# fork_join_dispatcher_flat

Fig. 1: fork_join_dispatcher_flat, signal wires on met3
Scale: 4 px per µm. Cells faint in the background.
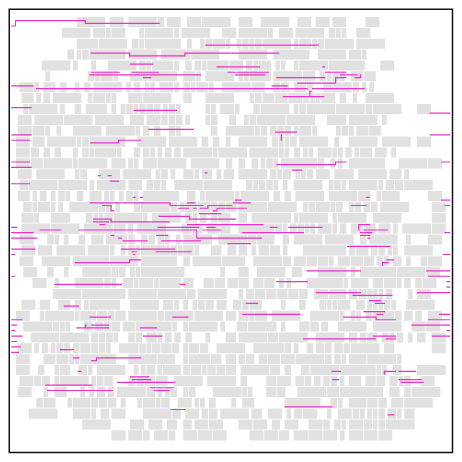

===== src/rtl/fork_join_dispatcher_pkg.sv =====
// Shared encodings and default widths for the fork/join dispatcher and its job timers.
package fork_join_pkg;

  localparam int DEF_NUM_JOBS = 4;
  localparam int DEF_DELAY_W  = 8;
  localparam int DEF_TIME_W   = 16;
  localparam int DEF_ID_W     = 2;

  typedef enum logic [1:0] {
    JOIN_ALL  = 2'd0,
    JOIN_ANY  = 2'd1,
    JOIN_NONE = 2'd2,
    JOIN_RSVD = 2'd3
  } join_mode_t;

  typedef enum logic [1:0] {
    IDLE  = 2'd0,
    RUN   = 2'd1,
    DRAIN = 2'd2
  } state_t;

  // The reserved encoding behaves exactly like JOIN_ALL.
  function automatic join_mode_t norm_mode(input logic [1:0] mode);
    join_mode_t m;
    m = join_mode_t'(mode);
    return (m == JOIN_ANY || m == JOIN_NONE) ? m : JOIN_ALL;
  endfunction

endpackage


===== src/rtl/fork_join_dispatcher_if.sv =====
// Fork command, join/busy status and completion-event stream of the dispatcher.
interface fork_join_dispatcher_if
  import fork_join_pkg::*;
#(
  parameter int NUM_JOBS = DEF_NUM_JOBS,
  parameter int DELAY_W  = DEF_DELAY_W,
  parameter int TIME_W   = DEF_TIME_W,
  parameter int ID_W     = DEF_ID_W
) ();

  // Handshakes (fork_*, evt_*): a transfer happens on a rising clock edge where
  // valid && ready; the sender holds payload stable while valid && !ready, and
  // valid never depends combinationally on ready.
  logic                         fork_valid;
  logic                         fork_ready;
  logic [1:0]                   fork_mode;
  logic [NUM_JOBS-1:0]          fork_en;
  logic [NUM_JOBS*DELAY_W-1:0]  fork_delay;
  logic                         join_done;
  logic [NUM_JOBS-1:0]          busy;
  logic                         evt_valid;
  logic                         evt_ready;
  logic [ID_W-1:0]              evt_id;
  logic [TIME_W-1:0]            evt_time;
  logic [TIME_W-1:0]            now;

  modport slave (
    input  fork_valid, fork_mode, fork_en, fork_delay, evt_ready,
    output fork_ready, join_done, busy, evt_valid, evt_id, evt_time, now
  );

  modport master (
    output fork_valid, fork_mode, fork_en, fork_delay, evt_ready,
    input  fork_ready, join_done, busy, evt_valid, evt_id, evt_time, now
  );

endinterface


===== src/rtl/fork_join_dispatcher_job_timer.sv =====
// One job slot: countdown from the loaded delay (0 counts as 1), done pulse on the
// final count, completion timestamp latched and also bypassed on the done cycle.
module job_timer #(
  parameter int DELAY_W = 8,
  parameter int TIME_W  = 16
) (
  input  logic               clk,
  input  logic               rst,
  input  logic               i_load,
  input  logic [DELAY_W-1:0] i_delay,
  input  logic [TIME_W-1:0]  i_now,
  output logic               o_busy,
  output logic               o_done,
  output logic [TIME_W-1:0]  o_time
);

  logic [DELAY_W-1:0] r_cnt;
  logic               r_busy;
  logic [TIME_W-1:0]  r_time;
  logic               w_done;

  assign w_done = r_busy && (r_cnt == DELAY_W'(1));

  always_ff @(posedge clk) begin
    if (rst) begin
      r_cnt  <= '0;
      r_busy <= 1'b0;
      r_time <= '0;
    end else if (i_load) begin
      r_busy <= 1'b1;
      r_cnt  <= (i_delay == '0) ? DELAY_W'(1) : i_delay;
    end else if (r_busy) begin
      if (w_done) begin
        r_busy <= 1'b0;
        r_time <= i_now;
      end else begin
        r_cnt <= r_cnt - DELAY_W'(1);
      end
    end
  end

  assign o_busy = r_busy;
  assign o_done = w_done;
  // The event register may capture a completion in its own cycle, before r_time updates.
  assign o_time = w_done ? i_now : r_time;

endmodule


===== src/rtl/fork_join_dispatcher.sv =====
// Fork/join dispatcher: launches enabled job timers, signals the join point per mode
// and streams per-job completion events (lowest index first) with timestamps.
module fork_join_dispatcher
  import fork_join_pkg::*;
#(
  parameter int NUM_JOBS = DEF_NUM_JOBS,
  parameter int DELAY_W  = DEF_DELAY_W,
  parameter int TIME_W   = DEF_TIME_W,
  parameter int ID_W     = DEF_ID_W
) (
  input  logic                  clk,
  input  logic                  rst,
  fork_join_dispatcher_if.slave bus,
  output state_t                o_dbg_state
);

  state_t              r_state;
  state_t              w_state_nxt;
  join_mode_t          r_mode;
  logic [NUM_JOBS-1:0] r_en;
  logic [NUM_JOBS-1:0] r_comp;
  logic [NUM_JOBS-1:0] r_pend;
  logic [TIME_W-1:0]   r_now;
  logic                r_evt_valid;
  logic [ID_W-1:0]     r_evt_id;
  logic [TIME_W-1:0]   r_evt_time;

  logic [NUM_JOBS-1:0] w_busy;
  logic [NUM_JOBS-1:0] w_done;
  logic [NUM_JOBS-1:0] w_avail;
  logic [NUM_JOBS-1:0] w_pick_mask;
  logic [TIME_W-1:0]   w_ts [NUM_JOBS];
  logic [ID_W-1:0]     w_pick_id;
  logic                w_ready;
  logic                w_accept;
  logic                w_cond;
  logic                w_join;
  logic                w_evt_load;

  always_ff @(posedge clk) begin
    if (rst) r_now <= '0;
    else     r_now <= r_now + TIME_W'(1);
  end

  for (genvar g = 0; g < NUM_JOBS; g++) begin : g_slot
    job_timer #(.DELAY_W(DELAY_W), .TIME_W(TIME_W)) u_timer (
      .clk     (clk),
      .rst     (rst),
      .i_load  (w_accept && bus.fork_en[g]),
      .i_delay (bus.fork_delay[g*DELAY_W +: DELAY_W]),
      .i_now   (r_now),
      .o_busy  (w_busy[g]),
      .o_done  (w_done[g]),
      .o_time  (w_ts[g])
    );
  end

  assign w_ready  = !rst && (r_state == IDLE) && (w_busy == '0) && (r_pend == '0);
  assign w_accept = bus.fork_valid && w_ready;

  always_ff @(posedge clk) begin
    if (rst) begin
      r_mode <= JOIN_ALL;
      r_en   <= '0;
      r_comp <= '0;
    end else if (w_accept) begin
      r_mode <= norm_mode(bus.fork_mode);
      r_en   <= bus.fork_en;
      r_comp <= '0;
    end else begin
      r_comp <= r_comp | w_done;
    end
  end

  always_ff @(posedge clk) begin
    if (rst) r_state <= IDLE;
    else     r_state <= w_state_nxt;
  end

  // Join conditions count a slot completing this very cycle, so the pulse lands on T+d.
  always_comb begin
    w_state_nxt = r_state;
    w_cond      = 1'b0;
    w_join      = 1'b0;
    case (r_state)
      IDLE: begin
        if (w_accept) w_state_nxt = RUN;
      end
      RUN: begin
        if (r_en == '0 || r_mode == JOIN_NONE) w_cond = 1'b1;
        else if (r_mode == JOIN_ANY)           w_cond = |(r_en & w_done);
        else                                   w_cond = &(~r_en | r_comp | w_done);
        if (w_cond) begin
          w_join      = 1'b1;
          w_state_nxt = DRAIN;
        end
      end
      DRAIN: begin
        if (w_busy == '0 && r_pend == '0 && !r_evt_valid) w_state_nxt = IDLE;
      end
      default: w_state_nxt = IDLE;
    endcase
  end

  always_comb begin
    w_avail   = r_pend | w_done;
    w_pick_id = '0;
    for (int i = NUM_JOBS - 1; i >= 0; i--) begin
      if (w_avail[i]) w_pick_id = ID_W'(i);
    end
    w_pick_mask = NUM_JOBS'(1) << w_pick_id;
    w_evt_load  = (!r_evt_valid || bus.evt_ready) && (w_avail != '0);
  end

  always_ff @(posedge clk) begin
    if (rst) begin
      r_pend      <= '0;
      r_evt_valid <= 1'b0;
      r_evt_id    <= '0;
      r_evt_time  <= '0;
    end else begin
      r_pend <= w_avail & ~(w_evt_load ? w_pick_mask : '0);
      if (w_evt_load) begin
        r_evt_valid <= 1'b1;
        r_evt_id    <= w_pick_id;
        r_evt_time  <= w_ts[w_pick_id];
      end else if (bus.evt_ready) begin
        r_evt_valid <= 1'b0;
      end
    end
  end

  assign bus.fork_ready = w_ready;
  assign bus.join_done  = w_join && !rst;
  assign bus.busy       = w_busy;
  assign bus.evt_valid  = r_evt_valid;
  assign bus.evt_id     = r_evt_id;
  assign bus.evt_time   = r_evt_time;
  assign bus.now        = r_now;
  assign o_dbg_state    = r_state;

endmodule


===== src/flat_wrapper.sv =====
// flat-port wrapper written by rule: the top's interface ports become plain ports
module fork_join_dispatcher_flat import fork_join_pkg::*;
#(
  parameter int NUM_JOBS = DEF_NUM_JOBS,
  parameter int DELAY_W  = DEF_DELAY_W,
  parameter int TIME_W   = DEF_TIME_W,
  parameter int ID_W     = DEF_ID_W
)
  (clk, rst, o_dbg_state, bus_fork_valid, bus_fork_mode, bus_fork_en, bus_fork_delay, bus_evt_ready, bus_fork_ready, bus_join_done, bus_busy, bus_evt_valid, bus_evt_id, bus_evt_time, bus_now);
  fork_join_dispatcher_if #(.NUM_JOBS(NUM_JOBS), .DELAY_W(DELAY_W), .TIME_W(TIME_W), .ID_W(ID_W)) bus_i ();
  input  logic clk;
  input  logic rst;
  output state_t o_dbg_state;
  input wire logic [$bits(bus_i.fork_valid)-1:0] bus_fork_valid;
  input wire logic [$bits(bus_i.fork_mode)-1:0] bus_fork_mode;
  input wire logic [$bits(bus_i.fork_en)-1:0] bus_fork_en;
  input wire logic [$bits(bus_i.fork_delay)-1:0] bus_fork_delay;
  input wire logic [$bits(bus_i.evt_ready)-1:0] bus_evt_ready;
  output wire logic [$bits(bus_i.fork_ready)-1:0] bus_fork_ready;
  output wire logic [$bits(bus_i.join_done)-1:0] bus_join_done;
  output wire logic [$bits(bus_i.busy)-1:0] bus_busy;
  output wire logic [$bits(bus_i.evt_valid)-1:0] bus_evt_valid;
  output wire logic [$bits(bus_i.evt_id)-1:0] bus_evt_id;
  output wire logic [$bits(bus_i.evt_time)-1:0] bus_evt_time;
  output wire logic [$bits(bus_i.now)-1:0] bus_now;
  assign bus_i.fork_valid = bus_fork_valid;
  assign bus_i.fork_mode = bus_fork_mode;
  assign bus_i.fork_en = bus_fork_en;
  assign bus_i.fork_delay = bus_fork_delay;
  assign bus_i.evt_ready = bus_evt_ready;
  assign bus_fork_ready = bus_i.fork_ready;
  assign bus_join_done = bus_i.join_done;
  assign bus_busy = bus_i.busy;
  assign bus_evt_valid = bus_i.evt_valid;
  assign bus_evt_id = bus_i.evt_id;
  assign bus_evt_time = bus_i.evt_time;
  assign bus_now = bus_i.now;
  fork_join_dispatcher #(.NUM_JOBS(NUM_JOBS), .DELAY_W(DELAY_W), .TIME_W(TIME_W), .ID_W(ID_W)) u_core (.clk(clk), .rst(rst), .bus(bus_i), .o_dbg_state(o_dbg_state));
endmodule

===== config.mk =====
export PLATFORM = sky130hd
export DESIGN_NAME = fork_join_dispatcher_flat
export DESIGN_NICKNAME = d
export VERILOG_FILES = /design/src/rtl/fork_join_dispatcher_pkg.sv /design/src/rtl/fork_join_dispatcher_if.sv /design/src/rtl/fork_join_dispatcher_job_timer.sv /design/src/rtl/fork_join_dispatcher.sv /design/src/flat_wrapper.sv
export SDC_FILE = /design/constraint.sdc
export NUM_CORES = 1
export LEC_CHECK = 0
export ABC_AREA = 0
export CORE_UTILIZATION = 60
export DETAILED_ROUTE_END_ITERATION = 8
export PLACE_DENSITY = 0.85
export SLEW_MARGIN = 10
export SYNTH_ARGS = -nofsm -noshare
export SYNTH_HDL_FRONTEND = slang
export SYNTH_SLANG_ARGS = --single-unit

===== constraint.sdc =====
create_clock -name clk -period 3.45 [get_ports clk]
set_input_delay 0.5175 -clock clk [delete_from_list [all_inputs] [get_ports clk]]
set_output_delay 0.5175 -clock clk [all_outputs]
set_load 0.05 [all_outputs]

# conv_1g_tx_serializer

--- src/rtl/conv_1g_tx_serializer.sv ---
// ============================================================================
// conv_1g_tx_serializer
//
// Transmit-side 1G converter. Reads 64-bit packet words (sop/eop/mod) from a
// showahead packet FIFO and serializes them, one byte per enabled MAC clock,
// onto the GMII MAC transmit control path. At 100M/10M the MAC clock enable
// is asserted 1-in-10 / 1-in-100 and every byte is held between enables.
//
// The FIFO pops the head word on the same edge that pkt_rd_req_o is high, so
// the pop request is decoded combinationally from the current head fields.
//
// Ports:
//   clk_mac_i      in   MAC clock (only clock)
//   rst_n_i        in   asynchronous active-low reset
//   clk_mac_en_i   in   MAC clock enable (rate adaptation)
//   pkt_data_i     in   FIFO head word, byte 0 = [7:0] goes out first
//   pkt_sop_i      in   head word starts a frame
//   pkt_eop_i      in   head word ends a frame
//   pkt_mod_i      in   valid bytes in an eop word (0 = all 8)
//   pkt_avail_i    in   FIFO not empty, head fields valid
//   pkt_rd_req_o   out  pop head word (one clk, only on enabled cycles)
//   tx_ready_i     in   MAC can accept a new frame start
//   tx_data_o      out  byte to the MAC
//   tx_data_en_o   out  tx_data_o valid
//   tx_data_end_o  out  last byte of the frame
//   tx_err_o       out  frame aborted (only together with tx_data_end_o)
//   underrun_o     out  one-clk pulse per underrun / missing-eop abort
// ============================================================================
module conv_1g_tx_serializer #(
    parameter int IDLE_GAP          = 0,
    parameter bit ABORT_ON_UNDERRUN = 1'b1
) (
    input  logic        clk_mac_i,
    input  logic        rst_n_i,
    input  logic        clk_mac_en_i,
    input  logic [63:0] pkt_data_i,
    input  logic        pkt_sop_i,
    input  logic        pkt_eop_i,
    input  logic [2:0]  pkt_mod_i,
    input  logic        pkt_avail_i,
    output logic        pkt_rd_req_o,
    input  logic        tx_ready_i,
    output logic [7:0]  tx_data_o,
    output logic        tx_data_en_o,
    output logic        tx_data_end_o,
    output logic        tx_err_o,
    output logic        underrun_o
);

    typedef enum logic [2:0] {
        S_IDLE,
        S_SEND,
        S_ERR,
        S_DROP,
        S_GAP
    } state_t;

    // Gap counter counts the extra idle enables beyond the mandatory one.
    localparam int              GAP_W    = (IDLE_GAP > 1) ? $clog2(IDLE_GAP + 1) : 1;
    localparam logic [GAP_W-1:0] GAP_LOAD = GAP_W'(IDLE_GAP);

    state_t            state_q,    state_d;
    logic [63:0]       word_q,     word_d;
    logic [2:0]        idx_q,      idx_d;
    logic              eop_q,      eop_d;
    logic [2:0]        mod_q,      mod_d;
    logic              drop_q,     drop_d;
    logic [GAP_W-1:0]  gap_cnt_q,  gap_cnt_d;
    logic [7:0]        tx_data_q,  tx_data_d;
    logic              tx_en_q,    tx_en_d;
    logic              tx_end_q,   tx_end_d;
    logic              tx_err_q,   tx_err_d;
    logic              underrun_q, underrun_d;
    logic              rd_req_c;

    logic [7:0]        cur_byte;
    logic [2:0]        last_idx;
    logic              at_last;

    assign cur_byte = word_q[{idx_q, 3'b000} +: 8];
    // An eop word with mod=N ends at byte N-1; every other word ends at byte 7.
    assign last_idx = (eop_q && (mod_q != 3'd0)) ? (mod_q - 3'd1) : 3'd7;
    assign at_last  = (idx_q == last_idx);

    always_comb begin
        state_d    = state_q;
        word_d     = word_q;
        idx_d      = idx_q;
        eop_d      = eop_q;
        mod_d      = mod_q;
        drop_d     = drop_q;
        gap_cnt_d  = gap_cnt_q;
        tx_data_d  = tx_data_q;
        tx_en_d    = tx_en_q;
        tx_end_d   = tx_end_q;
        tx_err_d   = tx_err_q;
        underrun_d = 1'b0;          // one MAC clock wide regardless of rate
        rd_req_c   = 1'b0;

        if (clk_mac_en_i) begin
            tx_data_d = 8'h00;
            tx_en_d   = 1'b0;
            tx_end_d  = 1'b0;
            tx_err_d  = 1'b0;

            case (state_q)
                S_IDLE: begin
                    if (pkt_avail_i) begin
                        if (!pkt_sop_i) begin
                            // Orphan word outside a frame: discard it.
                            rd_req_c = 1'b1;
                        end else if (tx_ready_i) begin
                            rd_req_c  = 1'b1;
                            word_d    = pkt_data_i;
                            eop_d     = pkt_eop_i;
                            mod_d     = pkt_mod_i;
                            tx_data_d = pkt_data_i[7:0];
                            tx_en_d   = 1'b1;
                            idx_d     = 3'd1;
                            if (pkt_eop_i && (pkt_mod_i == 3'd1)) begin
                                // One-byte frame: byte 0 is already the end.
                                tx_end_d  = 1'b1;
                                gap_cnt_d = GAP_LOAD;
                                state_d   = S_GAP;
                            end else begin
                                state_d = S_SEND;
                            end
                        end
                    end
                end

                S_SEND: begin
                    tx_data_d = cur_byte;
                    tx_en_d   = 1'b1;
                    idx_d     = idx_q + 3'd1;
                    if (at_last) begin
                        if (eop_q) begin
                            tx_end_d  = 1'b1;
                            gap_cnt_d = GAP_LOAD;
                            state_d   = S_GAP;
                        end else if (!pkt_avail_i) begin
                            drop_d  = ABORT_ON_UNDERRUN;
                            state_d = S_ERR;
                        end else if (pkt_sop_i) begin
                            // Missing eop: keep the new sop word for later.
                            drop_d  = 1'b0;
                            state_d = S_ERR;
                        end else begin
                            // Load the continuation word on this edge so the
                            // next enable sends its byte 0 without a bubble.
                            rd_req_c = 1'b1;
                            word_d   = pkt_data_i;
                            eop_d    = pkt_eop_i;
                            mod_d    = pkt_mod_i;
                            idx_d    = 3'd0;
                        end
                    end
                end

                S_ERR: begin
                    tx_data_d  = 8'h00;
                    tx_en_d    = 1'b1;
                    tx_end_d   = 1'b1;
                    tx_err_d   = 1'b1;
                    underrun_d = 1'b1;
                    if (drop_q) begin
                        state_d = S_DROP;
                    end else begin
                        gap_cnt_d = GAP_LOAD;
                        state_d   = S_GAP;
                    end
                end

                S_DROP: begin
                    if (pkt_avail_i) begin
                        if (pkt_sop_i) begin
                            // Next frame already waiting: stop discarding.
                            gap_cnt_d = GAP_LOAD;
                            state_d   = S_GAP;
                        end else begin
                            rd_req_c = 1'b1;
                            if (pkt_eop_i) begin
                                gap_cnt_d = GAP_LOAD;
                                state_d   = S_GAP;
                            end
                        end
                    end
                end

                S_GAP: begin
                    if (gap_cnt_q == '0) begin
                        state_d = S_IDLE;
                    end else begin
                        gap_cnt_d = gap_cnt_q - GAP_W'(1);
                    end
                end

                default: begin
                    state_d = S_IDLE;
                end
            endcase
        end
    end

    always_ff @(posedge clk_mac_i or negedge rst_n_i) begin
        if (!rst_n_i) begin
            state_q    <= S_IDLE;
            word_q     <= '0;
            idx_q      <= '0;
            eop_q      <= 1'b0;
            mod_q      <= '0;
            drop_q     <= 1'b0;
            gap_cnt_q  <= '0;
            tx_data_q  <= '0;
            tx_en_q    <= 1'b0;
            tx_end_q   <= 1'b0;
            tx_err_q   <= 1'b0;
            underrun_q <= 1'b0;
        end else begin
            state_q    <= state_d;
            word_q     <= word_d;
            idx_q      <= idx_d;
            eop_q      <= eop_d;
            mod_q      <= mod_d;
            drop_q     <= drop_d;
            gap_cnt_q  <= gap_cnt_d;
            tx_data_q  <= tx_data_d;
            tx_en_q    <= tx_en_d;
            tx_end_q   <= tx_end_d;
            tx_err_q   <= tx_err_d;
            underrun_q <= underrun_d;
        end
    end

    // No pops while reset is held, so leftover words stay for IDLE to clean up.
    assign pkt_rd_req_o  = rd_req_c & rst_n_i;
    assign tx_data_o     = tx_data_q;
    assign tx_data_en_o  = tx_en_q;
    assign tx_data_end_o = tx_end_q;
    assign tx_err_o      = tx_err_q;
    assign underrun_o    = underrun_q;

endmodule

--- config.mk ---
export PLATFORM = sky130hd
export DESIGN_NAME = conv_1g_tx_serializer
export DESIGN_NICKNAME = d
export VERILOG_FILES = /design/src/rtl/conv_1g_tx_serializer.sv
export SDC_FILE = /design/constraint.sdc
export NUM_CORES = 1
export LEC_CHECK = 0
export CAP_MARGIN = 10
export CORE_UTILIZATION = 52
export CTS_BUF_LIST = sky130_fd_sc_hd__clkbuf_16
export CTS_CLUSTER_DIAMETER = 80
export DETAILED_ROUTE_END_ITERATION = 8
export MAX_ROUTING_LAYER = met4
export PLACE_DENSITY = 0.87
export SLEW_MARGIN = 20
export SYNTH_ARGS = -nofsm -noshare
export SYNTH_HDL_FRONTEND = slang
export SYNTH_SLANG_ARGS = --single-unit
--- constraint.sdc ---
create_clock -name clk_mac_i -period 2.3 [get_ports clk_mac_i]
set_input_delay 0.345 -clock clk_mac_i [delete_from_list [all_inputs] [get_ports clk_mac_i]]
set_output_delay 0.345 -clock clk_mac_i [all_outputs]
set_load 0.1 [all_outputs]

==> notes/layouts.md <==
Pictures saved along the way, in no particular order.

Zoomed window.
picture 1
Region (43, 43) to (93, 93) µm. Cells in grey, sequential cells in the stronger grey; small squares are vias.
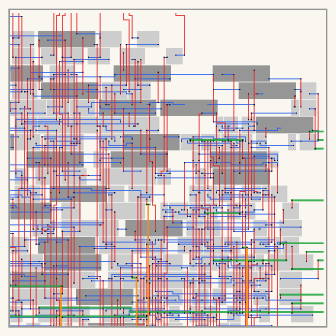
picture 2
Region (58, 58) to (108, 108) µm. Cells in grey, sequential cells in the stronger grey; small squares are vias.
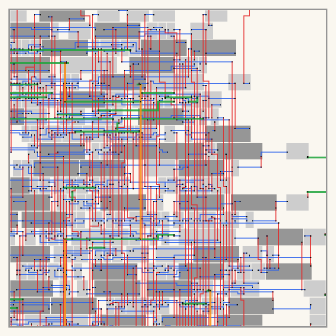
| picture | from |
|---|---|
| picture 1 | conv_1g_tx_serializer |
| picture 2 | fork_join_dispatcher_flat |

Key to picture 2:
green -> metal 3
blue -> metal 1
red -> metal 2
orange -> metal 4
netlist names of flops here include = `u_core.g_slot.u_timer.r_time` (25), `u_core.bus.evt_time` (7), `u_core.bus.now` (6)
cells with their middle in the window = 190
most frequent = dfxtp_1 (39), nand2_1 (35), nor2_1 (23)
sequential cells in the window = 39

Fig. 2: conv_1g_tx_serializer, signal wires on met3
Scale: 4 px per µm. Cells faint in the background.
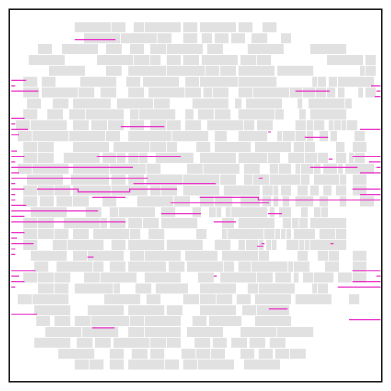
share of all routed wire = 5.1%
nets with wire on the layer = 57
main direction = horizontal
longest straight run = 33.8 µm
wire length on this layer = 480 µm
Post-Route WL: 9.414 mm
M3 GR Usage: 0.05419
DR vias: 2887

==> impl_metrics.py, conv_1g_tx_serializer <==
# Metrics from the implementation run
metrics = {
    "worst_setup_path": {
        "critPathLaunchType": "register",
        "reg2reg_to": "word_q[13]",
        "endpoint": "pkt_rd_req_o",
        "critical_path_class": "reg2out",
        "crit_path_start": "mod_q[0]",
        "cp_slowest_cell": "dfrtp_1",
    },
    "sta": {
        "timing.final.ws_setup_ns": -0.2480,
        "fin_skew_ns": 0.008227,
        "max_slew_margin": 0.5478,
        "setup_viol_count_final": 1,
        "holdWs_ns": 0.04805,
        "grt_setup_unrepaired": "true",
        "fmax_mhz": 392.5,
    },
    "layout": {
        "n_sequential_cell": 87,
        "fin_area_um2": 5634,
        "layout_top_cells": "dfrtp_1, clkdlybuf4s50_1, mux2_2",
        "comb_area_share": 0.3513,
        "largest_class": "flip-flops and latches",
        "nFillCells": 557,
        "sh_seq_area": 0.3864,
        "diodes": 0,
        "nNetsFinal": 479,
    },
    "clock_tree": {
        "post_cts_buffers": 1,
        "cts_root_buffer": "clkbuf_16",
        "postCtsHoldBufs": 0,
        "htreeDepth": 3,
        "clk_latency_ns": 0.34,
        "clk_pin_slew_ns": 0.06,
    },
    "power_and_ir_drop": {
        "leakagePower_nw": 2.542,
        "power_top_consumer": "combinational cells",
        "pwr-share-clk": 0.211,
        "ir_drop_uv": 631.9,
        "swShare": 0.3544,
        "switching_power_w": 0.002398,
    },
    "synth": {
        "logic_family": "multiplexers",
        "top_cells_by_area": "dfrtp_1, mux2_2, mux4_1",
        "yosys.area_share.aoi": 0.06197,
        "synth_cell_types": 50,
        "async_reset_ff_frac": 1.000,
        "ff_type": "dfrtp_1",
        "synth_top_cell_by_count": "dfrtp_1",
        "syn_nets": 379,
        "common_cells": "dfrtp_1, mux2_2, mux2_1, mux4_1, nor2_1",
        "synthXorXnorAreaFrac": 0.006139,
        "ys_seq_frac": 0.5086,
        "yosysTopAreaCell": "dfrtp_1",
        "simple_gate_area_frac": 0.07746,
    },
    "global_route": {
        "met2_usage": 0.4204,
        "first_global_vias": 3249,
        "grt_pass1_wl_mm": 16.04,
    },
    "route": {
        "wl_met3_um": 479,
        "drt_iter0_markers": 143,
        "route.detailed.drc": 0,
    },
    "status": {
        "status": "finished with violations",
        "failed_checks": "negative setup slack",
    },
    "floorplan": {
        "die_w_um": 92.73,
    },
    "place": {
        "place_congestion": 0.8643,
        "dp_cells": 492,
    },
}
conv_1g_tx_serializer: flip-flops by register name, summed over array words and instances, names as in the netlist:
signal	count
tx_data_o	8
word_q	64
idx_q	3
mod_q	3
tx_data_en_o	1
state_q	3
eop_q	1
drop_q	1
underrun_o	1
tx_err_o	1
tx_data_end_o	1
conv_1g_tx_serializer: worst max-delay path, delay by kind of cell, from the launching register on:
family          cells  cell delay (ns)
buf+inv             2             0.22
compound gates      3             0.63
simple gates        2             0.26
fa+ha+maj           2             0.41
flops               1             0.36
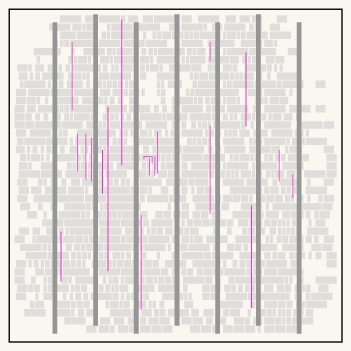
Fig. 3. The metal 4 layer (fork_join_dispatcher_flat).
Scale: 3 px per µm. Supply wires on this layer in grey. Cells faint in the background.
nets with wire on the layer = 12
share of all routed wire = 2.1%
wire length on this layer = 371 µm
main direction = vertical
Post-Route WL: 17.98 mm
DR vias: 6598

Notes on Fig. 1 above:
longest straight run = 67.6 µm
main direction = horizontal
M3 GR Usage: 0.06092

==> impl_metrics.py, fork_join_dispatcher_flat <==
# Metrics from the implementation run
metrics = {
    "status": {
        "status": "finished clean",
    },
    "global_route": {
        "grt-ovfl-total": 0,
        "grt_busiest_layer": "met2",
    },
    "layout": {
        "clkbuf_count": 25,
        "n_sequential_cell": 151,
        "final_common_cell": "dfxtp_1",
        "layout_top_cells": "dfxtp_1, nand2_1, nor2_1",
        "regMostFlops": "u_core.g_slot.u_timer.r_time",
        "final_util": 0.7529,
        "comb_area_um2": 3679,
    },
    "place": {
        "pre_cts_ws_ns": 0.6119,
        "dp_cells": 1065,
    },
    "synth": {
        "synth-warning-count": 0,
        "synth_top_cell_by_count": "dfxtp_1",
        "ys_cells": 882,
        "yosys.area_share.aoi": 0.1834,
        "ys_seq_elements": 151,
        "ys_sh_adder": 0.01597,
        "synth_top_area_share": 0.4286,
    },
    "route": {
        "route.met2.wl_mm": 8.636,
    },
    "worst_setup_path": {
        "endpoint": "bus_join_done",
        "crit_path_start": "u_core.g_slot[1].u_timer.r_cnt[1]",
        "path_delay_family": "simple AND/OR/NAND/NOR gates",
        "crit_cells": 10,
        "crit_fanout": 12,
    },
    "sta": {
        "timing.final.ws_setup_ns": 0.2383,
    },
    "power_and_ir_drop": {
        "power_density_nw_per_um2": 521.3,
        "power_frac_comb": 0.132,
    },
    "floorplan": {
        "coreArea_um2": 11420,
    },
    "clock_tree": {
        "cts_inserted_buffers": 17,
    },
    "run": {
        "drv_cap": 0,
    },
}
## fork_join_dispatcher_flat: metrics by stage
step	hold WS, ns	area (µm²)
2_1_floorplan	0.4321	7053
3_3_place_gp	0.4392	7961
3_5_place_dp	0.4454	7961
4_1_cts	0.4529	8597
5_1_grt	0.4753	8597
6_report	0.4528	8597
## fork_join_dispatcher_flat: worst reg2reg max path: stages, from the launching register on
cell and delay, ns:
dfxtp_1 0.39, ha_1 0.16, nor3b_1 0.42, and3_1 0.29
buf_4 0.27, or4_1 0.55, nand3_1 0.15, o21ai_0 0.27
a311oi_1 0.12

# axi_line_fetch

Fig. 4: axi_line_fetch, zoomed window
Region (166, 166) to (216, 216) µm. Cells in grey, sequential cells in the stronger grey; small squares are vias.
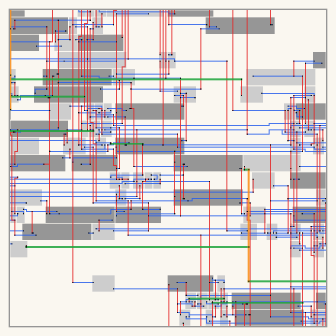

[src/rtl/axi_line_fetch.sv]
// AXI4 read-burst line fetcher: one INCR/WRAP burst per request, R beats assembled
// into a line, completed lines queued in a first-word-fall-through FIFO.
module axi_line_fetch #(
    parameter int         ADDR_W     = 32,
    parameter int         DATA_W     = 64,
    parameter int         LINE_BEATS = 2,
    parameter int         FIFO_DEPTH = 2,
    parameter int         WRAP_MODE  = 0,
    parameter logic [3:0] AR_CACHE   = 4'b0010
) (
    input  logic                         clk,
    input  logic                         rst_n,
    input  logic                         req_valid,
    output logic                         req_ready,
    input  logic [ADDR_W-1:0]            req_addr,
    input  logic                         flush,
    output logic                         line_valid,
    input  logic                         line_ready,
    output logic [LINE_BEATS*DATA_W-1:0] line_data,
    output logic [ADDR_W-1:0]            line_addr,
    output logic                         line_err,
    output logic                         arvalid,
    input  logic                         arready,
    output logic [ADDR_W-1:0]            araddr,
    output logic [1:0]                   arburst,
    output logic [2:0]                   arsize,
    output logic [7:0]                   arlen,
    output logic [3:0]                   arcache,
    input  logic                         rvalid,
    output logic                         rready,
    input  logic [DATA_W-1:0]            rdata,
    input  logic [1:0]                   rresp,
    input  logic                         rlast,
    output logic                         busy
);
    localparam int BYTES  = DATA_W / 8;
    localparam int SIZE_W = $clog2(BYTES);
    localparam int IDX_W  = $clog2(LINE_BEATS);
    localparam int OFF_W  = SIZE_W + IDX_W;
    localparam int LINE_W = LINE_BEATS * DATA_W;
    localparam int BEAT_W = IDX_W + 1;
    localparam int PTR_W  = (FIFO_DEPTH > 1) ? $clog2(FIFO_DEPTH) : 1;
    localparam int CNT_W  = $clog2(FIFO_DEPTH + 1);

    localparam logic [1:0] S_IDLE  = 2'd0;
    localparam logic [1:0] S_AR    = 2'd1;
    localparam logic [1:0] S_R     = 2'd2;
    localparam logic [1:0] S_DRAIN = 2'd3;

    localparam logic [ADDR_W-1:0] LINE_MASK = ADDR_W'((1 << OFF_W) - 1);
    localparam logic [ADDR_W-1:0] BEAT_MASK = ADDR_W'((1 << SIZE_W) - 1);
    localparam logic [PTR_W-1:0]  PTR_LAST  = PTR_W'(FIFO_DEPTH - 1);

    logic [1:0]        state;
    logic              flush_seen;
    logic [ADDR_W-1:0] base_q;
    logic [IDX_W-1:0]  start_q;
    logic [BEAT_W-1:0] beat_q;
    logic              err_q;
    logic [LINE_W-1:0] line_q;
    logic [LINE_W-1:0] line_next;
    logic              err_next;

    logic [PTR_W-1:0]  wr_ptr, rd_ptr;
    logic [CNT_W-1:0]  count;
    logic [LINE_W-1:0] data_mem [FIFO_DEPTH];
    logic [ADDR_W-1:0] addr_mem [FIFO_DEPTH];
    logic              err_mem  [FIFO_DEPTH];

    logic accept, r_beat, room, push, pop;
    logic [IDX_W-1:0] widx;
    logic unused;

    assign unused    = rresp[0];
    assign req_ready = rst_n & (state == S_IDLE) & ~flush & (count < CNT_W'(FIFO_DEPTH));
    assign accept    = req_valid & req_ready;
    assign arvalid   = (state == S_AR);
    assign rready    = (state == S_R) | (state == S_DRAIN);
    assign arburst   = (WRAP_MODE != 0) ? 2'b10 : 2'b01;
    assign arsize    = 3'(SIZE_W);
    assign arlen     = 8'(LINE_BEATS - 1);
    assign arcache   = AR_CACHE;
    assign busy      = (state != S_IDLE) | line_valid;

    assign r_beat = (state == S_R) & rvalid;
    assign room   = beat_q < BEAT_W'(LINE_BEATS);
    assign widx   = start_q + beat_q[IDX_W-1:0];
    // A flush on the rlast beat still drops the line; the burst is already over.
    assign push   = r_beat & rlast & ~flush;
    assign pop    = line_valid & line_ready & ~flush;

    always_comb begin
        line_next = line_q;
        if (room) line_next[int'(widx) * DATA_W +: DATA_W] = rdata;
        err_next = err_q | rresp[1] | ~room |
                   (rlast & (beat_q != BEAT_W'(LINE_BEATS - 1)));
    end

    // NOTE: sequential state uses non-blocking assignments so every flop samples
    // pre-edge values regardless of statement order.
    always_ff @(posedge clk or negedge rst_n) begin
        if (!rst_n) begin
            state      <= S_IDLE;
            flush_seen <= 1'b0;
            araddr     <= '0;
        end else begin
            case (state)
                S_IDLE: if (accept) begin
                    state  <= S_AR;
                    araddr <= (WRAP_MODE != 0) ? (req_addr & ~BEAT_MASK)
                                               : (req_addr & ~LINE_MASK);
                end
                S_AR: begin
                    if (flush) flush_seen <= 1'b1;
                    if (arready) begin
                        state      <= (flush_seen | flush) ? S_DRAIN : S_R;
                        flush_seen <= 1'b0;
                    end
                end
                S_R: begin
                    if (rvalid & rlast) state <= S_IDLE;
                    else if (flush)     state <= S_DRAIN;
                end
                default: if (rvalid & rlast) state <= S_IDLE;
            endcase
        end
    end

    // NOTE: the line buffer and FIFO storage carry no reset; they are initialised
    // on request accept or written before use, and the outputs are gated by line_valid.
    always_ff @(posedge clk) begin
        if (accept) begin
            base_q  <= req_addr & ~LINE_MASK;
            start_q <= (WRAP_MODE != 0) ? req_addr[OFF_W-1:SIZE_W] : '0;
            beat_q  <= '0;
            err_q   <= 1'b0;
            line_q  <= '0;
        end else if (r_beat) begin
            line_q <= line_next;
            err_q  <= err_next;
            if (room) beat_q <= beat_q + BEAT_W'(1);
        end
    end

    always_ff @(posedge clk) begin
        if (push) begin
            data_mem[wr_ptr] <= line_next;
            addr_mem[wr_ptr] <= base_q;
            err_mem[wr_ptr]  <= err_next;
        end
    end

    always_ff @(posedge clk or negedge rst_n) begin
        if (!rst_n) begin
            wr_ptr <= '0;
            rd_ptr <= '0;
            count  <= '0;
        end else if (flush) begin
            wr_ptr <= '0;
            rd_ptr <= '0;
            count  <= '0;
        end else begin
            if (push) wr_ptr <= (wr_ptr == PTR_LAST) ? '0 : wr_ptr + PTR_W'(1);
            if (pop)  rd_ptr <= (rd_ptr == PTR_LAST) ? '0 : rd_ptr + PTR_W'(1);
            case ({push, pop})
                2'b10:   count <= count + CNT_W'(1);
                2'b01:   count <= count - CNT_W'(1);
                default: count <= count;
            endcase
        end
    end

    assign line_valid = (count != '0);
    assign line_data  = line_valid ? data_mem[rd_ptr] : '0;
    assign line_addr  = line_valid ? addr_mem[rd_ptr] : '0;
    assign line_err   = line_valid ? err_mem[rd_ptr]  : 1'b0;

endmodule

[config.mk]
export PLATFORM = sky130hd
export DESIGN_NAME = axi_line_fetch
export DESIGN_NICKNAME = d
export VERILOG_FILES = /design/src/rtl/axi_line_fetch.sv
export SDC_FILE = /design/constraint.sdc
export NUM_CORES = 1
export LEC_CHECK = 0
export CORE_MARGIN = 5
export CORE_UTILIZATION = 35
export DETAILED_ROUTE_END_ITERATION = 8
export PLACE_DENSITY = 0.64
export SYNTH_ARGS = -nofsm -noshare
export SYNTH_HDL_FRONTEND = slang
export SYNTH_SLANG_ARGS = --single-unit
[constraint.sdc]
create_clock -name clk -period 16.6 [get_ports clk]
set_clock_uncertainty 0.15 [all_clocks]
set_input_delay 3.32 -clock clk [delete_from_list [all_inputs] [get_ports clk]]
set_output_delay 3.32 -clock clk [all_outputs]
set_load 0.02 [all_outputs]
# note_frame_receiver

===== src/rtl/ghffe_pkg.sv =====
// Shared constants and FSM state encoding for the FFT-board note link.
// The SC/AV blocks import NUM_NOTES from here so every consumer agrees on the vector width.
package ghffe_pkg;

   // Number of note bits carried in one frame. This is also the width of the active vector.
   localparam int NUM_NOTES = 48;

   // One even-parity bit follows the data bits in every frame.
   localparam int PARITY_BITS = 1;

   // Receiver FSM states.
   typedef enum logic [1:0] {
      IDLE     = 2'd0,
      RECV     = 2'd1,
      CHECK    = 2'd2,
      WAIT_LOW = 2'd3
   } rx_state_t;

endpackage


===== src/rtl/note_frame_receiver_sync_2ff.sv =====
// Two-flop synchronizer for one asynchronous PMOD line.
// Sync and data each use an identical copy, so both lines see the same latency.
module sync_2ff (
   input  logic clk,
   input  logic raw,
   output logic synced
);

   logic meta;

   // There is no reset here. The first flop may go metastable and the second flop resolves it.
   always_ff @(posedge clk) begin
      meta   <= raw;
      synced <= meta;
   end

endmodule


===== src/rtl/note_frame_receiver.sv =====
// Deframes note-activity frames from the FFT board (JA[1] = sync, JA[0] = data).
// The last good frame is held on active. active[35:0] feeds NDATA[36:1] downstream.
module note_frame_receiver
   import ghffe_pkg::*;
#(
   parameter int NUM_NOTES      = ghffe_pkg::NUM_NOTES,
   parameter int BIT_CYCLES     = 100,
   parameter int TIMEOUT_CYCLES = 2_000_000
) (
   input  logic                 clk,
   input  logic                 reset,
   input  logic                 ser_sync,
   input  logic                 ser_data,
   output logic [NUM_NOTES-1:0] active,
   output logic                 frame_valid,
   output logic                 link_up,
   output logic [7:0]           err_count
);

   localparam int BW = $clog2(NUM_NOTES + PARITY_BITS);
   localparam int CW = $clog2(BIT_CYCLES);
   localparam int TW = $clog2(TIMEOUT_CYCLES);

   // The parity bit is the last bit of the frame. Its index equals the number of data bits.
   localparam logic [BW-1:0] PARITY_IDX = BW'(NUM_NOTES + PARITY_BITS - 1);
   localparam logic [CW-1:0] CYC_LAST   = CW'(BIT_CYCLES - 1);
   localparam logic [CW-1:0] SAMPLE_AT  = CW'(BIT_CYCLES / 2 - 1);
   localparam logic [TW-1:0] TMO_LAST   = TW'(TIMEOUT_CYCLES - 1);
   localparam logic [7:0]    ERR_MAX    = 8'hFF;

   logic                 sync_q;
   logic                 data_q;
   logic                 sync_q_d;
   logic                 sync_rise;
   rx_state_t            state;
   logic [BW-1:0]        bit_cnt;
   logic [CW-1:0]        cyc_cnt;
   logic [NUM_NOTES-1:0] shreg;
   logic                 par;
   logic [TW-1:0]        tmo_cnt;

   sync_2ff u_sync_sync (
      .clk    (clk),
      .raw    (ser_sync),
      .synced (sync_q)
   );

   sync_2ff u_sync_data (
      .clk    (clk),
      .raw    (ser_data),
      .synced (data_q)
   );

   // Delayed copy of sync for edge detection. It is deliberately left unreset, so a sync line
   // that stays high through reset does not look like a fresh frame start afterwards.
   always_ff @(posedge clk) begin
      sync_q_d <= sync_q;
   end

   assign sync_rise = sync_q & ~sync_q_d;

   // Receiver FSM, bit timing, shift register, parity, error count and link-timeout watchdog.
   always_ff @(posedge clk) begin
      if (reset) begin
         state       <= IDLE;
         bit_cnt     <= '0;
         cyc_cnt     <= '0;
         shreg       <= '0;
         par         <= 1'b0;
         tmo_cnt     <= '0;
         active      <= '0;
         frame_valid <= 1'b0;
         link_up     <= 1'b0;
         err_count   <= '0;
      end else begin
         frame_valid <= 1'b0;

         if (tmo_cnt == TMO_LAST) begin
            active  <= '0;
            link_up <= 1'b0;
         end else begin
            tmo_cnt <= tmo_cnt + TW'(1);
         end

         case (state)
            IDLE: begin
               if (sync_rise) begin
                  state   <= RECV;
                  bit_cnt <= '0;
                  cyc_cnt <= '0;
                  par     <= 1'b0;
               end
            end

            RECV: begin
               if (!sync_q) begin
                  if (err_count != ERR_MAX) begin
                     err_count <= err_count + 8'd1;
                  end
                  state <= IDLE;
               end else begin
                  cyc_cnt <= (cyc_cnt == CYC_LAST) ? '0 : cyc_cnt + CW'(1);
                  if (cyc_cnt == SAMPLE_AT) begin
                     par <= par ^ data_q;
                     if (bit_cnt == PARITY_IDX) begin
                        state <= CHECK;
                     end else begin
                        shreg   <= {shreg[NUM_NOTES-2:0], data_q};
                        bit_cnt <= bit_cnt + BW'(1);
                     end
                  end
               end
            end

            CHECK: begin
               if (!par) begin
                  active      <= shreg;
                  frame_valid <= 1'b1;
                  link_up     <= 1'b1;
                  tmo_cnt     <= '0;
               end else if (err_count != ERR_MAX) begin
                  err_count <= err_count + 8'd1;
               end
               state <= WAIT_LOW;
            end

            WAIT_LOW: begin
               if (!sync_q) begin
                  state <= IDLE;
               end
            end

            default: state <= IDLE;
         endcase
      end
   end

endmodule


===== config.mk =====
export PLATFORM = sky130hd
export DESIGN_NAME = note_frame_receiver
export DESIGN_NICKNAME = d
export VERILOG_FILES = /design/src/rtl/ghffe_pkg.sv /design/src/rtl/note_frame_receiver_sync_2ff.sv /design/src/rtl/note_frame_receiver.sv
export SDC_FILE = /design/constraint.sdc
export NUM_CORES = 1
export LEC_CHECK = 0
export ABC_AREA = 1
export CAP_MARGIN = 20
export CORE_MARGIN = 5
export CORE_UTILIZATION = 60
export DETAILED_ROUTE_END_ITERATION = 12
export PLACE_DENSITY = 0.84
export SETUP_SLACK_MARGIN = 0.5
export SYNTH_ARGS = -nofsm -noshare
export SYNTH_HDL_FRONTEND = slang
export SYNTH_SLANG_ARGS = --single-unit

===== constraint.sdc =====
create_clock -name clk -period 3.4 [get_ports clk]
set_input_delay 0.85 -clock clk [delete_from_list [all_inputs] [get_ports clk]]
set_output_delay 0.85 -clock clk [all_outputs]
set_load 0.01 [all_outputs]

# ecc_apb_sequencer

$ cat config.mk
export PLATFORM = sky130hd
export DESIGN_NAME = ecc_apb_sequencer
export DESIGN_NICKNAME = d
export VERILOG_FILES = /design/src/rtl/ecc_apb_sequencer.sv
export SDC_FILE = /design/constraint.sdc
export NUM_CORES = 1
export LEC_CHECK = 0
export CAP_MARGIN = 20
export CORE_AREA = 2 2 132 134
export DETAILED_ROUTE_END_ITERATION = 8
export DIE_AREA = 0 0 134 136
export SLEW_MARGIN = 20
export SYNTH_ARGS = -nofsm -noshare
export SYNTH_HDL_FRONTEND = slang
export SYNTH_SLANG_ARGS = --single-unit
$ cat constraint.sdc
create_clock -name clk -period 2.7 [get_ports clk]
set_input_delay 0.81 -clock clk [delete_from_list [all_inputs] [get_ports clk]]
set_output_delay 0.81 -clock clk [all_outputs]
set_load 0.01 [all_outputs]
$ cat src/rtl/ecc_apb_sequencer.sv
// APB master for the ECC_ENC_DEC register bank: one host request becomes four
// register writes, a bounded wait for operation_done, and one response.
module ecc_apb_sequencer #(
  parameter int unsigned                AMBA_ADDR_WIDTH = 20,
  parameter int unsigned                AMBA_WORD       = 32,
  parameter int unsigned                DATA_WIDTH      = 32,
  parameter logic [AMBA_ADDR_WIDTH-1:0] REG_BASE        = '0,
  parameter int unsigned                TIMEOUT_CYCLES  = 64
) (
  input  logic                       clk,
  input  logic                       rst,
  input  logic                       req_valid,
  output logic                       req_ready,
  input  logic [1:0]                 req_op,
  input  logic [AMBA_WORD-1:0]       req_data,
  input  logic [1:0]                 req_width,
  input  logic [AMBA_WORD-1:0]       req_noise,
  output logic [AMBA_ADDR_WIDTH-1:0] PADDR,
  output logic [AMBA_WORD-1:0]       PWDATA,
  output logic                       PSEL,
  output logic                       PENABLE,
  output logic                       PWRITE,
  input  logic                       operation_done,
  input  logic [DATA_WIDTH-1:0]      data_out,
  input  logic [1:0]                 num_of_errors,
  output logic                       rsp_valid,
  input  logic                       rsp_ready,
  output logic [DATA_WIDTH-1:0]      rsp_data,
  output logic [1:0]                 rsp_num_err,
  output logic [1:0]                 rsp_status
);

  localparam int unsigned CNT_W = (TIMEOUT_CYCLES > 1) ? $clog2(TIMEOUT_CYCLES) : 1;

  localparam logic [1:0] ST_OK        = 2'b00;
  localparam logic [1:0] ST_TIMEOUT   = 2'b01;
  localparam logic [1:0] ST_BAD_WIDTH = 2'b10;

  typedef enum logic [2:0] {
    S_IDLE,
    S_SETUP,
    S_ACCESS,
    S_WAIT_DONE,
    S_RESP
  } state_t;

  state_t               state, state_nxt;
  logic [1:0]           idx, idx_nxt, idx_inc;
  logic [CNT_W-1:0]     cnt, cnt_nxt;
  logic [1:0]           op_q, width_q;
  logic [AMBA_WORD-1:0] noise_q;
  logic                 accept;

  logic                       req_ready_nxt;
  logic                       psel_nxt, penable_nxt, pwrite_nxt;
  logic [AMBA_ADDR_WIDTH-1:0] paddr_nxt;
  logic [AMBA_WORD-1:0]       pwdata_nxt;
  logic                       rsp_valid_nxt;
  logic [DATA_WIDTH-1:0]      rsp_data_nxt;
  logic [1:0]                 rsp_num_err_nxt;
  logic [1:0]                 rsp_status_nxt;

  // Write index 0..3 maps to DATA_IN, CODEWORD_WIDTH, NOISE, CTRL (offsets 1,2,3,0 words)
  function automatic logic [AMBA_ADDR_WIDTH-1:0] reg_addr(input logic [1:0] i);
    logic [1:0] slot;
    slot = i + 2'd1;
    return REG_BASE + AMBA_ADDR_WIDTH'({slot, 2'b00});
  endfunction

  assign accept = (state == S_IDLE) && req_valid && req_ready;

  always_comb begin
    state_nxt       = state;
    idx_nxt         = idx;
    cnt_nxt         = cnt;
    idx_inc         = idx + 2'd1;
    req_ready_nxt   = req_ready;
    psel_nxt        = 1'b0;
    penable_nxt     = 1'b0;
    pwrite_nxt      = 1'b0;
    paddr_nxt       = PADDR;
    pwdata_nxt      = PWDATA;
    rsp_valid_nxt   = rsp_valid;
    rsp_data_nxt    = rsp_data;
    rsp_num_err_nxt = rsp_num_err;
    rsp_status_nxt  = rsp_status;

    case (state)
      S_IDLE: begin
        if (accept) begin
          req_ready_nxt = 1'b0;
          if (req_width == 2'd3) begin
            state_nxt       = S_RESP;
            rsp_valid_nxt   = 1'b1;
            rsp_data_nxt    = '0;
            rsp_num_err_nxt = '0;
            rsp_status_nxt  = ST_BAD_WIDTH;
          end else begin
            state_nxt  = S_SETUP;
            idx_nxt    = 2'd0;
            psel_nxt   = 1'b1;
            pwrite_nxt = 1'b1;
            paddr_nxt  = reg_addr(2'd0);
            pwdata_nxt = req_data;
          end
        end
      end

      S_SETUP: begin
        state_nxt   = S_ACCESS;
        psel_nxt    = 1'b1;
        penable_nxt = 1'b1;
        pwrite_nxt  = 1'b1;
      end

      S_ACCESS: begin
        if (idx == 2'd3) begin
          state_nxt = S_WAIT_DONE;
          cnt_nxt   = '0;
        end else begin
          state_nxt  = S_SETUP;
          idx_nxt    = idx_inc;
          psel_nxt   = 1'b1;
          pwrite_nxt = 1'b1;
          paddr_nxt  = reg_addr(idx_inc);
          case (idx_inc)
            2'd1:    pwdata_nxt = AMBA_WORD'(width_q);
            2'd2:    pwdata_nxt = noise_q;
            default: pwdata_nxt = AMBA_WORD'(op_q);
          endcase
        end
      end

      // Done takes priority over the timeout on the last allowed cycle
      S_WAIT_DONE: begin
        if (operation_done) begin
          state_nxt       = S_RESP;
          rsp_valid_nxt   = 1'b1;
          rsp_data_nxt    = data_out;
          rsp_num_err_nxt = num_of_errors;
          rsp_status_nxt  = ST_OK;
        end else if (cnt == CNT_W'(TIMEOUT_CYCLES - 1)) begin
          state_nxt       = S_RESP;
          rsp_valid_nxt   = 1'b1;
          rsp_data_nxt    = '0;
          rsp_num_err_nxt = '0;
          rsp_status_nxt  = ST_TIMEOUT;
        end else begin
          cnt_nxt = cnt + CNT_W'(1);
        end
      end

      S_RESP: begin
        if (rsp_valid && rsp_ready) begin
          state_nxt     = S_IDLE;
          rsp_valid_nxt = 1'b0;
          req_ready_nxt = 1'b1;
        end
      end

      default: state_nxt = S_IDLE;
    endcase
  end

  always_ff @(posedge clk) begin
    if (rst) begin
      state       <= S_IDLE;
      idx         <= '0;
      cnt         <= '0;
      op_q        <= '0;
      width_q     <= '0;
      noise_q     <= '0;
      req_ready   <= 1'b1;
      PSEL        <= 1'b0;
      PENABLE     <= 1'b0;
      PWRITE      <= 1'b0;
      PADDR       <= '0;
      PWDATA      <= '0;
      rsp_valid   <= 1'b0;
      rsp_data    <= '0;
      rsp_num_err <= '0;
      rsp_status  <= '0;
    end else begin
      state       <= state_nxt;
      idx         <= idx_nxt;
      cnt         <= cnt_nxt;
      req_ready   <= req_ready_nxt;
      PSEL        <= psel_nxt;
      PENABLE     <= penable_nxt;
      PWRITE      <= pwrite_nxt;
      PADDR       <= paddr_nxt;
      PWDATA      <= pwdata_nxt;
      rsp_valid   <= rsp_valid_nxt;
      rsp_data    <= rsp_data_nxt;
      rsp_num_err <= rsp_num_err_nxt;
      rsp_status  <= rsp_status_nxt;
      if (accept) begin
        op_q    <= req_op;
        width_q <= req_width;
        noise_q <= req_noise;
      end
    end
  end

endmodule

# l2_ic_responder_flat

==> config.mk <==
export PLATFORM = sky130hd
export DESIGN_NAME = l2_ic_responder_flat
export DESIGN_NICKNAME = d
export VERILOG_FILES = /design/src/rtl/l2_ic_responder_pkg.sv /design/src/rtl/l2_ic_responder_if.sv /design/src/rtl/l2_ic_line_buf.sv /design/src/rtl/l2_ic_responder.sv /design/src/flat_wrapper.sv
export SDC_FILE = /design/constraint.sdc
export NUM_CORES = 1
export LEC_CHECK = 0
export CAP_MARGIN = 30
export CORE_MARGIN = 5
export CORE_UTILIZATION = 46
export DETAILED_ROUTE_END_ITERATION = 8
export GPL_TIMING_DRIVEN = 0
export PLACE_DENSITY = 0.68
export SLEW_MARGIN = 30
export SYNTH_ARGS = -nofsm -noshare
export SYNTH_HDL_FRONTEND = slang
export SYNTH_SLANG_ARGS = --single-unit
==> constraint.sdc <==
create_clock -name clk -period 2.4 [get_ports clk]
set_clock_uncertainty 0.05 [all_clocks]
set_input_delay 0.36 -clock clk [delete_from_list [all_inputs] [get_ports clk]]
set_output_delay 0.36 -clock clk [all_outputs]
set_load 0.02 [all_outputs]
==> src/rtl/l2_ic_responder_pkg.sv <==
// Shared widths and FSM state encodings for the I-cache miss responder.
package l2_ic_responder_pkg;

    localparam int L2_LINE_W  = 128;
    localparam int L2_ADDR_W  = 28;
    localparam int MEM_ADDR_W = 30;
    localparam int WORD_W     = 32;

    typedef logic [L2_LINE_W-1:0]  l2_line_t;   // L2_LINE_BUS  127:0
    typedef logic [L2_ADDR_W-1:0]  l2_addr_t;   // L2_ADDR_BUS  27:0
    typedef logic [MEM_ADDR_W-1:0] mem_addr_t;  // MEM_ADDR_BUS 29:0
    typedef logic [WORD_W-1:0]     word_t;

    typedef enum logic [1:0] {
        L2R_IDLE  = 2'd0,
        L2R_FETCH = 2'd1,
        L2R_RESP  = 2'd2,
        L2R_DONE  = 2'd3
    } l2r_state_t;

endpackage

==> src/rtl/l2_ic_responder_if.sv <==
// I-cache miss request/response signals plus the beat-wise main-memory port.
// Handshakes: a request is the level irq & ic_rw_en & ~l2_cache_rw, held until the one-cycle l2_rdy
// pulse; a memory beat transfers on the cycle where mem_req & mem_ack, with mem_req/mem_addr held until then.
interface l2_ic_responder_if;
    import l2_ic_responder_pkg::*;

    logic      irq;
    logic      ic_rw_en;
    l2_addr_t  l2_addr;
    logic      l2_cache_rw;
    logic      inv;
    logic      ic_en;
    logic      l2_rdy;
    l2_line_t  data_wd_l2;
    logic      mem_wr_ic_en;
    logic      mem_req;
    mem_addr_t mem_addr;
    logic      mem_ack;
    word_t     mem_rdata;

    modport slave (
        input  irq, ic_rw_en, l2_addr, l2_cache_rw, inv, mem_ack, mem_rdata,
        output ic_en, l2_rdy, data_wd_l2, mem_wr_ic_en, mem_req, mem_addr
    );

    modport master (
        output irq, ic_rw_en, l2_addr, l2_cache_rw, inv, mem_ack, mem_rdata,
        input  ic_en, l2_rdy, data_wd_l2, mem_wr_ic_en, mem_req, mem_addr
    );

endinterface

==> src/rtl/l2_ic_line_buf.sv <==
// One-entry line buffer: tag/valid/data with hit compare, load port and invalidate.
module l2_ic_line_buf
    import l2_ic_responder_pkg::*;
(
    input  logic     clk,
    input  logic     reset,
    input  logic     inv,
    input  l2_addr_t lookup_tag,
    output logic     hit,
    output l2_line_t rd_data,
    input  logic     load,
    input  l2_addr_t load_tag,
    input  l2_line_t load_data
);

    logic     valid;
    l2_addr_t tag;
    l2_line_t data;

    // inv wins over a simultaneous load so a line invalidated during its own fill stays invalid
    always_ff @(posedge clk or negedge reset) begin
        if (!reset) begin
            valid <= 1'b0;
            tag   <= '0;
            data  <= '0;
        end else begin
            if (load) begin
                tag  <= load_tag;
                data <= load_data;
            end
            if (inv)
                valid <= 1'b0;
            else if (load)
                valid <= 1'b1;
        end
    end

    assign hit     = valid & ~inv & (tag == lookup_tag);
    assign rd_data = data;

endmodule

==> src/rtl/l2_ic_responder.sv <==
// Responder FSM: answers line fills from the line buffer or assembles four memory beats.
module l2_ic_responder
    import l2_ic_responder_pkg::*;
(
    input  logic          clk,
    input  logic          reset,
    l2_ic_responder_if.slave bus,
    output l2r_state_t    dbg_state
);

    l2r_state_t state, state_next;
    logic [1:0] beat;
    l2_addr_t   req_addr;
    l2_line_t   line_asm, line_next, data_q, buf_data;
    logic       from_mem_q, inv_pend;
    logic       accept, hit, beat_ack, last_ack, buf_load;
    logic       ic_en, l2_rdy, mem_req;

    assign accept   = (state == L2R_IDLE) & bus.irq & bus.ic_rw_en & ~bus.l2_cache_rw;
    assign beat_ack = (state == L2R_FETCH) & bus.mem_ack;
    assign last_ack = beat_ack & (beat == 2'd3);
    assign buf_load = last_ack & ~inv_pend;

    l2_ic_line_buf u_line_buf (
        .clk        (clk),
        .reset      (reset),
        .inv        (bus.inv),
        .lookup_tag (bus.l2_addr),
        .hit        (hit),
        .rd_data    (buf_data),
        .load       (buf_load),
        .load_tag   (req_addr),
        .load_data  (line_next)
    );

    always_comb begin
        line_next = line_asm;
        line_next[{beat, 5'd0} +: WORD_W] = bus.mem_rdata;
    end

    always_ff @(posedge clk or negedge reset) begin
        if (!reset)
            state <= L2R_IDLE;
        else
            state <= state_next;
    end

    always_comb begin
        state_next = state;
        ic_en      = 1'b0;
        l2_rdy     = 1'b0;
        mem_req    = 1'b0;
        case (state)
            L2R_IDLE:  if (accept) state_next = hit ? L2R_RESP : L2R_FETCH;
            L2R_FETCH: begin
                ic_en   = 1'b1;
                mem_req = 1'b1;
                if (last_ack) state_next = L2R_RESP;
            end
            L2R_RESP: begin
                ic_en      = 1'b1;
                l2_rdy     = 1'b1;
                state_next = L2R_DONE;
            end
            L2R_DONE:  state_next = L2R_IDLE;
            default:   state_next = L2R_IDLE;
        endcase
    end

    // An inv seen at any point of a fill keeps the fetched line out of the buffer
    always_ff @(posedge clk or negedge reset) begin
        if (!reset) begin
            beat       <= 2'd0;
            req_addr   <= '0;
            line_asm   <= '0;
            data_q     <= '0;
            from_mem_q <= 1'b0;
            inv_pend   <= 1'b0;
        end else begin
            if (accept) begin
                req_addr <= bus.l2_addr;
                beat     <= 2'd0;
                inv_pend <= 1'b0;
                if (hit) begin
                    data_q     <= buf_data;
                    from_mem_q <= 1'b0;
                end
            end
            if ((state == L2R_FETCH) && bus.inv)
                inv_pend <= 1'b1;
            if (beat_ack) begin
                line_asm <= line_next;
                beat     <= beat + 2'd1;
            end
            if (last_ack) begin
                data_q     <= line_next;
                from_mem_q <= 1'b1;
            end
        end
    end

    assign bus.ic_en        = ic_en;
    assign bus.l2_rdy       = l2_rdy;
    assign bus.mem_req      = mem_req;
    assign bus.mem_addr     = {req_addr, beat};
    assign bus.data_wd_l2   = data_q;
    assign bus.mem_wr_ic_en = from_mem_q;
    assign dbg_state        = state;

endmodule

==> src/flat_wrapper.sv <==
// flat-port wrapper written by rule: the top's interface ports become plain ports
module l2_ic_responder_flat import l2_ic_responder_pkg::*;
  (clk, reset, dbg_state, bus_irq, bus_ic_rw_en, bus_l2_addr, bus_l2_cache_rw, bus_inv, bus_mem_ack, bus_mem_rdata, bus_ic_en, bus_l2_rdy, bus_data_wd_l2, bus_mem_wr_ic_en, bus_mem_req, bus_mem_addr);
  l2_ic_responder_if bus_i ();
  input  logic clk;
  input  logic reset;
  output l2r_state_t dbg_state;
  input wire logic [$bits(bus_i.irq)-1:0] bus_irq;
  input wire logic [$bits(bus_i.ic_rw_en)-1:0] bus_ic_rw_en;
  input wire logic [$bits(bus_i.l2_addr)-1:0] bus_l2_addr;
  input wire logic [$bits(bus_i.l2_cache_rw)-1:0] bus_l2_cache_rw;
  input wire logic [$bits(bus_i.inv)-1:0] bus_inv;
  input wire logic [$bits(bus_i.mem_ack)-1:0] bus_mem_ack;
  input wire logic [$bits(bus_i.mem_rdata)-1:0] bus_mem_rdata;
  output wire logic [$bits(bus_i.ic_en)-1:0] bus_ic_en;
  output wire logic [$bits(bus_i.l2_rdy)-1:0] bus_l2_rdy;
  output wire logic [$bits(bus_i.data_wd_l2)-1:0] bus_data_wd_l2;
  output wire logic [$bits(bus_i.mem_wr_ic_en)-1:0] bus_mem_wr_ic_en;
  output wire logic [$bits(bus_i.mem_req)-1:0] bus_mem_req;
  output wire logic [$bits(bus_i.mem_addr)-1:0] bus_mem_addr;
  assign bus_i.irq = bus_irq;
  assign bus_i.ic_rw_en = bus_ic_rw_en;
  assign bus_i.l2_addr = bus_l2_addr;
  assign bus_i.l2_cache_rw = bus_l2_cache_rw;
  assign bus_i.inv = bus_inv;
  assign bus_i.mem_ack = bus_mem_ack;
  assign bus_i.mem_rdata = bus_mem_rdata;
  assign bus_ic_en = bus_i.ic_en;
  assign bus_l2_rdy = bus_i.l2_rdy;
  assign bus_data_wd_l2 = bus_i.data_wd_l2;
  assign bus_mem_wr_ic_en = bus_i.mem_wr_ic_en;
  assign bus_mem_req = bus_i.mem_req;
  assign bus_mem_addr = bus_i.mem_addr;
  l2_ic_responder u_core (.clk(clk), .reset(reset), .bus(bus_i), .dbg_state(dbg_state));
endmodule

==> notes/layouts.md <==
Pictures saved along the way, in no particular order.

I/O pins on the die edge.
shot_01.png
Scale: 2 px per µm. Pins as bars across the die edge, other pins in grey.
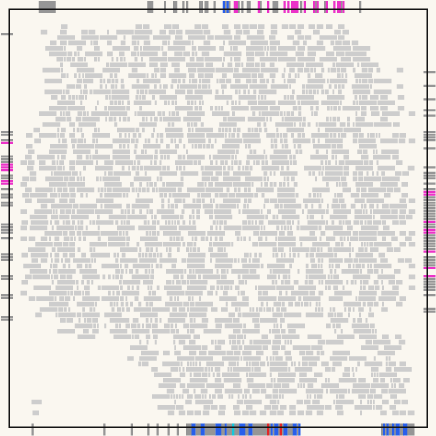
shot_02.png
Scale: 3 px per µm. Pins as bars across the die edge, other pins in grey.
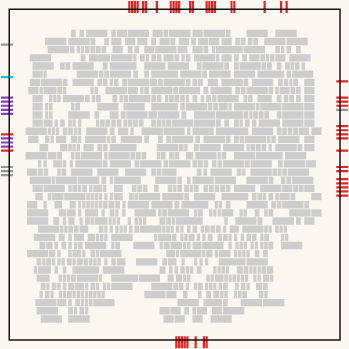
shot_03.png
Scale: 1.5 px per µm. Pins as bars across the die edge, other pins in grey.
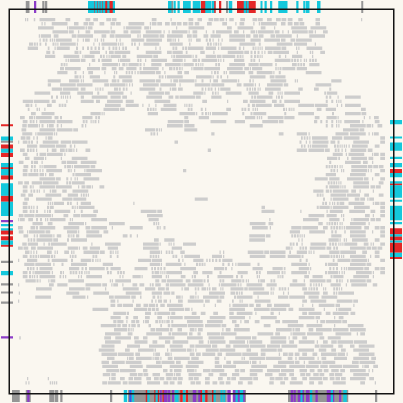
shot_04.png
Scale: 3 px per µm. Pins as bars across the die edge, other pins in grey.
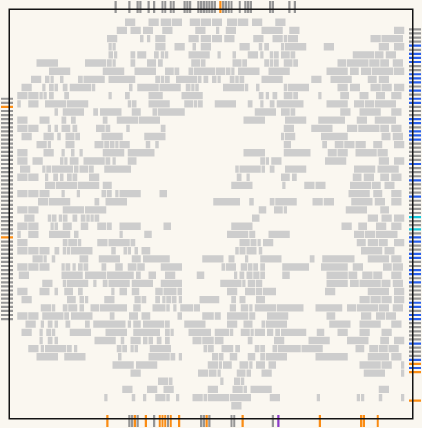
shot_03.png comes from axi_line_fetch.
shot_02.png comes from note_frame_receiver.
shot_01.png comes from l2_ic_responder_flat.
shot_04.png comes from ecc_apb_sequencer.

Key to shot_03.png:
red -> `rdata`  # pins 64, direction input, edge 25 top, 16 left, 14 right, 9 bottom
cyan -> `line_data`  # pins 128, direction output, edge 48 top, 32 right, 28 left, 20 bottom
purple -> `line_addr`  # pins 32, direction output, edge 29 bottom, 2 left, 1 top
blue -> `arvalid`  # pins 1, direction output, edge bottom
all pins by edge = 143 bottom, 81 top, 51 left, 46 right

Fig. 5: l2_ic_responder_flat, zoomed window
Region (131, 131) to (181, 181) µm. Cells in grey, sequential cells in the stronger grey; small squares are vias.
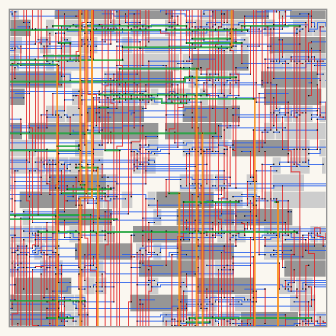
red -> metal 2
green -> metal 3
blue -> metal 1
orange -> metal 4
cells with their middle in the window = 184
sequential cells in the window = 34
most frequent = dfrtp_1 (34), a21oi_1 (30), nand2_1 (20)
netlist names of flops here include = `u_core.line_asm` (15), `u_core.u_line_buf.rd_data` (15), `u_core.bus.data_wd_l2` (4)

==> impl_metrics.py, l2_ic_responder_flat <==
# Metrics from the implementation run
metrics = {
    "status": {
        "status": "finished with violations",
        "failed_checks": "negative setup slack",
    },
    "clock_tree": {
        "post_cts_buffers": 0,
        "htreeDepth": 2,
    },
    "layout": {
        "nNetsFinal": 2208,
        "final_common_cell": "dfrtp_1",
        "comb_area_um2": 7358,
        "sh_seq_area": 0.4418,
        "nFillCells": 3201,
    },
    "floorplan": {
        "pin_count": 231,
        "die_h_um": 208.2,
    },
    "sta": {
        "timing.final.ws_setup_ns": -0.03101,
        "holdWs_ns": 0.2275,
        "setup_viol_count_final": 33,
        "slew_violations": 0,
        "hold_viol": 0,
    },
    "power_and_ir_drop": {
        "power_top_consumer": "combinational cells",
        "power_w": 0.03082,
        "p_seq_w": 0.0118,
        "p_comb_w": 0.0124,
    },
    "synth": {
        "logic_family": "AND-OR/OR-AND gates",
        "synth_top_cell_by_count": "dfrtp_1",
        "synth_top_area_share": 0.5745,
        "synth-warning-count": 0,
        "synthXorXnorAreaFrac": 0.01211,
        "top_cells_by_area": "dfrtp_1, nand2_1, a41oi_1",
    },
    "worst_setup_path": {
        "rrSetupSlack_ns": -0.03,
    },
    "route": {
        "ant_nets": 0,
    },
}
[l2_ic_responder_flat: worst max-delay path, delay by kind of cell, from the launching register on]
| family | cells | cell delay [ns] |
|---|---|---|
| compound gates | 1 | 0.06 |
| xor+xnor | 1 | 0.15 |
| buf+inv | 2 | 0.40 |
| flops | 1 | 0.39 |
| simple gates | 4 | 1.23 |
[l2_ic_responder_flat: layer usage]
metal	share of wire	vias up	GRT usage
met1	0.43	7833	0.3814
met5	0	-	0
met4	0.043	0	0.09060
met3	0.070	135	0.04233
li1	-	7080	-
met2	0.45	660	0.4036
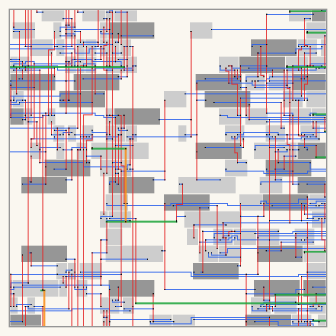
Fig. 6. Zoomed window (ecc_apb_sequencer).
Region (76, 77) to (126, 127) µm. Cells in grey, sequential cells in the stronger grey; small squares are vias.
blue -> metal 1
orange -> metal 4
red -> metal 2
green -> metal 3
sequential cells in the window = 26
netlist names of flops here include = `rsp_data` (15), `PWDATA` (6), `noise_q` (5)
cells with their middle in the window = 121
most frequent = clkdlybuf4s50_1 (31), dfxtp_1 (26), a22o_1 (17)

==> impl_metrics.py, ecc_apb_sequencer <==
# Metrics from the implementation run
metrics = {
    "place": {
        "place_area_um2": 6967,
        "place_congestion": 0.8175,
        "io_buffer_count": 181,
    },
    "sta": {
        "slew_violations": 0,
        "post-route-period-util": 0.8244,
        "fmax_mhz": 449.3,
        "fin_skew_ns": 0.006561,
        "holdWs_ns": 0.4542,
        "grt_setup_unrepaired": "false",
        "worst_pin_slew_ns": 0.5718,
    },
    "worst_setup_path": {
        "worstReg2RegStart": "state[1]",
        "crit_cells": 1,
        "endpoint": "req_ready",
        "cp_slowest_cell": "clkdlybuf4s50_1",
        "ff2ff_path_depth": 5,
        "crit_path_end_kind": "output pin",
        "crit_fanout": 6,
        "critPathLaunchType": "register",
    },
    "synth": {
        "ys_sh_mux": 0.008058,
        "yosysTopAreaCell": "dfxtp_1",
        "ys_area_um2": 4969,
        "async_reset_ff_frac": 0,
        "synth_top_area_share": 0.4875,
        "ys_sh_adder": 0.01007,
        "yosys.area_share.aoi": 0.2523,
    },
    "power_and_ir_drop": {
        "pwr-share-seq": 0.358,
        "ir_drop_uv": 430.9,
        "power_frac_comb": 0.277,
        "swShare": 0.3059,
        "pg_clk_w": 0.00227,
    },
    "run": {
        "warnings": 28,
    },
    "clock_tree": {
        "cts_tree": "built",
        "cts_root_buffer": "clkbuf_16",
        "cts_inserted_buffers": 17,
    },
    "layout": {
        "n_sequential_cell": 121,
        "comb_area_share": 0.2989,
        "top_regs": "PWDATA: 32 flops, noise_q: 32 flops, rsp_data: 32 flops",
        "sh_seq_area": 0.3203,
        "fin_area_um2": 7564,
    },
    "floorplan": {
        "taps": 225,
        "chip_area_um2": 18220,
        "die_w_um": 134,
    },
    "global_route": {
        "antenna_found_initial": 0,
        "grt_util_all_layers": 0.1713,
        "grt_pass1_wl_mm": 24.42,
    },
    "worst_hold_path": {
        "min_path_type": "reg2reg",
        "min_from": "op_q[1]",
    },
    "route": {
        "wire_per_inst_um": 16.08,
        "routed_wl_mm": 15.56,
    },
    "status": {
        "status": "finished clean",
    },
}
[ecc_apb_sequencer: metrics by stage]
stage	instances	total power [W]	util
floorplan	579	0.003156	-
global placement	936	0.003963	0.4128
detailed placement	936	0.003992	0.4128
CTS	968	0.006284	0.4482
global route	968	0.006549	0.4482
finish	968	0.006223	0.4482
[ecc_apb_sequencer: metal layers]
metal | up-vias | global-route usage | share of wire
met1 | 2266 | 0.2172 | 0.45
met2 | 231 | 0.2732 | 0.46
met5 | - | 0 | 0
met4 | 0 | 0.06324 | 0.0098
li1 | 2330 | - | -
met3 | 11 | 0.05481 | 0.079
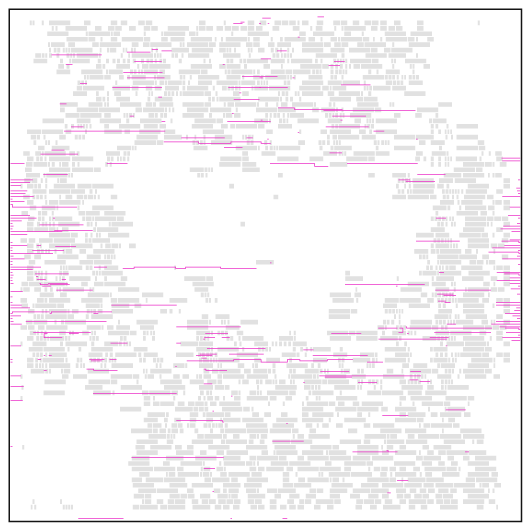
Fig. 7. Signal wires on met3 (axi_line_fetch).
Scale: 2 px per µm. Cells faint in the background.
longest straight run = 50.6 µm
main direction = horizontal
wire length on this layer = 2530 µm
share of all routed wire = 4.8%
Post-Route WL: 52.98 mm
DR vias: 14330
M3 GR Usage: 0.02883

## Picture notes: Fig. 4
green -> metal 3
blue -> metal 1
orange -> metal 4
red -> metal 2
cells with their middle in the window = 78
most frequent = nand2_1 (14), edfxtp_1 (14)
netlist names of flops here include = `data_mem` (14), `line_q` (7)
sequential cells in the window = 21

==> impl_metrics.py, axi_line_fetch <==
# Metrics from the implementation run
metrics = {
    "status": {
        "status": "finished clean",
    },
    "sta": {
        "setup_viol_count_final": 0,
        "hold_viol": 0,
        "timing.final.ws_setup_ns": 8.066,
        "final.min_clock_period_ns": 8.534,
        "slew_violations": 0,
    },
    "global_route": {
        "grt-ovfl-total": 0,
        "first_global_vias": 14160,
    },
    "floorplan": {
        "coreArea_um2": 60020,
        "pin_count": 321,
    },
    "synth": {
        "simple_gate_area_frac": 0.1357,
        "syn_avg_cell_area_um2": 11.46,
        "ys_sh_adder": 0.0005940,
        "async_reset_ff_frac": 0.06890,
        "ys_sh_mux": 0.09385,
        "synth_cell_types": 40,
        "synthXorXnorAreaFrac": 0.0004158,
        "ys_area_um2": 21070,
        "ff_type": "edfxtp_1",
    },
    "worst_setup_path": {
        "path_delay_family": "buffers and inverters",
        "cp.arrival_ns": 5.06,
        "path_cells": "clkdlybuf4s50_1 > buf_4 > and3_1 > clkdlybuf4s50_1",
        "worstReg2RegStart": "state[1]",
        "crit_path_end_kind": "output pin",
        "rrSetupSlack_ns": 12.87,
        "crit_cells": 4,
    },
    "worst_hold_path": {
        "min_path_type": "reg2reg",
    },
    "clock_tree": {
        "clk_latency_ns": 0.60,
        "cts_root_buffer": "clkbuf_16",
        "clk_pin_slew_ns": 0.06,
        "ctsResizeCount": 0,
    },
    "layout": {
        "nFillCells": 5541,
        "fin_area_um2": 26190,
        "diodes": 5,
        "n_sequential_cell": 508,
    },
    "power_and_ir_drop": {
        "p_int_w": 0.002749,
        "power_frac_comb": 0.251,
    },
    "place": {
        "dp_cells": 2789,
    },
    "route": {
        "route.detailed.drc": 0,
    },
}
axi_line_fetch: flip-flops by register name (all words and copies together) (netlist names):
| signal | count |
|---|---|
| line_q | 128 |
| wr_ptr | 1 |
| count | 2 |
| beat_q | 2 |
| state | 2 |
| base_q | 28 |
| addr_mem | 56 |
| data_mem | 256 |
| flush_seen | 1 |
| err_q | 1 |
| err_mem | 2 |
| rd_ptr | 1 |
| araddr | 28 |
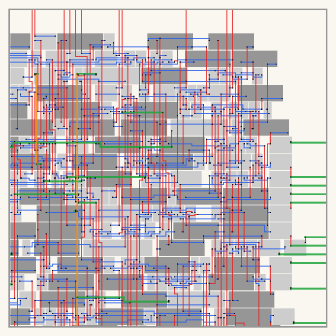
Fig. 8. Zoomed window (note_frame_receiver).
Region (57, 57) to (107, 107) µm. Cells in grey, sequential cells in the stronger grey; small squares are vias.
red -> metal 2
green -> metal 3
blue -> metal 1
orange -> metal 4
sequential cells in the window = 45
most frequent = dfxtp_1 (45), o21ai_0 (36)
netlist names of flops here include = `active` (24), `shreg` (20)
cells with their middle in the window = 182

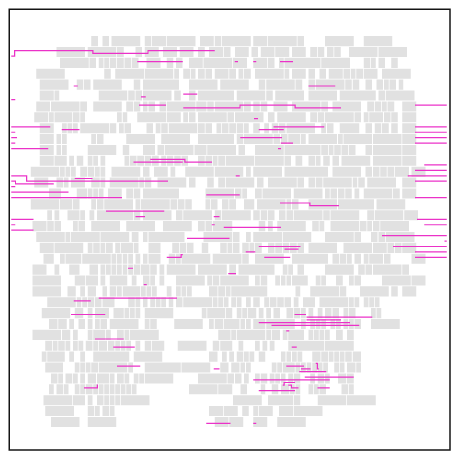
Fig. 9. Signal wires on met3 (note_frame_receiver).
Scale: 4 px per µm. Cells faint in the background.
nets with wire on the layer = 67
share of all routed wire = 5.6%
longest straight run = 35.2 µm
M3 GR Usage: 0.06283
DR vias: 5154

==> impl_metrics.py, note_frame_receiver <==
# Metrics from the implementation run
metrics = {
    "status": {
        "status": "finished clean",
    },
    "synth": {
        "ys_sh_mux": 0,
        "yosys.area_share.aoi": 0.1606,
        "ys_seq_frac": 0.4959,
        "synth-warning-count": 0,
        "syn_nets": 781,
        "synth_top_cell_by_count": "dfxtp_1",
        "synth_cell_types": 32,
        "async_reset_ff_frac": 0,
    },
    "floorplan": {
        "coreArea_um2": 9729,
        "row_count": 36,
    },
    "power_and_ir_drop": {
        "leakagePower_nw": 2.481,
        "ir_drop_uv": 343.4,
    },
    "worst_setup_path": {
        "rrSetupSlack_ns": 1.21,
        "crit_path_end_kind": "output pin",
        "crit_fanout": 6,
        "crit_required_ns": 2.55,
        "path_cells": "clkdlybuf4s50_1",
    },
    "layout": {
        "comb_area_um2": 2391,
        "nNetsFinal": 831,
        "nFillCells": 735,
        "buffers_excl_clock": 65,
        "final_common_cell": "dfxtp_1",
        "sh_seq_area": 0.4163,
        "regArea_um2": 2963,
    },
    "place": {
        "place_congestion": 0.8762,
        "pre_cts_ws_ns": 0.6711,
    },
    "global_route": {
        "grt_util_all_layers": 0.2353,
        "antenna_found_initial": 0,
        "grt_max_degree": 97,
        "first_global_vias": 4904,
        "met2_usage": 0.3973,
        "grt_busiest_layer": "met2",
    },
    "route": {
        "drt_iter0_markers": 388,
    },
    "clock_tree": {
        "cts_tree": "built",
        "post_cts_buffers": 0,
        "postCtsHoldBufs": 0,
    },
    "worst_hold_path": {
        "whs_path_depth": 0,
        "min_path_type": "reg2reg",
    },
    "sta": {
        "post-route-period-util": 0.7073,
        "worst_pin_slew_ns": 0.8111,
        "grt_setup_unrepaired": "false",
    },
}
==> note_frame_receiver: path summary, 6_finish.rpt <==
path | start | to
min | u_sync_data.meta | u_sync_data.synced
min reg2reg | u_sync_data.meta | u_sync_data.synced
max | err_count[2] | err_count[2]
max reg2reg | bit_cnt[0] | shreg[19]
==> note_frame_receiver: power groups by stage <==
stage	combinational [W]	sequential (W)	clock, W
detailed placement	0.000111	0.00180	0
global route	0.000128	0.00176	0.00190
floorplan	0.0000838	0.00179	0
global placement	0.000107	0.00180	0
CTS	0.000112	0.00176	0.00181
finish	0.000112	0.00176	0.00178

# shift_arbiter

Fig. 10: shift_arbiter, I/O pins on the die edge
Scale: 6 px per µm. Pins as bars across the die edge, other pins in grey.
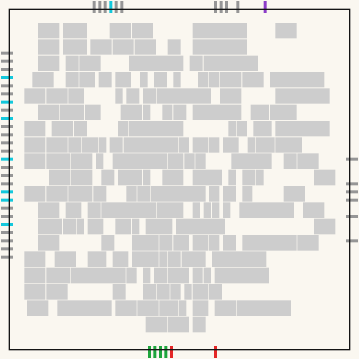

==> src/rtl/shift_arbiter.sv <==
// shift_arbiter: round-robin arbiter over four requesters that captures the
// winner's parallel word and shifts it out LSB first, stallable by hold.
module shift_arbiter #(
    parameter int BITS = 8
) (
    input  logic            clk,
    input  logic            rst,
    input  logic [3:0]      req,
    input  logic [BITS-1:0] d0,
    input  logic [BITS-1:0] d1,
    input  logic [BITS-1:0] d2,
    input  logic [BITS-1:0] d3,
    input  logic            hold,
    output logic [3:0]      gnt,
    output logic            sout,
    output logic            svalid,
    output logic            eos,
    output logic [1:0]      sid,
    output logic            busy
);
    localparam int CW = (BITS > 1) ? $clog2(BITS) : 1;
    localparam logic [CW-1:0] LAST = CW'(BITS - 1);

    typedef enum logic {IDLE, SHIFT} state_t;

    state_t          state_q, state_d;
    logic [BITS-1:0] word_q, word_d, word_sh, dsel;
    logic [CW-1:0]   cnt_q, cnt_d;
    logic [1:0]      ptr_q, ptr_d, sid_q, sid_d, win;
    logic [3:0]      gnt_q, gnt_d;
    logic            found, capture, last;

    // search starts at ptr and wraps, so the last winner goes to the back
    always_comb begin
        win   = ptr_q;
        found = 1'b0;
        for (int i = 0; i < 4; i++) begin
            if (!found && req[ptr_q + 2'(i)]) begin
                win   = ptr_q + 2'(i);
                found = 1'b1;
            end
        end
    end

    assign capture = (state_q == IDLE) && !hold && found;
    assign last    = (cnt_q == LAST);
    assign dsel    = (win == 2'd0) ? d0 : (win == 2'd1) ? d1 : (win == 2'd2) ? d2 : d3;

    always_ff @(posedge clk or negedge rst) begin
        if (!rst) begin
            state_q <= IDLE;
        end else begin
            state_q <= state_d;
        end
    end

    always_comb begin
        state_d = (state_q == IDLE) ? (capture ? SHIFT : IDLE)
                                    : ((!hold && last) ? IDLE : SHIFT);
    end

    always_comb begin
        word_d = capture ? dsel : word_q;
        sid_d  = capture ? win : sid_q;
        ptr_d  = capture ? win + 2'd1 : ptr_q;
        gnt_d  = capture ? 4'b0001 << win : 4'b0000;
        cnt_d  = capture ? '0
               : ((state_q == SHIFT) && !hold) ? (last ? '0 : cnt_q + 1'b1)
               : cnt_q;
    end

    always_ff @(posedge clk or negedge rst) begin
        if (!rst) begin
            word_q <= '0;
            cnt_q  <= '0;
            ptr_q  <= '0;
            sid_q  <= '0;
            gnt_q  <= '0;
        end else begin
            word_q <= word_d;
            cnt_q  <= cnt_d;
            ptr_q  <= ptr_d;
            sid_q  <= sid_d;
            gnt_q  <= gnt_d;
        end
    end

    always_comb begin
        word_sh = word_q >> cnt_q;
        svalid  = (state_q == SHIFT);
        sout    = svalid & word_sh[0];
        eos     = svalid & last;
        busy    = svalid;
        gnt     = gnt_q;
        sid     = sid_q;
    end
endmodule

==> config.mk <==
export PLATFORM = sky130hd
export DESIGN_NAME = shift_arbiter
export DESIGN_NICKNAME = d
export VERILOG_FILES = /design/src/rtl/shift_arbiter.sv
export SDC_FILE = /design/constraint.sdc
export NUM_CORES = 1
export LEC_CHECK = 0
export CAP_MARGIN = 20
export CORE_MARGIN = 2
export CORE_UTILIZATION = 47
export DETAILED_ROUTE_END_ITERATION = 16
export PLACE_DENSITY = 0.85
export SYNTH_ARGS = -nofsm -noshare
export SYNTH_HDL_FRONTEND = slang
export SYNTH_SLANG_ARGS = --single-unit
export TNS_END_PERCENT = 1
==> constraint.sdc <==
create_clock -name clk -period 6.28 [get_ports clk]
set_input_delay 1.256 -clock clk [delete_from_list [all_inputs] [get_ports clk]]
set_output_delay 1.256 -clock clk [all_outputs]
set_load 0.02 [all_outputs]
# voice_allocator

$ cat config.mk
export PLATFORM = sky130hd
export DESIGN_NAME = voice_allocator
export DESIGN_NICKNAME = d
export VERILOG_FILES = /design/src/rtl/voice_allocator.sv
export SDC_FILE = /design/constraint.sdc
export NUM_CORES = 1
export LEC_CHECK = 0
export ABC_AREA = 1
export CAP_MARGIN = 20
export CORE_MARGIN = 2
export CORE_UTILIZATION = 35
export DETAILED_ROUTE_END_ITERATION = 16
export SETUP_SLACK_MARGIN = 0.02
export SLEW_MARGIN = 40
export SYNTH_ARGS = -nofsm -noshare
export SYNTH_HDL_FRONTEND = slang
export SYNTH_SLANG_ARGS = --single-unit
$ cat constraint.sdc
create_clock -name i_clk -period 4.47 [get_ports i_clk]
set_input_delay 0.447 -clock i_clk [delete_from_list [all_inputs] [get_ports i_clk]]
set_output_delay 0.447 -clock i_clk [all_outputs]
set_load 0.02 [all_outputs]
$ cat src/rtl/voice_allocator.sv
// voice_allocator: parses MIDI note-on/note-off bytes, keeps a voice table and
// issues one keystate update (flag, status, voice, note, velocity) per event.
// Optional feature macro: CHANNEL_FILTER_EN (accept only messages on i_channel;
// undefined = omni mode, i_channel ignored).
module voice_allocator #(
    parameter int NUM_VOICES = 8,
    parameter int UPDATE_GAP = 4
) (
    input  logic       i_clk,
    input  logic       i_reset,
    input  logic       i_byte_valid,
    input  logic [7:0] i_byte,
    input  logic [3:0] i_channel,
    output logic       o_SPI_flag,
    output logic       o_SPI_note_status,
    output logic [7:0] o_SPI_voice_index,
    output logic [6:0] o_note,
    output logic [6:0] o_velocity,
    output logic       o_overflow
);
    localparam int IW = (NUM_VOICES > 2) ? $clog2(NUM_VOICES) : 1;
    localparam int GW = (UPDATE_GAP > 1) ? $clog2(UPDATE_GAP + 1) : 1;
    localparam logic [IW-1:0] LAST_IDX = IW'(NUM_VOICES - 1);
    localparam logic [GW-1:0] GAP_LAST = GW'(UPDATE_GAP - 1);

    typedef enum logic [1:0] {S_IDLE, S_SCAN, S_EMIT, S_GAP} state_t;

    // parser state
    logic       r_run_valid;
    logic       r_run_on;
    logic [3:0] r_run_chan;
    logic       r_have_d1;
    logic [6:0] r_d1;

    // one-entry message register
    logic       r_msg_full;
    logic       r_msg_on;
    logic [6:0] r_msg_note;
    logic [6:0] r_msg_vel;
    logic       r_overflow;

    // allocator
    state_t                       r_state;
    logic                         r_work_on;
    logic [6:0]                   r_work_note;
    logic [6:0]                   r_work_vel;
    logic [IW-1:0]                r_scan_idx;
    logic                         r_match_found;
    logic [IW-1:0]                r_match_idx;
    logic                         r_free_found;
    logic [IW-1:0]                r_free_idx;
    logic [IW-1:0]                r_steal_ptr;
    logic [GW-1:0]                r_gap_cnt;
    logic [NUM_VOICES-1:0]        r_active;
    logic [NUM_VOICES-1:0][6:0]   r_vnote;

    // registered outputs
    logic       r_flag;
    logic       r_status;
    logic [7:0] r_vidx;
    logic [6:0] r_note;
    logic [6:0] r_vel;

    logic          w_done;
    logic          w_msg_on;
    logic          w_chan_ok;
    logic          w_accept;
    logic          w_take;
    logic [IW-1:0] w_pick;

    // second data byte of a note message completes it; velocity 0 means note-off
    assign w_done   = i_byte_valid && !i_byte[7] && r_run_valid && r_have_d1;
    assign w_msg_on = r_run_on && (i_byte[6:0] != 7'd0);

`ifdef CHANNEL_FILTER_EN
    assign w_chan_ok = (r_run_chan == i_channel);
`else
    assign w_chan_ok = 1'b1;
    logic w_unused;
    assign w_unused = ^{i_channel, r_run_chan};
`endif

    assign w_accept = w_done && w_chan_ok;
    // the message register is freed in the same cycle IDLE hands it to SCAN
    assign w_take   = (r_state == S_IDLE) && r_msg_full;
    // retrigger beats free voice beats steal
    assign w_pick   = r_match_found ? r_match_idx :
                      r_free_found  ? r_free_idx  : r_steal_ptr;

    // MIDI parser: running status tracking and data byte pairing
    always_ff @(posedge i_clk or posedge i_reset) begin
        if (i_reset) begin
            r_run_valid <= 1'b0;
            r_run_on    <= 1'b0;
            r_run_chan  <= 4'd0;
            r_have_d1   <= 1'b0;
            r_d1        <= 7'd0;
        end else if (i_byte_valid) begin
            if (i_byte[7]) begin
                // realtime bytes (F8-FF) leave the parser untouched
                if (i_byte[7:3] != 5'b11111) begin
                    r_have_d1 <= 1'b0;
                    if (i_byte[7:5] == 3'b100) begin
                        r_run_valid <= 1'b1;
                        r_run_on    <= i_byte[4];
                        r_run_chan  <= i_byte[3:0];
                    end else begin
                        r_run_valid <= 1'b0;
                    end
                end
            end else if (r_run_valid) begin
                if (r_have_d1) begin
                    r_have_d1 <= 1'b0;
                end else begin
                    r_d1      <= i_byte[6:0];
                    r_have_d1 <= 1'b1;
                end
            end
        end
    end

    // message register: fill when empty (or being freed), else drop and flag overflow
    always_ff @(posedge i_clk or posedge i_reset) begin
        if (i_reset) begin
            r_msg_full <= 1'b0;
            r_msg_on   <= 1'b0;
            r_msg_note <= 7'd0;
            r_msg_vel  <= 7'd0;
            r_overflow <= 1'b0;
        end else if (w_accept && (!r_msg_full || w_take)) begin
            r_msg_full <= 1'b1;
            r_msg_on   <= w_msg_on;
            r_msg_note <= r_d1;
            r_msg_vel  <= w_msg_on ? i_byte[6:0] : 7'd0;
        end else begin
            if (w_accept)
                r_overflow <= 1'b1;
            if (w_take)
                r_msg_full <= 1'b0;
        end
    end

    // allocator FSM, voice table and registered update outputs
    always_ff @(posedge i_clk or posedge i_reset) begin
        if (i_reset) begin
            r_state       <= S_IDLE;
            r_work_on     <= 1'b0;
            r_work_note   <= 7'd0;
            r_work_vel    <= 7'd0;
            r_scan_idx    <= '0;
            r_match_found <= 1'b0;
            r_match_idx   <= '0;
            r_free_found  <= 1'b0;
            r_free_idx    <= '0;
            r_steal_ptr   <= '0;
            r_gap_cnt     <= '0;
            r_active      <= '0;
            r_vnote       <= '0;
            r_flag        <= 1'b0;
            r_status      <= 1'b0;
            r_vidx        <= 8'd0;
            r_note        <= 7'd0;
            r_vel         <= 7'd0;
        end else begin
            r_flag <= 1'b0;
            case (r_state)
                S_IDLE: begin
                    if (r_msg_full) begin
                        r_work_on     <= r_msg_on;
                        r_work_note   <= r_msg_note;
                        r_work_vel    <= r_msg_vel;
                        r_scan_idx    <= '0;
                        r_match_found <= 1'b0;
                        r_free_found  <= 1'b0;
                        r_state       <= S_SCAN;
                    end
                end
                S_SCAN: begin
                    if (!r_match_found && r_active[r_scan_idx] &&
                        (r_vnote[r_scan_idx] == r_work_note)) begin
                        r_match_found <= 1'b1;
                        r_match_idx   <= r_scan_idx;
                    end
                    if (!r_free_found && !r_active[r_scan_idx]) begin
                        r_free_found <= 1'b1;
                        r_free_idx   <= r_scan_idx;
                    end
                    if (r_scan_idx == LAST_IDX)
                        r_state <= S_EMIT;
                    else
                        r_scan_idx <= r_scan_idx + 1'b1;
                end
                S_EMIT: begin
                    r_gap_cnt <= '0;
                    r_state   <= S_GAP;
                    if (r_work_on) begin
                        r_active[w_pick] <= 1'b1;
                        r_vnote[w_pick]  <= r_work_note;
                        if (!r_match_found && !r_free_found)
                            r_steal_ptr <= (r_steal_ptr == LAST_IDX) ? '0 : r_steal_ptr + 1'b1;
                        r_flag   <= 1'b1;
                        r_status <= 1'b1;
                        r_vidx   <= 8'(w_pick);
                        r_note   <= r_work_note;
                        r_vel    <= r_work_vel;
                    end else if (r_match_found) begin
                        r_active[r_match_idx] <= 1'b0;
                        r_flag   <= 1'b1;
                        r_status <= 1'b0;
                        r_vidx   <= 8'(r_match_idx);
                        r_note   <= r_work_note;
                        r_vel    <= 7'd0;
                    end
                end
                S_GAP: begin
                    if (r_gap_cnt == GAP_LAST)
                        r_state <= S_IDLE;
                    else
                        r_gap_cnt <= r_gap_cnt + 1'b1;
                end
                default: r_state <= S_IDLE;
            endcase
        end
    end

    assign o_SPI_flag        = r_flag;
    assign o_SPI_note_status = r_status;
    assign o_SPI_voice_index = r_vidx;
    assign o_note            = r_note;
    assign o_velocity        = r_vel;
    assign o_overflow        = r_overflow;

endmodule

Fig. 11: voice_allocator, the metal 4 layer
Scale: 3 px per µm. Supply wires on this layer in grey. Cells faint in the background.
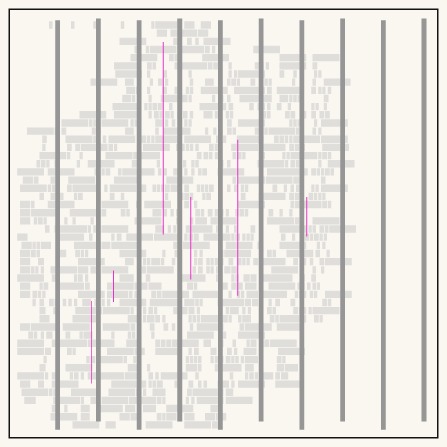
main direction = vertical
wire length on this layer = 193 µm
share of all routed wire = 1.3%
nets with wire on the layer = 4
longest straight run = 63.9 µm
Post-Route WL: 14.38 mm
DR vias: 4949

==> impl_metrics.py, voice_allocator <==
# Metrics from the implementation run
metrics = {
    "sta": {
        "grt_setup_unrepaired": "false",
        "hold_viol": 0,
    },
    "worst_setup_path": {
        "critPathLaunchType": "register",
        "crit_path_start": "r_scan_idx[1]",
        "crit_cells": 11,
    },
    "floorplan": {
        "coreArea_um2": 18770,
        "pin_count": 40,
    },
    "synth": {
        "netlist_area_um2": 6701,
        "synth_top_cell_by_count": "nand2_1",
        "ys_cells": 786,
        "edf_count": 0,
    },
    "layout": {
        "fin_area_um2": 7722,
    },
    "status": {
        "status": "finished clean",
    },
    "clock_tree": {
        "clk_latency_ns": 0.42,
    },
    "global_route": {
        "grt_busiest_layer": "met2",
        "first_global_vias": 4774,
    },
    "run": {
        "drv_cap": 0,
    },
    "power_and_ir_drop": {
        "pg_clk_w": 0.00152,
    },
    "route": {
        "route.detailed.drc": 0,
    },
}
-- voice_allocator: final cells by class --
cell class	instances	area, µm²	area share
Sequential cell	144	3605	0.4668
Inverter	102	392.9	0.05087
Timing Repair Buffer	32	327.8	0.04245
Multi-Input combinational cell	508	2475	0.3205
Clock inverter	12	182.7	0.02366
Tap cell	234	292.8	0.03791
Clock buffer	20	446.7	0.05784
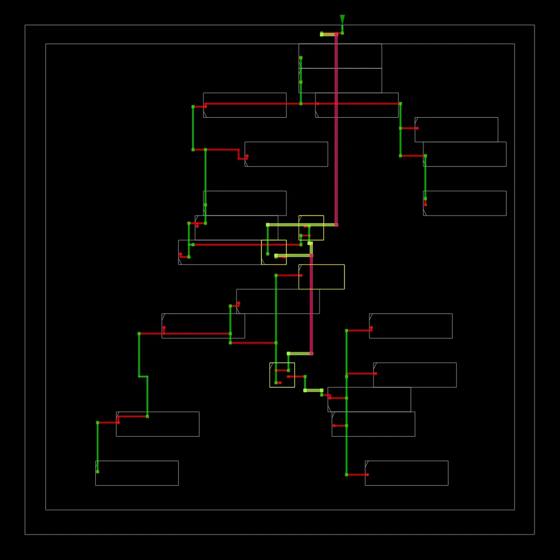
Fig. 12. Clock wiring as the flow saved it (shift_arbiter).
Late-Pin Clk Latency: 0.31 ns
Final Skew: 0.004486 ns
clock group power: 0.0000768 W

## Picture notes: Fig. 10
green -> `req`  # pins 4, direction input, edge bottom
red -> `sid`  # pins 2, direction output, edge bottom
purple -> `rst`  # pins 1, direction input, edge top
cyan -> `d2`  # pins 8, direction input, edge 7 left, 1 top
Die Y: 56.49 µm
count of input and output buffers: 48
die width: 56.49 µm

==> impl_metrics.py, shift_arbiter <==
# Metrics from the implementation run
metrics = {
    "power_and_ir_drop": {
        "switching_power_w": 0.0002537,
        "power_top_consumer": "combinational cells",
        "swShare": 0.3963,
        "pwr-share-clk": 0.120,
    },
    "layout": {
        "area_delta_synth_final_pct": 38.84,
        "largest_reg_flops": 8,
    },
    "global_route": {
        "grt_util_all_layers": 0.2055,
        "use_met1": 0.2574,
        "antenna_found_initial": 0,
    },
    "worst_setup_path": {
        "crit_required_ns": 6.44,
        "ff2ff_path_depth": 7,
    },
    "synth": {
        "async_reset_ff_frac": 1.000,
        "netlist_area_um2": 1295,
        "synth_cell_types": 36,
    },
    "floorplan": {
        "chip_area_um2": 3191,
        "taps": 31,
    },
    "status": {
        "status": "finished clean",
    },
    "sta": {
        "worst_pin_slew_ns": 0.8958,
        "setup_viol_count_final": 0,
    },
    "clock_tree": {
        "cts_root_buffer": "clkbuf_4",
    },
    "route": {
        "vias": 1198,
    },
}
==> shift_arbiter: layer usage <==
metal / wire length, µm / vias up
li1: - / 576
met1: 1300 / 559
met2: 1569 / 56
met3: 166 / 7
met4: 50 / 0
met5: 0 / -
==> shift_arbiter: layout by cell type (no fill, tap or decap), types with 5 or more instances in the layout <==
master	count
nand2b_1	9
nand2_1	12
nor2_1	7
o211ai_1	8
a21oi_1	10
dfrtp_1	20
clkdlybuf4s50_1	48
mux2_2	8
a31oi_1	9
o21ai_0	5
ha_1	6

==> notes/layouts.md <==
Pictures saved along the way, in no particular order.

Signal wires on met3.
image #1
Scale: 3 px per µm. Cells faint in the background.
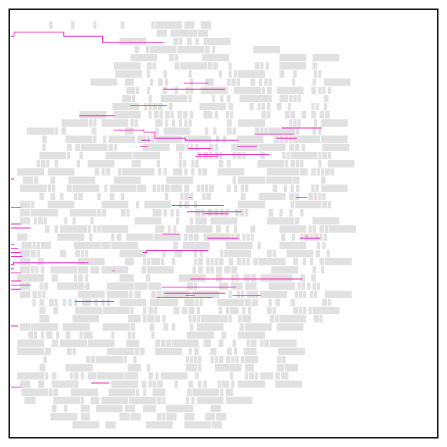
image #2
Scale: 8 px per µm. Cells faint in the background.
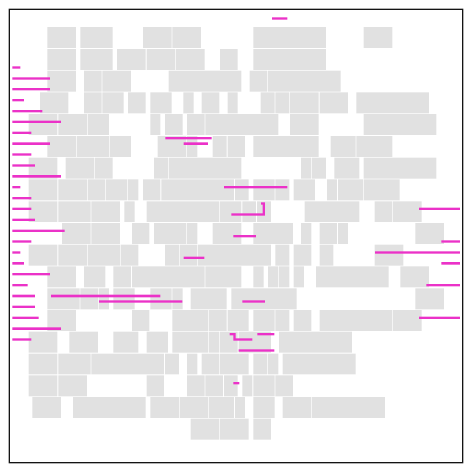
shift_arbiter: image #2
voice_allocator: image #1
- largest die: image #1


# demux_1_16_reg

Fig. 13: demux_1_16_reg, zoomed window
Region (72, 72) to (122, 122) µm. Cells in grey, sequential cells in the stronger grey; small squares are vias.
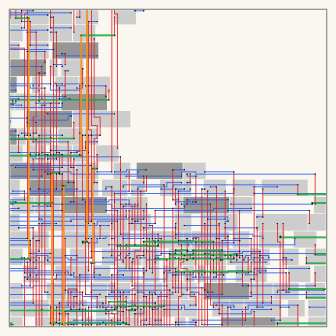

===== src/rtl/demux_1_16_reg.sv =====
// demux_1_16_reg: registered 1-to-16 demultiplexer.
// One input word is steered to one of 16 lanes, chosen by an explicit select
// or by an internal round-robin pointer. Each lane has a one-entry holding
// register with its own valid/ready pair, so a stalled lane only blocks
// writes aimed at itself.
module demux_1_16_reg #(
    parameter int DATA_W = 8
) (
    input  logic                 clk,
    input  logic                 rst_n,
    input  logic                 in_valid,
    output logic                 in_ready,
    input  logic [DATA_W-1:0]    din,
    input  logic [3:0]           sel,
    input  logic                 auto_mode,
    input  logic                 ptr_clr,
    output logic [16*DATA_W-1:0] out_data,
    output logic [15:0]          out_valid,
    input  logic [15:0]          out_ready,
    output logic [3:0]           rr_ptr
);

    logic [15:0][DATA_W-1:0] lane_q;
    logic [15:0]             valid_q;
    logic [3:0]              ptr_q;
    logic [3:0]              tgt;
    logic                    accept;

    // Target lane, input readiness and handshake are purely combinational.
    always_comb begin
        tgt      = auto_mode ? ptr_q : sel;
        in_ready = rst_n & (~valid_q[tgt] | out_ready[tgt]);
        accept   = in_valid & in_ready;
    end

    // Per-lane holding registers: a write wins over a same-cycle drain, so
    // the lane stays valid with the new word and no bubble is inserted.
    always_ff @(posedge clk) begin
        if (!rst_n) begin
            lane_q  <= '0;
            valid_q <= '0;
        end else begin
            for (int unsigned k = 0; k < 16; k++) begin
                if (accept && (tgt == 4'(k))) begin
                    lane_q[k]  <= din;
                    valid_q[k] <= 1'b1;
                end else if (valid_q[k] && out_ready[k]) begin
                    valid_q[k] <= 1'b0;
                end
            end
        end
    end

    // Round-robin pointer: clear has priority over an auto-mode advance.
    always_ff @(posedge clk) begin
        if (!rst_n) begin
            ptr_q <= '0;
        end else if (ptr_clr) begin
            ptr_q <= '0;
        end else if (accept && auto_mode) begin
            ptr_q <= ptr_q + 4'd1;
        end
    end

    assign out_data  = lane_q;
    assign out_valid = valid_q;
    assign rr_ptr    = ptr_q;

endmodule


===== config.mk =====
export PLATFORM = sky130hd
export DESIGN_NAME = demux_1_16_reg
export DESIGN_NICKNAME = d
export VERILOG_FILES = /design/src/rtl/demux_1_16_reg.sv
export SDC_FILE = /design/constraint.sdc
export NUM_CORES = 1
export LEC_CHECK = 0
export CORE_MARGIN = 5
export CORE_UTILIZATION = 42
export CTS_CLUSTER_SIZE = 30
export DETAILED_ROUTE_END_ITERATION = 7
export PLACE_DENSITY = 0.85
export SLEW_MARGIN = 20
export SYNTH_ARGS = -nofsm -noshare
export SYNTH_HDL_FRONTEND = slang
export SYNTH_SLANG_ARGS = --single-unit

===== constraint.sdc =====
create_clock -name clk -period 2.3 [get_ports clk]
set_input_delay 0.23 -clock clk [delete_from_list [all_inputs] [get_ports clk]]
set_output_delay 0.23 -clock clk [all_outputs]
set_load 0.03 [all_outputs]

# pistorm_bus_arbiter

**config.mk**
```make
export PLATFORM = sky130hd
export DESIGN_NAME = pistorm_bus_arbiter
export DESIGN_NICKNAME = d
export VERILOG_FILES = /design/src/rtl/pistorm_bus_arbiter.sv
export SDC_FILE = /design/constraint.sdc
export NUM_CORES = 1
export LEC_CHECK = 0
export CORE_UTILIZATION = 55
export CTS_BUF_LIST = sky130_fd_sc_hd__clkbuf_8
export DETAILED_ROUTE_END_ITERATION = 10
export PLACE_DENSITY = 0.83
export SLEW_MARGIN = 5
export SYNTH_ARGS = -nofsm -noshare
export SYNTH_HDL_FRONTEND = slang
export SYNTH_SLANG_ARGS = --single-unit
```
**constraint.sdc**
```tcl
create_clock -name PI_CLK -period 2.1 [get_ports PI_CLK]
set_input_delay 0.21 -clock PI_CLK [delete_from_list [all_inputs] [get_ports PI_CLK]]
set_output_delay 0.21 -clock PI_CLK [all_outputs]
set_load 0.05 [all_outputs]
```
**src/rtl/pistorm_bus_arbiter.sv**
```systemverilog
// 68000 bus-mastership arbiter between the Pi transaction engine and ST DMA masters.
// Optional macro ARB_FAIR_EN: after a DMA tenure the Pi gets one bus cycle before BR is honoured again.
`timescale 1ns/100ps

module pistorm_bus_arbiter #(
  parameter int BG_TIMEOUT_CYC = 16,
  parameter int REARB_GAP_CYC  = 2,
  parameter int CNT_W          = 16
) (
  input  logic             PI_CLK,
  input  logic             SYS_RESET_n,
  input  logic             M68K_CLK,
  input  logic             M68K_BR_n,
  input  logic             M68K_BGACK_n,
  input  logic             M68K_AS_n,
  input  logic             TXN_REQ,
  input  logic             TXN_ACTIVE,
  input  logic             TXN_DONE,
  output logic             BUS_GRANT_PI,
  output logic             M68K_BG_n,
  output logic [2:0]       ARB_STATE,
  output logic [CNT_W-1:0] DMA_COUNT
);

  localparam int TO_W  = $clog2(BG_TIMEOUT_CYC + 1);
  localparam int GAP_W = $clog2(REARB_GAP_CYC + 1);
  localparam logic [TO_W-1:0]  TO_LIMIT  = TO_W'(BG_TIMEOUT_CYC);
  localparam logic [GAP_W-1:0] GAP_LIMIT = GAP_W'(REARB_GAP_CYC);

  typedef enum logic [2:0] {
    ST_IDLE    = 3'd0,
    ST_PEND    = 3'd1,
    ST_GRANT   = 3'd2,
    ST_OWNED   = 3'd3,
    ST_RECOVER = 3'd4
  } arb_state_t;

  logic [2:0] c8m_sync_reg, br_sync_reg, bgack_sync_reg, as_sync_reg;
  logic       c8m_rise, c8m_fall, br_n_s, bgack_n_s, as_n_s;

  arb_state_t       state_reg, state_next;
  logic             bg_n_reg, bg_n_next;
  logic             br_seen_reg, br_seen_next;
  logic             arm_reg, arm_next;
  logic [TO_W-1:0]  to_cnt_reg, to_cnt_next;
  logic [GAP_W-1:0] gap_cnt_reg, gap_cnt_next;
  logic [CNT_W-1:0] dma_count_reg, dma_count_next;
  logic             rec_done;
  logic             fair_block;

  // Strobes idle high after reset so nothing looks like a request while the chains fill.
  always_ff @(posedge PI_CLK or negedge SYS_RESET_n) begin
    if (!SYS_RESET_n) begin
      c8m_sync_reg   <= 3'b000;
      br_sync_reg    <= 3'b111;
      bgack_sync_reg <= 3'b111;
      as_sync_reg    <= 3'b111;
    end else begin
      c8m_sync_reg   <= {c8m_sync_reg[1:0], M68K_CLK};
      br_sync_reg    <= {br_sync_reg[1:0], M68K_BR_n};
      bgack_sync_reg <= {bgack_sync_reg[1:0], M68K_BGACK_n};
      as_sync_reg    <= {as_sync_reg[1:0], M68K_AS_n};
    end
  end

  assign c8m_rise  = c8m_sync_reg[1] & ~c8m_sync_reg[2];
  assign c8m_fall  = ~c8m_sync_reg[1] & c8m_sync_reg[2];
  assign br_n_s    = br_sync_reg[2];
  assign bgack_n_s = bgack_sync_reg[2];
  assign as_n_s    = as_sync_reg[2];

`ifdef ARB_FAIR_EN
  logic fair_block_reg;

  always_ff @(posedge PI_CLK or negedge SYS_RESET_n) begin
    if (!SYS_RESET_n) begin
      fair_block_reg <= 1'b0;
    end else if (rec_done && TXN_REQ) begin
      fair_block_reg <= 1'b1;
    end else if (TXN_DONE) begin
      fair_block_reg <= 1'b0;
    end
  end

  assign fair_block = fair_block_reg;
`else
  logic unused_fair;
  assign fair_block  = 1'b0;
  assign unused_fair = &{1'b0, TXN_REQ, TXN_DONE, rec_done};
`endif

  always_comb begin
    state_next     = state_reg;
    bg_n_next      = bg_n_reg;
    br_seen_next   = br_seen_reg;
    arm_next       = arm_reg;
    to_cnt_next    = to_cnt_reg;
    gap_cnt_next   = gap_cnt_reg;
    dma_count_next = dma_count_reg;
    rec_done       = 1'b0;
    case (state_reg)
      ST_IDLE: begin
        bg_n_next    = 1'b1;
        to_cnt_next  = '0;
        gap_cnt_next = '0;
        if (arm_reg) begin
          // Qualified BR waits for the falling edge; recheck the bus is still free there.
          if (c8m_fall) begin
            arm_next = 1'b0;
            if (!TXN_ACTIVE && as_n_s) begin
              state_next = ST_GRANT;
              bg_n_next  = 1'b0;
            end else begin
              state_next = ST_PEND;
            end
          end
        end else if (c8m_rise) begin
          if (!bgack_n_s) begin
            state_next     = ST_OWNED;
            dma_count_next = dma_count_reg + 1'b1;
            br_seen_next   = 1'b0;
          end else if (!br_n_s && !fair_block) begin
            if (br_seen_reg) begin
              br_seen_next = 1'b0;
              if (!TXN_ACTIVE && as_n_s) begin
                arm_next = 1'b1;
              end else begin
                state_next = ST_PEND;
              end
            end else begin
              br_seen_next = 1'b1;
            end
          end else begin
            br_seen_next = 1'b0;
          end
        end
      end
      ST_PEND: begin
        br_seen_next = 1'b0;
        arm_next     = 1'b0;
        to_cnt_next  = '0;
        if (c8m_rise && br_n_s) begin
          state_next = ST_IDLE;
        end else if (c8m_fall && !TXN_ACTIVE && as_n_s) begin
          state_next = ST_GRANT;
          bg_n_next  = 1'b0;
        end
      end
      ST_GRANT: begin
        br_seen_next = 1'b0;
        arm_next     = 1'b0;
        if (c8m_rise) begin
          // BGACK is tested first so it wins over a coincident timeout.
          if (!bgack_n_s) begin
            state_next     = ST_OWNED;
            dma_count_next = dma_count_reg + 1'b1;
            to_cnt_next    = '0;
          end else if (br_n_s || (to_cnt_reg + 1'b1 == TO_LIMIT)) begin
            state_next  = ST_IDLE;
            bg_n_next   = 1'b1;
            to_cnt_next = '0;
          end else begin
            to_cnt_next = to_cnt_reg + 1'b1;
          end
        end
      end
      ST_OWNED: begin
        br_seen_next = 1'b0;
        arm_next     = 1'b0;
        if (c8m_rise) begin
          bg_n_next = 1'b1;
          if (bgack_n_s) begin
            state_next   = ST_RECOVER;
            gap_cnt_next = '0;
          end
        end
      end
      ST_RECOVER: begin
        br_seen_next = 1'b0;
        arm_next     = 1'b0;
        bg_n_next    = 1'b1;
        if (c8m_rise) begin
          if (gap_cnt_reg + 1'b1 == GAP_LIMIT) begin
            state_next   = ST_IDLE;
            gap_cnt_next = '0;
            rec_done     = 1'b1;
          end else begin
            gap_cnt_next = gap_cnt_reg + 1'b1;
          end
        end
      end
      default: begin
        state_next   = ST_IDLE;
        bg_n_next    = 1'b1;
        br_seen_next = 1'b0;
        arm_next     = 1'b0;
        to_cnt_next  = '0;
        gap_cnt_next = '0;
      end
    endcase
  end

  always_ff @(posedge PI_CLK or negedge SYS_RESET_n) begin
    if (!SYS_RESET_n) begin
      state_reg     <= ST_IDLE;
      bg_n_reg      <= 1'b1;
      br_seen_reg   <= 1'b0;
      arm_reg       <= 1'b0;
      to_cnt_reg    <= '0;
      gap_cnt_reg   <= '0;
      dma_count_reg <= '0;
    end else begin
      state_reg     <= state_next;
      bg_n_reg      <= bg_n_next;
      br_seen_reg   <= br_seen_next;
      arm_reg       <= arm_next;
      to_cnt_reg    <= to_cnt_next;
      gap_cnt_reg   <= gap_cnt_next;
      dma_count_reg <= dma_count_next;
    end
  end

  // A pending idle-bus BR withholds the Pi grant so the DMA master is not starved.
  assign BUS_GRANT_PI = (state_reg == ST_IDLE) && bg_n_reg && bgack_n_s &&
                        !(!br_n_s && !TXN_ACTIVE && !fair_block);
  assign M68K_BG_n    = bg_n_reg;
  assign ARB_STATE    = state_reg;
  assign DMA_COUNT    = dma_count_reg;

endmodule

```
# flow_ctrl_flat

$ cat config.mk
export PLATFORM = sky130hd
export DESIGN_NAME = flow_ctrl_flat
export DESIGN_NICKNAME = d
export VERILOG_FILES = /design/src/rtl/flow_ctrl_pkg.sv /design/src/rtl/flow_ctrl_if.sv /design/src/rtl/flow_ctrl.sv /design/src/flat_wrapper.sv
export SDC_FILE = /design/constraint.sdc
export NUM_CORES = 1
export LEC_CHECK = 0
export CORE_ASPECT_RATIO = 2
export CORE_MARGIN = 2
export CORE_UTILIZATION = 39
export CTS_BUF_LIST = sky130_fd_sc_hd__clkbuf_4
export CTS_CLUSTER_DIAMETER = 100
export DETAILED_ROUTE_END_ITERATION = 6
export GPL_ROUTABILITY_DRIVEN = 0
export PLACE_DENSITY = 0.71
export SLEW_MARGIN = 20
export SYNTH_ARGS = -nofsm -noshare
export SYNTH_HDL_FRONTEND = slang
export SYNTH_SLANG_ARGS = --single-unit
export TNS_END_PERCENT = 10
$ cat constraint.sdc
create_clock -name clk -period 2.2 [get_ports clk]
set_input_delay 0.22 -clock clk [delete_from_list [all_inputs] [get_ports clk]]
set_output_delay 0.22 -clock clk [all_outputs]
set_load 0.01 [all_outputs]
$ cat src/rtl/flow_ctrl_pkg.sv
// Shared widths and flow codes for the PC flow controller.
// The flow_ctrl state encoding is kept private to the controller module.
package flow_ctrl_pkg;
   localparam int CPU_WIDTH  = 32;
   localparam int FLOW_WIDTH = 2;

   typedef logic [FLOW_WIDTH-1:0] flow_t;

   localparam flow_t FLOW_WORK    = 2'd0;
   localparam flow_t FLOW_STOP    = 2'd1;
   localparam flow_t FLOW_REFRESH = 2'd2;

   // Interrupt redirects always beat EX-stage jumps.
   function automatic logic [CPU_WIDTH-1:0] sel_target(
      input logic                 int_req,
      input logic [CPU_WIDTH-1:0] int_addr,
      input logic [CPU_WIDTH-1:0] jump_addr
   );
      return int_req ? int_addr : jump_addr;
   endfunction
endpackage

$ cat src/rtl/flow_ctrl_if.sv
// Redirect/stall requests in, PC flow decisions out.
// The pipeline drives the master side; flow_ctrl is the slave.
interface flow_ctrl_if;
   import flow_ctrl_pkg::*;

   logic                  jump_req_i;
   logic [CPU_WIDTH-1:0]  jump_addr_i;
   logic                  int_req_i;
   logic [CPU_WIDTH-1:0]  int_addr_i;
   logic                  hold_req_i;
   logic                  bus_stall_i;
   logic                  jtag_halt_i;
   logic [FLOW_WIDTH-1:0] flow_pc_o;
   logic                  next_pc_four_o;
   logic [CPU_WIDTH-1:0]  next_pc_o;
   logic                  flush_o;
   logic                  redirect_pend_o;

   modport master (
      output jump_req_i, jump_addr_i, int_req_i, int_addr_i,
             hold_req_i, bus_stall_i, jtag_halt_i,
      input  flow_pc_o, next_pc_four_o, next_pc_o, flush_o, redirect_pend_o
   );

   modport slave (
      input  jump_req_i, jump_addr_i, int_req_i, int_addr_i,
             hold_req_i, bus_stall_i, jtag_halt_i,
      output flow_pc_o, next_pc_four_o, next_pc_o, flush_o, redirect_pend_o
   );
endinterface

$ cat src/rtl/flow_ctrl.sv
// PC flow controller: arbitrates halt, interrupt, jump and stall requests and
// buffers a redirect that arrives while the pipeline is frozen.
module flow_ctrl
   import flow_ctrl_pkg::*;
(
   input  logic        clk,
   input  logic        rst,
   flow_ctrl_if.slave  bus
);

   typedef enum logic [2:0] {S_INIT, S_RUN, S_STALL, S_PEND, S_HALT} state_t;

   state_t                r_state;
   state_t                w_state_nxt;
   logic [CPU_WIDTH-1:0]  r_buf_addr;
   logic [CPU_WIDTH-1:0]  w_buf_addr_nxt;
   logic                  r_buf_vld;
   logic                  w_buf_vld_nxt;

   logic                  w_stall;
   logic                  w_redir;
   logic                  w_halt;
   logic                  w_as_run;
   logic                  w_as_pend;
   logic [CPU_WIDTH-1:0]  w_target;
   flow_t                 w_flow;
   logic                  w_four;
   logic [CPU_WIDTH-1:0]  w_next_pc;
   logic                  w_flush;

   assign w_stall  = bus.hold_req_i | bus.bus_stall_i;
   assign w_redir  = bus.int_req_i | bus.jump_req_i;
   assign w_halt   = bus.jtag_halt_i;
   assign w_target = sel_target(bus.int_req_i, bus.int_addr_i, bus.jump_addr_i);

   // Leaving HALT is zero-latency: the release cycle already acts as PEND or RUN.
   assign w_as_pend = (r_state == S_PEND) | ((r_state == S_HALT) & ~w_halt & r_buf_vld);
   assign w_as_run  = (r_state == S_RUN) | (r_state == S_STALL) |
                      ((r_state == S_HALT) & ~w_halt & ~r_buf_vld);

   always_ff @(posedge clk) begin
      if (rst) begin
         r_state    <= S_INIT;
         r_buf_addr <= '0;
         r_buf_vld  <= 1'b0;
      end else begin
         r_state    <= w_state_nxt;
         r_buf_addr <= w_buf_addr_nxt;
         r_buf_vld  <= w_buf_vld_nxt;
      end
   end

   always_comb begin
      w_state_nxt    = r_state;
      w_buf_addr_nxt = r_buf_addr;
      w_buf_vld_nxt  = r_buf_vld;
      w_flow         = FLOW_STOP;
      w_four         = 1'b1;
      w_next_pc      = '0;
      w_flush        = 1'b0;

      if (r_state == S_INIT) begin
         if (w_halt) begin
            w_state_nxt = S_HALT;
         end else begin
            w_flow      = FLOW_REFRESH;
            w_four      = 1'b0;
            w_flush     = 1'b1;
            w_state_nxt = S_RUN;
         end
      end else if (w_halt) begin
         w_state_nxt = S_HALT;
      end else if (w_as_pend) begin
         if (!w_stall) begin
            w_flow        = FLOW_WORK;
            w_four        = 1'b0;
            w_next_pc     = bus.int_req_i ? bus.int_addr_i : r_buf_addr;
            w_flush       = 1'b1;
            w_buf_vld_nxt = 1'b0;
            w_state_nxt   = S_RUN;
         end else begin
            // Younger jumps were already flushed; only a fresh interrupt replaces the target.
            if (bus.int_req_i) w_buf_addr_nxt = bus.int_addr_i;
            w_state_nxt = S_PEND;
         end
      end else if (w_as_run) begin
         if (w_redir && w_stall) begin
            w_buf_addr_nxt = w_target;
            w_buf_vld_nxt  = 1'b1;
            w_flush        = 1'b1;
            w_state_nxt    = S_PEND;
         end else if (w_redir) begin
            w_flow      = FLOW_WORK;
            w_four      = 1'b0;
            w_next_pc   = w_target;
            w_flush     = 1'b1;
            w_state_nxt = S_RUN;
         end else if (w_stall) begin
            w_state_nxt = S_STALL;
         end else begin
            w_flow      = FLOW_WORK;
            w_state_nxt = S_RUN;
         end
      end
   end

   assign bus.flow_pc_o       = rst ? FLOW_REFRESH : w_flow;
   assign bus.next_pc_four_o  = rst ? 1'b0 : w_four;
   assign bus.next_pc_o       = rst ? '0 : w_next_pc;
   assign bus.flush_o         = rst | w_flush;
   assign bus.redirect_pend_o = ~rst & r_buf_vld & w_buf_vld_nxt;

endmodule
$ cat src/flat_wrapper.sv
// flat-port wrapper written by rule: the top's interface ports become plain ports
module flow_ctrl_flat import flow_ctrl_pkg::*;
  (clk, rst, bus_jump_req_i, bus_jump_addr_i, bus_int_req_i, bus_int_addr_i, bus_hold_req_i, bus_bus_stall_i, bus_jtag_halt_i, bus_flow_pc_o, bus_next_pc_four_o, bus_next_pc_o, bus_flush_o, bus_redirect_pend_o);
  flow_ctrl_if bus_i ();
  input  logic clk;
  input  logic rst;
  input wire logic [$bits(bus_i.jump_req_i)-1:0] bus_jump_req_i;
  input wire logic [$bits(bus_i.jump_addr_i)-1:0] bus_jump_addr_i;
  input wire logic [$bits(bus_i.int_req_i)-1:0] bus_int_req_i;
  input wire logic [$bits(bus_i.int_addr_i)-1:0] bus_int_addr_i;
  input wire logic [$bits(bus_i.hold_req_i)-1:0] bus_hold_req_i;
  input wire logic [$bits(bus_i.bus_stall_i)-1:0] bus_bus_stall_i;
  input wire logic [$bits(bus_i.jtag_halt_i)-1:0] bus_jtag_halt_i;
  output wire logic [$bits(bus_i.flow_pc_o)-1:0] bus_flow_pc_o;
  output wire logic [$bits(bus_i.next_pc_four_o)-1:0] bus_next_pc_four_o;
  output wire logic [$bits(bus_i.next_pc_o)-1:0] bus_next_pc_o;
  output wire logic [$bits(bus_i.flush_o)-1:0] bus_flush_o;
  output wire logic [$bits(bus_i.redirect_pend_o)-1:0] bus_redirect_pend_o;
  assign bus_i.jump_req_i = bus_jump_req_i;
  assign bus_i.jump_addr_i = bus_jump_addr_i;
  assign bus_i.int_req_i = bus_int_req_i;
  assign bus_i.int_addr_i = bus_int_addr_i;
  assign bus_i.hold_req_i = bus_hold_req_i;
  assign bus_i.bus_stall_i = bus_bus_stall_i;
  assign bus_i.jtag_halt_i = bus_jtag_halt_i;
  assign bus_flow_pc_o = bus_i.flow_pc_o;
  assign bus_next_pc_four_o = bus_i.next_pc_four_o;
  assign bus_next_pc_o = bus_i.next_pc_o;
  assign bus_flush_o = bus_i.flush_o;
  assign bus_redirect_pend_o = bus_i.redirect_pend_o;
  flow_ctrl u_core (.clk(clk), .rst(rst), .bus(bus_i));
endmodule
# obstacle_mover_flat

--- config.mk ---
export PLATFORM = sky130hd
export DESIGN_NAME = obstacle_mover_flat
export DESIGN_NICKNAME = d
export VERILOG_FILES = /design/src/rtl/obstacle_mover_if.sv /design/src/rtl/obstacle_mover.sv /design/src/flat_wrapper.sv
export SDC_FILE = /design/constraint.sdc
export NUM_CORES = 1
export LEC_CHECK = 0
export CAP_MARGIN = 20
export CORE_MARGIN = 1
export CORE_UTILIZATION = 58
export DETAILED_ROUTE_END_ITERATION = 8
export PLACE_DENSITY = 0.79
export SKIP_LAST_GASP = 1
export SYNTH_ARGS = -nofsm -noshare
export SYNTH_HDL_FRONTEND = slang
export SYNTH_SLANG_ARGS = --single-unit
export TNS_END_PERCENT = 1
--- constraint.sdc ---
create_clock -name clock -period 2.9 [get_ports clock]
set_clock_uncertainty 0.05 [all_clocks]
set_input_delay 0.58 -clock clock [delete_from_list [all_inputs] [get_ports clock]]
set_output_delay 0.58 -clock clock [all_outputs]
set_load 0.05 [all_outputs]
--- src/rtl/obstacle_mover_if.sv ---
// Pixel write port between the obstacle engine and the VGA adapter, with
// the animation enable and status flags travelling alongside it.
interface obstacle_mover_if;
  logic       enable;
  logic [7:0] x;
  logic [6:0] y;
  logic [2:0] colour_out;
  logic       plot;
  logic       busy;
  logic       wrapped;

  modport master (
    input  enable,
    output x, y, colour_out, plot, busy, wrapped
  );

  modport slave (
    output enable,
    input  x, y, colour_out, plot, busy, wrapped
  );
endinterface

--- src/rtl/obstacle_mover.sv ---
// Animates one rectangular obstacle along a horizontal lane: draw, wait for a
// movement step, erase, move (with wrap), redraw. One registered pixel per cycle.
//
// state | meaning
// IDLE  | after reset, waiting for the first enable
// DRAW  | plotting the object at pos_x in OBJ_COLOUR
// WAIT  | object on screen, waiting for a pending step while enabled
// ERASE | plotting the object at pos_x in BG_COLOUR
// MOVE  | one cycle, advance or wrap pos_x
module obstacle_mover #(
  parameter int         OBJ_W           = 4,
  parameter int         OBJ_H           = 4,
  parameter int         SCREEN_W        = 160,
  parameter int         START_X         = 10,
  parameter int         START_Y         = 58,
  parameter logic [2:0] OBJ_COLOUR      = 3'd2,
  parameter logic [2:0] BG_COLOUR       = 3'd0,
  parameter int         TICKS_PER_FRAME = 833333,
  parameter int         FRAMES_PER_STEP = 15,
  parameter int         STEP            = 1,
  parameter int         DIR             = 0
) (
  input logic              clock,
  input logic              resetn,
  obstacle_mover_if.master vga
);

  localparam int DIV_W = (TICKS_PER_FRAME > 1) ? $clog2(TICKS_PER_FRAME) : 1;
  localparam int FRM_W = (FRAMES_PER_STEP > 1) ? $clog2(FRAMES_PER_STEP) : 1;

  localparam logic [DIV_W-1:0] DIV_LAST = DIV_W'(TICKS_PER_FRAME - 1);
  localparam logic [FRM_W-1:0] FRM_LAST = FRM_W'(FRAMES_PER_STEP - 1);
  localparam logic [8:0]       MAX_X    = 9'(SCREEN_W - OBJ_W);
  localparam logic [8:0]       STEP_X   = 9'(STEP);
  localparam logic [8:0]       START_X9 = 9'(START_X);
  localparam logic [6:0]       START_Y7 = 7'(START_Y);
  localparam logic [3:0]       LAST_COL = 4'(OBJ_W - 1);
  localparam logic [3:0]       LAST_ROW = 4'(OBJ_H - 1);

  typedef enum logic [2:0] {IDLE, DRAW, WAIT, ERASE, MOVE} state_t;

  state_t           state_q, state_d;
  logic [8:0]       pos_x_q, pos_x_d;
  logic [3:0]       col_q, col_d;
  logic [3:0]       row_q, row_d;
  logic [DIV_W-1:0] div_q, div_d;
  logic [FRM_W-1:0] frm_q, frm_d;
  logic             pending_q, pending_d;
  logic [7:0]       x_q, x_d;
  logic [6:0]       y_q, y_d;
  logic [2:0]       colour_q, colour_d;
  logic             plot_q, plot_d;
  logic             busy_q, busy_d;
  logic             wrapped_q, wrapped_d;

  logic       tick, frame_wrap, last_pix, will_wrap, pending_clr;
  logic [8:0] next_x;

  always_comb begin
    state_d     = state_q;
    pos_x_d     = pos_x_q;
    col_d       = col_q;
    row_d       = row_q;
    x_d         = x_q;
    y_d         = y_q;
    colour_d    = colour_q;
    plot_d      = 1'b0;
    wrapped_d   = 1'b0;
    pending_clr = 1'b0;

    tick       = vga.enable && (div_q == DIV_LAST);
    frame_wrap = tick && (frm_q == FRM_LAST);
    div_d      = vga.enable ? (tick ? '0 : div_q + 1'b1) : div_q;
    frm_d      = tick ? (frame_wrap ? '0 : frm_q + 1'b1) : frm_q;
    last_pix   = (col_q == LAST_COL) && (row_q == LAST_ROW);

    if (DIR == 0) begin
      will_wrap = (pos_x_q + STEP_X) > MAX_X;
      next_x    = will_wrap ? 9'd0 : pos_x_q + STEP_X;
    end else begin
      will_wrap = pos_x_q < STEP_X;
      next_x    = will_wrap ? MAX_X : pos_x_q - STEP_X;
    end

    unique case (state_q)
      IDLE: if (vga.enable) state_d = DRAW;
      DRAW, ERASE: begin
        plot_d   = 1'b1;
        x_d      = 8'(pos_x_q + {5'd0, col_q});
        y_d      = START_Y7 + {3'd0, row_q};
        colour_d = (state_q == DRAW) ? OBJ_COLOUR : BG_COLOUR;
        if (col_q == LAST_COL) begin
          col_d = 4'd0;
          row_d = row_q + 4'd1;
        end else begin
          col_d = col_q + 4'd1;
        end
        if (last_pix) begin
          row_d = 4'd0;
          if (state_q == DRAW) begin
            state_d = WAIT;
          end else begin
            state_d   = MOVE;
            wrapped_d = will_wrap;
          end
        end
      end
      WAIT: begin
        if (pending_q && vga.enable) begin
          state_d     = ERASE;
          pending_clr = 1'b1;
        end
      end
      MOVE: begin
        pos_x_d = next_x;
        state_d = DRAW;
      end
      default: state_d = IDLE;
    endcase

    // A step landing in the same cycle that ERASE starts must not be lost.
    pending_d = frame_wrap ? 1'b1 : (pending_clr ? 1'b0 : pending_q);
    busy_d    = (state_d == DRAW) || (state_d == ERASE) || (state_d == MOVE);
  end

  always_ff @(posedge clock or negedge resetn) begin
    if (!resetn) begin
      state_q   <= IDLE;
      pos_x_q   <= START_X9;
      col_q     <= 4'd0;
      row_q     <= 4'd0;
      div_q     <= '0;
      frm_q     <= '0;
      pending_q <= 1'b0;
      x_q       <= START_X9[7:0];
      y_q       <= START_Y7;
      colour_q  <= BG_COLOUR;
      plot_q    <= 1'b0;
      busy_q    <= 1'b0;
      wrapped_q <= 1'b0;
    end else begin
      state_q   <= state_d;
      pos_x_q   <= pos_x_d;
      col_q     <= col_d;
      row_q     <= row_d;
      div_q     <= div_d;
      frm_q     <= frm_d;
      pending_q <= pending_d;
      x_q       <= x_d;
      y_q       <= y_d;
      colour_q  <= colour_d;
      plot_q    <= plot_d;
      busy_q    <= busy_d;
      wrapped_q <= wrapped_d;
    end
  end

  assign vga.x          = x_q;
  assign vga.y          = y_q;
  assign vga.colour_out = colour_q;
  assign vga.plot       = plot_q;
  assign vga.busy       = busy_q;
  assign vga.wrapped    = wrapped_q;

endmodule

--- src/flat_wrapper.sv ---
// flat-port wrapper written by rule: the top's interface ports become plain ports
module obstacle_mover_flat 
#(
  parameter int         OBJ_W           = 4,
  parameter int         OBJ_H           = 4,
  parameter int         SCREEN_W        = 160,
  parameter int         START_X         = 10,
  parameter int         START_Y         = 58,
  parameter logic [2:0] OBJ_COLOUR      = 3'd2,
  parameter logic [2:0] BG_COLOUR       = 3'd0,
  parameter int         TICKS_PER_FRAME = 833333,
  parameter int         FRAMES_PER_STEP = 15,
  parameter int         STEP            = 1,
  parameter int         DIR             = 0
)
  (clock, resetn, vga_enable, vga_x, vga_y, vga_colour_out, vga_plot, vga_busy, vga_wrapped);
  obstacle_mover_if vga_i ();
  input logic clock;
  input logic resetn;
  input wire logic [$bits(vga_i.enable)-1:0] vga_enable;
  output wire logic [$bits(vga_i.x)-1:0] vga_x;
  output wire logic [$bits(vga_i.y)-1:0] vga_y;
  output wire logic [$bits(vga_i.colour_out)-1:0] vga_colour_out;
  output wire logic [$bits(vga_i.plot)-1:0] vga_plot;
  output wire logic [$bits(vga_i.busy)-1:0] vga_busy;
  output wire logic [$bits(vga_i.wrapped)-1:0] vga_wrapped;
  assign vga_i.enable = vga_enable;
  assign vga_x = vga_i.x;
  assign vga_y = vga_i.y;
  assign vga_colour_out = vga_i.colour_out;
  assign vga_plot = vga_i.plot;
  assign vga_busy = vga_i.busy;
  assign vga_wrapped = vga_i.wrapped;
  obstacle_mover #(.OBJ_W(OBJ_W), .OBJ_H(OBJ_H), .SCREEN_W(SCREEN_W), .START_X(START_X), .START_Y(START_Y), .OBJ_COLOUR(OBJ_COLOUR), .BG_COLOUR(BG_COLOUR), .TICKS_PER_FRAME(TICKS_PER_FRAME), .FRAMES_PER_STEP(FRAMES_PER_STEP), .STEP(STEP), .DIR(DIR)) u_core (.clock(clock), .resetn(resetn), .vga(vga_i));
endmodule

==> layout pictures side by side <==
Signal wires on met3.
panel A
Scale: 4 px per µm. Cells faint in the background.
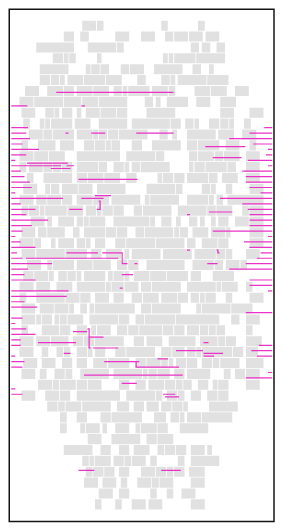
panel B
Scale: 4 px per µm. Cells faint in the background.
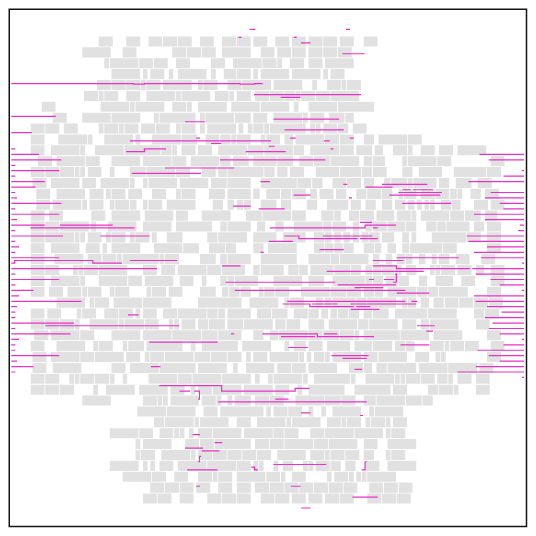
panel C
Scale: 8 px per µm. Cells faint in the background.
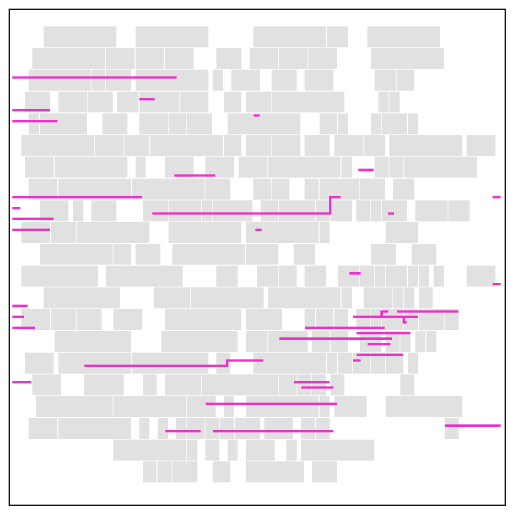
panel D
Scale: 6 px per µm. Cells faint in the background.
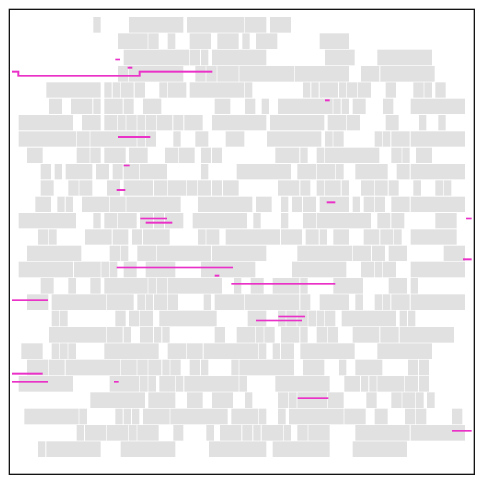
Panel A comes from flow_ctrl_flat.
Panel B comes from demux_1_16_reg.
Panel C comes from pistorm_bus_arbiter.
Panel D comes from obstacle_mover_flat.
The one with the smallest die is panel C.
The one with the largest die is panel B.

Fig. 14: demux_1_16_reg, the metal 4 layer
Scale: 3 px per µm. Supply wires on this layer in grey. Cells faint in the background.
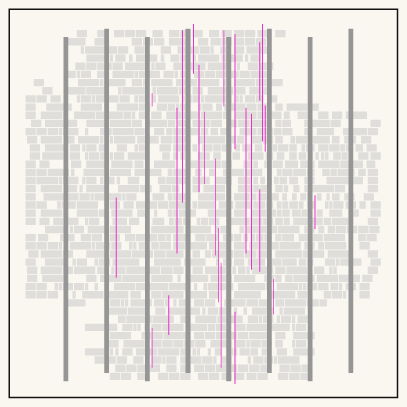
wire length on this layer = 645 µm
nets with wire on the layer = 19
longest straight run = 57.1 µm
share of all routed wire = 3.1%
main direction = vertical
DR vias: 5518
Post-Route WL: 21.05 mm

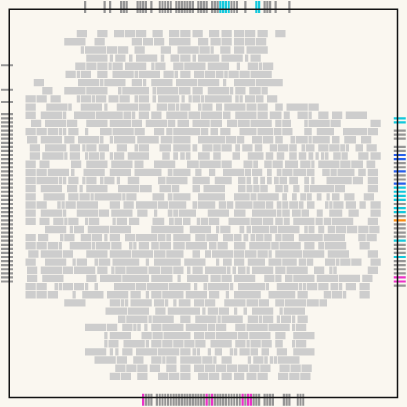
Fig. 15. I/O pins on the die edge (demux_1_16_reg).
Scale: 3 px per µm. Pins as bars across the die edge, other pins in grey.
orange -> `ptr_clr`  # pins 1, direction input, edge right
blue -> `rr_ptr`  # pins 4, direction output, edge right
magenta -> `din`  # pins 8, direction input, edge 6 bottom, 2 right
cyan -> `out_ready`  # pins 16, direction input, edge 10 right, 6 top
Die Y: 128.9 µm
die width: 128.9 µm

## Picture notes: Fig. 13
blue -> metal 1
orange -> metal 4
green -> metal 3
red -> metal 2
sequential cells in the window = 11
cells with their middle in the window = 144
most frequent = clkdlybuf4s50_1 (31), buf_4 (21), mux2i_1 (12)
netlist names of flops here include = `out_data` (6), `rr_ptr` (3), `out_valid` (2)

==> impl_metrics.py, demux_1_16_reg <==
# Metrics from the implementation run
metrics = {
    "status": {
        "status": "finished with violations",
        "failed_checks": "negative setup slack",
    },
    "worst_setup_path": {
        "crit_fanout": 6,
        "rrSetupSlack_ns": -0.24,
        "critical_path_class": "reg2out",
        "path_delay_family": "multiplexers",
    },
    "layout": {
        "final_util": 0.6820,
        "buffers_excl_clock": 272,
        "nFillCells": 1011,
        "nNetsFinal": 881,
        "fin_area_um2": 9467,
        "final_common_cell": "clkdlybuf4s50_1",
        "regArea_um2": 2967,
        "layout_top_cells": "clkdlybuf4s50_1, dfxtp_1, nand2_1",
    },
    "sta": {
        "hold_viol": 0,
        "timing.final.ws_setup_ns": -0.3435,
        "max_slew_margin": 0.5059,
        "fin_skew_ns": 0.01266,
        "fmax_mhz": 378.3,
        "slew_violations": 0,
        "setup_viol_count_final": 146,
    },
    "place": {
        "place_area_um2": 8244,
        "io_buffer_count": 181,
    },
    "synth": {
        "logic_family": "multiplexers",
        "yosysTopAreaCell": "dfxtp_1",
        "ys_sh_adder": 0.002107,
        "synth-warning-count": 0,
    },
    "power_and_ir_drop": {
        "pg_clk_w": 0.00277,
        "power_density_nw_per_um2": 623.9,
        "leakagePower_nw": 3.365,
        "pwr-share-clk": 0.469,
    },
    "run": {
        "drv_cap": 0,
    },
    "floorplan": {
        "coreArea_um2": 13880,
        "chip_area_um2": 16620,
    },
    "global_route": {
        "grt_pass1_wl_mm": 30.54,
    },
    "clock_tree": {
        "clockBufferDepth": 2,
        "cts_tree": "built",
    },
}
demux_1_16_reg: metal layers:
layer / up-vias / GRT usage
li1: 2551 / -
met1: 2653 / 0.3102
met2: 265 / 0.3796
met3: 49 / 0.06517
met4: 0 / 0.09759
met5: - / 0
demux_1_16_reg: path summary, 6_finish.rpt:
check / startpoint / to / cells past startpoint
min reg2reg: out_data[34] / out_data[34] / 2
max reg2reg: rr_ptr[0] / out_valid[9] / 11
min: rst_n / out_valid[11] / 2
max: rr_ptr[0] / in_ready / 8
demux_1_16_reg: flip-flops by register name (all words and copies together) (netlist names):
register   flops
out_valid     16
out_data     128
rr_ptr         4
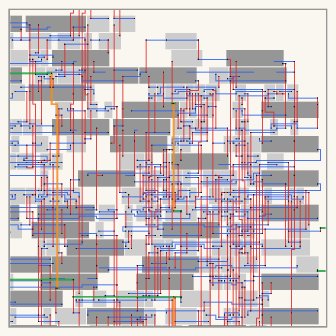
Fig. 16. Zoomed window (obstacle_mover_flat).
Region (27, 27) to (77, 77) µm. Cells in grey, sequential cells in the stronger grey; small squares are vias.
orange -> metal 4
blue -> metal 1
red -> metal 2
green -> metal 3
sequential cells in the window = 30
cells with their middle in the window = 158
most frequent = dfrtp_1 (29), nand2_1 (25), o21ai_0 (12)
netlist names of flops here include = `u_core.div_q` (18), `u_core.vga.x` (5), `u_core.col_q` (2)

==> impl_metrics.py, obstacle_mover_flat <==
# Metrics from the implementation run
metrics = {
    "worst_setup_path": {
        "crit_required_ns": 3.08,
        "reg2reg_to": "u_core.pos_x_q[2]",
        "path_cells": "ha_1 > nor2b_1 > a21oi_1 > o311a_1 > o31ai_4 > nor2_1 > a22o_1",
        "rrSetupSlack_ns": 0.51,
        "crit_path_start": "u_core.pos_x_q[1]",
        "cp.arrival_ns": 2.58,
        "crit_cells": 7,
        "ff2ff_path_depth": 7,
        "endpoint": "u_core.pos_x_q[2]",
    },
    "route": {
        "highest_layer": "met4",
        "avgViaCountPerCell": 5.420,
        "vias": 2450,
    },
    "synth": {
        "ys_cells": 350,
        "top_cells_by_area": "dfrtp_1, nand2_1, dfstp_2",
        "netlist_area_um2": 3286,
        "synth_cells": 350,
        "edf_count": 0,
        "syn_avg_cell_area_um2": 9.388,
        "synth_cell_types": 45,
        "yosysTopAreaCell": "dfrtp_1",
        "yosys.area_share.aoi": 0.1188,
        "synth-warning-count": 0,
    },
    "clock_tree": {
        "postCtsHoldBufs": 0,
        "cts.sinks": 64,
        "clockBufferDepth": 2,
    },
    "layout": {
        "final_util": 0.6893,
        "diodes": 0,
        "drive_gt1_frac": 0.1026,
        "largest_class": "flip-flops and latches",
        "nonClkBufAreaFrac": 0.06434,
        "inv_count": 18,
        "regMostFlops": "u_core.div_q",
    },
    "global_route": {
        "grt-ovfl-total": 0,
        "use_met1": 0.2910,
        "met2_usage": 0.3743,
        "grt_pass1_wl_mm": 10.64,
        "antenna_found_initial": 0,
        "first_global_vias": 2390,
    },
    "floorplan": {
        "die_w_um": 77.27,
        "chip_area_um2": 5970,
        "die_h_um": 77.27,
    },
    "sta": {
        "tns_ns": 0,
        "max_slew_margin": 0.6510,
        "fmax_mhz": 418.2,
    },
    "power_and_ir_drop": {
        "ir_drop_uv": 692.3,
    },
    "place": {
        "pre_cts_ws_ns": 0.4096,
    },
    "run": {
        "drv_cap": 0,
        "warnings": 29,
    },
    "status": {
        "status": "finished clean",
    },
}
obstacle_mover_flat: stage by stage:
| stage | hold slack, ns | power [W] |
|---|---|---|
| final | 0.1172 | 0.002901 |
| after global routing | 0.1369 | 0.003060 |
| after CTS | 0.1203 | 0.002933 |
| after detailed placement | 0.4048 | 0.002134 |
| after global placement | 0.3970 | 0.002112 |
| after floorplan | 0.2344 | 0.001860 |
obstacle_mover_flat: power by group:
group	internal, W	switching [W]
Clock	0.000440	0.000346
Combinational	0.000294	0.000588
Sequential	0.00108	0.000154
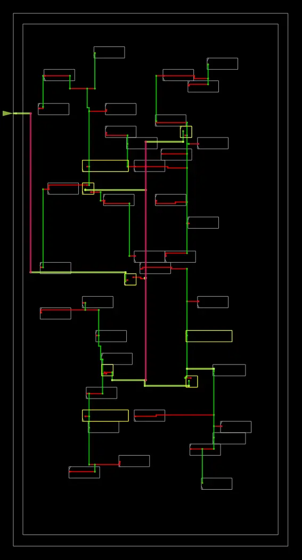
Fig. 17. Clock wiring as the flow saved it (flow_ctrl_flat).
TritonCTS buffer count: 5
CTS sink cnt: 36
Final Skew: 0.007411 ns

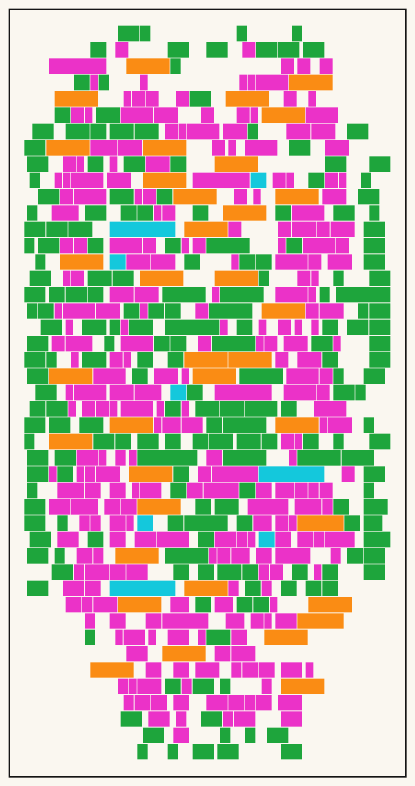
Fig. 18. Cells coloured by class (flow_ctrl_flat).
Scale: 6 px per µm.
orange -> flops  # cells 36, share of their area 15%
cyan -> clock drivers and dummy loads  # cells 8, share of their area 2.6%
green -> other buffers and delay cells  # cells 208, share of their area 40%
magenta -> combinational and other logic  # cells 264, share of their area 43%
Final Util: 0.6663
register share of the cell area: 0.1449
Placeable Area: 7488 µm²
FP Rows: 45
final instance area: 4990 µm²

==> impl_metrics.py, flow_ctrl_flat <==
# Metrics from the implementation run
metrics = {
    "synth": {
        "synth_cell_types": 48,
        "yosysTopAreaCell": "dfxtp_1",
        "simple_gate_area_frac": 0.1875,
        "syn_nets": 415,
        "syn_avg_cell_area_um2": 8.671,
        "ys_area_um2": 2983,
        "ys_seq_frac": 0.2416,
        "edf_count": 0,
    },
    "clock_tree": {
        "cts_tree": "built",
        "ctsResizeCount": 142,
        "cts_root_buffer": "clkbuf_4",
    },
    "layout": {
        "layout_top_cells": "clkdlybuf4s50_1, buf_4, nand2_1, dfxtp_1, buf_2",
        "fin_cells": 610,
        "largest_class": "multi-input combinational cells",
        "comb_area_share": 0.4135,
        "area_delta_synth_final_pct": 67.28,
        "final_common_cell": "clkdlybuf4s50_1",
    },
    "status": {
        "failed_checks": "negative setup slack",
        "status": "finished with violations",
    },
    "worst_hold_path": {
        "holdPathEnd": "u_core.r_buf_addr[0]",
        "min_from": "u_core.r_buf_addr[0]",
    },
    "worst_setup_path": {
        "crit_path_end_kind": "output pin",
        "crit_cells": 6,
    },
    "power_and_ir_drop": {
        "leakagePower_nw": 2.018,
    },
    "sta": {
        "final.min_clock_period_ns": 2.589,
        "grt_setup_unrepaired": "true",
        "setup_viol_count_final": 43,
        "timing.final.ws_setup_ns": -0.3894,
        "max_slew_margin": 0.6266,
    },
    "place": {
        "dp_cells": 559,
        "hpwl_mm": 6.355,
    },
    "floorplan": {
        "die_w_um": 65.84,
    },
    "route": {
        "wire_per_inst_um": 17.72,
        "drt_iter0_markers": 247,
    },
    "global_route": {
        "grt_pass1_wl_mm": 16.53,
        "grt_max_degree": 42,
    },
}
-- flow_ctrl_flat: routing by layer --
metal  up-vias  GRT usage  routed length [µm]
met5         -          0                   0
met4         0    0.08946                 186
met3        18    0.04126                 644
met2       155     0.4088                5325
met1      1662     0.3138                4653
li1       1662          -                   -
-- flow_ctrl_flat: tightest hold or removal path, delay by kind of cell, from the launching register on --
family	cells	cell delay (ns)
flops	1	0.33
simple gates	1	0.05
mux	1	0.05
-- flow_ctrl_flat: power breakdown --
part	internal (W)	switching, W
clock	0.000468	0.000274
combinational	0.000427	0.000307
sequential	0.000674	0.0000143
total	0.00157	0.000595
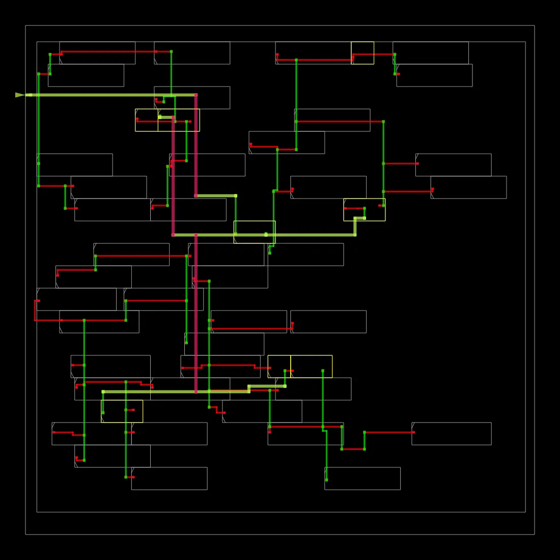
Fig. 19. Clock wiring as the flow saved it (pistorm_bus_arbiter).
clock buf count: 5
clock group power: 0.000520 W
Final Skew: 0.007286 ns

==> impl_metrics.py, pistorm_bus_arbiter <==
# Metrics from the implementation run
metrics = {
    "synth": {
        "ys_sh_mux": 0.02225,
        "synth_cells": 181,
        "ys_cells": 181,
        "top_cells_by_area": "dfrtp_1, dfstp_2, xnor2_1",
        "ys_seq_frac": 0.5277,
        "synth-warning-count": 0,
        "yosys.area_share.aoi": 0.1176,
    },
    "status": {
        "status": "finished clean",
    },
    "layout": {
        "drive_gt1_frac": 0.1767,
        "fin_cells": 261,
        "fin_area_um2": 2395,
        "inv_count": 6,
        "largest_reg_flops": 16,
    },
    "worst_setup_path": {
        "crit_required_ns": 1.89,
        "worstReg2RegStart": "ARB_STATE[0]",
        "path_delay_family": "simple AND/OR/NAND/NOR gates",
        "endpoint": "BUS_GRANT_PI",
        "crit_path_end_kind": "output pin",
        "cp_slowest_cell": "nor3_1",
    },
    "place": {
        "io_buffer_count": 27,
    },
    "sta": {
        "worst_pin_slew_ns": 0.8663,
        "max_slew_margin": 0.4225,
    },
    "clock_tree": {
        "cts.sinks": 41,
        "cts_tree": "built",
    },
    "run": {
        "drv_cap": 0,
    },
    "worst_hold_path": {
        "min_path_type": "in2async",
    },
    "route": {
        "route.met2.wl_mm": 2.196,
        "avgViaCountPerCell": 5.904,
        "drtPass1Iterations": 4,
    },
    "floorplan": {
        "row_count": 21,
    },
}
==> pistorm_bus_arbiter: layout by cell type (no fill, tap or decap), types with 4 or more instances in the layout <==
cell and count:
inv_1 6, a21oi_1 8, dfstp_2 10, nand2_1 18
nand2b_1 5, nor2_1 11, nand3_1 5, clkbuf_8 5
buf_4 5, dfrtp_1 31, nand3_2 4, clkdlybuf4s50_1 25
o21ai_0 9, xnor2_1 12
==> pistorm_bus_arbiter: routing by layer <==
metal	track usage	up-vias
li1	-	713
met1	0.2982	762
met2	0.4224	53
met3	0.06211	13
met4	0.1016	0
met5	0	-

# excp_vector_unit_flat

Fig. 20: excp_vector_unit_flat, I/O pins on the die edge
Scale: 4 px per µm. Pins as bars across the die edge, other pins in grey.
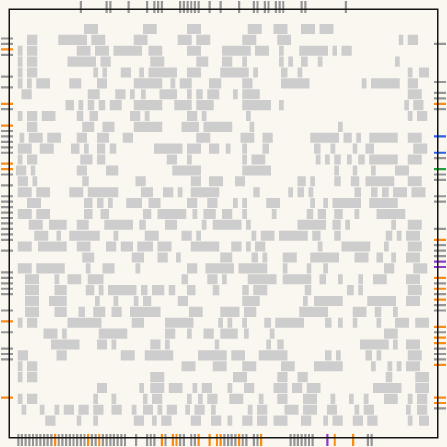

--- src/rtl/excp_vector_unit_if.sv ---
// Signal bundle between the exception sequencer and the control unit, memory and PC mux.
// The slave modport is the sequencer's view; master is the surrounding datapath's view.
interface excp_vector_unit_if;
  logic        excp_opcode;
  logic        excp_ovf;
  logic        excp_div0;
  logic [31:0] pc_in;
  logic [31:0] mem_data_in;
  logic [31:0] mem_addr;
  logic        mem_read;
  logic [31:0] epc_out;
  logic        epc_write;
  logic [31:0] excp_code;
  logic [2:0]  pc_src;
  logic        pc_write;
  logic [1:0]  excp_cause;
  logic        busy;

  modport slave (
    input  excp_opcode, excp_ovf, excp_div0, pc_in, mem_data_in,
    output mem_addr, mem_read, epc_out, epc_write, excp_code,
           pc_src, pc_write, excp_cause, busy
  );

  modport master (
    output excp_opcode, excp_ovf, excp_div0, pc_in, mem_data_in,
    input  mem_addr, mem_read, epc_out, epc_write, excp_code,
           pc_src, pc_write, excp_cause, busy
  );
endinterface

--- src/rtl/excp_vector_unit.sv ---
// Exception sequencer: saves EPC, fetches the handler byte from the cause's vector
// location, then requests a one-cycle PC write from PC-mux input 5. All outputs registered.
module excp_vector_unit #(
  parameter int unsigned MEM_LAT    = 2,
  parameter int unsigned VEC_OPCODE = 253,
  parameter int unsigned VEC_OVF    = 254,
  parameter int unsigned VEC_DIV0   = 255
) (
  input logic               clk,
  input logic               reset,
  excp_vector_unit_if.slave bus
);

  localparam int unsigned CW = (MEM_LAT > 1) ? $clog2(MEM_LAT) : 1;

  typedef enum logic [1:0] {
    S_IDLE,
    S_READ,
    S_JUMP
  } state_t;

  typedef enum logic [1:0] {
    C_NONE   = 2'd0,
    C_OPCODE = 2'd1,
    C_OVF    = 2'd2,
    C_DIV0   = 2'd3
  } cause_t;

  state_t      r_state,    w_state;
  logic [CW-1:0] r_cnt,    w_cnt;
  logic [31:0] r_mem_addr, w_mem_addr;
  logic        r_mem_read, w_mem_read;
  logic [31:0] r_epc,      w_epc;
  logic        r_epc_write, w_epc_write;
  logic [31:0] r_code,     w_code;
  logic [2:0]  r_pc_src,   w_pc_src;
  logic        r_pc_write, w_pc_write;
  cause_t      r_cause,    w_cause;
  logic        r_busy,     w_busy;

  cause_t      w_req_cause;
  logic        w_req_any;
  logic        w_unused_data;

  function automatic logic [31:0] vec_addr(input cause_t c);
    case (c)
      C_OPCODE: vec_addr = 32'(VEC_OPCODE);
      C_OVF:    vec_addr = 32'(VEC_OVF);
      C_DIV0:   vec_addr = 32'(VEC_DIV0);
      default:  vec_addr = '0;
    endcase
  endfunction

  // Fixed priority: opcode > ovf > div0.
  always_comb begin
    w_req_any   = bus.excp_opcode | bus.excp_ovf | bus.excp_div0;
    w_req_cause = C_NONE;
    if (bus.excp_opcode)    w_req_cause = C_OPCODE;
    else if (bus.excp_ovf)  w_req_cause = C_OVF;
    else if (bus.excp_div0) w_req_cause = C_DIV0;
  end

  assign w_unused_data = ^bus.mem_data_in[31:8];

  always_comb begin
    w_state     = r_state;
    w_cnt       = r_cnt;
    w_mem_addr  = r_mem_addr;
    w_mem_read  = r_mem_read;
    w_epc       = r_epc;
    w_epc_write = 1'b0;
    w_code      = r_code;
    w_pc_src    = r_pc_src;
    w_pc_write  = 1'b0;
    w_cause     = r_cause;
    w_busy      = r_busy;

    case (r_state)
      S_IDLE: begin
        if (w_req_any) begin
          w_state     = S_READ;
          w_cause     = w_req_cause;
          w_epc       = bus.pc_in - 32'd4;
          w_cnt       = CW'(MEM_LAT - 1);
          w_mem_read  = 1'b1;
          w_mem_addr  = vec_addr(w_req_cause);
          w_epc_write = 1'b1;
          w_busy      = 1'b1;
        end
      end
      S_READ: begin
        // Outputs are registered, so the JUMP-cycle strobes are set on the last READ edge.
        if (r_cnt == '0) begin
          w_state    = S_JUMP;
          w_code     = {24'b0, bus.mem_data_in[7:0]};
          w_mem_read = 1'b0;
          w_mem_addr = '0;
          w_pc_write = 1'b1;
          w_pc_src   = 3'd5;
        end else begin
          w_cnt = r_cnt - 1'b1;
        end
      end
      S_JUMP: begin
        w_state  = S_IDLE;
        w_pc_src = '0;
        w_cause  = C_NONE;
        w_busy   = 1'b0;
      end
      default: begin
        w_state = S_IDLE;
      end
    endcase
  end

  always_ff @(posedge clk) begin
    if (reset) begin
      r_state     <= S_IDLE;
      r_cnt       <= '0;
      r_mem_addr  <= '0;
      r_mem_read  <= 1'b0;
      r_epc       <= '0;
      r_epc_write <= 1'b0;
      r_code      <= '0;
      r_pc_src    <= '0;
      r_pc_write  <= 1'b0;
      r_cause     <= C_NONE;
      r_busy      <= 1'b0;
    end else begin
      r_state     <= w_state;
      r_cnt       <= w_cnt;
      r_mem_addr  <= w_mem_addr;
      r_mem_read  <= w_mem_read;
      r_epc       <= w_epc;
      r_epc_write <= w_epc_write;
      r_code      <= w_code;
      r_pc_src    <= w_pc_src;
      r_pc_write  <= w_pc_write;
      r_cause     <= w_cause;
      r_busy      <= w_busy;
    end
  end

  assign bus.mem_addr   = r_mem_addr;
  assign bus.mem_read   = r_mem_read;
  assign bus.epc_out    = r_epc;
  assign bus.epc_write  = r_epc_write;
  assign bus.excp_code  = r_code;
  assign bus.pc_src     = r_pc_src;
  assign bus.pc_write   = r_pc_write;
  assign bus.excp_cause = r_cause;
  assign bus.busy       = r_busy;

endmodule
--- src/flat_wrapper.sv ---
// flat-port wrapper written by rule: the top's interface ports become plain ports
module excp_vector_unit_flat 
#(
  parameter int unsigned MEM_LAT    = 2,
  parameter int unsigned VEC_OPCODE = 253,
  parameter int unsigned VEC_OVF    = 254,
  parameter int unsigned VEC_DIV0   = 255
)
  (clk, reset, bus_excp_opcode, bus_excp_ovf, bus_excp_div0, bus_pc_in, bus_mem_data_in, bus_mem_addr, bus_mem_read, bus_epc_out, bus_epc_write, bus_excp_code, bus_pc_src, bus_pc_write, bus_excp_cause, bus_busy);
  excp_vector_unit_if bus_i ();
  input logic clk;
  input logic reset;
  input wire logic [$bits(bus_i.excp_opcode)-1:0] bus_excp_opcode;
  input wire logic [$bits(bus_i.excp_ovf)-1:0] bus_excp_ovf;
  input wire logic [$bits(bus_i.excp_div0)-1:0] bus_excp_div0;
  input wire logic [$bits(bus_i.pc_in)-1:0] bus_pc_in;
  input wire logic [$bits(bus_i.mem_data_in)-1:0] bus_mem_data_in;
  output wire logic [$bits(bus_i.mem_addr)-1:0] bus_mem_addr;
  output wire logic [$bits(bus_i.mem_read)-1:0] bus_mem_read;
  output wire logic [$bits(bus_i.epc_out)-1:0] bus_epc_out;
  output wire logic [$bits(bus_i.epc_write)-1:0] bus_epc_write;
  output wire logic [$bits(bus_i.excp_code)-1:0] bus_excp_code;
  output wire logic [$bits(bus_i.pc_src)-1:0] bus_pc_src;
  output wire logic [$bits(bus_i.pc_write)-1:0] bus_pc_write;
  output wire logic [$bits(bus_i.excp_cause)-1:0] bus_excp_cause;
  output wire logic [$bits(bus_i.busy)-1:0] bus_busy;
  assign bus_i.excp_opcode = bus_excp_opcode;
  assign bus_i.excp_ovf = bus_excp_ovf;
  assign bus_i.excp_div0 = bus_excp_div0;
  assign bus_i.pc_in = bus_pc_in;
  assign bus_i.mem_data_in = bus_mem_data_in;
  assign bus_mem_addr = bus_i.mem_addr;
  assign bus_mem_read = bus_i.mem_read;
  assign bus_epc_out = bus_i.epc_out;
  assign bus_epc_write = bus_i.epc_write;
  assign bus_excp_code = bus_i.excp_code;
  assign bus_pc_src = bus_i.pc_src;
  assign bus_pc_write = bus_i.pc_write;
  assign bus_excp_cause = bus_i.excp_cause;
  assign bus_busy = bus_i.busy;
  excp_vector_unit #(.MEM_LAT(MEM_LAT), .VEC_OPCODE(VEC_OPCODE), .VEC_OVF(VEC_OVF), .VEC_DIV0(VEC_DIV0)) u_core (.clk(clk), .reset(reset), .bus(bus_i));
endmodule
--- config.mk ---
export PLATFORM = sky130hd
export DESIGN_NAME = excp_vector_unit_flat
export DESIGN_NICKNAME = d
export VERILOG_FILES = /design/src/rtl/excp_vector_unit_if.sv /design/src/rtl/excp_vector_unit.sv /design/src/flat_wrapper.sv
export SDC_FILE = /design/constraint.sdc
export NUM_CORES = 1
export LEC_CHECK = 0
export CAP_MARGIN = 40
export CELL_PAD_IN_SITES_DETAIL_PLACEMENT = 1
export CELL_PAD_IN_SITES_GLOBAL_PLACEMENT = 1
export CORE_UTILIZATION = 26
export CTS_BUF_LIST = sky130_fd_sc_hd__clkbuf_4
export DETAILED_ROUTE_END_ITERATION = 12
export GPL_TIMING_DRIVEN = 0
export HOLD_SLACK_MARGIN = 0.02
export PLACE_DENSITY_LB_ADDON = 0.1
export SLEW_MARGIN = 20
export SYNTH_ARGS = -nofsm -noshare
export SYNTH_HDL_FRONTEND = slang
export SYNTH_SLANG_ARGS = --single-unit
--- constraint.sdc ---
create_clock -name clk -period 2.3 [get_ports clk]
set_clock_uncertainty 0.05 [all_clocks]
set_input_delay 0.345 -clock clk [delete_from_list [all_inputs] [get_ports clk]]
set_output_delay 0.345 -clock clk [all_outputs]
set_load 0.05 [all_outputs]
# cp0_int_unit

--- src/rtl/cp0_int_unit.sv ---
// Coprocessor-0 and interrupt unit.
// Holds Status (IE, IM), Cause (ExcCode, IP) and EPC. Synchronises and
// edge-detects external interrupt lines into pending bits. Raises INTsignal
// to the control FSM and supplies redirect PCs and mfc0 read data.
module cp0_int_unit #(
    parameter int          NUM_IRQ           = 4,
    parameter logic [31:0] HANDLER_ADDR      = 32'h0000_0008,
    parameter int          INT_SIGNALS_WIDTH = 7
) (
    input  logic                         clk,
    input  logic                         reset,
    input  logic [INT_SIGNALS_WIDTH-1:0] int_signals,
    input  logic [31:0]                  INTcause,
    input  logic [31:0]                  epc_in,
    input  logic [4:0]                   cp0_addr,
    input  logic [31:0]                  cp0_wdata,
    input  logic [NUM_IRQ-1:0]           irq_in,
    output logic                         INTsignal,
    output logic [31:0]                  cp0_rdata,
    output logic [31:0]                  int_pc,
    output logic                         int_pc_sel,
    output logic [31:0]                  epc_out,
    output logic                         status_ie
);

    localparam logic [4:0]  ADDR_STATUS = 5'd12;
    localparam logic [4:0]  ADDR_CAUSE  = 5'd13;
    localparam logic [4:0]  ADDR_EPC    = 5'd14;
    localparam logic [31:0] CAUSE_INT   = 32'd1;

    // Field split of the FSM control bundle.
    logic [1:0] w_pcint;
    logic       w_epc_write;
    logic       w_int_enable;
    logic       w_int_disable;
    logic       w_cp0_reg_write;
    logic       w_reg_write_source;

    assign w_pcint            = int_signals[6:5];
    assign w_epc_write        = int_signals[4];
    assign w_int_enable       = int_signals[3];
    assign w_int_disable      = int_signals[2];
    assign w_cp0_reg_write    = int_signals[1];
    assign w_reg_write_source = int_signals[0];

    // RegWriteSource only steers the register-file write mux downstream;
    // read data here is always valid, so the bit is not consumed.
    logic w_unused_rws;
    assign w_unused_rws = w_reg_write_source;

    // Architectural state.
    logic               r_ie;
    logic [NUM_IRQ-1:0] r_im;
    logic [4:0]         r_exc_code;
    logic [31:0]        r_epc;
    logic [NUM_IRQ-1:0] r_pending;

    // IRQ synchroniser and edge-detect flops.
    logic [NUM_IRQ-1:0] r_sync1;
    logic [NUM_IRQ-1:0] r_sync2;
    logic [NUM_IRQ-1:0] r_sync3;

    logic [NUM_IRQ-1:0] w_irq_edge;
    logic [NUM_IRQ-1:0] w_masked_pending;
    logic [NUM_IRQ-1:0] w_ack_mask;
    logic               w_ack_req;
    logic               w_mtc0_status;
    logic               w_mtc0_cause;
    logic               w_mtc0_epc;
    logic [31:0]        w_status_rd;
    logic [31:0]        w_cause_rd;

    // Isolate the lowest-index set bit (highest-priority line).
    function automatic logic [NUM_IRQ-1:0] lowest_set(input logic [NUM_IRQ-1:0] v);
        logic [NUM_IRQ-1:0] res;
        logic               found;
        res   = '0;
        found = 1'b0;
        for (int i = 0; i < NUM_IRQ; i++) begin
            if (v[i] && !found) begin
                res[i] = 1'b1;
                found  = 1'b1;
            end else begin
                res[i] = 1'b0;
            end
        end
        return res;
    endfunction

    assign w_irq_edge       = r_sync2 & ~r_sync3;
    assign w_masked_pending = r_pending & r_im;
    assign w_ack_req        = w_epc_write && (INTcause == CAUSE_INT);
    assign w_ack_mask       = w_ack_req ? lowest_set(w_masked_pending) : {NUM_IRQ{1'b0}};

    assign w_mtc0_status = w_cp0_reg_write && (cp0_addr == ADDR_STATUS);
    assign w_mtc0_cause  = w_cp0_reg_write && (cp0_addr == ADDR_CAUSE);
    assign w_mtc0_epc    = w_cp0_reg_write && (cp0_addr == ADDR_EPC);

    // Two-flop synchroniser plus one delay flop for rising-edge detection.
    always_ff @(posedge clk) begin
        if (!reset) begin
            r_sync1 <= '0;
            r_sync2 <= '0;
            r_sync3 <= '0;
        end else begin
            r_sync1 <= irq_in;
            r_sync2 <= r_sync1;
            r_sync3 <= r_sync2;
        end
    end

    // Pending bits: acknowledge clears the serviced line, a new edge re-sets
    // it (set wins over a same-cycle clear).
    always_ff @(posedge clk) begin
        if (!reset) begin
            r_pending <= '0;
        end else begin
            r_pending <= (r_pending & ~w_ack_mask) | w_irq_edge;
        end
    end

    // Status.IE: disable beats enable, both beat a software write.
    always_ff @(posedge clk) begin
        if (!reset) begin
            r_ie <= 1'b0;
        end else if (w_int_disable) begin
            r_ie <= 1'b0;
        end else if (w_int_enable) begin
            r_ie <= 1'b1;
        end else if (w_mtc0_status) begin
            r_ie <= cp0_wdata[0];
        end else begin
            r_ie <= r_ie;
        end
    end

    // Status.IM: software-written only.
    always_ff @(posedge clk) begin
        if (!reset) begin
            r_im <= '0;
        end else if (w_mtc0_status) begin
            r_im <= cp0_wdata[8 +: NUM_IRQ];
        end else begin
            r_im <= r_im;
        end
    end

    // Cause.ExcCode: hardware exception entry beats a software write.
    always_ff @(posedge clk) begin
        if (!reset) begin
            r_exc_code <= 5'd0;
        end else if (w_epc_write) begin
            r_exc_code <= INTcause[4:0];
        end else if (w_mtc0_cause) begin
            r_exc_code <= cp0_wdata[6:2];
        end else begin
            r_exc_code <= r_exc_code;
        end
    end

    // EPC: hardware exception entry beats a software write.
    always_ff @(posedge clk) begin
        if (!reset) begin
            r_epc <= 32'd0;
        end else if (w_epc_write) begin
            r_epc <= epc_in;
        end else if (w_mtc0_epc) begin
            r_epc <= cp0_wdata;
        end else begin
            r_epc <= r_epc;
        end
    end

    // Readable images of Status and Cause with unimplemented bits at zero.
    always_comb begin
        w_status_rd                  = 32'd0;
        w_status_rd[0]               = r_ie;
        w_status_rd[8 +: NUM_IRQ]    = r_im;
        w_cause_rd                   = 32'd0;
        w_cause_rd[6:2]              = r_exc_code;
        w_cause_rd[8 +: NUM_IRQ]     = r_pending;
    end

    // mfc0 read decode.
    always_comb begin
        cp0_rdata = 32'd0;
        case (cp0_addr)
            ADDR_STATUS: cp0_rdata = w_status_rd;
            ADDR_CAUSE:  cp0_rdata = w_cause_rd;
            ADDR_EPC:    cp0_rdata = r_epc;
            default:     cp0_rdata = 32'd0;
        endcase
    end

    // PC redirect select: handler entry or eret return.
    always_comb begin
        int_pc     = 32'd0;
        int_pc_sel = 1'b0;
        case (w_pcint)
            2'b01: begin
                int_pc     = HANDLER_ADDR;
                int_pc_sel = 1'b1;
            end
            2'b10: begin
                int_pc     = r_epc;
                int_pc_sel = 1'b1;
            end
            default: begin
                int_pc     = 32'd0;
                int_pc_sel = 1'b0;
            end
        endcase
    end

    // Interrupt request depends on registers only, so it never glitches
    // within a cycle.
    assign INTsignal = r_ie & (|w_masked_pending);
    assign epc_out   = r_epc;
    assign status_ie = r_ie;

endmodule

--- config.mk ---
export PLATFORM = sky130hd
export DESIGN_NAME = cp0_int_unit
export DESIGN_NICKNAME = d
export VERILOG_FILES = /design/src/rtl/cp0_int_unit.sv
export SDC_FILE = /design/constraint.sdc
export NUM_CORES = 1
export LEC_CHECK = 0
export CORE_ASPECT_RATIO = 1.1
export CORE_UTILIZATION = 39
export CTS_BUF_LIST = sky130_fd_sc_hd__clkbuf_4 sky130_fd_sc_hd__clkbuf_8
export DETAILED_ROUTE_END_ITERATION = 10
export PLACE_DENSITY = 0.95
export SLEW_MARGIN = 25
export SYNTH_ARGS = -nofsm -noshare
export SYNTH_HDL_FRONTEND = slang
export SYNTH_SLANG_ARGS = --single-unit
--- constraint.sdc ---
create_clock -name clk -period 4 [get_ports clk]
set_input_delay 0.8 -clock clk [delete_from_list [all_inputs] [get_ports clk]]
set_output_delay 0.8 -clock clk [all_outputs]
set_load 0.05 [all_outputs]
# iir_coeff_ctrl

`src/rtl/iir_coeff_ctrl_pkg.sv`:
```
// Shared definitions for the IIR coefficient controller: FSM encoding,
// coefficient address map and the unity-gain coefficient helper.
package iir_coeff_ctrl_pkg;

    typedef enum logic [1:0] {
        ST_IDLE    = 2'd0,
        ST_PENDING = 2'd1,
        ST_FLUSH   = 2'd2,
        ST_ACK     = 2'd3
    } state_t;

    // b[0..N] live at B_BASE, a[0..N-1] follow immediately after the b bank
    localparam int B_BASE = 0;

    function automatic int a_base(input int n);
        return n + 1;
    endfunction

    function automatic longint unsigned unity_coeff(input int q);
        return 64'd1 << q;
    endfunction

endpackage

```
`src/rtl/iir_coeff_bank.sv`:
```
// Coefficient register bank: single-entry write port, whole-bank parallel
// load, and a packed view of every entry. Entry 0 resets to RESET_VAL0.
module iir_coeff_bank #(
    parameter int NUM         = 5,
    parameter int COEFF_WIDTH = 16,
    parameter int IDX_WIDTH   = 4,
    parameter logic [COEFF_WIDTH-1:0] RESET_VAL0 = '0
) (
    input  logic                       clk,
    input  logic                       rst_n,
    input  logic                       wr_en,
    input  logic [IDX_WIDTH-1:0]       wr_idx,
    input  logic [COEFF_WIDTH-1:0]     wr_data,
    input  logic                       load_en,
    input  logic [NUM*COEFF_WIDTH-1:0] load_data,
    output logic [NUM*COEFF_WIDTH-1:0] coeffs
);

    logic [COEFF_WIDTH-1:0] regs [NUM];

    // Parallel load wins over a single write so the bank switches as a unit
    always_ff @(posedge clk) begin
        for (int i = 0; i < NUM; i++) begin
            if (!rst_n) begin
                regs[i] <= (i == 0) ? RESET_VAL0 : '0;
            end else if (load_en) begin
                regs[i] <= load_data[i*COEFF_WIDTH +: COEFF_WIDTH];
            end else if (wr_en && (wr_idx == IDX_WIDTH'(i))) begin
                regs[i] <= wr_data;
            end
        end
    end

    for (genvar g = 0; g < NUM; g++) begin : g_pack
        assign coeffs[g*COEFF_WIDTH +: COEFF_WIDTH] = regs[g];
    end

endmodule

```
`src/rtl/iir_coeff_ctrl.sv`:
```
// Coefficient controller for a direct-form I IIR filter: shadow writes,
// atomic commit on a sample boundary, then a timed flush of the filter state.
//
// state   | meaning
// IDLE    | accepting host writes; commit_req starts a commit
// PENDING | waiting for sample_en to swap shadow into active
// FLUSH   | filter held in reset while flush counter runs down
// ACK     | flush done; commit_ack issued on the way back to IDLE
module iir_coeff_ctrl
    import iir_coeff_ctrl_pkg::*;
#(
    parameter int N            = 2,
    parameter int COEFF_WIDTH  = 16,
    parameter int Q            = 14,
    parameter int ADDR_WIDTH   = 4,
    parameter int FLUSH_CYCLES = 4
) (
    input  logic                         clk,
    input  logic                         rst_n,
    input  logic                         sample_en,
    input  logic                         wr_valid,
    output logic                         wr_ready,
    input  logic [ADDR_WIDTH-1:0]        wr_addr,
    input  logic [COEFF_WIDTH-1:0]       wr_data,
    input  logic                         commit_req,
    output logic                         commit_ack,
    output logic                         busy,
    output logic                         addr_err,
    input  logic                         err_clr,
    output logic [COEFF_WIDTH*(N+1)-1:0] packed_b_coeffs,
    output logic [COEFF_WIDTH*N-1:0]     packed_a_coeffs,
    output logic                         filter_rst_n
);

    localparam int NUM    = 2*N + 1;
    localparam int A_BASE = a_base(N);
    localparam int CNT_W  = (FLUSH_CYCLES > 1) ? $clog2(FLUSH_CYCLES) : 1;
    localparam logic [COEFF_WIDTH-1:0] UNITY    = COEFF_WIDTH'(unity_coeff(Q));
    localparam logic [ADDR_WIDTH-1:0]  MAX_ADDR = ADDR_WIDTH'(2*N);
    localparam logic [CNT_W-1:0]       CNT_INIT = CNT_W'(FLUSH_CYCLES - 1);

    state_t                     state, state_next;
    logic [CNT_W-1:0]           cnt, cnt_next;
    logic                       accept, addr_bad, shadow_wr, load_active;
    logic [NUM*COEFF_WIDTH-1:0] shadow_coeffs, active_coeffs;

    assign accept    = wr_valid && wr_ready;
    assign addr_bad  = wr_addr > MAX_ADDR;
    assign shadow_wr = accept && !addr_bad;

    always_comb begin
        state_next  = state;
        cnt_next    = cnt;
        load_active = 1'b0;
        case (state)
            ST_IDLE: begin
                if (commit_req) state_next = ST_PENDING;
            end
            ST_PENDING: begin
                if (sample_en) begin
                    load_active = 1'b1;
                    cnt_next    = CNT_INIT;
                    state_next  = ST_FLUSH;
                end
            end
            ST_FLUSH: begin
                if (cnt == '0) state_next = ST_ACK;
                else           cnt_next   = cnt - 1'b1;
            end
            ST_ACK:  state_next = ST_IDLE;
            default: state_next = ST_IDLE;
        endcase
    end

    // Outputs are registered from the next state so they align with it
    always_ff @(posedge clk) begin
        if (!rst_n) begin
            state        <= ST_IDLE;
            cnt          <= '0;
            wr_ready     <= 1'b0;
            busy         <= 1'b0;
            commit_ack   <= 1'b0;
            filter_rst_n <= 1'b0;
            addr_err     <= 1'b0;
        end else begin
            state        <= state_next;
            cnt          <= cnt_next;
            wr_ready     <= (state_next == ST_IDLE);
            busy         <= (state_next inside {ST_PENDING, ST_FLUSH});
            commit_ack   <= (state == ST_ACK);
            filter_rst_n <= (state_next != ST_FLUSH);
            if (err_clr)                  addr_err <= 1'b0;
            else if (accept && addr_bad)  addr_err <= 1'b1;
        end
    end

    iir_coeff_bank #(
        .NUM         (NUM),
        .COEFF_WIDTH (COEFF_WIDTH),
        .IDX_WIDTH   (ADDR_WIDTH),
        .RESET_VAL0  (UNITY)
    ) u_shadow (
        .clk       (clk),
        .rst_n     (rst_n),
        .wr_en     (shadow_wr),
        .wr_idx    (wr_addr),
        .wr_data   (wr_data),
        .load_en   (1'b0),
        .load_data ('0),
        .coeffs    (shadow_coeffs)
    );

    iir_coeff_bank #(
        .NUM         (NUM),
        .COEFF_WIDTH (COEFF_WIDTH),
        .IDX_WIDTH   (ADDR_WIDTH),
        .RESET_VAL0  (UNITY)
    ) u_active (
        .clk       (clk),
        .rst_n     (rst_n),
        .wr_en     (1'b0),
        .wr_idx    ('0),
        .wr_data   ('0),
        .load_en   (load_active),
        .load_data (shadow_coeffs),
        .coeffs    (active_coeffs)
    );

    assign packed_b_coeffs = active_coeffs[COEFF_WIDTH*B_BASE +: COEFF_WIDTH*(N+1)];
    assign packed_a_coeffs = active_coeffs[COEFF_WIDTH*A_BASE +: COEFF_WIDTH*N];

endmodule
```
`config.mk`:
```
export PLATFORM = sky130hd
export DESIGN_NAME = iir_coeff_ctrl
export DESIGN_NICKNAME = d
export VERILOG_FILES = /design/src/rtl/iir_coeff_ctrl_pkg.sv /design/src/rtl/iir_coeff_bank.sv /design/src/rtl/iir_coeff_ctrl.sv
export SDC_FILE = /design/constraint.sdc
export NUM_CORES = 1
export LEC_CHECK = 0
export ABC_AREA = 1
export ABC_CLOCK_PERIOD_IN_PS = 4000
export CORE_MARGIN = 10
export CORE_UTILIZATION = 52
export DETAILED_ROUTE_END_ITERATION = 6
export PLACE_DENSITY_LB_ADDON = 0.15
export SETUP_SLACK_MARGIN = 0.5
export SKIP_CTS_REPAIR_TIMING = 1
export SLEW_MARGIN = 10
export SYNTH_ARGS = -nofsm -noshare
export SYNTH_HDL_FRONTEND = slang
export SYNTH_SLANG_ARGS = --single-unit
```
`constraint.sdc`:
```
create_clock -name clk -period 4 [get_ports clk]
set_clock_uncertainty 0.05 [all_clocks]
set_input_delay 0.4 -clock clk [delete_from_list [all_inputs] [get_ports clk]]
set_output_delay 0.4 -clock clk [all_outputs]
set_load 0.02 [all_outputs]
```
Fig. 21: iir_coeff_ctrl, clock wiring as the flow saved it
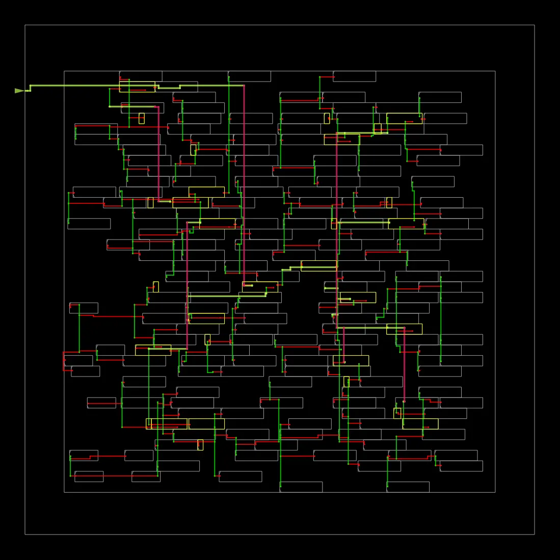
Late-Pin Clk Latency: 0.42 ns
clock group power: 0.00137 W

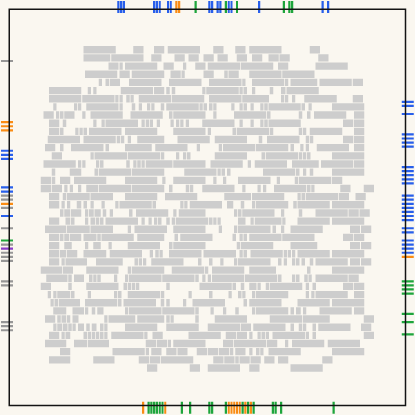
Fig. 22. I/O pins on the die edge (iir_coeff_ctrl).
Scale: 3 px per µm. Pins as bars across the die edge, other pins in grey.
blue -> `packed_b_coeffs`  # pins 48, direction output, edge 25 right, 17 top, 6 left
purple -> `wr_valid`  # pins 1, direction input, edge left
orange -> `wr_data`  # pins 16, direction input, edge 9 bottom, 4 left, 2 top, 1 right
green -> `packed_a_coeffs`  # pins 32, direction output, edge 18 bottom, 7 right, 6 top, 1 left
all pins by edge = 33 right, 27 bottom, 26 left, 25 top
Die Y: 131.6 µm
die width: 131.6 µm
count of input and output buffers: 110

==> impl_metrics.py, iir_coeff_ctrl <==
# Metrics from the implementation run
metrics = {
    "global_route": {
        "grt_pass1_wl_mm": 19.98,
        "grt_util_all_layers": 0.1468,
        "use_met1": 0.1598,
    },
    "status": {
        "status": "finished clean",
    },
    "sta": {
        "slew_violations": 0,
        "tns_ns": 0,
        "setup_viol_count_final": 0,
    },
    "clock_tree": {
        "htreeDepth": 4,
        "cts.sinks": 169,
    },
    "synth": {
        "synth_cells": 512,
        "yosys.area_share.aoi": 0.005025,
        "top_cells_by_area": "edfxtp_1, nor2_1, inv_1",
        "syn_nets": 541,
    },
    "route": {
        "vias": 3761,
        "wl_met3_um": 689,
        "drt_iter0_markers": 289,
    },
    "worst_setup_path": {
        "crit_path_end_kind": "register",
        "crit_cells": 5,
        "crit_path_start": "sample_en",
        "critical_path_class": "in2reg",
    },
    "layout": {
        "layout_top_cells": "nor2_1, edfxtp_1, clkdlybuf4s50_1",
        "clkbuf_count": 22,
        "n_sequential_cell": 169,
        "regArea_um2": 4985,
    },
    "worst_hold_path": {
        "min_from": "addr_err",
        "holdPathEnd": "addr_err",
    },
}
iir_coeff_ctrl: through the flow:
stage | hold WS [ns] | std cells | total power [W]
4_1_cts | 0.4065 | 809 | 0.003785
5_1_grt | 0.4438 | 809 | 0.003869
6_report | 0.4015 | 809 | 0.003759
2_1_floorplan | 0.3892 | 512 | 0.002261
3_5_place_dp | 0.3932 | 779 | 0.002433
3_3_place_gp | 0.3859 | 779 | 0.002426
iir_coeff_ctrl: report_power, final:
part	switching [W]	internal, W
combinational	0.000205	0.000131
sequential	0.0000271	0.00203
clock	0.000599	0.000770
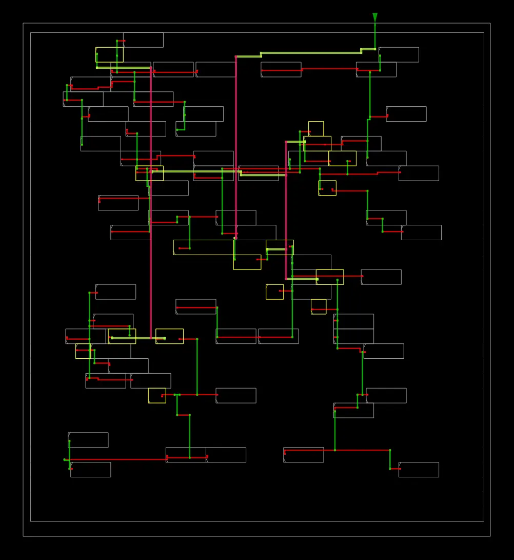
Fig. 23. Clock wiring as the flow saved it (cp0_int_unit).
clock group power: 0.000557 W
CTS sink cnt: 58

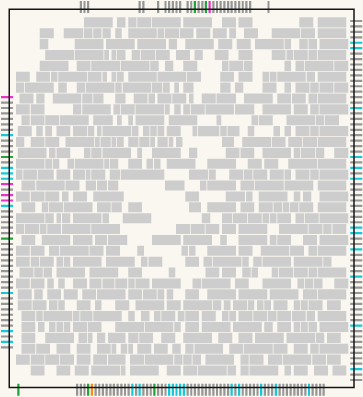
Fig. 24. I/O pins on the die edge (cp0_int_unit).
Scale: 4 px per µm. Pins as bars across the die edge, other pins in grey.
orange -> `int_pc_sel`  # pins 1, direction output, edge bottom
green -> `int_signals`  # pins 7, direction input, edge 3 bottom, 2 left, 2 top
cyan -> `epc_in`  # pins 32, direction input, edge 12 bottom, 12 right, 8 left
magenta -> `cp0_addr`  # pins 5, direction input, edge 4 left, 1 top
all pins by edge = 69 bottom, 67 right, 47 left, 30 top
Die Y: 94.21 µm
die width: 85.82 µm

==> impl_metrics.py, cp0_int_unit <==
# Metrics from the implementation run
metrics = {
    "sta": {
        "worst_pin_slew_ns": 0.8624,
        "holdWs_ns": 0.4459,
        "fin_skew_ns": 0.004049,
        "final.min_clock_period_ns": 3.305,
    },
    "synth": {
        "netlist_area_um2": 3014,
        "yosys.area_share.aoi": 0.1818,
        "synth_cell_types": 32,
        "yosysTopAreaCell": "dfxtp_1",
        "ys_sh_mux": 0.1362,
        "ys_cells": 346,
        "logic_family": "simple AND/OR/NAND/NOR gates",
        "synth-warning-count": 0,
        "ys_seq_frac": 0.3852,
        "synth_cells": 346,
        "simple_gate_area_frac": 0.2345,
        "synthXorXnorAreaFrac": 0,
    },
    "layout": {
        "layout_top_cells": "clkdlybuf4s50_1, and2_1, buf_12",
        "area_delta_synth_final_pct": 99.42,
        "final_util": 0.8043,
        "nNetsFinal": 665,
        "final_common_cell": "clkdlybuf4s50_1",
        "fin_area_um2": 6011,
        "diodes": 0,
    },
    "worst_hold_path": {
        "holdPathEnd": "r_sync2[2]",
    },
    "worst_setup_path": {
        "cp.arrival_ns": 2.50,
        "endpoint": "int_pc_sel",
        "crit_path_end_kind": "output pin",
        "reg2reg_to": "r_pending[3]",
        "cp_slowest_cell": "clkdlybuf4s50_1",
    },
    "power_and_ir_drop": {
        "leakagePower_nw": 2.262,
        "power_top_consumer": "sequential cells",
        "swShare": 0.3198,
        "pwr-share-clk": 0.337,
        "ir_drop_uv": 264.9,
        "power_frac_comb": 0.275,
    },
    "route": {
        "routed_wl_mm": 11.52,
        "wire_per_inst_um": 17.48,
        "wl_met3_um": 826,
    },
    "place": {
        "pre_cts_ws_ns": 0.7054,
        "place_congestion": 0.8119,
    },
    "global_route": {
        "grt_pass1_wl_mm": 17.60,
        "met3_usage": 0.07206,
        "grt-ovfl-total": 0,
        "met2_usage": 0.5580,
    },
    "floorplan": {
        "coreArea_um2": 7473,
        "pin_count": 213,
    },
    "clock_tree": {
        "cts_inserted_buffers": 9,
        "clockBufferDepth": 2,
    },
    "status": {
        "status": "finished clean",
    },
}
cp0_int_unit: worst max-delay path: cells and delay by family:
kind                     cells  cell delay [ns]
adder cells (fa/ha/maj)      1             0.31
buffers and inverters        4             1.39
cp0_int_unit: cell type report:
class,count,area (µm²),share of cell area
clock inverter,7,78.83,0.01311
inverter,7,27.53,0.004580
clock buffer,9,123.9,0.02061
multi-input combinational,256,1695,0.2821
tap,105,131.4,0.02186
timing repair buffer,217,2793,0.4646
sequential,58,1161,0.1932
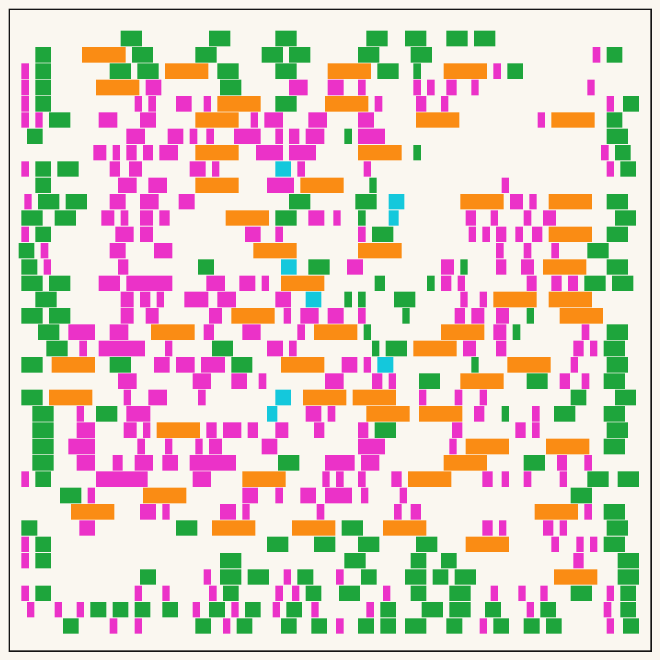
Fig. 25. Cells coloured by class (excp_vector_unit_flat).
Scale: 6 px per µm.
magenta -> combinational and other logic  # cells 266, share of their area 37%
cyan -> clock drivers and dummy loads  # cells 8, share of their area 1.3%
green -> other buffers and delay cells  # cells 172, share of their area 36%
orange -> flops  # cells 53, share of their area 26%
FP Rows: 37
final instance area: 4294 µm²
register share of the cell area: 0.2471
Placeable Area: 10460 µm²

About Fig. 20:
purple -> `bus_pc_src`  # pins 3, direction output, edge 2 right, 1 bottom
green -> `bus_excp_div0`  # pins 1, direction input, edge right
blue -> `bus_excp_cause`  # pins 2, direction output, edge right
orange -> `bus_excp_code`  # pins 32, direction output, edge 14 bottom, 11 right, 7 left
all pins by edge = 68 bottom, 40 left, 39 right, 27 top
Die Y: 106.7 µm
die width: 106.7 µm

==> impl_metrics.py, excp_vector_unit_flat <==
# Metrics from the implementation run
metrics = {
    "status": {
        "status": "finished clean",
    },
    "route": {
        "highest_layer": "met4",
        "route.met2.wl_mm": 4.107,
    },
    "clock_tree": {
        "cts_inserted_buffers": 5,
        "clockBufferDepth": 2,
        "cts.sinks": 53,
    },
    "global_route": {
        "grt_util_all_layers": 0.1455,
        "antenna_found_initial": 0,
        "met2_usage": 0.2654,
    },
    "layout": {
        "diodes": 0,
        "final_util": 0.4104,
        "layout_top_cells": "clkdlybuf4s50_1, buf_4, nor2_1",
        "nNetsFinal": 568,
        "nonClkBufAreaFrac": 0.3438,
    },
    "worst_setup_path": {
        "path_cells": "clkdlybuf4s50_1 > inv_1 > ha_1 > or4b_4 > nor2_4 > nand4_1 > xor2_1 > a211oi_1",
        "crit_required_ns": 2.55,
        "crit_fanout": 6,
    },
    "place": {
        "hpwl_mm": 6.609,
    },
    "synth": {
        "ys_area_um2": 2853,
        "edf_count": 0,
        "yosysTopAreaCell": "dfxtp_1",
        "yosys.area_share.aoi": 0.1241,
        "ys_sh_adder": 0.004386,
        "ys_cells": 343,
        "syn_avg_cell_area_um2": 8.317,
        "ff_type": "dfxtp_1",
        "netlist_area_um2": 2853,
        "synth_top_area_share": 0.3719,
    },
    "run": {
        "warnings": 50,
    },
    "power_and_ir_drop": {
        "ir_drop_uv": 231.1,
        "pg_clk_w": 0.000427,
        "power_top_consumer": "combinational cells",
    },
    "sta": {
        "slew_violations": 0,
    },
}
-- excp_vector_unit_flat: worst max-delay path, delay by kind of cell --
family | cells | cell delay, ns
fa+ha+maj | 1 | 0.21
buf+inv | 2 | 0.61
simple gates | 3 | 0.90
xor+xnor | 1 | 0.18
compound gates | 1 | 0.23
-- excp_vector_unit_flat: per-stage QoR --
step / setup TNS (ns) / cells / total power (W)
final: 0 / 635 / 0.002837
after global placement: -14.53 / 626 / 0.002422
after floorplan: 0 / 391 / 0.002015
after global routing: -0.02369 / 635 / 0.002995
after detailed placement: -8.967 / 627 / 0.002437
after CTS: 0 / 634 / 0.002877

==> gallery <==
Signal wires on met3.
Scale: 4 px per µm. Cells faint in the background.
Plate I
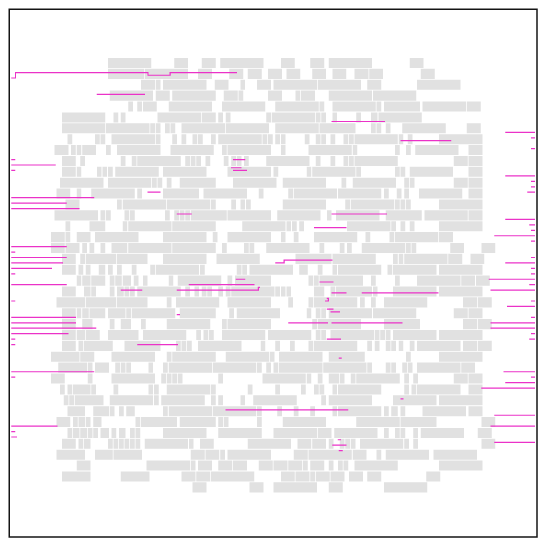
Plate II
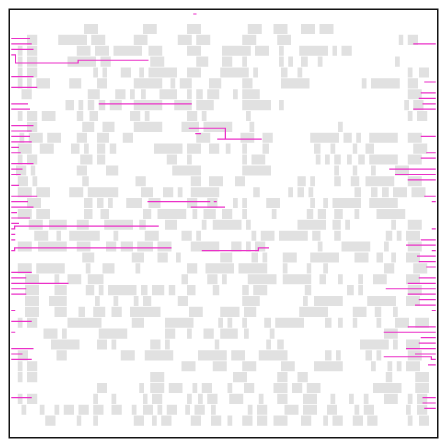
Plate III
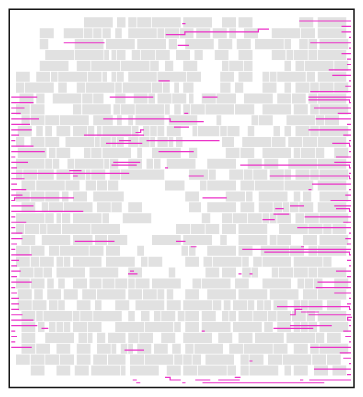
| picture | from |
|---|---|
| Plate II | excp_vector_unit_flat |
| Plate III | cp0_int_unit |
| Plate I | iir_coeff_ctrl |
The one with the largest die is Plate I.


# mips_multicycle_ctrl

Fig. 26: mips_multicycle_ctrl, wiring heat map
Scale: 3 px per µm. The die is cut into 18 by 13 equal tiles; dark purple is low, yellow is high, scaled to the fullest tile. Values are wire area over tile area, all layers added.
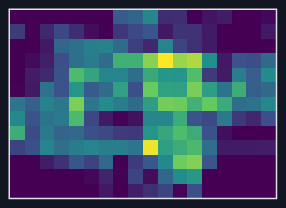

`config.mk`:
```
export PLATFORM = sky130hd
export DESIGN_NAME = mips_multicycle_ctrl
export DESIGN_NICKNAME = d
export VERILOG_FILES = /design/src/rtl/mips_multicycle_ctrl.sv
export SDC_FILE = /design/constraint.sdc
export NUM_CORES = 1
export LEC_CHECK = 0
export CAP_MARGIN = 20
export CORE_ASPECT_RATIO = 0.7
export CORE_UTILIZATION = 25
export CTS_CLUSTER_DIAMETER = 80
export CTS_CLUSTER_SIZE = 14
export DETAILED_ROUTE_END_ITERATION = 16
export GPL_TIMING_DRIVEN = 0
export PLACE_DENSITY_LB_ADDON = 0.3
export SYNTH_ARGS = -nofsm -noshare
export SYNTH_HDL_FRONTEND = slang
export SYNTH_SLANG_ARGS = --single-unit
export TNS_END_PERCENT = 5
```
`constraint.sdc`:
```
create_clock -name clk -period 3.5 [get_ports clk]
set_clock_uncertainty 0.15 [all_clocks]
set_input_delay 1.05 -clock clk [delete_from_list [all_inputs] [get_ports clk]]
set_output_delay 1.05 -clock clk [all_outputs]
set_load 0.01 [all_outputs]
```
`src/rtl/mips_multicycle_ctrl.sv`:
```
// Multi-cycle MIPS control FSM: sequences fetch/decode/execute/memory/writeback,
// drives the ALU control word, the shared memory handshake and datapath selects.
module mips_multicycle_ctrl #(
    parameter int TIMEOUT_CYCLES = 255,
    parameter int TO_W           = $clog2(TIMEOUT_CYCLES + 1)
) (
    input  logic        clk,
    input  logic        rst_n,
    input  logic        run,
    input  logic [5:0]  opcode,
    input  logic [5:0]  funct,
    input  logic        alu_zero,
    input  logic        mem_ready,
    output logic        mem_req,
    output logic        mem_we,
    output logic        mem_addr_sel,
    output logic        ir_we,
    output logic        pc_we,
    output logic [1:0]  pc_src,
    output logic [11:0] alu_control,
    output logic        alu_src_b,
    output logic        reg_we,
    output logic        reg_dst,
    output logic        wb_sel,
    output logic        retired,
    output logic        illegal_instr,
    output logic        bus_error,
    output logic [2:0]  state
);

    typedef enum logic [2:0] {
        S_IDLE   = 3'd0,
        S_FETCH  = 3'd1,
        S_DECODE = 3'd2,
        S_EXEC   = 3'd3,
        S_MEM    = 3'd4,
        S_WB     = 3'd5,
        S_ERROR  = 3'd6
    } state_t;

    typedef enum logic [2:0] {
        K_RTYPE,
        K_ADDI,
        K_LW,
        K_SW,
        K_BEQ,
        K_JUMP,
        K_ILLEGAL
    } kind_t;

    localparam logic [5:0]      OP_RTYPE = 6'h00;
    localparam logic [5:0]      OP_J     = 6'h02;
    localparam logic [5:0]      OP_BEQ   = 6'h04;
    localparam logic [5:0]      OP_ADDI  = 6'h08;
    localparam logic [5:0]      OP_LW    = 6'h23;
    localparam logic [5:0]      OP_SW    = 6'h2B;
    localparam logic [5:0]      FN_ADD   = 6'h20;
    localparam logic [5:0]      FN_SUB   = 6'h22;
    localparam logic [11:0]     ALU_ADD  = {OP_ADDI, 6'h00};
    localparam logic [11:0]     ALU_BEQ  = {OP_BEQ, 6'h00};
    localparam logic [TO_W-1:0] TO_LAST  = TO_W'(TIMEOUT_CYCLES - 1);

    state_t          state_q, state_d;
    kind_t           kind_q, dec_kind;
    logic [5:0]      funct_q;
    logic [TO_W-1:0] to_cnt;
    state_t          boundary;
    logic            mem_expired;

    always_comb begin
        dec_kind = K_ILLEGAL;
        case (opcode)
            OP_RTYPE: if (funct == FN_ADD || funct == FN_SUB) dec_kind = K_RTYPE;
            OP_ADDI:  dec_kind = K_ADDI;
            OP_LW:    dec_kind = K_LW;
            OP_SW:    dec_kind = K_SW;
            OP_BEQ:   dec_kind = K_BEQ;
            OP_J:     dec_kind = K_JUMP;
            default:  dec_kind = K_ILLEGAL;
        endcase
    end

    assign boundary    = run ? S_FETCH : S_IDLE;
    // The limit cycle is the last waiting cycle; mem_ready there still completes normally.
    assign mem_expired = !mem_ready && (to_cnt >= TO_LAST);

    always_ff @(posedge clk or negedge rst_n) begin
        if (!rst_n) begin
            state_q <= S_IDLE;
            kind_q  <= K_ILLEGAL;
            funct_q <= '0;
            to_cnt  <= '0;
        end else begin
            state_q <= state_d;
            if (state_q == S_DECODE) begin
                kind_q  <= dec_kind;
                funct_q <= funct;
            end
            if (state_d != state_q) begin
                to_cnt <= '0;
            end else if (mem_req && !mem_ready) begin
                to_cnt <= to_cnt + 1'b1;
            end else begin
                to_cnt <= '0;
            end
        end
    end

    always_comb begin
        state_d       = state_q;
        mem_req       = 1'b0;
        mem_we        = 1'b0;
        mem_addr_sel  = 1'b0;
        ir_we         = 1'b0;
        pc_we         = 1'b0;
        pc_src        = 2'd0;
        alu_control   = '0;
        alu_src_b     = 1'b0;
        reg_we        = 1'b0;
        reg_dst       = 1'b0;
        wb_sel        = 1'b0;
        retired       = 1'b0;
        illegal_instr = 1'b0;
        bus_error     = 1'b0;
        case (state_q)
            S_IDLE: begin
                if (run) state_d = S_FETCH;
            end
            S_FETCH: begin
                mem_req = 1'b1;
                if (mem_ready) begin
                    ir_we   = 1'b1;
                    pc_we   = 1'b1;
                    state_d = S_DECODE;
                end else if (mem_expired) begin
                    state_d = S_ERROR;
                end
            end
            S_DECODE: begin
                case (dec_kind)
                    K_JUMP: begin
                        pc_we   = 1'b1;
                        pc_src  = 2'd2;
                        retired = 1'b1;
                        state_d = boundary;
                    end
                    K_ILLEGAL: begin
                        illegal_instr = 1'b1;
                        state_d       = boundary;
                    end
                    default: state_d = S_EXEC;
                endcase
            end
            S_EXEC: begin
                case (kind_q)
                    K_RTYPE: begin
                        alu_control = {OP_RTYPE, funct_q};
                        state_d     = S_WB;
                    end
                    K_ADDI: begin
                        alu_control = ALU_ADD;
                        alu_src_b   = 1'b1;
                        state_d     = S_WB;
                    end
                    K_LW, K_SW: begin
                        alu_control = ALU_ADD;
                        alu_src_b   = 1'b1;
                        state_d     = S_MEM;
                    end
                    K_BEQ: begin
                        alu_control = ALU_BEQ;
                        if (alu_zero) begin
                            pc_we  = 1'b1;
                            pc_src = 2'd1;
                        end
                        retired = 1'b1;
                        state_d = boundary;
                    end
                    default: state_d = S_IDLE;
                endcase
            end
            S_MEM: begin
                mem_req      = 1'b1;
                mem_addr_sel = 1'b1;
                mem_we       = (kind_q == K_SW);
                alu_control  = ALU_ADD;
                alu_src_b    = 1'b1;
                if (mem_ready) begin
                    if (kind_q == K_SW) begin
                        retired = 1'b1;
                        state_d = boundary;
                    end else begin
                        state_d = S_WB;
                    end
                end else if (mem_expired) begin
                    state_d = S_ERROR;
                end
            end
            S_WB: begin
                reg_we  = 1'b1;
                retired = 1'b1;
                reg_dst = (kind_q == K_RTYPE);
                wb_sel  = (kind_q == K_LW);
                state_d = boundary;
            end
            S_ERROR: begin
                bus_error = 1'b1;
            end
            default: state_d = S_IDLE;
        endcase
    end

    assign state = state_q;

endmodule
```
# mult_share_arbiter

**config.mk**
```make
export PLATFORM = sky130hd
export DESIGN_NAME = mult_share_arbiter
export DESIGN_NICKNAME = d
export VERILOG_FILES = /design/src/rtl/mult_share_arbiter.sv
export SDC_FILE = /design/constraint.sdc
export NUM_CORES = 1
export LEC_CHECK = 0
export ABC_AREA = 1
export CAP_MARGIN = 20
export CORE_AREA = 5 5 187 189
export DETAILED_ROUTE_END_ITERATION = 6
export DIE_AREA = 0 0 192 194
export HOLD_SLACK_MARGIN = 0.08
export SLEW_MARGIN = 20
export SYNTH_ARGS = -nofsm -noshare
export SYNTH_HDL_FRONTEND = slang
export SYNTH_SLANG_ARGS = --single-unit
```
**constraint.sdc**
```tcl
create_clock -name clk -period 5.9 [get_ports clk]
set_input_delay 1.18 -clock clk [delete_from_list [all_inputs] [get_ports clk]]
set_output_delay 1.18 -clock clk [all_outputs]
set_load 0.01 [all_outputs]
```
**src/rtl/mult_share_arbiter.sv**
```systemverilog
// Shares one pipelined 32x32->64 multiplier among N_REQ requesters with a tag pipeline that
// routes each result back to its issuer. Define MULT_ARB_FIXED_PRIO_EN for fixed priority.
module mult_share_arbiter #(
   parameter int unsigned N_REQ   = 4,
   parameter int unsigned LATENCY = 2
) (
   input  logic                    clk,
   input  logic                    rst_n,
   input  logic [N_REQ-1:0]        req_valid,
   input  logic [32*N_REQ-1:0]     req_a,
   input  logic [32*N_REQ-1:0]     req_b,
   output logic [N_REQ-1:0]        req_ready,
   output logic [N_REQ-1:0]        rsp_valid,
   output logic [63:0]             rsp_r,
   output logic [31:0]             mul_a,
   output logic [31:0]             mul_b,
   input  logic [63:0]             mul_r,
   output logic [31:0]             issue_count
);

   localparam int unsigned DATA_W = 32;
   localparam int unsigned CNT_W  = 32;
   localparam int unsigned IDX_W  = (N_REQ > 1) ? $clog2(N_REQ) : 1;

   logic             gnt_any;
   logic [IDX_W-1:0] gnt_idx;
   logic [CNT_W-1:0] issue_count_q, issue_count_d;
   logic [LATENCY-1:0] tag_vld_q;
   logic [IDX_W-1:0]   tag_idx_q [LATENCY];

`ifdef MULT_ARB_FIXED_PRIO_EN
   // Lowest set index always wins.
   always_comb begin
      gnt_any = 1'b0;
      gnt_idx = '0;
      for (int i = int'(N_REQ) - 1; i >= 0; i--) begin
         if (req_valid[i]) begin
            gnt_any = 1'b1;
            gnt_idx = IDX_W'(i);
         end
      end
   end
`else
   logic [IDX_W-1:0] rr_ptr_q, rr_ptr_d;

   // First valid requester at or after rr_ptr, wrapping.
   always_comb begin
      int unsigned      cand;
      logic [IDX_W-1:0] cand_idx;
      gnt_any  = 1'b0;
      gnt_idx  = '0;
      cand     = 0;
      cand_idx = '0;
      for (int unsigned k = 0; k < N_REQ; k++) begin
         cand = 32'(rr_ptr_q) + k;
         if (cand >= N_REQ) cand = cand - N_REQ;
         cand_idx = IDX_W'(cand);
         if (!gnt_any && req_valid[cand_idx]) begin
            gnt_any = 1'b1;
            gnt_idx = cand_idx;
         end
      end
   end

   always_comb begin
      rr_ptr_d = rr_ptr_q;
      if (gnt_any) begin
         rr_ptr_d = (gnt_idx == IDX_W'(N_REQ - 1)) ? '0 : gnt_idx + IDX_W'(1);
      end
   end

   always_ff @(posedge clk or negedge rst_n) begin
      if (!rst_n) rr_ptr_q <= '0;
      else        rr_ptr_q <= rr_ptr_d;
   end
`endif

   always_comb begin
      req_ready = '0;
      mul_a     = '0;
      mul_b     = '0;
      if (gnt_any) begin
         req_ready = N_REQ'(1) << gnt_idx;
         mul_a     = req_a[DATA_W*gnt_idx +: DATA_W];
         mul_b     = req_b[DATA_W*gnt_idx +: DATA_W];
      end
   end

   always_comb begin
      issue_count_d = issue_count_q;
      if (gnt_any) issue_count_d = issue_count_q + CNT_W'(1);
   end

   // Tag pipeline runs in lockstep with the multiplier stages; reset drops in-flight tags.
   always_ff @(posedge clk or negedge rst_n) begin
      if (!rst_n) begin
         issue_count_q <= '0;
         tag_vld_q     <= '0;
         for (int unsigned s = 0; s < LATENCY; s++) tag_idx_q[s] <= '0;
      end else begin
         issue_count_q <= issue_count_d;
         tag_vld_q[0]  <= gnt_any;
         tag_idx_q[0]  <= gnt_idx;
         for (int unsigned s = 1; s < LATENCY; s++) begin
            tag_vld_q[s] <= tag_vld_q[s-1];
            tag_idx_q[s] <= tag_idx_q[s-1];
         end
      end
   end

   always_comb begin
      rsp_valid = '0;
      if (tag_vld_q[LATENCY-1]) rsp_valid = N_REQ'(1) << tag_idx_q[LATENCY-1];
   end

   assign rsp_r       = mul_r;
   assign issue_count = issue_count_q;

endmodule

```
Fig. 27: mult_share_arbiter, the metal 4 layer
Scale: 2 px per µm. Supply wires on this layer in grey. Cells faint in the background.
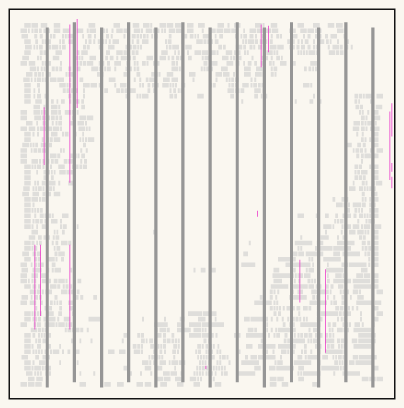
longest straight run = 78.9 µm
nets with wire on the layer = 16
share of all routed wire = 1.5%
main direction = vertical
wire length on this layer = 432 µm
DR vias: 8247
Post-Route WL: 29.19 mm

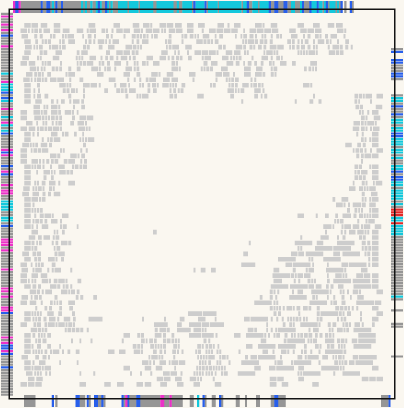
Fig. 28. I/O pins on the die edge (mult_share_arbiter).
Scale: 2 px per µm. Pins as bars across the die edge, other pins in grey.
cyan -> `req_a`  # pins 128, direction input, edge 85 top, 28 right, 14 left, 1 bottom
red -> `req_ready`  # pins 4, direction output, edge right
magenta -> `mul_b`  # pins 32, direction output, edge 26 left, 4 bottom, 2 top
blue -> `mul_r`  # pins 64, direction input, edge 23 top, 16 bottom, 13 left, 12 right
Die Y: 194 µm
count of input and output buffers: 365
die width: 192 µm

==> impl_metrics.py, mult_share_arbiter <==
# Metrics from the implementation run
metrics = {
    "place": {
        "dp_cells": 1843,
        "hpwl_mm": 22.14,
        "place_area_um2": 9985,
    },
    "clock_tree": {
        "cts.sinks": 40,
        "postCtsHoldBufs": 0,
        "ctsResizeCount": 0,
    },
    "layout": {
        "buffers_excl_clock": 377,
        "n_sequential_cell": 40,
        "clkbuf_count": 6,
        "area_delta_synth_final_pct": 56.13,
        "regArea_um2": 1001,
        "fin_cells": 1853,
        "layout_top_cells": "clkdlybuf4s50_1, inv_1, nand2_1",
        "comb_area_share": 0.3417,
        "largest_class": "buffers",
        "inv_count": 301,
        "comb_area_um2": 3465,
    },
    "power_and_ir_drop": {
        "p_int_w": 0.003389,
        "p_comb_w": 0.00650,
        "ir_drop_uv": 536.9,
    },
    "worst_hold_path": {
        "holdPathEnd": "tag_vld_q[1]",
        "whs_path_depth": 0,
    },
    "status": {
        "status": "finished clean",
    },
    "global_route": {
        "antenna_found_initial": 3,
        "grt_util_all_layers": 0.1459,
        "first_global_vias": 8072,
    },
    "synth": {
        "async_reset_ff_frac": 1.000,
        "common_cells": "inv_1, nand2_1, nand3_1, nand4_1, buf_4",
        "ys_seq_elements": 40,
        "synth-warning-count": 0,
        "syn_avg_cell_area_um2": 5.579,
        "synth_top_area_share": 0.1723,
        "ff_type": "dfrtp_1",
    },
    "sta": {
        "hold_viol": 0,
        "tns_ns": 0,
        "grt_setup_unrepaired": "false",
        "worst_pin_slew_ns": 0.8934,
    },
    "worst_setup_path": {
        "crit_cells": 12,
        "crit_required_ns": 4.72,
        "path_cells": "clkdlybuf4s50_1 > inv_1 > nand2_1 > nand3_1 > nand2_1 > inv_1 > nand3_4 > buf_12 > nand4_1 > nand3_1 > a21oi_1 > clkdlybuf4s50_1",
        "crit_path_end_kind": "output pin",
        "endpoint": "mul_a[26]",
    },
    "route": {
        "wire_per_inst_um": 15.75,
        "drt_iter0_markers": 382,
    },
    "floorplan": {
        "pin_count": 494,
        "taps": 448,
        "fp_util": 0.1961,
    },
}
[mult_share_arbiter: cells by family after synthesis]
kind of cell | share of synthesized area
AND-OR/OR-AND | 0.05954
XOR/XNOR | 0.03372
adder cells (fa/ha/maj) | 0.009634
buffers and inverters | 0.3189
flip-flops | 0.1541
AND/OR/NAND/NOR | 0.4241
[mult_share_arbiter: layer usage]
layer,track usage,share of wire
met1,0.1816,0.41
met2,0.2545,0.49
met3,0.03889,0.084
met4,0.02694,0.015
met5,0,0.00024
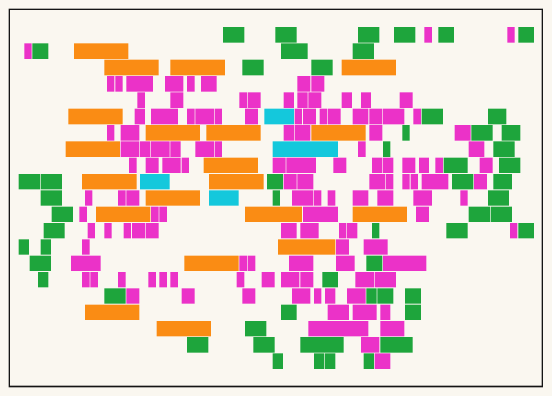
Fig. 29. Cells coloured by class (mips_multicycle_ctrl).
Scale: 6 px per µm.
cyan -> clock drivers and dummy loads  # cells 4, share of their area 3.7%
magenta -> combinational and other logic  # cells 130, share of their area 44%
green -> other buffers and delay cells  # cells 56, share of their area 25%
orange -> flops  # cells 20, share of their area 26%
FP Rows: 21
Placeable Area: 4913 µm²
Final Util: 0.4049

About Fig. 26:
mean over tiles = 0.097
fullest tile = 0.37
tiles over half the peak = 18%
post-detailed-route wirelength per cell: 12.29 µm
Post-Route WL: 3.428 mm
DR vias: 1288
Total GRT Usage: 0.1242

==> impl_metrics.py, mips_multicycle_ctrl <==
# Metrics from the implementation run
metrics = {
    "power_and_ir_drop": {
        "swShare": 0.3677,
        "power_top_consumer": "combinational cells",
        "switching_power_w": 0.0003920,
        "power_density_nw_per_um2": 535.9,
        "pwr-share-clk": 0.219,
        "p_comb_w": 0.000440,
        "p_seq_w": 0.000392,
    },
    "global_route": {
        "met2_usage": 0.1760,
        "grt-ovfl-total": 0,
        "grt_pass1_wl_mm": 5.423,
        "met3_usage": 0.03170,
    },
    "clock_tree": {
        "cts_root_buffer": "clkbuf_8",
        "htreeDepth": 1,
        "ctsResizeCount": 37,
        "post_cts_buffers": 1,
    },
    "route": {
        "drtPass1Iterations": 4,
        "route.detailed.drc": 0,
        "drt_iter0_markers": 50,
    },
    "sta": {
        "setup_viol_count_final": 0,
        "post-route-period-util": 0.9938,
        "holdWs_ns": 0.3231,
        "fmax_mhz": 287.5,
    },
    "synth": {
        "ys_cells": 157,
        "simple_gate_area_frac": 0.3241,
        "synth_cells": 157,
        "synthXorXnorAreaFrac": 0.04004,
        "synth_top_cell_by_count": "nand2_1",
        "ys_sh_mux": 0.008580,
        "ys_sh_adder": 0.03622,
        "netlist_area_um2": 1313,
        "ys_area_um2": 1313,
        "synth-warning-count": 0,
    },
    "place": {
        "io_buffer_count": 40,
    },
    "worst_setup_path": {
        "crit_required_ns": 2.30,
        "ff2ff_path_depth": 5,
        "cp_slowest_cell": "or3_4",
        "crit_fanout": 4,
    },
    "floorplan": {
        "pin_count": 46,
    },
    "layout": {
        "nNetsFinal": 231,
        "comb_area_share": 0.4138,
        "inv_count": 6,
        "buffers_excl_clock": 56,
        "nFillCells": 522,
        "clock_area_frac": 0.03585,
        "final_common_cell": "clkdlybuf4s50_1",
    },
    "status": {
        "status": "finished clean",
    },
}
[mips_multicycle_ctrl: how the worst max path moves through the flow]
stage               cells past startpoint  slack, ns             to       from
global route                            6      -0.02  illegal_instr   funct[5]
floorplan                               5       0.32  illegal_instr  opcode[1]
detailed placement                      5      -0.75  illegal_instr  opcode[5]
finish                                  6       0.02  illegal_instr  opcode[0]
CTS                                     6      -0.04  illegal_instr   funct[4]
global placement                        5      -0.77  illegal_instr  opcode[5]
[mips_multicycle_ctrl: state kept, by name, summed over array words and instances (netlist names)]
signal	cells
state	3
funct_q	6
to_cnt	8
kind_q	3

# apb_slave_regbank_flat

Fig. 30: apb_slave_regbank_flat, clock wiring as the flow saved it
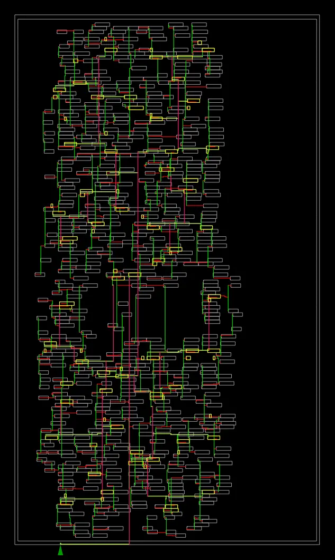

===== src/rtl/apb_pkg.sv =====
// Shared APB definitions for the slave register bank.
// FSM encoding, bus widths, slot map and error pattern.
package apb_pkg;

    localparam int APB_DW   = 32;
    localparam int APB_AW   = 32;
    localparam int NUM_PSEL = 3;

    localparam logic [APB_AW-1:0] SLOT0_BASE = 32'h0000_0000;
    localparam logic [APB_AW-1:0] SLOT1_BASE = 32'h8400_0000;
    localparam logic [APB_AW-1:0] SLOT2_BASE = 32'h8800_0000;
    localparam logic [APB_AW-1:0] MAP_END    = 32'h8C00_0000;

    localparam logic [APB_DW-1:0] ERR_DATA = 32'hDEAD_BEEF;

    typedef enum logic {
        IDLE,
        ACCESS
    } apb_state_t;

endpackage


===== src/rtl/apb_slave_regbank_if.sv =====
// APB bus between the bridge (master) and a slave.
// Carries selects, address/data and the ready/error response.
interface apb_slave_regbank_if;
    import apb_pkg::*;

    logic [NUM_PSEL-1:0] psel;
    logic                penable;
    logic                pwrite;
    logic [APB_AW-1:0]   paddr;
    logic [APB_DW-1:0]   pwdata;
    logic [APB_DW-1:0]   pr_data;
    logic                pready;
    logic                pslverr;

    modport master (
        output psel, penable, pwrite, paddr, pwdata,
        input  pr_data, pready, pslverr
    );

    modport slave (
        input  psel, penable, pwrite, paddr, pwdata,
        output pr_data, pready, pslverr
    );

endinterface


===== src/rtl/apb_reg_array.sv =====
// DEPTH x 32 register storage with synchronous clear,
// one write port and one combinational read port.
module apb_reg_array
    import apb_pkg::*;
#(
    parameter int DEPTH = 16,
    localparam int IW = $clog2(DEPTH)
) (
    input  logic              clk,
    input  logic              clr,
    input  logic              we,
    input  logic [IW-1:0]     waddr,
    input  logic [APB_DW-1:0] wdata,
    input  logic [IW-1:0]     raddr,
    output logic [APB_DW-1:0] rdata
);

    logic [APB_DW-1:0] mem [DEPTH];

    // Clear has priority over the write port.
    always_ff @(posedge clk) begin
        if (clr) begin
            for (int i = 0; i < DEPTH; i++) begin
                mem[i] <= '0;
            end
        end else if (we) begin
            mem[waddr] <= wdata;
        end
    end

    assign rdata = mem[raddr];

endmodule


===== src/rtl/apb_slave_regbank.sv =====
// APB slave register bank with programmable wait states
// and error response on unmapped or misaligned addresses.
module apb_slave_regbank
    import apb_pkg::*;
#(
    parameter int               SEL_IDX     = 0,
    parameter logic [APB_AW-1:0] BASE_ADDR  = 32'h0000_0000,
    parameter int               DEPTH       = 16,
    parameter int               WAIT_STATES = 0
) (
    input  logic               hclk,
    input  logic               hreset,
    apb_slave_regbank_if.slave bus
);

    localparam int IW = $clog2(DEPTH);
    localparam logic [APB_AW-1:0] SPAN = APB_AW'(DEPTH * 4);

    apb_state_t        state;
    apb_state_t        state_n;
    logic [3:0]        cnt;
    logic [3:0]        cnt_n;
    logic              hit_q;
    logic              wr_q;
    logic [IW-1:0]     idx_q;
    logic [APB_DW-1:0] wdata_q;
    logic [APB_DW-1:0] rdata_q;
    logic [APB_DW-1:0] rdata_n;
    logic              latch;
    logic              we;

    logic              sel;
    logic [APB_AW-1:0] off;
    logic              hit_in;
    logic [IW-1:0]     idx_in;
    logic [APB_DW-1:0] arr_rd;

    assign sel    = bus.psel[SEL_IDX];
    assign off    = bus.paddr - BASE_ADDR;
    assign hit_in = (off < SPAN) && (bus.paddr[1:0] == 2'b00);
    assign idx_in = off[IW+1:2];

    apb_reg_array #(.DEPTH(DEPTH)) u_arr (
        .clk   (hclk),
        .clr   (hreset),
        .we    (we),
        .waddr (idx_q),
        .wdata (wdata_q),
        .raddr (idx_in),
        .rdata (arr_rd)
    );

    // Next-state, counter and read-data selection.
    always_comb begin
        state_n = state;
        cnt_n   = cnt;
        rdata_n = rdata_q;
        latch   = 1'b0;
        we      = 1'b0;
        unique case (state)
            IDLE: begin
                if (sel && !bus.penable) begin
                    state_n = ACCESS;
                    latch   = 1'b1;
                    cnt_n   = 4'(WAIT_STATES);
                    if (bus.pwrite) begin
                        rdata_n = '0;
                    end else begin
                        rdata_n = hit_in ? arr_rd : ERR_DATA;
                    end
                end
            end
            ACCESS: begin
                if (sel && bus.penable) begin
                    if (cnt != 4'd0) begin
                        cnt_n = cnt - 4'd1;
                    end else begin
                        state_n = IDLE;
                        we      = wr_q && hit_q;
                        rdata_n = '0;
                    end
                end else begin
                    state_n = IDLE;
                    rdata_n = '0;
                end
            end
            default: begin
                state_n = IDLE;
                rdata_n = '0;
            end
        endcase
    end

    // State, counter and setup-phase latches.
    always_ff @(posedge hclk) begin
        if (hreset) begin
            state   <= IDLE;
            cnt     <= '0;
            hit_q   <= 1'b0;
            wr_q    <= 1'b0;
            idx_q   <= '0;
            wdata_q <= '0;
            rdata_q <= '0;
        end else begin
            state   <= state_n;
            cnt     <= cnt_n;
            rdata_q <= rdata_n;
            if (latch) begin
                hit_q   <= hit_in;
                wr_q    <= bus.pwrite;
                idx_q   <= idx_in;
                wdata_q <= bus.pwdata;
            end
        end
    end

    assign bus.pr_data = rdata_q;
    assign bus.pready  = (state == ACCESS) && (cnt == 4'd0);
    assign bus.pslverr = bus.pready && !hit_q;

endmodule


===== src/flat_wrapper.sv =====
// flat-port wrapper written by rule: the top's interface ports become plain ports
module apb_slave_regbank_flat import apb_pkg::*;
#(
    parameter int               SEL_IDX     = 0,
    parameter logic [APB_AW-1:0] BASE_ADDR  = 32'h0000_0000,
    parameter int               DEPTH       = 16,
    parameter int               WAIT_STATES = 0
)
  (hclk, hreset, bus_psel, bus_penable, bus_pwrite, bus_paddr, bus_pwdata, bus_pr_data, bus_pready, bus_pslverr);
  apb_slave_regbank_if bus_i ();
  input  logic hclk;
  input  logic hreset;
  input wire logic [$bits(bus_i.psel)-1:0] bus_psel;
  input wire logic [$bits(bus_i.penable)-1:0] bus_penable;
  input wire logic [$bits(bus_i.pwrite)-1:0] bus_pwrite;
  input wire logic [$bits(bus_i.paddr)-1:0] bus_paddr;
  input wire logic [$bits(bus_i.pwdata)-1:0] bus_pwdata;
  output wire logic [$bits(bus_i.pr_data)-1:0] bus_pr_data;
  output wire logic [$bits(bus_i.pready)-1:0] bus_pready;
  output wire logic [$bits(bus_i.pslverr)-1:0] bus_pslverr;
  assign bus_i.psel = bus_psel;
  assign bus_i.penable = bus_penable;
  assign bus_i.pwrite = bus_pwrite;
  assign bus_i.paddr = bus_paddr;
  assign bus_i.pwdata = bus_pwdata;
  assign bus_pr_data = bus_i.pr_data;
  assign bus_pready = bus_i.pready;
  assign bus_pslverr = bus_i.pslverr;
  apb_slave_regbank #(.SEL_IDX(SEL_IDX), .BASE_ADDR(BASE_ADDR), .DEPTH(DEPTH), .WAIT_STATES(WAIT_STATES)) u_core (.hclk(hclk), .hreset(hreset), .bus(bus_i));
endmodule

===== config.mk =====
export PLATFORM = sky130hd
export DESIGN_NAME = apb_slave_regbank_flat
export DESIGN_NICKNAME = d
export VERILOG_FILES = /design/src/rtl/apb_pkg.sv /design/src/rtl/apb_slave_regbank_if.sv /design/src/rtl/apb_reg_array.sv /design/src/rtl/apb_slave_regbank.sv /design/src/flat_wrapper.sv
export SDC_FILE = /design/constraint.sdc
export NUM_CORES = 1
export LEC_CHECK = 0
export CAP_MARGIN = 20
export CORE_ASPECT_RATIO = 1.75
export CORE_MARGIN = 2
export CORE_UTILIZATION = 30
export CTS_CLUSTER_DIAMETER = 200
export DETAILED_ROUTE_END_ITERATION = 16
export PLACE_DENSITY = 0.54
export SETUP_SLACK_MARGIN = 0.15
export SLEW_MARGIN = 20
export SYNTH_ARGS = -nofsm -noshare
export SYNTH_HDL_FRONTEND = slang
export SYNTH_SLANG_ARGS = --single-unit

===== constraint.sdc =====
create_clock -name hclk -period 2.44 [get_ports hclk]
set_clock_uncertainty 0.15 [all_clocks]
set_input_delay 0.488 -clock hclk [delete_from_list [all_inputs] [get_ports hclk]]
set_output_delay 0.488 -clock hclk [all_outputs]
set_load 0.1 [all_outputs]

# ultrasonic_ranger

==> config.mk <==
export PLATFORM = sky130hd
export DESIGN_NAME = ultrasonic_ranger
export DESIGN_NICKNAME = d
export VERILOG_FILES = /design/src/rtl/ranger_pkg.sv /design/src/rtl/echo_sync.sv /design/src/rtl/ultrasonic_ranger.sv
export SDC_FILE = /design/constraint.sdc
export NUM_CORES = 1
export LEC_CHECK = 0
export CAP_MARGIN = 10
export CORE_MARGIN = 1.5
export CORE_UTILIZATION = 40
export DETAILED_ROUTE_END_ITERATION = 8
export PLACE_DENSITY = 0.64
export REMOVE_ABC_BUFFERS = 1
export SLEW_MARGIN = 20
export SYNTH_ARGS = -nofsm -noshare
export SYNTH_HDL_FRONTEND = slang
export SYNTH_SLANG_ARGS = --single-unit
==> constraint.sdc <==
create_clock -name clk -period 2.82 [get_ports clk]
set_input_delay 0.846 -clock clk [delete_from_list [all_inputs] [get_ports clk]]
set_output_delay 0.846 -clock clk [all_outputs]
set_load 0.1 [all_outputs]
==> src/rtl/ranger_pkg.sv <==
// rtl/ranger_pkg.sv - shared FSM encoding, default 50 MHz timing and period sanity check
package ranger_pkg;

    // Default timing for a 50 MHz system clock
    localparam int DEF_TRIG_CYCLES     = 500;      // 10 us trigger pulse
    localparam int DEF_TICKS_PER_CM    = 2900;     // 58 us of echo per centimetre
    localparam int DEF_MAX_ECHO_CYCLES = 1200000;  // 24 ms wait / measure limit
    localparam int DEF_PERIOD_CYCLES   = 3000000;  // 60 ms between triggers
    localparam int DEF_THRESH_CM       = 100;
    localparam int DEF_DIST_W          = 9;

    // Measurement FSM encoding
    typedef logic [1:0] ranger_state_t;
    localparam ranger_state_t TRIG_ST   = 2'd0;
    localparam ranger_state_t WAIT_RISE = 2'd1;
    localparam ranger_state_t MEASURE   = 2'd2;
    localparam ranger_state_t IDLE      = 2'd3;

    // A full trigger + worst-case wait + worst-case measure must fit inside one period,
    // otherwise the period counter would wrap while a measurement is still running.
    function automatic bit period_ok(input int trig_cycles,
                                     input int max_echo_cycles,
                                     input int period_cycles);
        return period_cycles > (trig_cycles + 2 * max_echo_cycles + 4);
    endfunction

endpackage

==> src/rtl/echo_sync.sv <==
// rtl/echo_sync.sv - two-flop synchronizer with level, rise and fall outputs
module echo_sync (
    input  logic clk,
    input  logic rst,
    input  logic async_i,
    output logic level_o,
    output logic rise_o,
    output logic fall_o
);

    logic sync1_q;
    logic sync2_q;
    logic prev_q;

    // Two metastability flops, then a copy of the synchronized level for edge detection
    always_ff @(posedge clk) begin
        if (rst) begin
            sync1_q <= 1'b0;
            sync2_q <= 1'b0;
            prev_q  <= 1'b0;
        end else begin
            sync1_q <= async_i;
            sync2_q <= sync1_q;
            prev_q  <= sync2_q;
        end
    end

    // Edges are decoded from registered values only, so they are glitch free and
    // appear in the same cycle the synchronized level first changes.
    assign level_o = sync2_q;
    assign rise_o  = sync2_q & ~prev_q;
    assign fall_o  = ~sync2_q & prev_q;

endmodule

==> src/rtl/ultrasonic_ranger.sv <==
// rtl/ultrasonic_ranger.sv - HC-SR04 trigger generator and divider-free echo-to-cm ranger
module ultrasonic_ranger
    import ranger_pkg::*;
#(
    parameter int TRIG_CYCLES     = DEF_TRIG_CYCLES,
    parameter int TICKS_PER_CM    = DEF_TICKS_PER_CM,
    parameter int MAX_ECHO_CYCLES = DEF_MAX_ECHO_CYCLES,
    parameter int PERIOD_CYCLES   = DEF_PERIOD_CYCLES,
    parameter int THRESH_CM       = DEF_THRESH_CM,
    parameter int DIST_W          = DEF_DIST_W
) (
    input  logic              clk,
    input  logic              rst,
    input  logic              echo_in,
    output logic              trig_out,
    output logic [DIST_W-1:0] distance_cm,
    output logic              dist_valid,
    output logic              timeout,
    output logic              obstacle
);

    localparam int PER_W = $clog2(PERIOD_CYCLES);
    localparam int CNT_W = $clog2(MAX_ECHO_CYCLES + 1);
    localparam int SUB_W = (TICKS_PER_CM > 1) ? $clog2(TICKS_PER_CM) : 1;

    // Period counter values: 0 is the post-wrap slot, 1..TRIG_CYCLES drive the trigger
    localparam logic [PER_W-1:0]  PER_ZERO      = '0;
    localparam logic [PER_W-1:0]  PER_TRIG_EXIT = PER_W'(TRIG_CYCLES + 1);
    localparam logic [PER_W-1:0]  PER_LAST      = PER_W'(PERIOD_CYCLES - 1);
    localparam logic [CNT_W-1:0]  CNT_LAST      = CNT_W'(MAX_ECHO_CYCLES - 1);
    localparam logic [CNT_W-1:0]  CNT_ONE       = CNT_W'(1);
    localparam logic [SUB_W-1:0]  SUB_LAST      = SUB_W'(TICKS_PER_CM - 1);
    localparam logic [DIST_W-1:0] CM_MAX        = '1;
    localparam logic [31:0]       THRESH_U      = 32'(THRESH_CM);

    if (!period_ok(TRIG_CYCLES, MAX_ECHO_CYCLES, PERIOD_CYCLES)) begin : g_bad_period
        $error("ultrasonic_ranger: PERIOD_CYCLES too short for trigger plus two echo limits");
    end

    logic echo_level;
    logic echo_rise;
    logic echo_fall;

    echo_sync u_echo_sync (
        .clk     (clk),
        .rst     (rst),
        .async_i (echo_in),
        .level_o (echo_level),
        .rise_o  (echo_rise),
        .fall_o  (echo_fall)
    );

    ranger_state_t     state_q, state_d;
    logic [PER_W-1:0]  per_q,   per_d;
    logic [CNT_W-1:0]  cnt_q,   cnt_d;
    logic [SUB_W-1:0]  sub_q,   sub_d;
    logic [DIST_W-1:0] cm_q,    cm_d;
    logic [DIST_W-1:0] dist_q,  dist_d;
    logic              trig_q,  trig_d;
    logic              valid_q, valid_d;
    logic              tmo_q,   tmo_d;
    logic              obst_q,  obst_d;

    logic [SUB_W-1:0]  sub_base;
    logic [DIST_W-1:0] cm_base;
    logic [SUB_W-1:0]  tick_sub;
    logic [DIST_W-1:0] tick_cm;

    // One echo-high cycle worth of progress on the sub-counter / cm counter pair.
    // Outside MEASURE the pair starts from zero, so the first high cycle counts too.
    always_comb begin
        sub_base = (state_q == MEASURE) ? sub_q : '0;
        cm_base  = (state_q == MEASURE) ? cm_q  : '0;
        if (sub_base == SUB_LAST) begin
            tick_sub = '0;
            tick_cm  = (cm_base == CM_MAX) ? cm_base : cm_base + 1'b1;
        end else begin
            tick_sub = sub_base + 1'b1;
            tick_cm  = cm_base;
        end
    end

    // Measurement sequencing: trigger, wait for echo rise, time the echo, idle out the period
    always_comb begin
        state_d = state_q;
        per_d   = (per_q == PER_LAST) ? '0 : per_q + 1'b1;
        cnt_d   = cnt_q;
        sub_d   = sub_q;
        cm_d    = cm_q;
        dist_d  = dist_q;
        trig_d  = trig_q;
        valid_d = 1'b0;
        tmo_d   = 1'b0;
        obst_d  = obst_q;

        case (state_q)
            TRIG_ST: begin
                if (per_q == PER_TRIG_EXIT) begin
                    trig_d  = 1'b0;
                    cnt_d   = '0;
                    state_d = WAIT_RISE;
                end else if (per_q != PER_ZERO) begin
                    trig_d = 1'b1;
                end
            end

            WAIT_RISE: begin
                // A line already high when the trigger ends shows no rise and times out.
                if (echo_rise) begin
                    cnt_d   = CNT_ONE;
                    sub_d   = tick_sub;
                    cm_d    = tick_cm;
                    state_d = MEASURE;
                end else if (cnt_q == CNT_LAST) begin
                    tmo_d   = 1'b1;
                    obst_d  = 1'b0;
                    state_d = IDLE;
                end else begin
                    cnt_d = cnt_q + 1'b1;
                end
            end

            MEASURE: begin
                if (echo_fall) begin
                    dist_d  = cm_q;
                    valid_d = 1'b1;
                    obst_d  = (32'(cm_q) <= THRESH_U);
                    state_d = IDLE;
                end else if (echo_level) begin
                    // Counting this cycle would make the high count reach the limit.
                    if (cnt_q == CNT_LAST) begin
                        tmo_d   = 1'b1;
                        obst_d  = 1'b0;
                        state_d = IDLE;
                    end else begin
                        cnt_d = cnt_q + 1'b1;
                        sub_d = tick_sub;
                        cm_d  = tick_cm;
                    end
                end
            end

            IDLE: begin
                // Leaving on the wrap keeps trigger rises exactly one period apart.
                if (per_q == PER_LAST) begin
                    state_d = TRIG_ST;
                end
            end

            default: begin
                trig_d  = 1'b0;
                state_d = TRIG_ST;
            end
        endcase
    end

    // State registers; reset aborts any measurement without reporting it
    always_ff @(posedge clk) begin
        if (rst) begin
            state_q <= TRIG_ST;
            per_q   <= '0;
            cnt_q   <= '0;
            sub_q   <= '0;
            cm_q    <= '0;
            dist_q  <= '0;
            trig_q  <= 1'b0;
            valid_q <= 1'b0;
            tmo_q   <= 1'b0;
            obst_q  <= 1'b0;
        end else begin
            state_q <= state_d;
            per_q   <= per_d;
            cnt_q   <= cnt_d;
            sub_q   <= sub_d;
            cm_q    <= cm_d;
            dist_q  <= dist_d;
            trig_q  <= trig_d;
            valid_q <= valid_d;
            tmo_q   <= tmo_d;
            obst_q  <= obst_d;
        end
    end

    assign trig_out    = trig_q;
    assign distance_cm = dist_q;
    assign dist_valid  = valid_q;
    assign timeout     = tmo_q;
    assign obstacle    = obst_q;

endmodule

# mem_arbiter

File: src/rtl/mem_arb_pkg.sv
// Shared types and constants for the unified-memory arbiter.
// Used by mem_arbiter and arb_pick.
package mem_arb_pkg;

   localparam int unsigned NUM_PORTS = 2;
   localparam int unsigned PORT_INST = 0;
   localparam int unsigned PORT_DATA = 1;
   localparam int unsigned ARB_CNT_W = 8;

   typedef enum logic [1:0] {
      IDLE    = 2'd0,
      BUSY    = 2'd1,
      RELEASE = 2'd2
   } arb_state_e;

   // Busy counter increment that sticks at all-ones.
   function automatic logic [ARB_CNT_W-1:0] cnt_sat_inc(input logic [ARB_CNT_W-1:0] cnt);
      return (cnt == '1) ? cnt : cnt + ARB_CNT_W'(1);
   endfunction

endpackage

File: src/rtl/arb_pick.sv
// Combinational winner selection between the instruction and data ports.
// ARB_RR_EN selects round-robin; otherwise the data port has fixed priority.
module arb_pick
   import mem_arb_pkg::*;
(
   input  logic [NUM_PORTS-1:0] req_cs_i,
   input  logic                 last_i,
   output logic                 any_c,
   output logic                 winner_c
);

`ifdef ARB_RR_EN
   always_comb begin
      any_c    = |req_cs_i;
      winner_c = req_cs_i[PORT_DATA];
      // Contention goes to whichever port was not served last.
      if (req_cs_i[PORT_INST] && req_cs_i[PORT_DATA]) begin
         winner_c = ~last_i;
      end
   end
`else
   logic unused_last;
   assign unused_last = last_i;

   always_comb begin
      any_c    = |req_cs_i;
      winner_c = req_cs_i[PORT_DATA];
   end
`endif

endmodule

File: src/rtl/mem_arbiter.sv
// Arbitrates the instruction and data CMU ports onto one single-ported memory.
// Build with ARB_RR_EN defined for round-robin, else data port has fixed priority.
module mem_arbiter
   import mem_arb_pkg::*;
#(
   parameter int unsigned ADDR_WIDTH = 32,
   parameter int unsigned DATA_WIDTH = 32,
   parameter int unsigned TIMEOUT    = 255
) (
   input  logic                  clk,
   input  logic                  rst_n,
   input  logic [1:0]            req_cs,
   input  logic [1:0]            req_we,
   input  logic [ADDR_WIDTH-1:0] req_addr0,
   input  logic [ADDR_WIDTH-1:0] req_addr1,
   input  logic [DATA_WIDTH-1:0] req_wdata0,
   input  logic [DATA_WIDTH-1:0] req_wdata1,
   output logic [1:0]            req_ack,
   output logic [1:0]            req_err,
   output logic [DATA_WIDTH-1:0] req_rdata,
   output logic                  mem_cs,
   output logic                  mem_we,
   output logic [ADDR_WIDTH-1:0] mem_addr,
   output logic [DATA_WIDTH-1:0] mem_wdata,
   input  logic [DATA_WIDTH-1:0] mem_rdata,
   input  logic                  mem_ack
);

   localparam logic [ARB_CNT_W-1:0] TO_CNT = ARB_CNT_W'(TIMEOUT);
   localparam bit                   TO_EN  = (TIMEOUT != 0);

   arb_state_e            state_q,     state_d;
   logic                  owner_q,     owner_d;
   logic                  last_q,      last_d;
   logic [ARB_CNT_W-1:0]  cnt_q,       cnt_d;
   logic [ARB_CNT_W-1:0]  cnt_inc;
   logic                  mem_cs_q,    mem_cs_d;
   logic                  mem_we_q,    mem_we_d;
   logic [ADDR_WIDTH-1:0] mem_addr_q,  mem_addr_d;
   logic [DATA_WIDTH-1:0] mem_wdata_q, mem_wdata_d;
   logic [1:0]            req_ack_q,   req_ack_d;
   logic [1:0]            req_err_q,   req_err_d;
   logic [DATA_WIDTH-1:0] req_rdata_q, req_rdata_d;
   logic                  pick_any_c;
   logic                  pick_winner_c;

   arb_pick u_pick (
      .req_cs_i (req_cs),
      .last_i   (last_q),
      .any_c    (pick_any_c),
      .winner_c (pick_winner_c)
   );

   // State and output registers; reset drops mem_cs immediately.
   always_ff @(posedge clk or negedge rst_n) begin
      if (!rst_n) begin
         state_q     <= IDLE;
         owner_q     <= 1'b0;
         last_q      <= 1'b1;
         cnt_q       <= '0;
         mem_cs_q    <= 1'b0;
         mem_we_q    <= 1'b0;
         mem_addr_q  <= '0;
         mem_wdata_q <= '0;
         req_ack_q   <= '0;
         req_err_q   <= '0;
         req_rdata_q <= '0;
      end else begin
         state_q     <= state_d;
         owner_q     <= owner_d;
         last_q      <= last_d;
         cnt_q       <= cnt_d;
         mem_cs_q    <= mem_cs_d;
         mem_we_q    <= mem_we_d;
         mem_addr_q  <= mem_addr_d;
         mem_wdata_q <= mem_wdata_d;
         req_ack_q   <= req_ack_d;
         req_err_q   <= req_err_d;
         req_rdata_q <= req_rdata_d;
      end
   end

   // Next-state logic; ack/err/rdata are single-cycle pulses.
   always_comb begin
      state_d     = state_q;
      owner_d     = owner_q;
      last_d      = last_q;
      cnt_d       = cnt_q;
      mem_cs_d    = mem_cs_q;
      mem_we_d    = mem_we_q;
      mem_addr_d  = mem_addr_q;
      mem_wdata_d = mem_wdata_q;
      req_ack_d   = '0;
      req_err_d   = '0;
      req_rdata_d = '0;
      cnt_inc     = cnt_sat_inc(cnt_q);

      unique case (state_q)
         IDLE: begin
            if (pick_any_c) begin
               state_d     = BUSY;
               owner_d     = pick_winner_c;
               last_d      = pick_winner_c;
               cnt_d       = '0;
               mem_cs_d    = 1'b1;
               mem_we_d    = req_we[pick_winner_c];
               mem_addr_d  = pick_winner_c ? req_addr1  : req_addr0;
               mem_wdata_d = pick_winner_c ? req_wdata1 : req_wdata0;
            end
         end
         BUSY: begin
            cnt_d = cnt_inc;
            // A memory ack beats a timeout landing on the same edge.
            if (mem_ack) begin
               req_ack_d[owner_q] = 1'b1;
               if (!mem_we_q) begin
                  req_rdata_d = mem_rdata;
               end
               mem_cs_d = 1'b0;
               mem_we_d = 1'b0;
               state_d  = RELEASE;
            end else if (TO_EN && (cnt_inc == TO_CNT)) begin
               req_ack_d[owner_q] = 1'b1;
               req_err_d[owner_q] = 1'b1;
               mem_cs_d = 1'b0;
               mem_we_d = 1'b0;
               state_d  = RELEASE;
            end
         end
         RELEASE: begin
            state_d = IDLE;
         end
         default: begin
            state_d = IDLE;
         end
      endcase
   end

   assign req_ack   = req_ack_q;
   assign req_err   = req_err_q;
   assign req_rdata = req_rdata_q;
   assign mem_cs    = mem_cs_q;
   assign mem_we    = mem_we_q;
   assign mem_addr  = mem_addr_q;
   assign mem_wdata = mem_wdata_q;

endmodule
File: config.mk
export PLATFORM = sky130hd
export DESIGN_NAME = mem_arbiter
export DESIGN_NICKNAME = d
export VERILOG_FILES = /design/src/rtl/mem_arb_pkg.sv /design/src/rtl/arb_pick.sv /design/src/rtl/mem_arbiter.sv
export SDC_FILE = /design/constraint.sdc
export NUM_CORES = 1
export LEC_CHECK = 0
export CAP_MARGIN = 20
export CORE_ASPECT_RATIO = 0.9
export CORE_MARGIN = 4
export CORE_UTILIZATION = 25
export DETAILED_ROUTE_END_ITERATION = 16
export PLACE_DENSITY = 0.63
export SYNTH_ARGS = -nofsm -noshare
export SYNTH_HDL_FRONTEND = slang
export SYNTH_SLANG_ARGS = --single-unit
File: constraint.sdc
create_clock -name clk -period 1.8 [get_ports clk]
set_input_delay 0.45 -clock clk [delete_from_list [all_inputs] [get_ports clk]]
set_output_delay 0.45 -clock clk [all_outputs]
set_load 0.05 [all_outputs]
Fig. 31: mem_arbiter, zoomed window
Region (90, 79) to (140, 129) µm. Cells in grey, sequential cells in the stronger grey; small squares are vias.
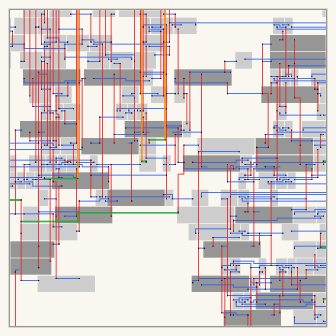
orange -> metal 4
blue -> metal 1
red -> metal 2
green -> metal 3
netlist names of flops here include = `mem_wdata` (18), `mem_addr` (5)
most frequent = nand2_1 (23), dfrtp_1 (23), o21ai_0 (22)
cells with their middle in the window = 115
sequential cells in the window = 23

==> impl_metrics.py, mem_arbiter <==
# Metrics from the implementation run
metrics = {
    "synth": {
        "ys_cells": 431,
        "top_cells_by_area": "dfrtp_1, mux2i_1, o21ai_0",
        "simple_gate_area_frac": 0.1409,
        "async_reset_ff_frac": 1.000,
        "netlist_area_um2": 4787,
        "ys_sh_adder": 0.002614,
    },
    "place": {
        "io_buffer_count": 268,
    },
    "floorplan": {
        "row_count": 47,
    },
    "global_route": {
        "grt_busiest_layer": "met2",
        "met2_usage": 0.2292,
    },
    "clock_tree": {
        "ctsResizeCount": 1,
    },
    "worst_setup_path": {
        "path_buffers": 0,
    },
    "status": {
        "status": "finished clean",
    },
    "sta": {
        "timing.final.ws_setup_ns": 0.1024,
        "post-route-period-util": 0.9431,
        "final.min_clock_period_ns": 1.698,
    },
}
==> mem_arbiter: final cells by class <==
class                           instances  share of cell area
Sequential cell                       113              0.3437
Timing Repair Buffer                  281              0.3173
Multi-Input combinational cell        290              0.2249
Clock buffer                           21             0.05719
Tap cell                              245             0.03726
Clock inverter                         10             0.01916
Inverter                                1           0.0004563
==> mem_arbiter: state kept, by name, summed over array words and instances, names as in the netlist, 2 cells and up <==
signal and flops:
cnt_q 8, req_err 2, req_ack 2, mem_addr 32, state_q 2, req_rdata 32
mem_wdata 32
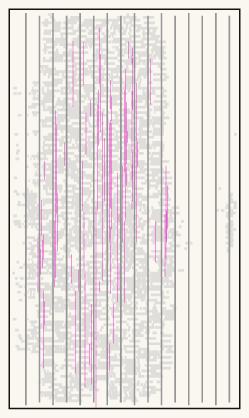
Fig. 32. The metal 4 layer (apb_slave_regbank_flat).
Scale: 1 px per µm. Supply wires on this layer in grey. Cells faint in the background.
main direction = vertical
share of all routed wire = 4.9%
nets with wire on the layer = 44
DR vias: 16220
Post-Route WL: 80.31 mm

Notes on Fig. 30 above:
CTS sink cnt: 587
clock buf count: 65
TritonCTS buffer count: 51
clock group power: 0.00859 W
Late-Pin Clk Latency: 0.60 ns

==> impl_metrics.py, apb_slave_regbank_flat <==
# Metrics from the implementation run
metrics = {
    "layout": {
        "final_common_cell": "edfxtp_1",
        "nonClkBufAreaFrac": 0.1266,
        "fin_cells": 3345,
        "sh_seq_area": 0.5090,
        "area_delta_synth_final_pct": 24.82,
        "regArea_um2": 16880,
        "drive_gt1_frac": 0.2417,
        "comb_area_share": 0.2673,
        "diodes": 1,
        "n_sequential_cell": 587,
        "buffers_excl_clock": 346,
        "largest_class": "flip-flops and latches",
        "fin_area_um2": 33160,
        "clock_area_frac": 0.05260,
    },
    "sta": {
        "post-route-period-util": 0.9751,
        "max_slew_margin": 0.3746,
    },
    "status": {
        "status": "finished clean",
    },
    "synth": {
        "ys_area_um2": 26570,
        "ys_sh_mux": 0.09495,
        "synth_cells": 1905,
        "logic_family": "simple AND/OR/NAND/NOR gates",
        "ys_cells": 1905,
        "synth-warning-count": 0,
        "syn_avg_cell_area_um2": 13.95,
        "synth_cell_types": 48,
    },
    "floorplan": {
        "row_count": 144,
        "die_w_um": 228.9,
        "pin_count": 105,
        "taps": 1168,
    },
    "worst_setup_path": {
        "crit_path_start": "bus_psel[0]",
        "ff2ff_path_depth": 10,
        "path_cells": "clkdlybuf4s50_1 > nand4_1 > or3_4 > buf_12 > nor4b_4 > or2_4 > buf_8 > buf_12 > clkbuf_16",
        "crit_cells": 9,
        "cpPeakStageDelay_ns": 0.57,
        "critical_path_class": "in2reg",
        "path_buffers": 5,
        "worstReg2RegStart": "u_core.cnt[0]",
        "crit_fanout": 8,
        "cp_slowest_cell": "clkdlybuf4s50_1",
    },
    "place": {
        "io_buffer_count": 102,
        "dp_cells": 3191,
        "place_area_um2": 30240,
    },
    "route": {
        "highest_layer": "met4",
        "route.met2.wl_mm": 44.16,
        "met1Wirelength_mm": 28.82,
        "avgViaCountPerCell": 4.849,
        "wire_per_inst_um": 24.01,
    },
    "worst_hold_path": {
        "whs_path_depth": 4,
    },
    "clock_tree": {
        "cts_tree": "built",
        "cts_root_buffer": "clkbuf_16",
        "htreeDepth": 2,
        "postCtsHoldBufs": 0,
        "ctsResizeCount": 33,
    },
    "power_and_ir_drop": {
        "power_top_consumer": "sequential cells",
        "pwr-share-seq": 0.522,
        "p_comb_w": 0.00189,
        "power_w": 0.02191,
    },
    "global_route": {
        "grt_max_degree": 54,
        "grt_pass1_wl_mm": 113.3,
        "met3_usage": 0.02062,
        "grt-ovfl-total": 0,
    },
    "run": {
        "warnings": 31,
    },
}
## apb_slave_regbank_flat: state kept, by name, indices dropped and copies added (netlist names)
signal / count
u_core.u_arr.mem: 512
u_core.bus.pr_data: 32
u_core.wdata_q: 32
u_core.cnt: 4
u_core.idx_q: 4
u_core.hit_q: 1
u_core.state: 1
u_core.wr_q: 1
## apb_slave_regbank_flat: tightest hold or removal path, stage by stage
cell and delay (ns):
buf_2 0.15, buf_12 0.18, nand2_1 0.07, a21oi_1 0.05
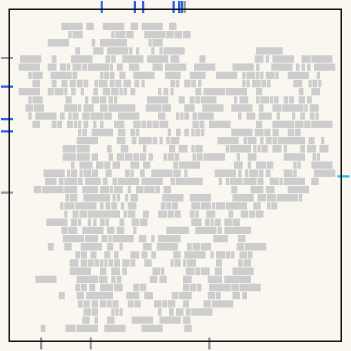
Fig. 33. I/O pins on the die edge (ultrasonic_ranger).
Scale: 3 px per µm. Pins as bars across the die edge, other pins in grey.
blue -> `distance_cm`  # pins 9, direction output, edge 6 top, 3 left
cyan -> `trig_out`  # pins 1, direction output, edge right
count of input and output buffers: 15
Die Y: 110.2 µm
die width: 110.2 µm

==> impl_metrics.py, ultrasonic_ranger <==
# Metrics from the implementation run
metrics = {
    "status": {
        "status": "finished clean",
    },
    "floorplan": {
        "row_count": 38,
        "coreArea_um2": 11030,
        "fp_util": 0.4166,
    },
    "clock_tree": {
        "cts_root_buffer": "clkbuf_16",
        "cts_inserted_buffers": 9,
        "clockBufferDepth": 2,
    },
    "global_route": {
        "grt_busiest_layer": "met2",
        "antenna_found_initial": 0,
        "grt_pass1_wl_mm": 19.30,
        "grt-ovfl-total": 0,
    },
    "place": {
        "pre_cts_ws_ns": 0.2475,
    },
    "sta": {
        "setup_viol_count_final": 0,
        "hold_viol": 0,
        "grt_setup_unrepaired": "false",
        "post-route-period-util": 0.9264,
    },
    "layout": {
        "final_util": 0.4714,
        "diodes": 0,
    },
    "power_and_ir_drop": {
        "pg_clk_w": 0.00119,
        "leakagePower_nw": 1.775,
        "swShare": 0.2515,
    },
    "worst_setup_path": {
        "cp_common_cell": "buf_4",
        "crit_required_ns": 3.04,
        "crit_path_end_kind": "register",
        "critical_path_class": "reg2reg",
        "crit_fanout": 31,
    },
    "synth": {
        "synth_top_area_share": 0.3572,
        "ys_sh_mux": 0.02423,
        "ys_cells": 554,
        "synth_top_cell_by_count": "dfxtp_1",
        "yosys.area_share.aoi": 0.1998,
        "edf_count": 0,
        "ys_sh_adder": 0.03539,
    },
    "run": {
        "warnings": 33,
    },
    "route": {
        "routed_wl_mm": 11.37,
        "ant_nets": 0,
        "wire_per_inst_um": 15.84,
    },
    "worst_hold_path": {
        "min_path_type": "reg2reg",
    },
}
## ultrasonic_ranger: cell type report
cell class                 count  share of cell area
multi-input combinational    424              0.5260
sequential                    82              0.3157
timing repair buffer          38             0.05486
clock buffer                  11             0.04475
tap                          140             0.03369
inverter                      18             0.01299
clock inverter                 5             0.01203
## ultrasonic_ranger: worst paths after layout
check                                         start  cells after the start             endpoint
worst max-delay path                     state_q[0]                      9            cnt_q[12]
worst min-delay path            u_echo_sync.sync1_q                      1  u_echo_sync.level_o
worst max register to register           state_q[0]                      9            cnt_q[12]
worst min register to register  u_echo_sync.sync1_q                      1  u_echo_sync.level_o

# button_conditioner_flat

Fig. 34: button_conditioner_flat, clock wiring as the flow saved it
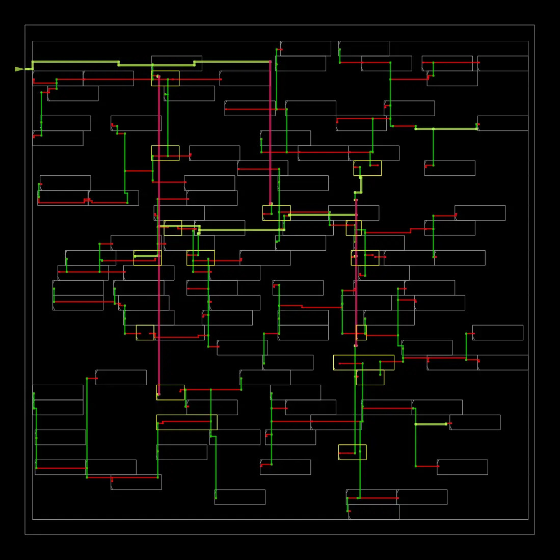
Fig. 35: button_conditioner_flat, the metal 4 layer
Scale: 4 px per µm. Supply wires on this layer in grey. Cells faint in the background.
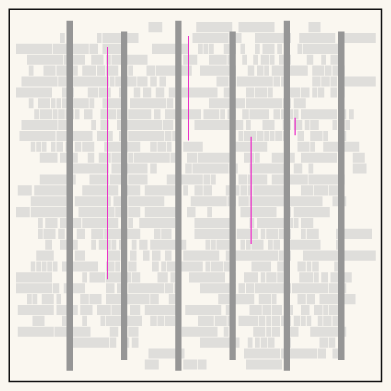
Fig. 36: button_conditioner_flat, zoomed window
Region (43, 43) to (93, 93) µm. Cells in grey, sequential cells in the stronger grey; small squares are vias.
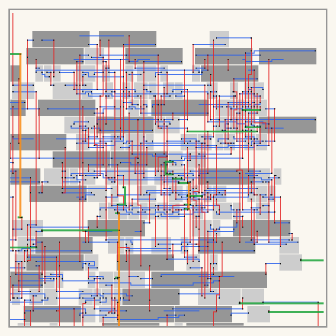
<file path="config.mk">
export PLATFORM = sky130hd
export DESIGN_NAME = button_conditioner_flat
export DESIGN_NICKNAME = d
export VERILOG_FILES = /design/src/rtl/button_conditioner_pkg.sv /design/src/rtl/button_conditioner_if.sv /design/src/rtl/button_conditioner_debouncer.sv /design/src/rtl/button_conditioner.sv /design/src/flat_wrapper.sv
export SDC_FILE = /design/constraint.sdc
export NUM_CORES = 1
export LEC_CHECK = 0
export CORE_UTILIZATION = 55
export DETAILED_ROUTE_END_ITERATION = 8
export GPL_TIMING_DRIVEN = 0
export PLACE_DENSITY = 0.75
export SYNTH_ARGS = -nofsm -noshare
export SYNTH_HDL_FRONTEND = slang
export SYNTH_SLANG_ARGS = --single-unit
</file>
<file path="constraint.sdc">
create_clock -name clk -period 3.6 [get_ports clk]
set_clock_uncertainty 0.2 [all_clocks]
set_input_delay 0.72 -clock clk [delete_from_list [all_inputs] [get_ports clk]]
set_output_delay 0.72 -clock clk [all_outputs]
set_load 0.02 [all_outputs]
</file>
<file path="src/rtl/button_conditioner_pkg.sv">
// ============================================================================
// Module      : game_2048_pkg
// Description : Shared types and helpers for the 2048 button front end.
//               Button index map (0=UP, 1=DOWN, 2=LEFT, 3=RIGHT), the
//               4-bit button vector type, conditioner FSM state encoding
//               and a lowest-index one-hot arbiter.
// Revision    : 1.0 - initial release
// ============================================================================
`default_nettype none

package game_2048_pkg;

  localparam int BTN_UP    = 0;
  localparam int BTN_DOWN  = 1;
  localparam int BTN_LEFT  = 2;
  localparam int BTN_RIGHT = 3;

  typedef logic [3:0] btn_vec_t;

  typedef enum logic [0:0] {
    S_IDLE = 1'b0,
    S_HELD = 1'b1
  } cond_state_t;

  // One-hot of the lowest set bit: UP beats DOWN beats LEFT beats RIGHT.
  // The loop runs from the highest index down so the lowest set bit is
  // the last (winning) assignment.
  function automatic btn_vec_t lowest_onehot(input btn_vec_t v);
    btn_vec_t r;
    r = '0;
    for (int i = 3; i >= 0; i--) begin
      if (v[i]) r = btn_vec_t'(4'b0001 << i);
    end
    return r;
  endfunction

endpackage

`default_nettype wire

</file>
<file path="src/rtl/button_conditioner_if.sv">
// ============================================================================
// Module      : button_conditioner_if
// Description : Bundle between the board buttons, the conditioner and the
//               2048 next-state logic.
//   raw_btn  [3:0] asynchronous board buttons
//   buttons  [3:0] one-hot single-cycle move pulse
//   btn_held       a press is accepted and not yet fully released
//   master : conditioner side (reads raw_btn, drives buttons/btn_held)
//   slave  : board/consumer side (drives raw_btn, reads buttons/btn_held)
// Revision    : 1.0 - initial release
// ============================================================================
`default_nettype none

interface button_conditioner_if;

  game_2048_pkg::btn_vec_t raw_btn;
  game_2048_pkg::btn_vec_t buttons;
  logic                    btn_held;

  modport master (
    input  raw_btn,
    output buttons,
    output btn_held
  );

  modport slave (
    output raw_btn,
    input  buttons,
    input  btn_held
  );

endinterface

`default_nettype wire

</file>
<file path="src/rtl/button_conditioner_debouncer.sv">
// ============================================================================
// Module      : button_debouncer
// Description : Single-bit two-flop synchroniser followed by a counter-based
//               debouncer. The debounced level toggles only after the
//               synchronised input has differed from it for DEBOUNCE_CYCLES
//               consecutive cycles; any return to the current level restarts
//               the count.
//   clk        system clock
//   rst        asynchronous active-high reset
//   i_raw      raw asynchronous button pin
//   o_db       debounced, active-high pressed level
// Revision    : 1.0 - initial release
// ============================================================================
`default_nettype none

module button_debouncer #(
  parameter int DEBOUNCE_CYCLES = 500000,
  parameter bit ACTIVE_LOW      = 1'b0
) (
  input  logic clk,
  input  logic rst,
  input  logic i_raw,
  output logic o_db
);

  localparam int                CNT_W     = $clog2(DEBOUNCE_CYCLES + 1);
  localparam logic [CNT_W-1:0]  C_CNT_MAX = CNT_W'(DEBOUNCE_CYCLES - 1);
  // Pin level of a released button, used as the synchroniser reset value.
  localparam logic              C_REL     = ACTIVE_LOW;

  logic             r_s1;
  logic             r_s2;
  logic             r_db;
  logic [CNT_W-1:0] r_cnt;
  logic             w_lvl;

  // Polarity correction happens after the second flop so the synchroniser
  // sees the raw pin directly.
  assign w_lvl = r_s2 ^ ACTIVE_LOW;

  always_ff @(posedge clk or posedge rst) begin
    if (rst) begin
      r_s1 <= C_REL;
      r_s2 <= C_REL;
    end else begin
      r_s1 <= i_raw;
      r_s2 <= r_s1;
    end
  end

  always_ff @(posedge clk or posedge rst) begin
    if (rst) begin
      r_db  <= 1'b0;
      r_cnt <= '0;
    end else if (w_lvl == r_db) begin
      r_cnt <= '0;
    end else if (r_cnt == C_CNT_MAX) begin
      r_db  <= ~r_db;
      r_cnt <= '0;
    end else begin
      r_cnt <= r_cnt + 1'b1;
    end
  end

  assign o_db = r_db;

endmodule

`default_nettype wire

</file>
<file path="src/rtl/button_conditioner.sv">
// ============================================================================
// Module      : button_conditioner
// Description : Turns four raw board buttons into one-hot, single-cycle move
//               requests for the 2048 next-state logic: per-bit synchronise
//               and debounce, rising-edge detect, lowest-index arbitration,
//               then lock-out until every button is released.
//   clk              system clock
//   rst_game         asynchronous active-high reset
//   bus.raw_btn      raw board buttons (0=UP,1=DOWN,2=LEFT,3=RIGHT)
//   bus.buttons      one-hot move pulse, one cycle wide
//   bus.btn_held     high while a press is locked out
// Revision    : 1.0 - initial release
// ============================================================================
`default_nettype none

module button_conditioner
  import game_2048_pkg::*;
#(
  parameter int DEBOUNCE_CYCLES = 500000,
  parameter bit ACTIVE_LOW      = 1'b0
) (
  input  logic                 clk,
  input  logic                 rst_game,
  button_conditioner_if.master bus
);

  localparam logic [0:0] C_S_IDLE = S_IDLE;
  localparam logic [0:0] C_S_HELD = S_HELD;

  btn_vec_t   w_db;
  btn_vec_t   w_rise;
  btn_vec_t   r_db_q;
  btn_vec_t   r_buttons;
  logic [0:0] r_state;
  logic       r_held;

  for (genvar i = 0; i < 4; i++) begin : g_db
    button_debouncer #(
      .DEBOUNCE_CYCLES (DEBOUNCE_CYCLES),
      .ACTIVE_LOW      (ACTIVE_LOW)
    ) u_db (
      .clk   (clk),
      .rst   (rst_game),
      .i_raw (bus.raw_btn[i]),
      .o_db  (w_db[i])
    );
  end

  always_ff @(posedge clk or posedge rst_game) begin
    if (rst_game) r_db_q <= '0;
    else          r_db_q <= w_db;
  end

  assign w_rise = w_db & ~r_db_q;

  // Rises seen while held are dropped rather than queued, so a press can
  // produce at most one move.
  always_ff @(posedge clk or posedge rst_game) begin
    if (rst_game) begin
      r_state   <= C_S_IDLE;
      r_held    <= 1'b0;
      r_buttons <= '0;
    end else begin
      r_buttons <= '0;
      case (r_state)
        C_S_IDLE: begin
          if (w_rise != '0) begin
            r_buttons <= lowest_onehot(w_rise);
            r_state   <= C_S_HELD;
            r_held    <= 1'b1;
          end
        end
        C_S_HELD: begin
          if (w_db == '0) begin
            r_state <= C_S_IDLE;
            r_held  <= 1'b0;
          end
        end
        default: begin
          r_state <= C_S_IDLE;
          r_held  <= 1'b0;
        end
      endcase
    end
  end

  assign bus.buttons  = r_buttons;
  assign bus.btn_held = r_held;

endmodule

`default_nettype wire

</file>
<file path="src/flat_wrapper.sv">
// flat-port wrapper written by rule: the top's interface ports become plain ports
module button_conditioner_flat import game_2048_pkg::*;
#(
  parameter int DEBOUNCE_CYCLES = 500000,
  parameter bit ACTIVE_LOW      = 1'b0
)
  (clk, rst_game, bus_raw_btn, bus_buttons, bus_btn_held);
  button_conditioner_if bus_i ();
  input  logic clk;
  input  logic rst_game;
  input wire logic [$bits(bus_i.raw_btn)-1:0] bus_raw_btn;
  output wire logic [$bits(bus_i.buttons)-1:0] bus_buttons;
  output wire logic [$bits(bus_i.btn_held)-1:0] bus_btn_held;
  assign bus_i.raw_btn = bus_raw_btn;
  assign bus_buttons = bus_i.buttons;
  assign bus_btn_held = bus_i.btn_held;
  button_conditioner #(.DEBOUNCE_CYCLES(DEBOUNCE_CYCLES), .ACTIVE_LOW(ACTIVE_LOW)) u_core (.clk(clk), .rst_game(rst_game), .bus(bus_i));
endmodule
</file>
==> impl_metrics.py <==
# Metrics from the implementation run
metrics = {
    "status": {
        "status": "finished clean",
    },
    "place": {
        "pre_cts_ws_ns": 1.077,
        "place_area_um2": 4781,
    },
    "synth": {
        "synth_cells": 447,
        "simple_gate_area_frac": 0.2539,
        "synthXorXnorAreaFrac": 0.09488,
    },
    "worst_setup_path": {
        "path_buffers": 2,
        "rrSetupSlack_ns": 1.06,
        "cpPeakStageDelay_ns": 0.54,
        "ff2ff_path_depth": 7,
        "crit_fanout": 10,
    },
    "sta": {
        "post-route-period-util": 0.7058,
        "worst_pin_slew_ns": 0.6757,
        "max_slew_margin": 0.5465,
    },
    "worst_hold_path": {
        "whs_path_depth": 0,
    },
    "route": {
        "route.detailed.drc": 0,
    },
    "run": {
        "drv_cap": 0,
    },
    "clock_tree": {
        "clk_pin_slew_ns": 0.09,
    },
    "power_and_ir_drop": {
        "leakagePower_nw": 2.029,
    },
    "layout": {
        "layout_top_cells": "dfrtp_1, nor2_1, nand2_1",
    },
}
## Picture notes: Fig. 34
clock group power: 0.000783 W
Flops: 98
TritonCTS buffer count: 9
CTS sink cnt: 98

## Picture notes: Fig. 35
longest straight run = 57.8 µm
nets with wire on the layer = 3
DR vias: 3286
Post-Route WL: 7.973 mm

## Picture notes: Fig. 36
green -> metal 3
orange -> metal 4
blue -> metal 1
red -> metal 2
sequential cells in the window = 30
most frequent = dfrtp_1 (30), nor2_1 (20), xnor2_1 (11)
netlist names of flops here include = `u_core.g_db.u_db.r_cnt` (20), `u_core.bus.buttons` (4), `u_core.r_db_q` (2)
cells with their middle in the window = 141

## metal layers
| metal | vias to the layer above | wire length, µm |
|---|---|---|
| met3 | 12 | 210 |
| met2 | 58 | 3821 |
| met1 | 1593 | 3826 |
| met4 | 0 | 114 |
| li1 | 1623 | - |
| met5 | - | 0 |
## power by group
part | internal [W] | switching (W)
combinational | 0.0000226 | 0.0000471
clock | 0.000411 | 0.000371
sequential | 0.00112 | 0.0000139
total | 0.00155 | 0.000432


## Gallery

Signal wires on met3.
(a)
Scale: 3 px per µm. Cells faint in the background.
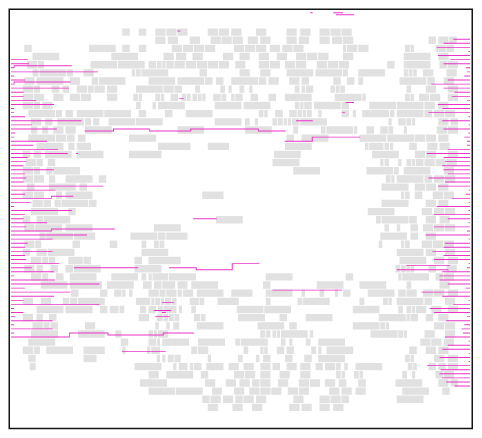
(b)
Scale: 2 px per µm. Cells faint in the background.
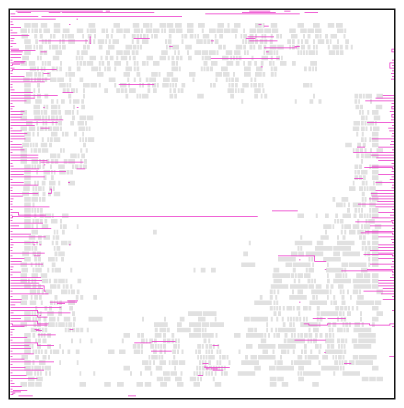
(c)
Scale: 1.5 px per µm. Cells faint in the background.
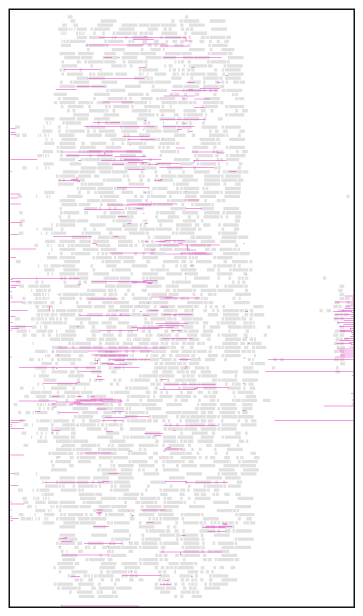
(d)
Scale: 2 px per µm. Cells faint in the background.
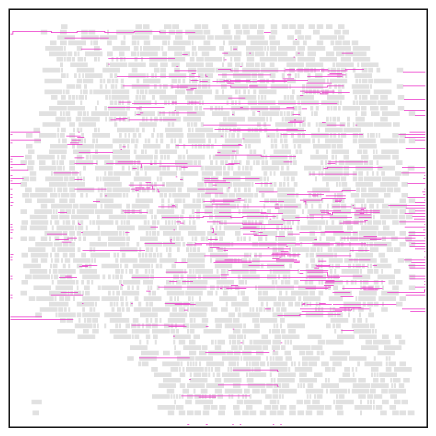
(e)
Scale: 4 px per µm. Cells faint in the background.
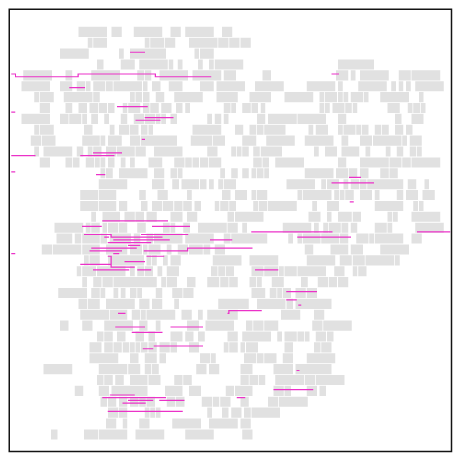
(f)
Scale: 3 px per µm. Cells faint in the background.
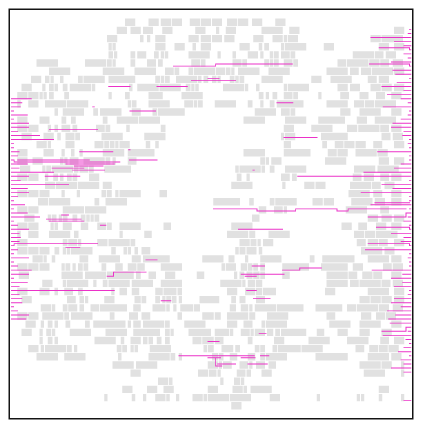
The one with the largest die is (c).
(f) -> ecc_apb_sequencer
(e) -> ultrasonic_ranger
(c) -> apb_slave_regbank_flat
(d) -> l2_ic_responder_flat
(b) -> mult_share_arbiter
(a) -> mem_arbiter


==> notes/layouts.md <==
Pictures saved along the way, in no particular order.

Clock wiring as the flow saved it.
(a)
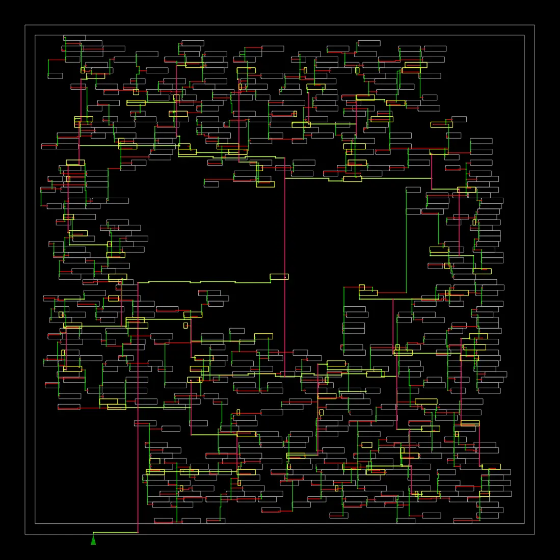
(b)
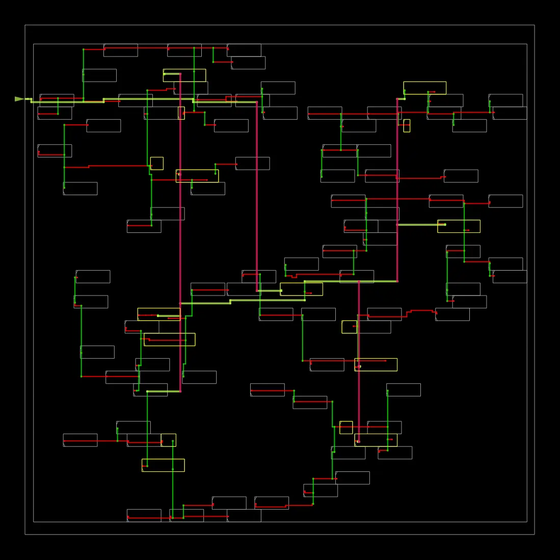
(c)
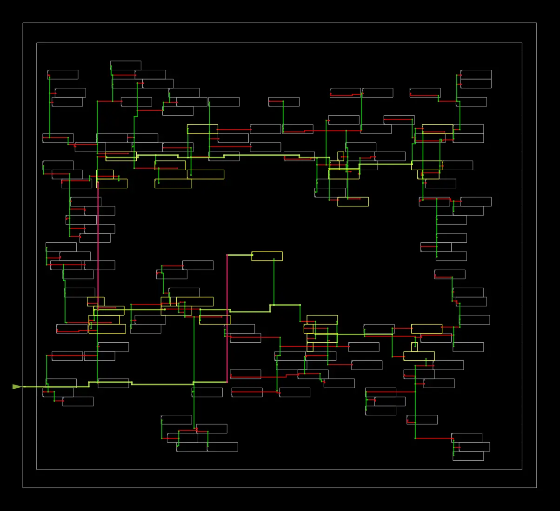
(d)
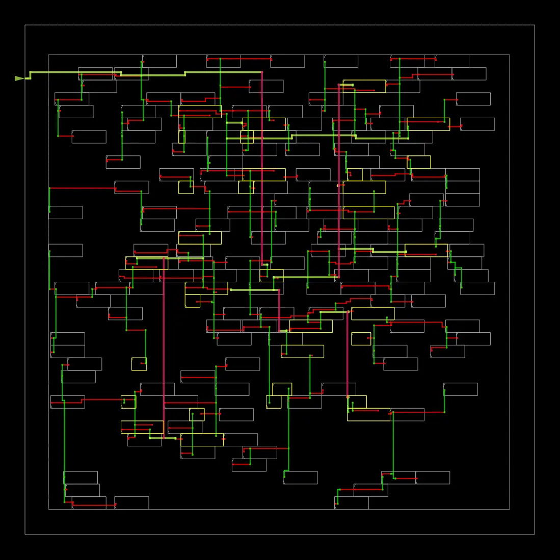
(e)
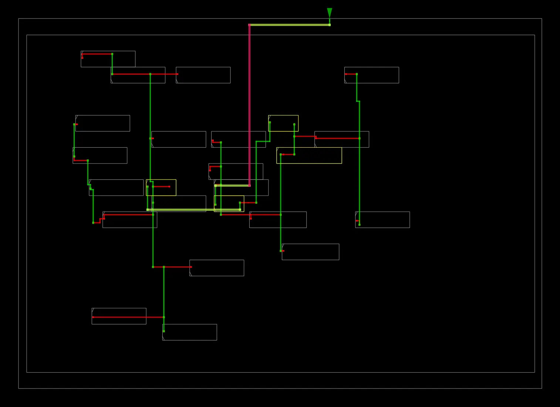
(f)
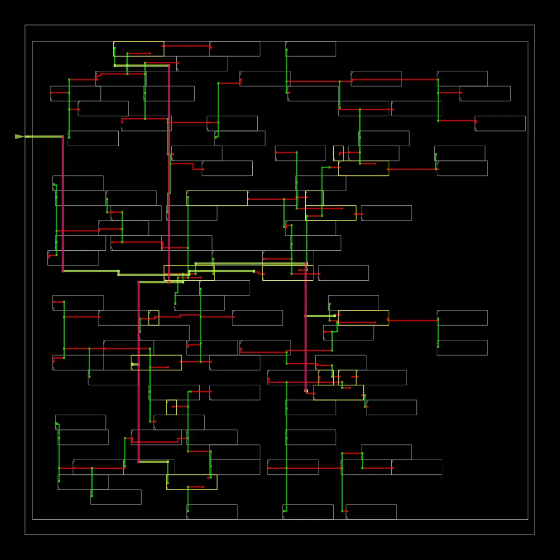
(a): axi_line_fetch
(e): mips_multicycle_ctrl
(d): note_frame_receiver
(b): ultrasonic_ranger
(f): conv_1g_tx_serializer
(c): mem_arbiter
Of these, most clock buffers: (a)

Power and IR drop assume default switching activity.
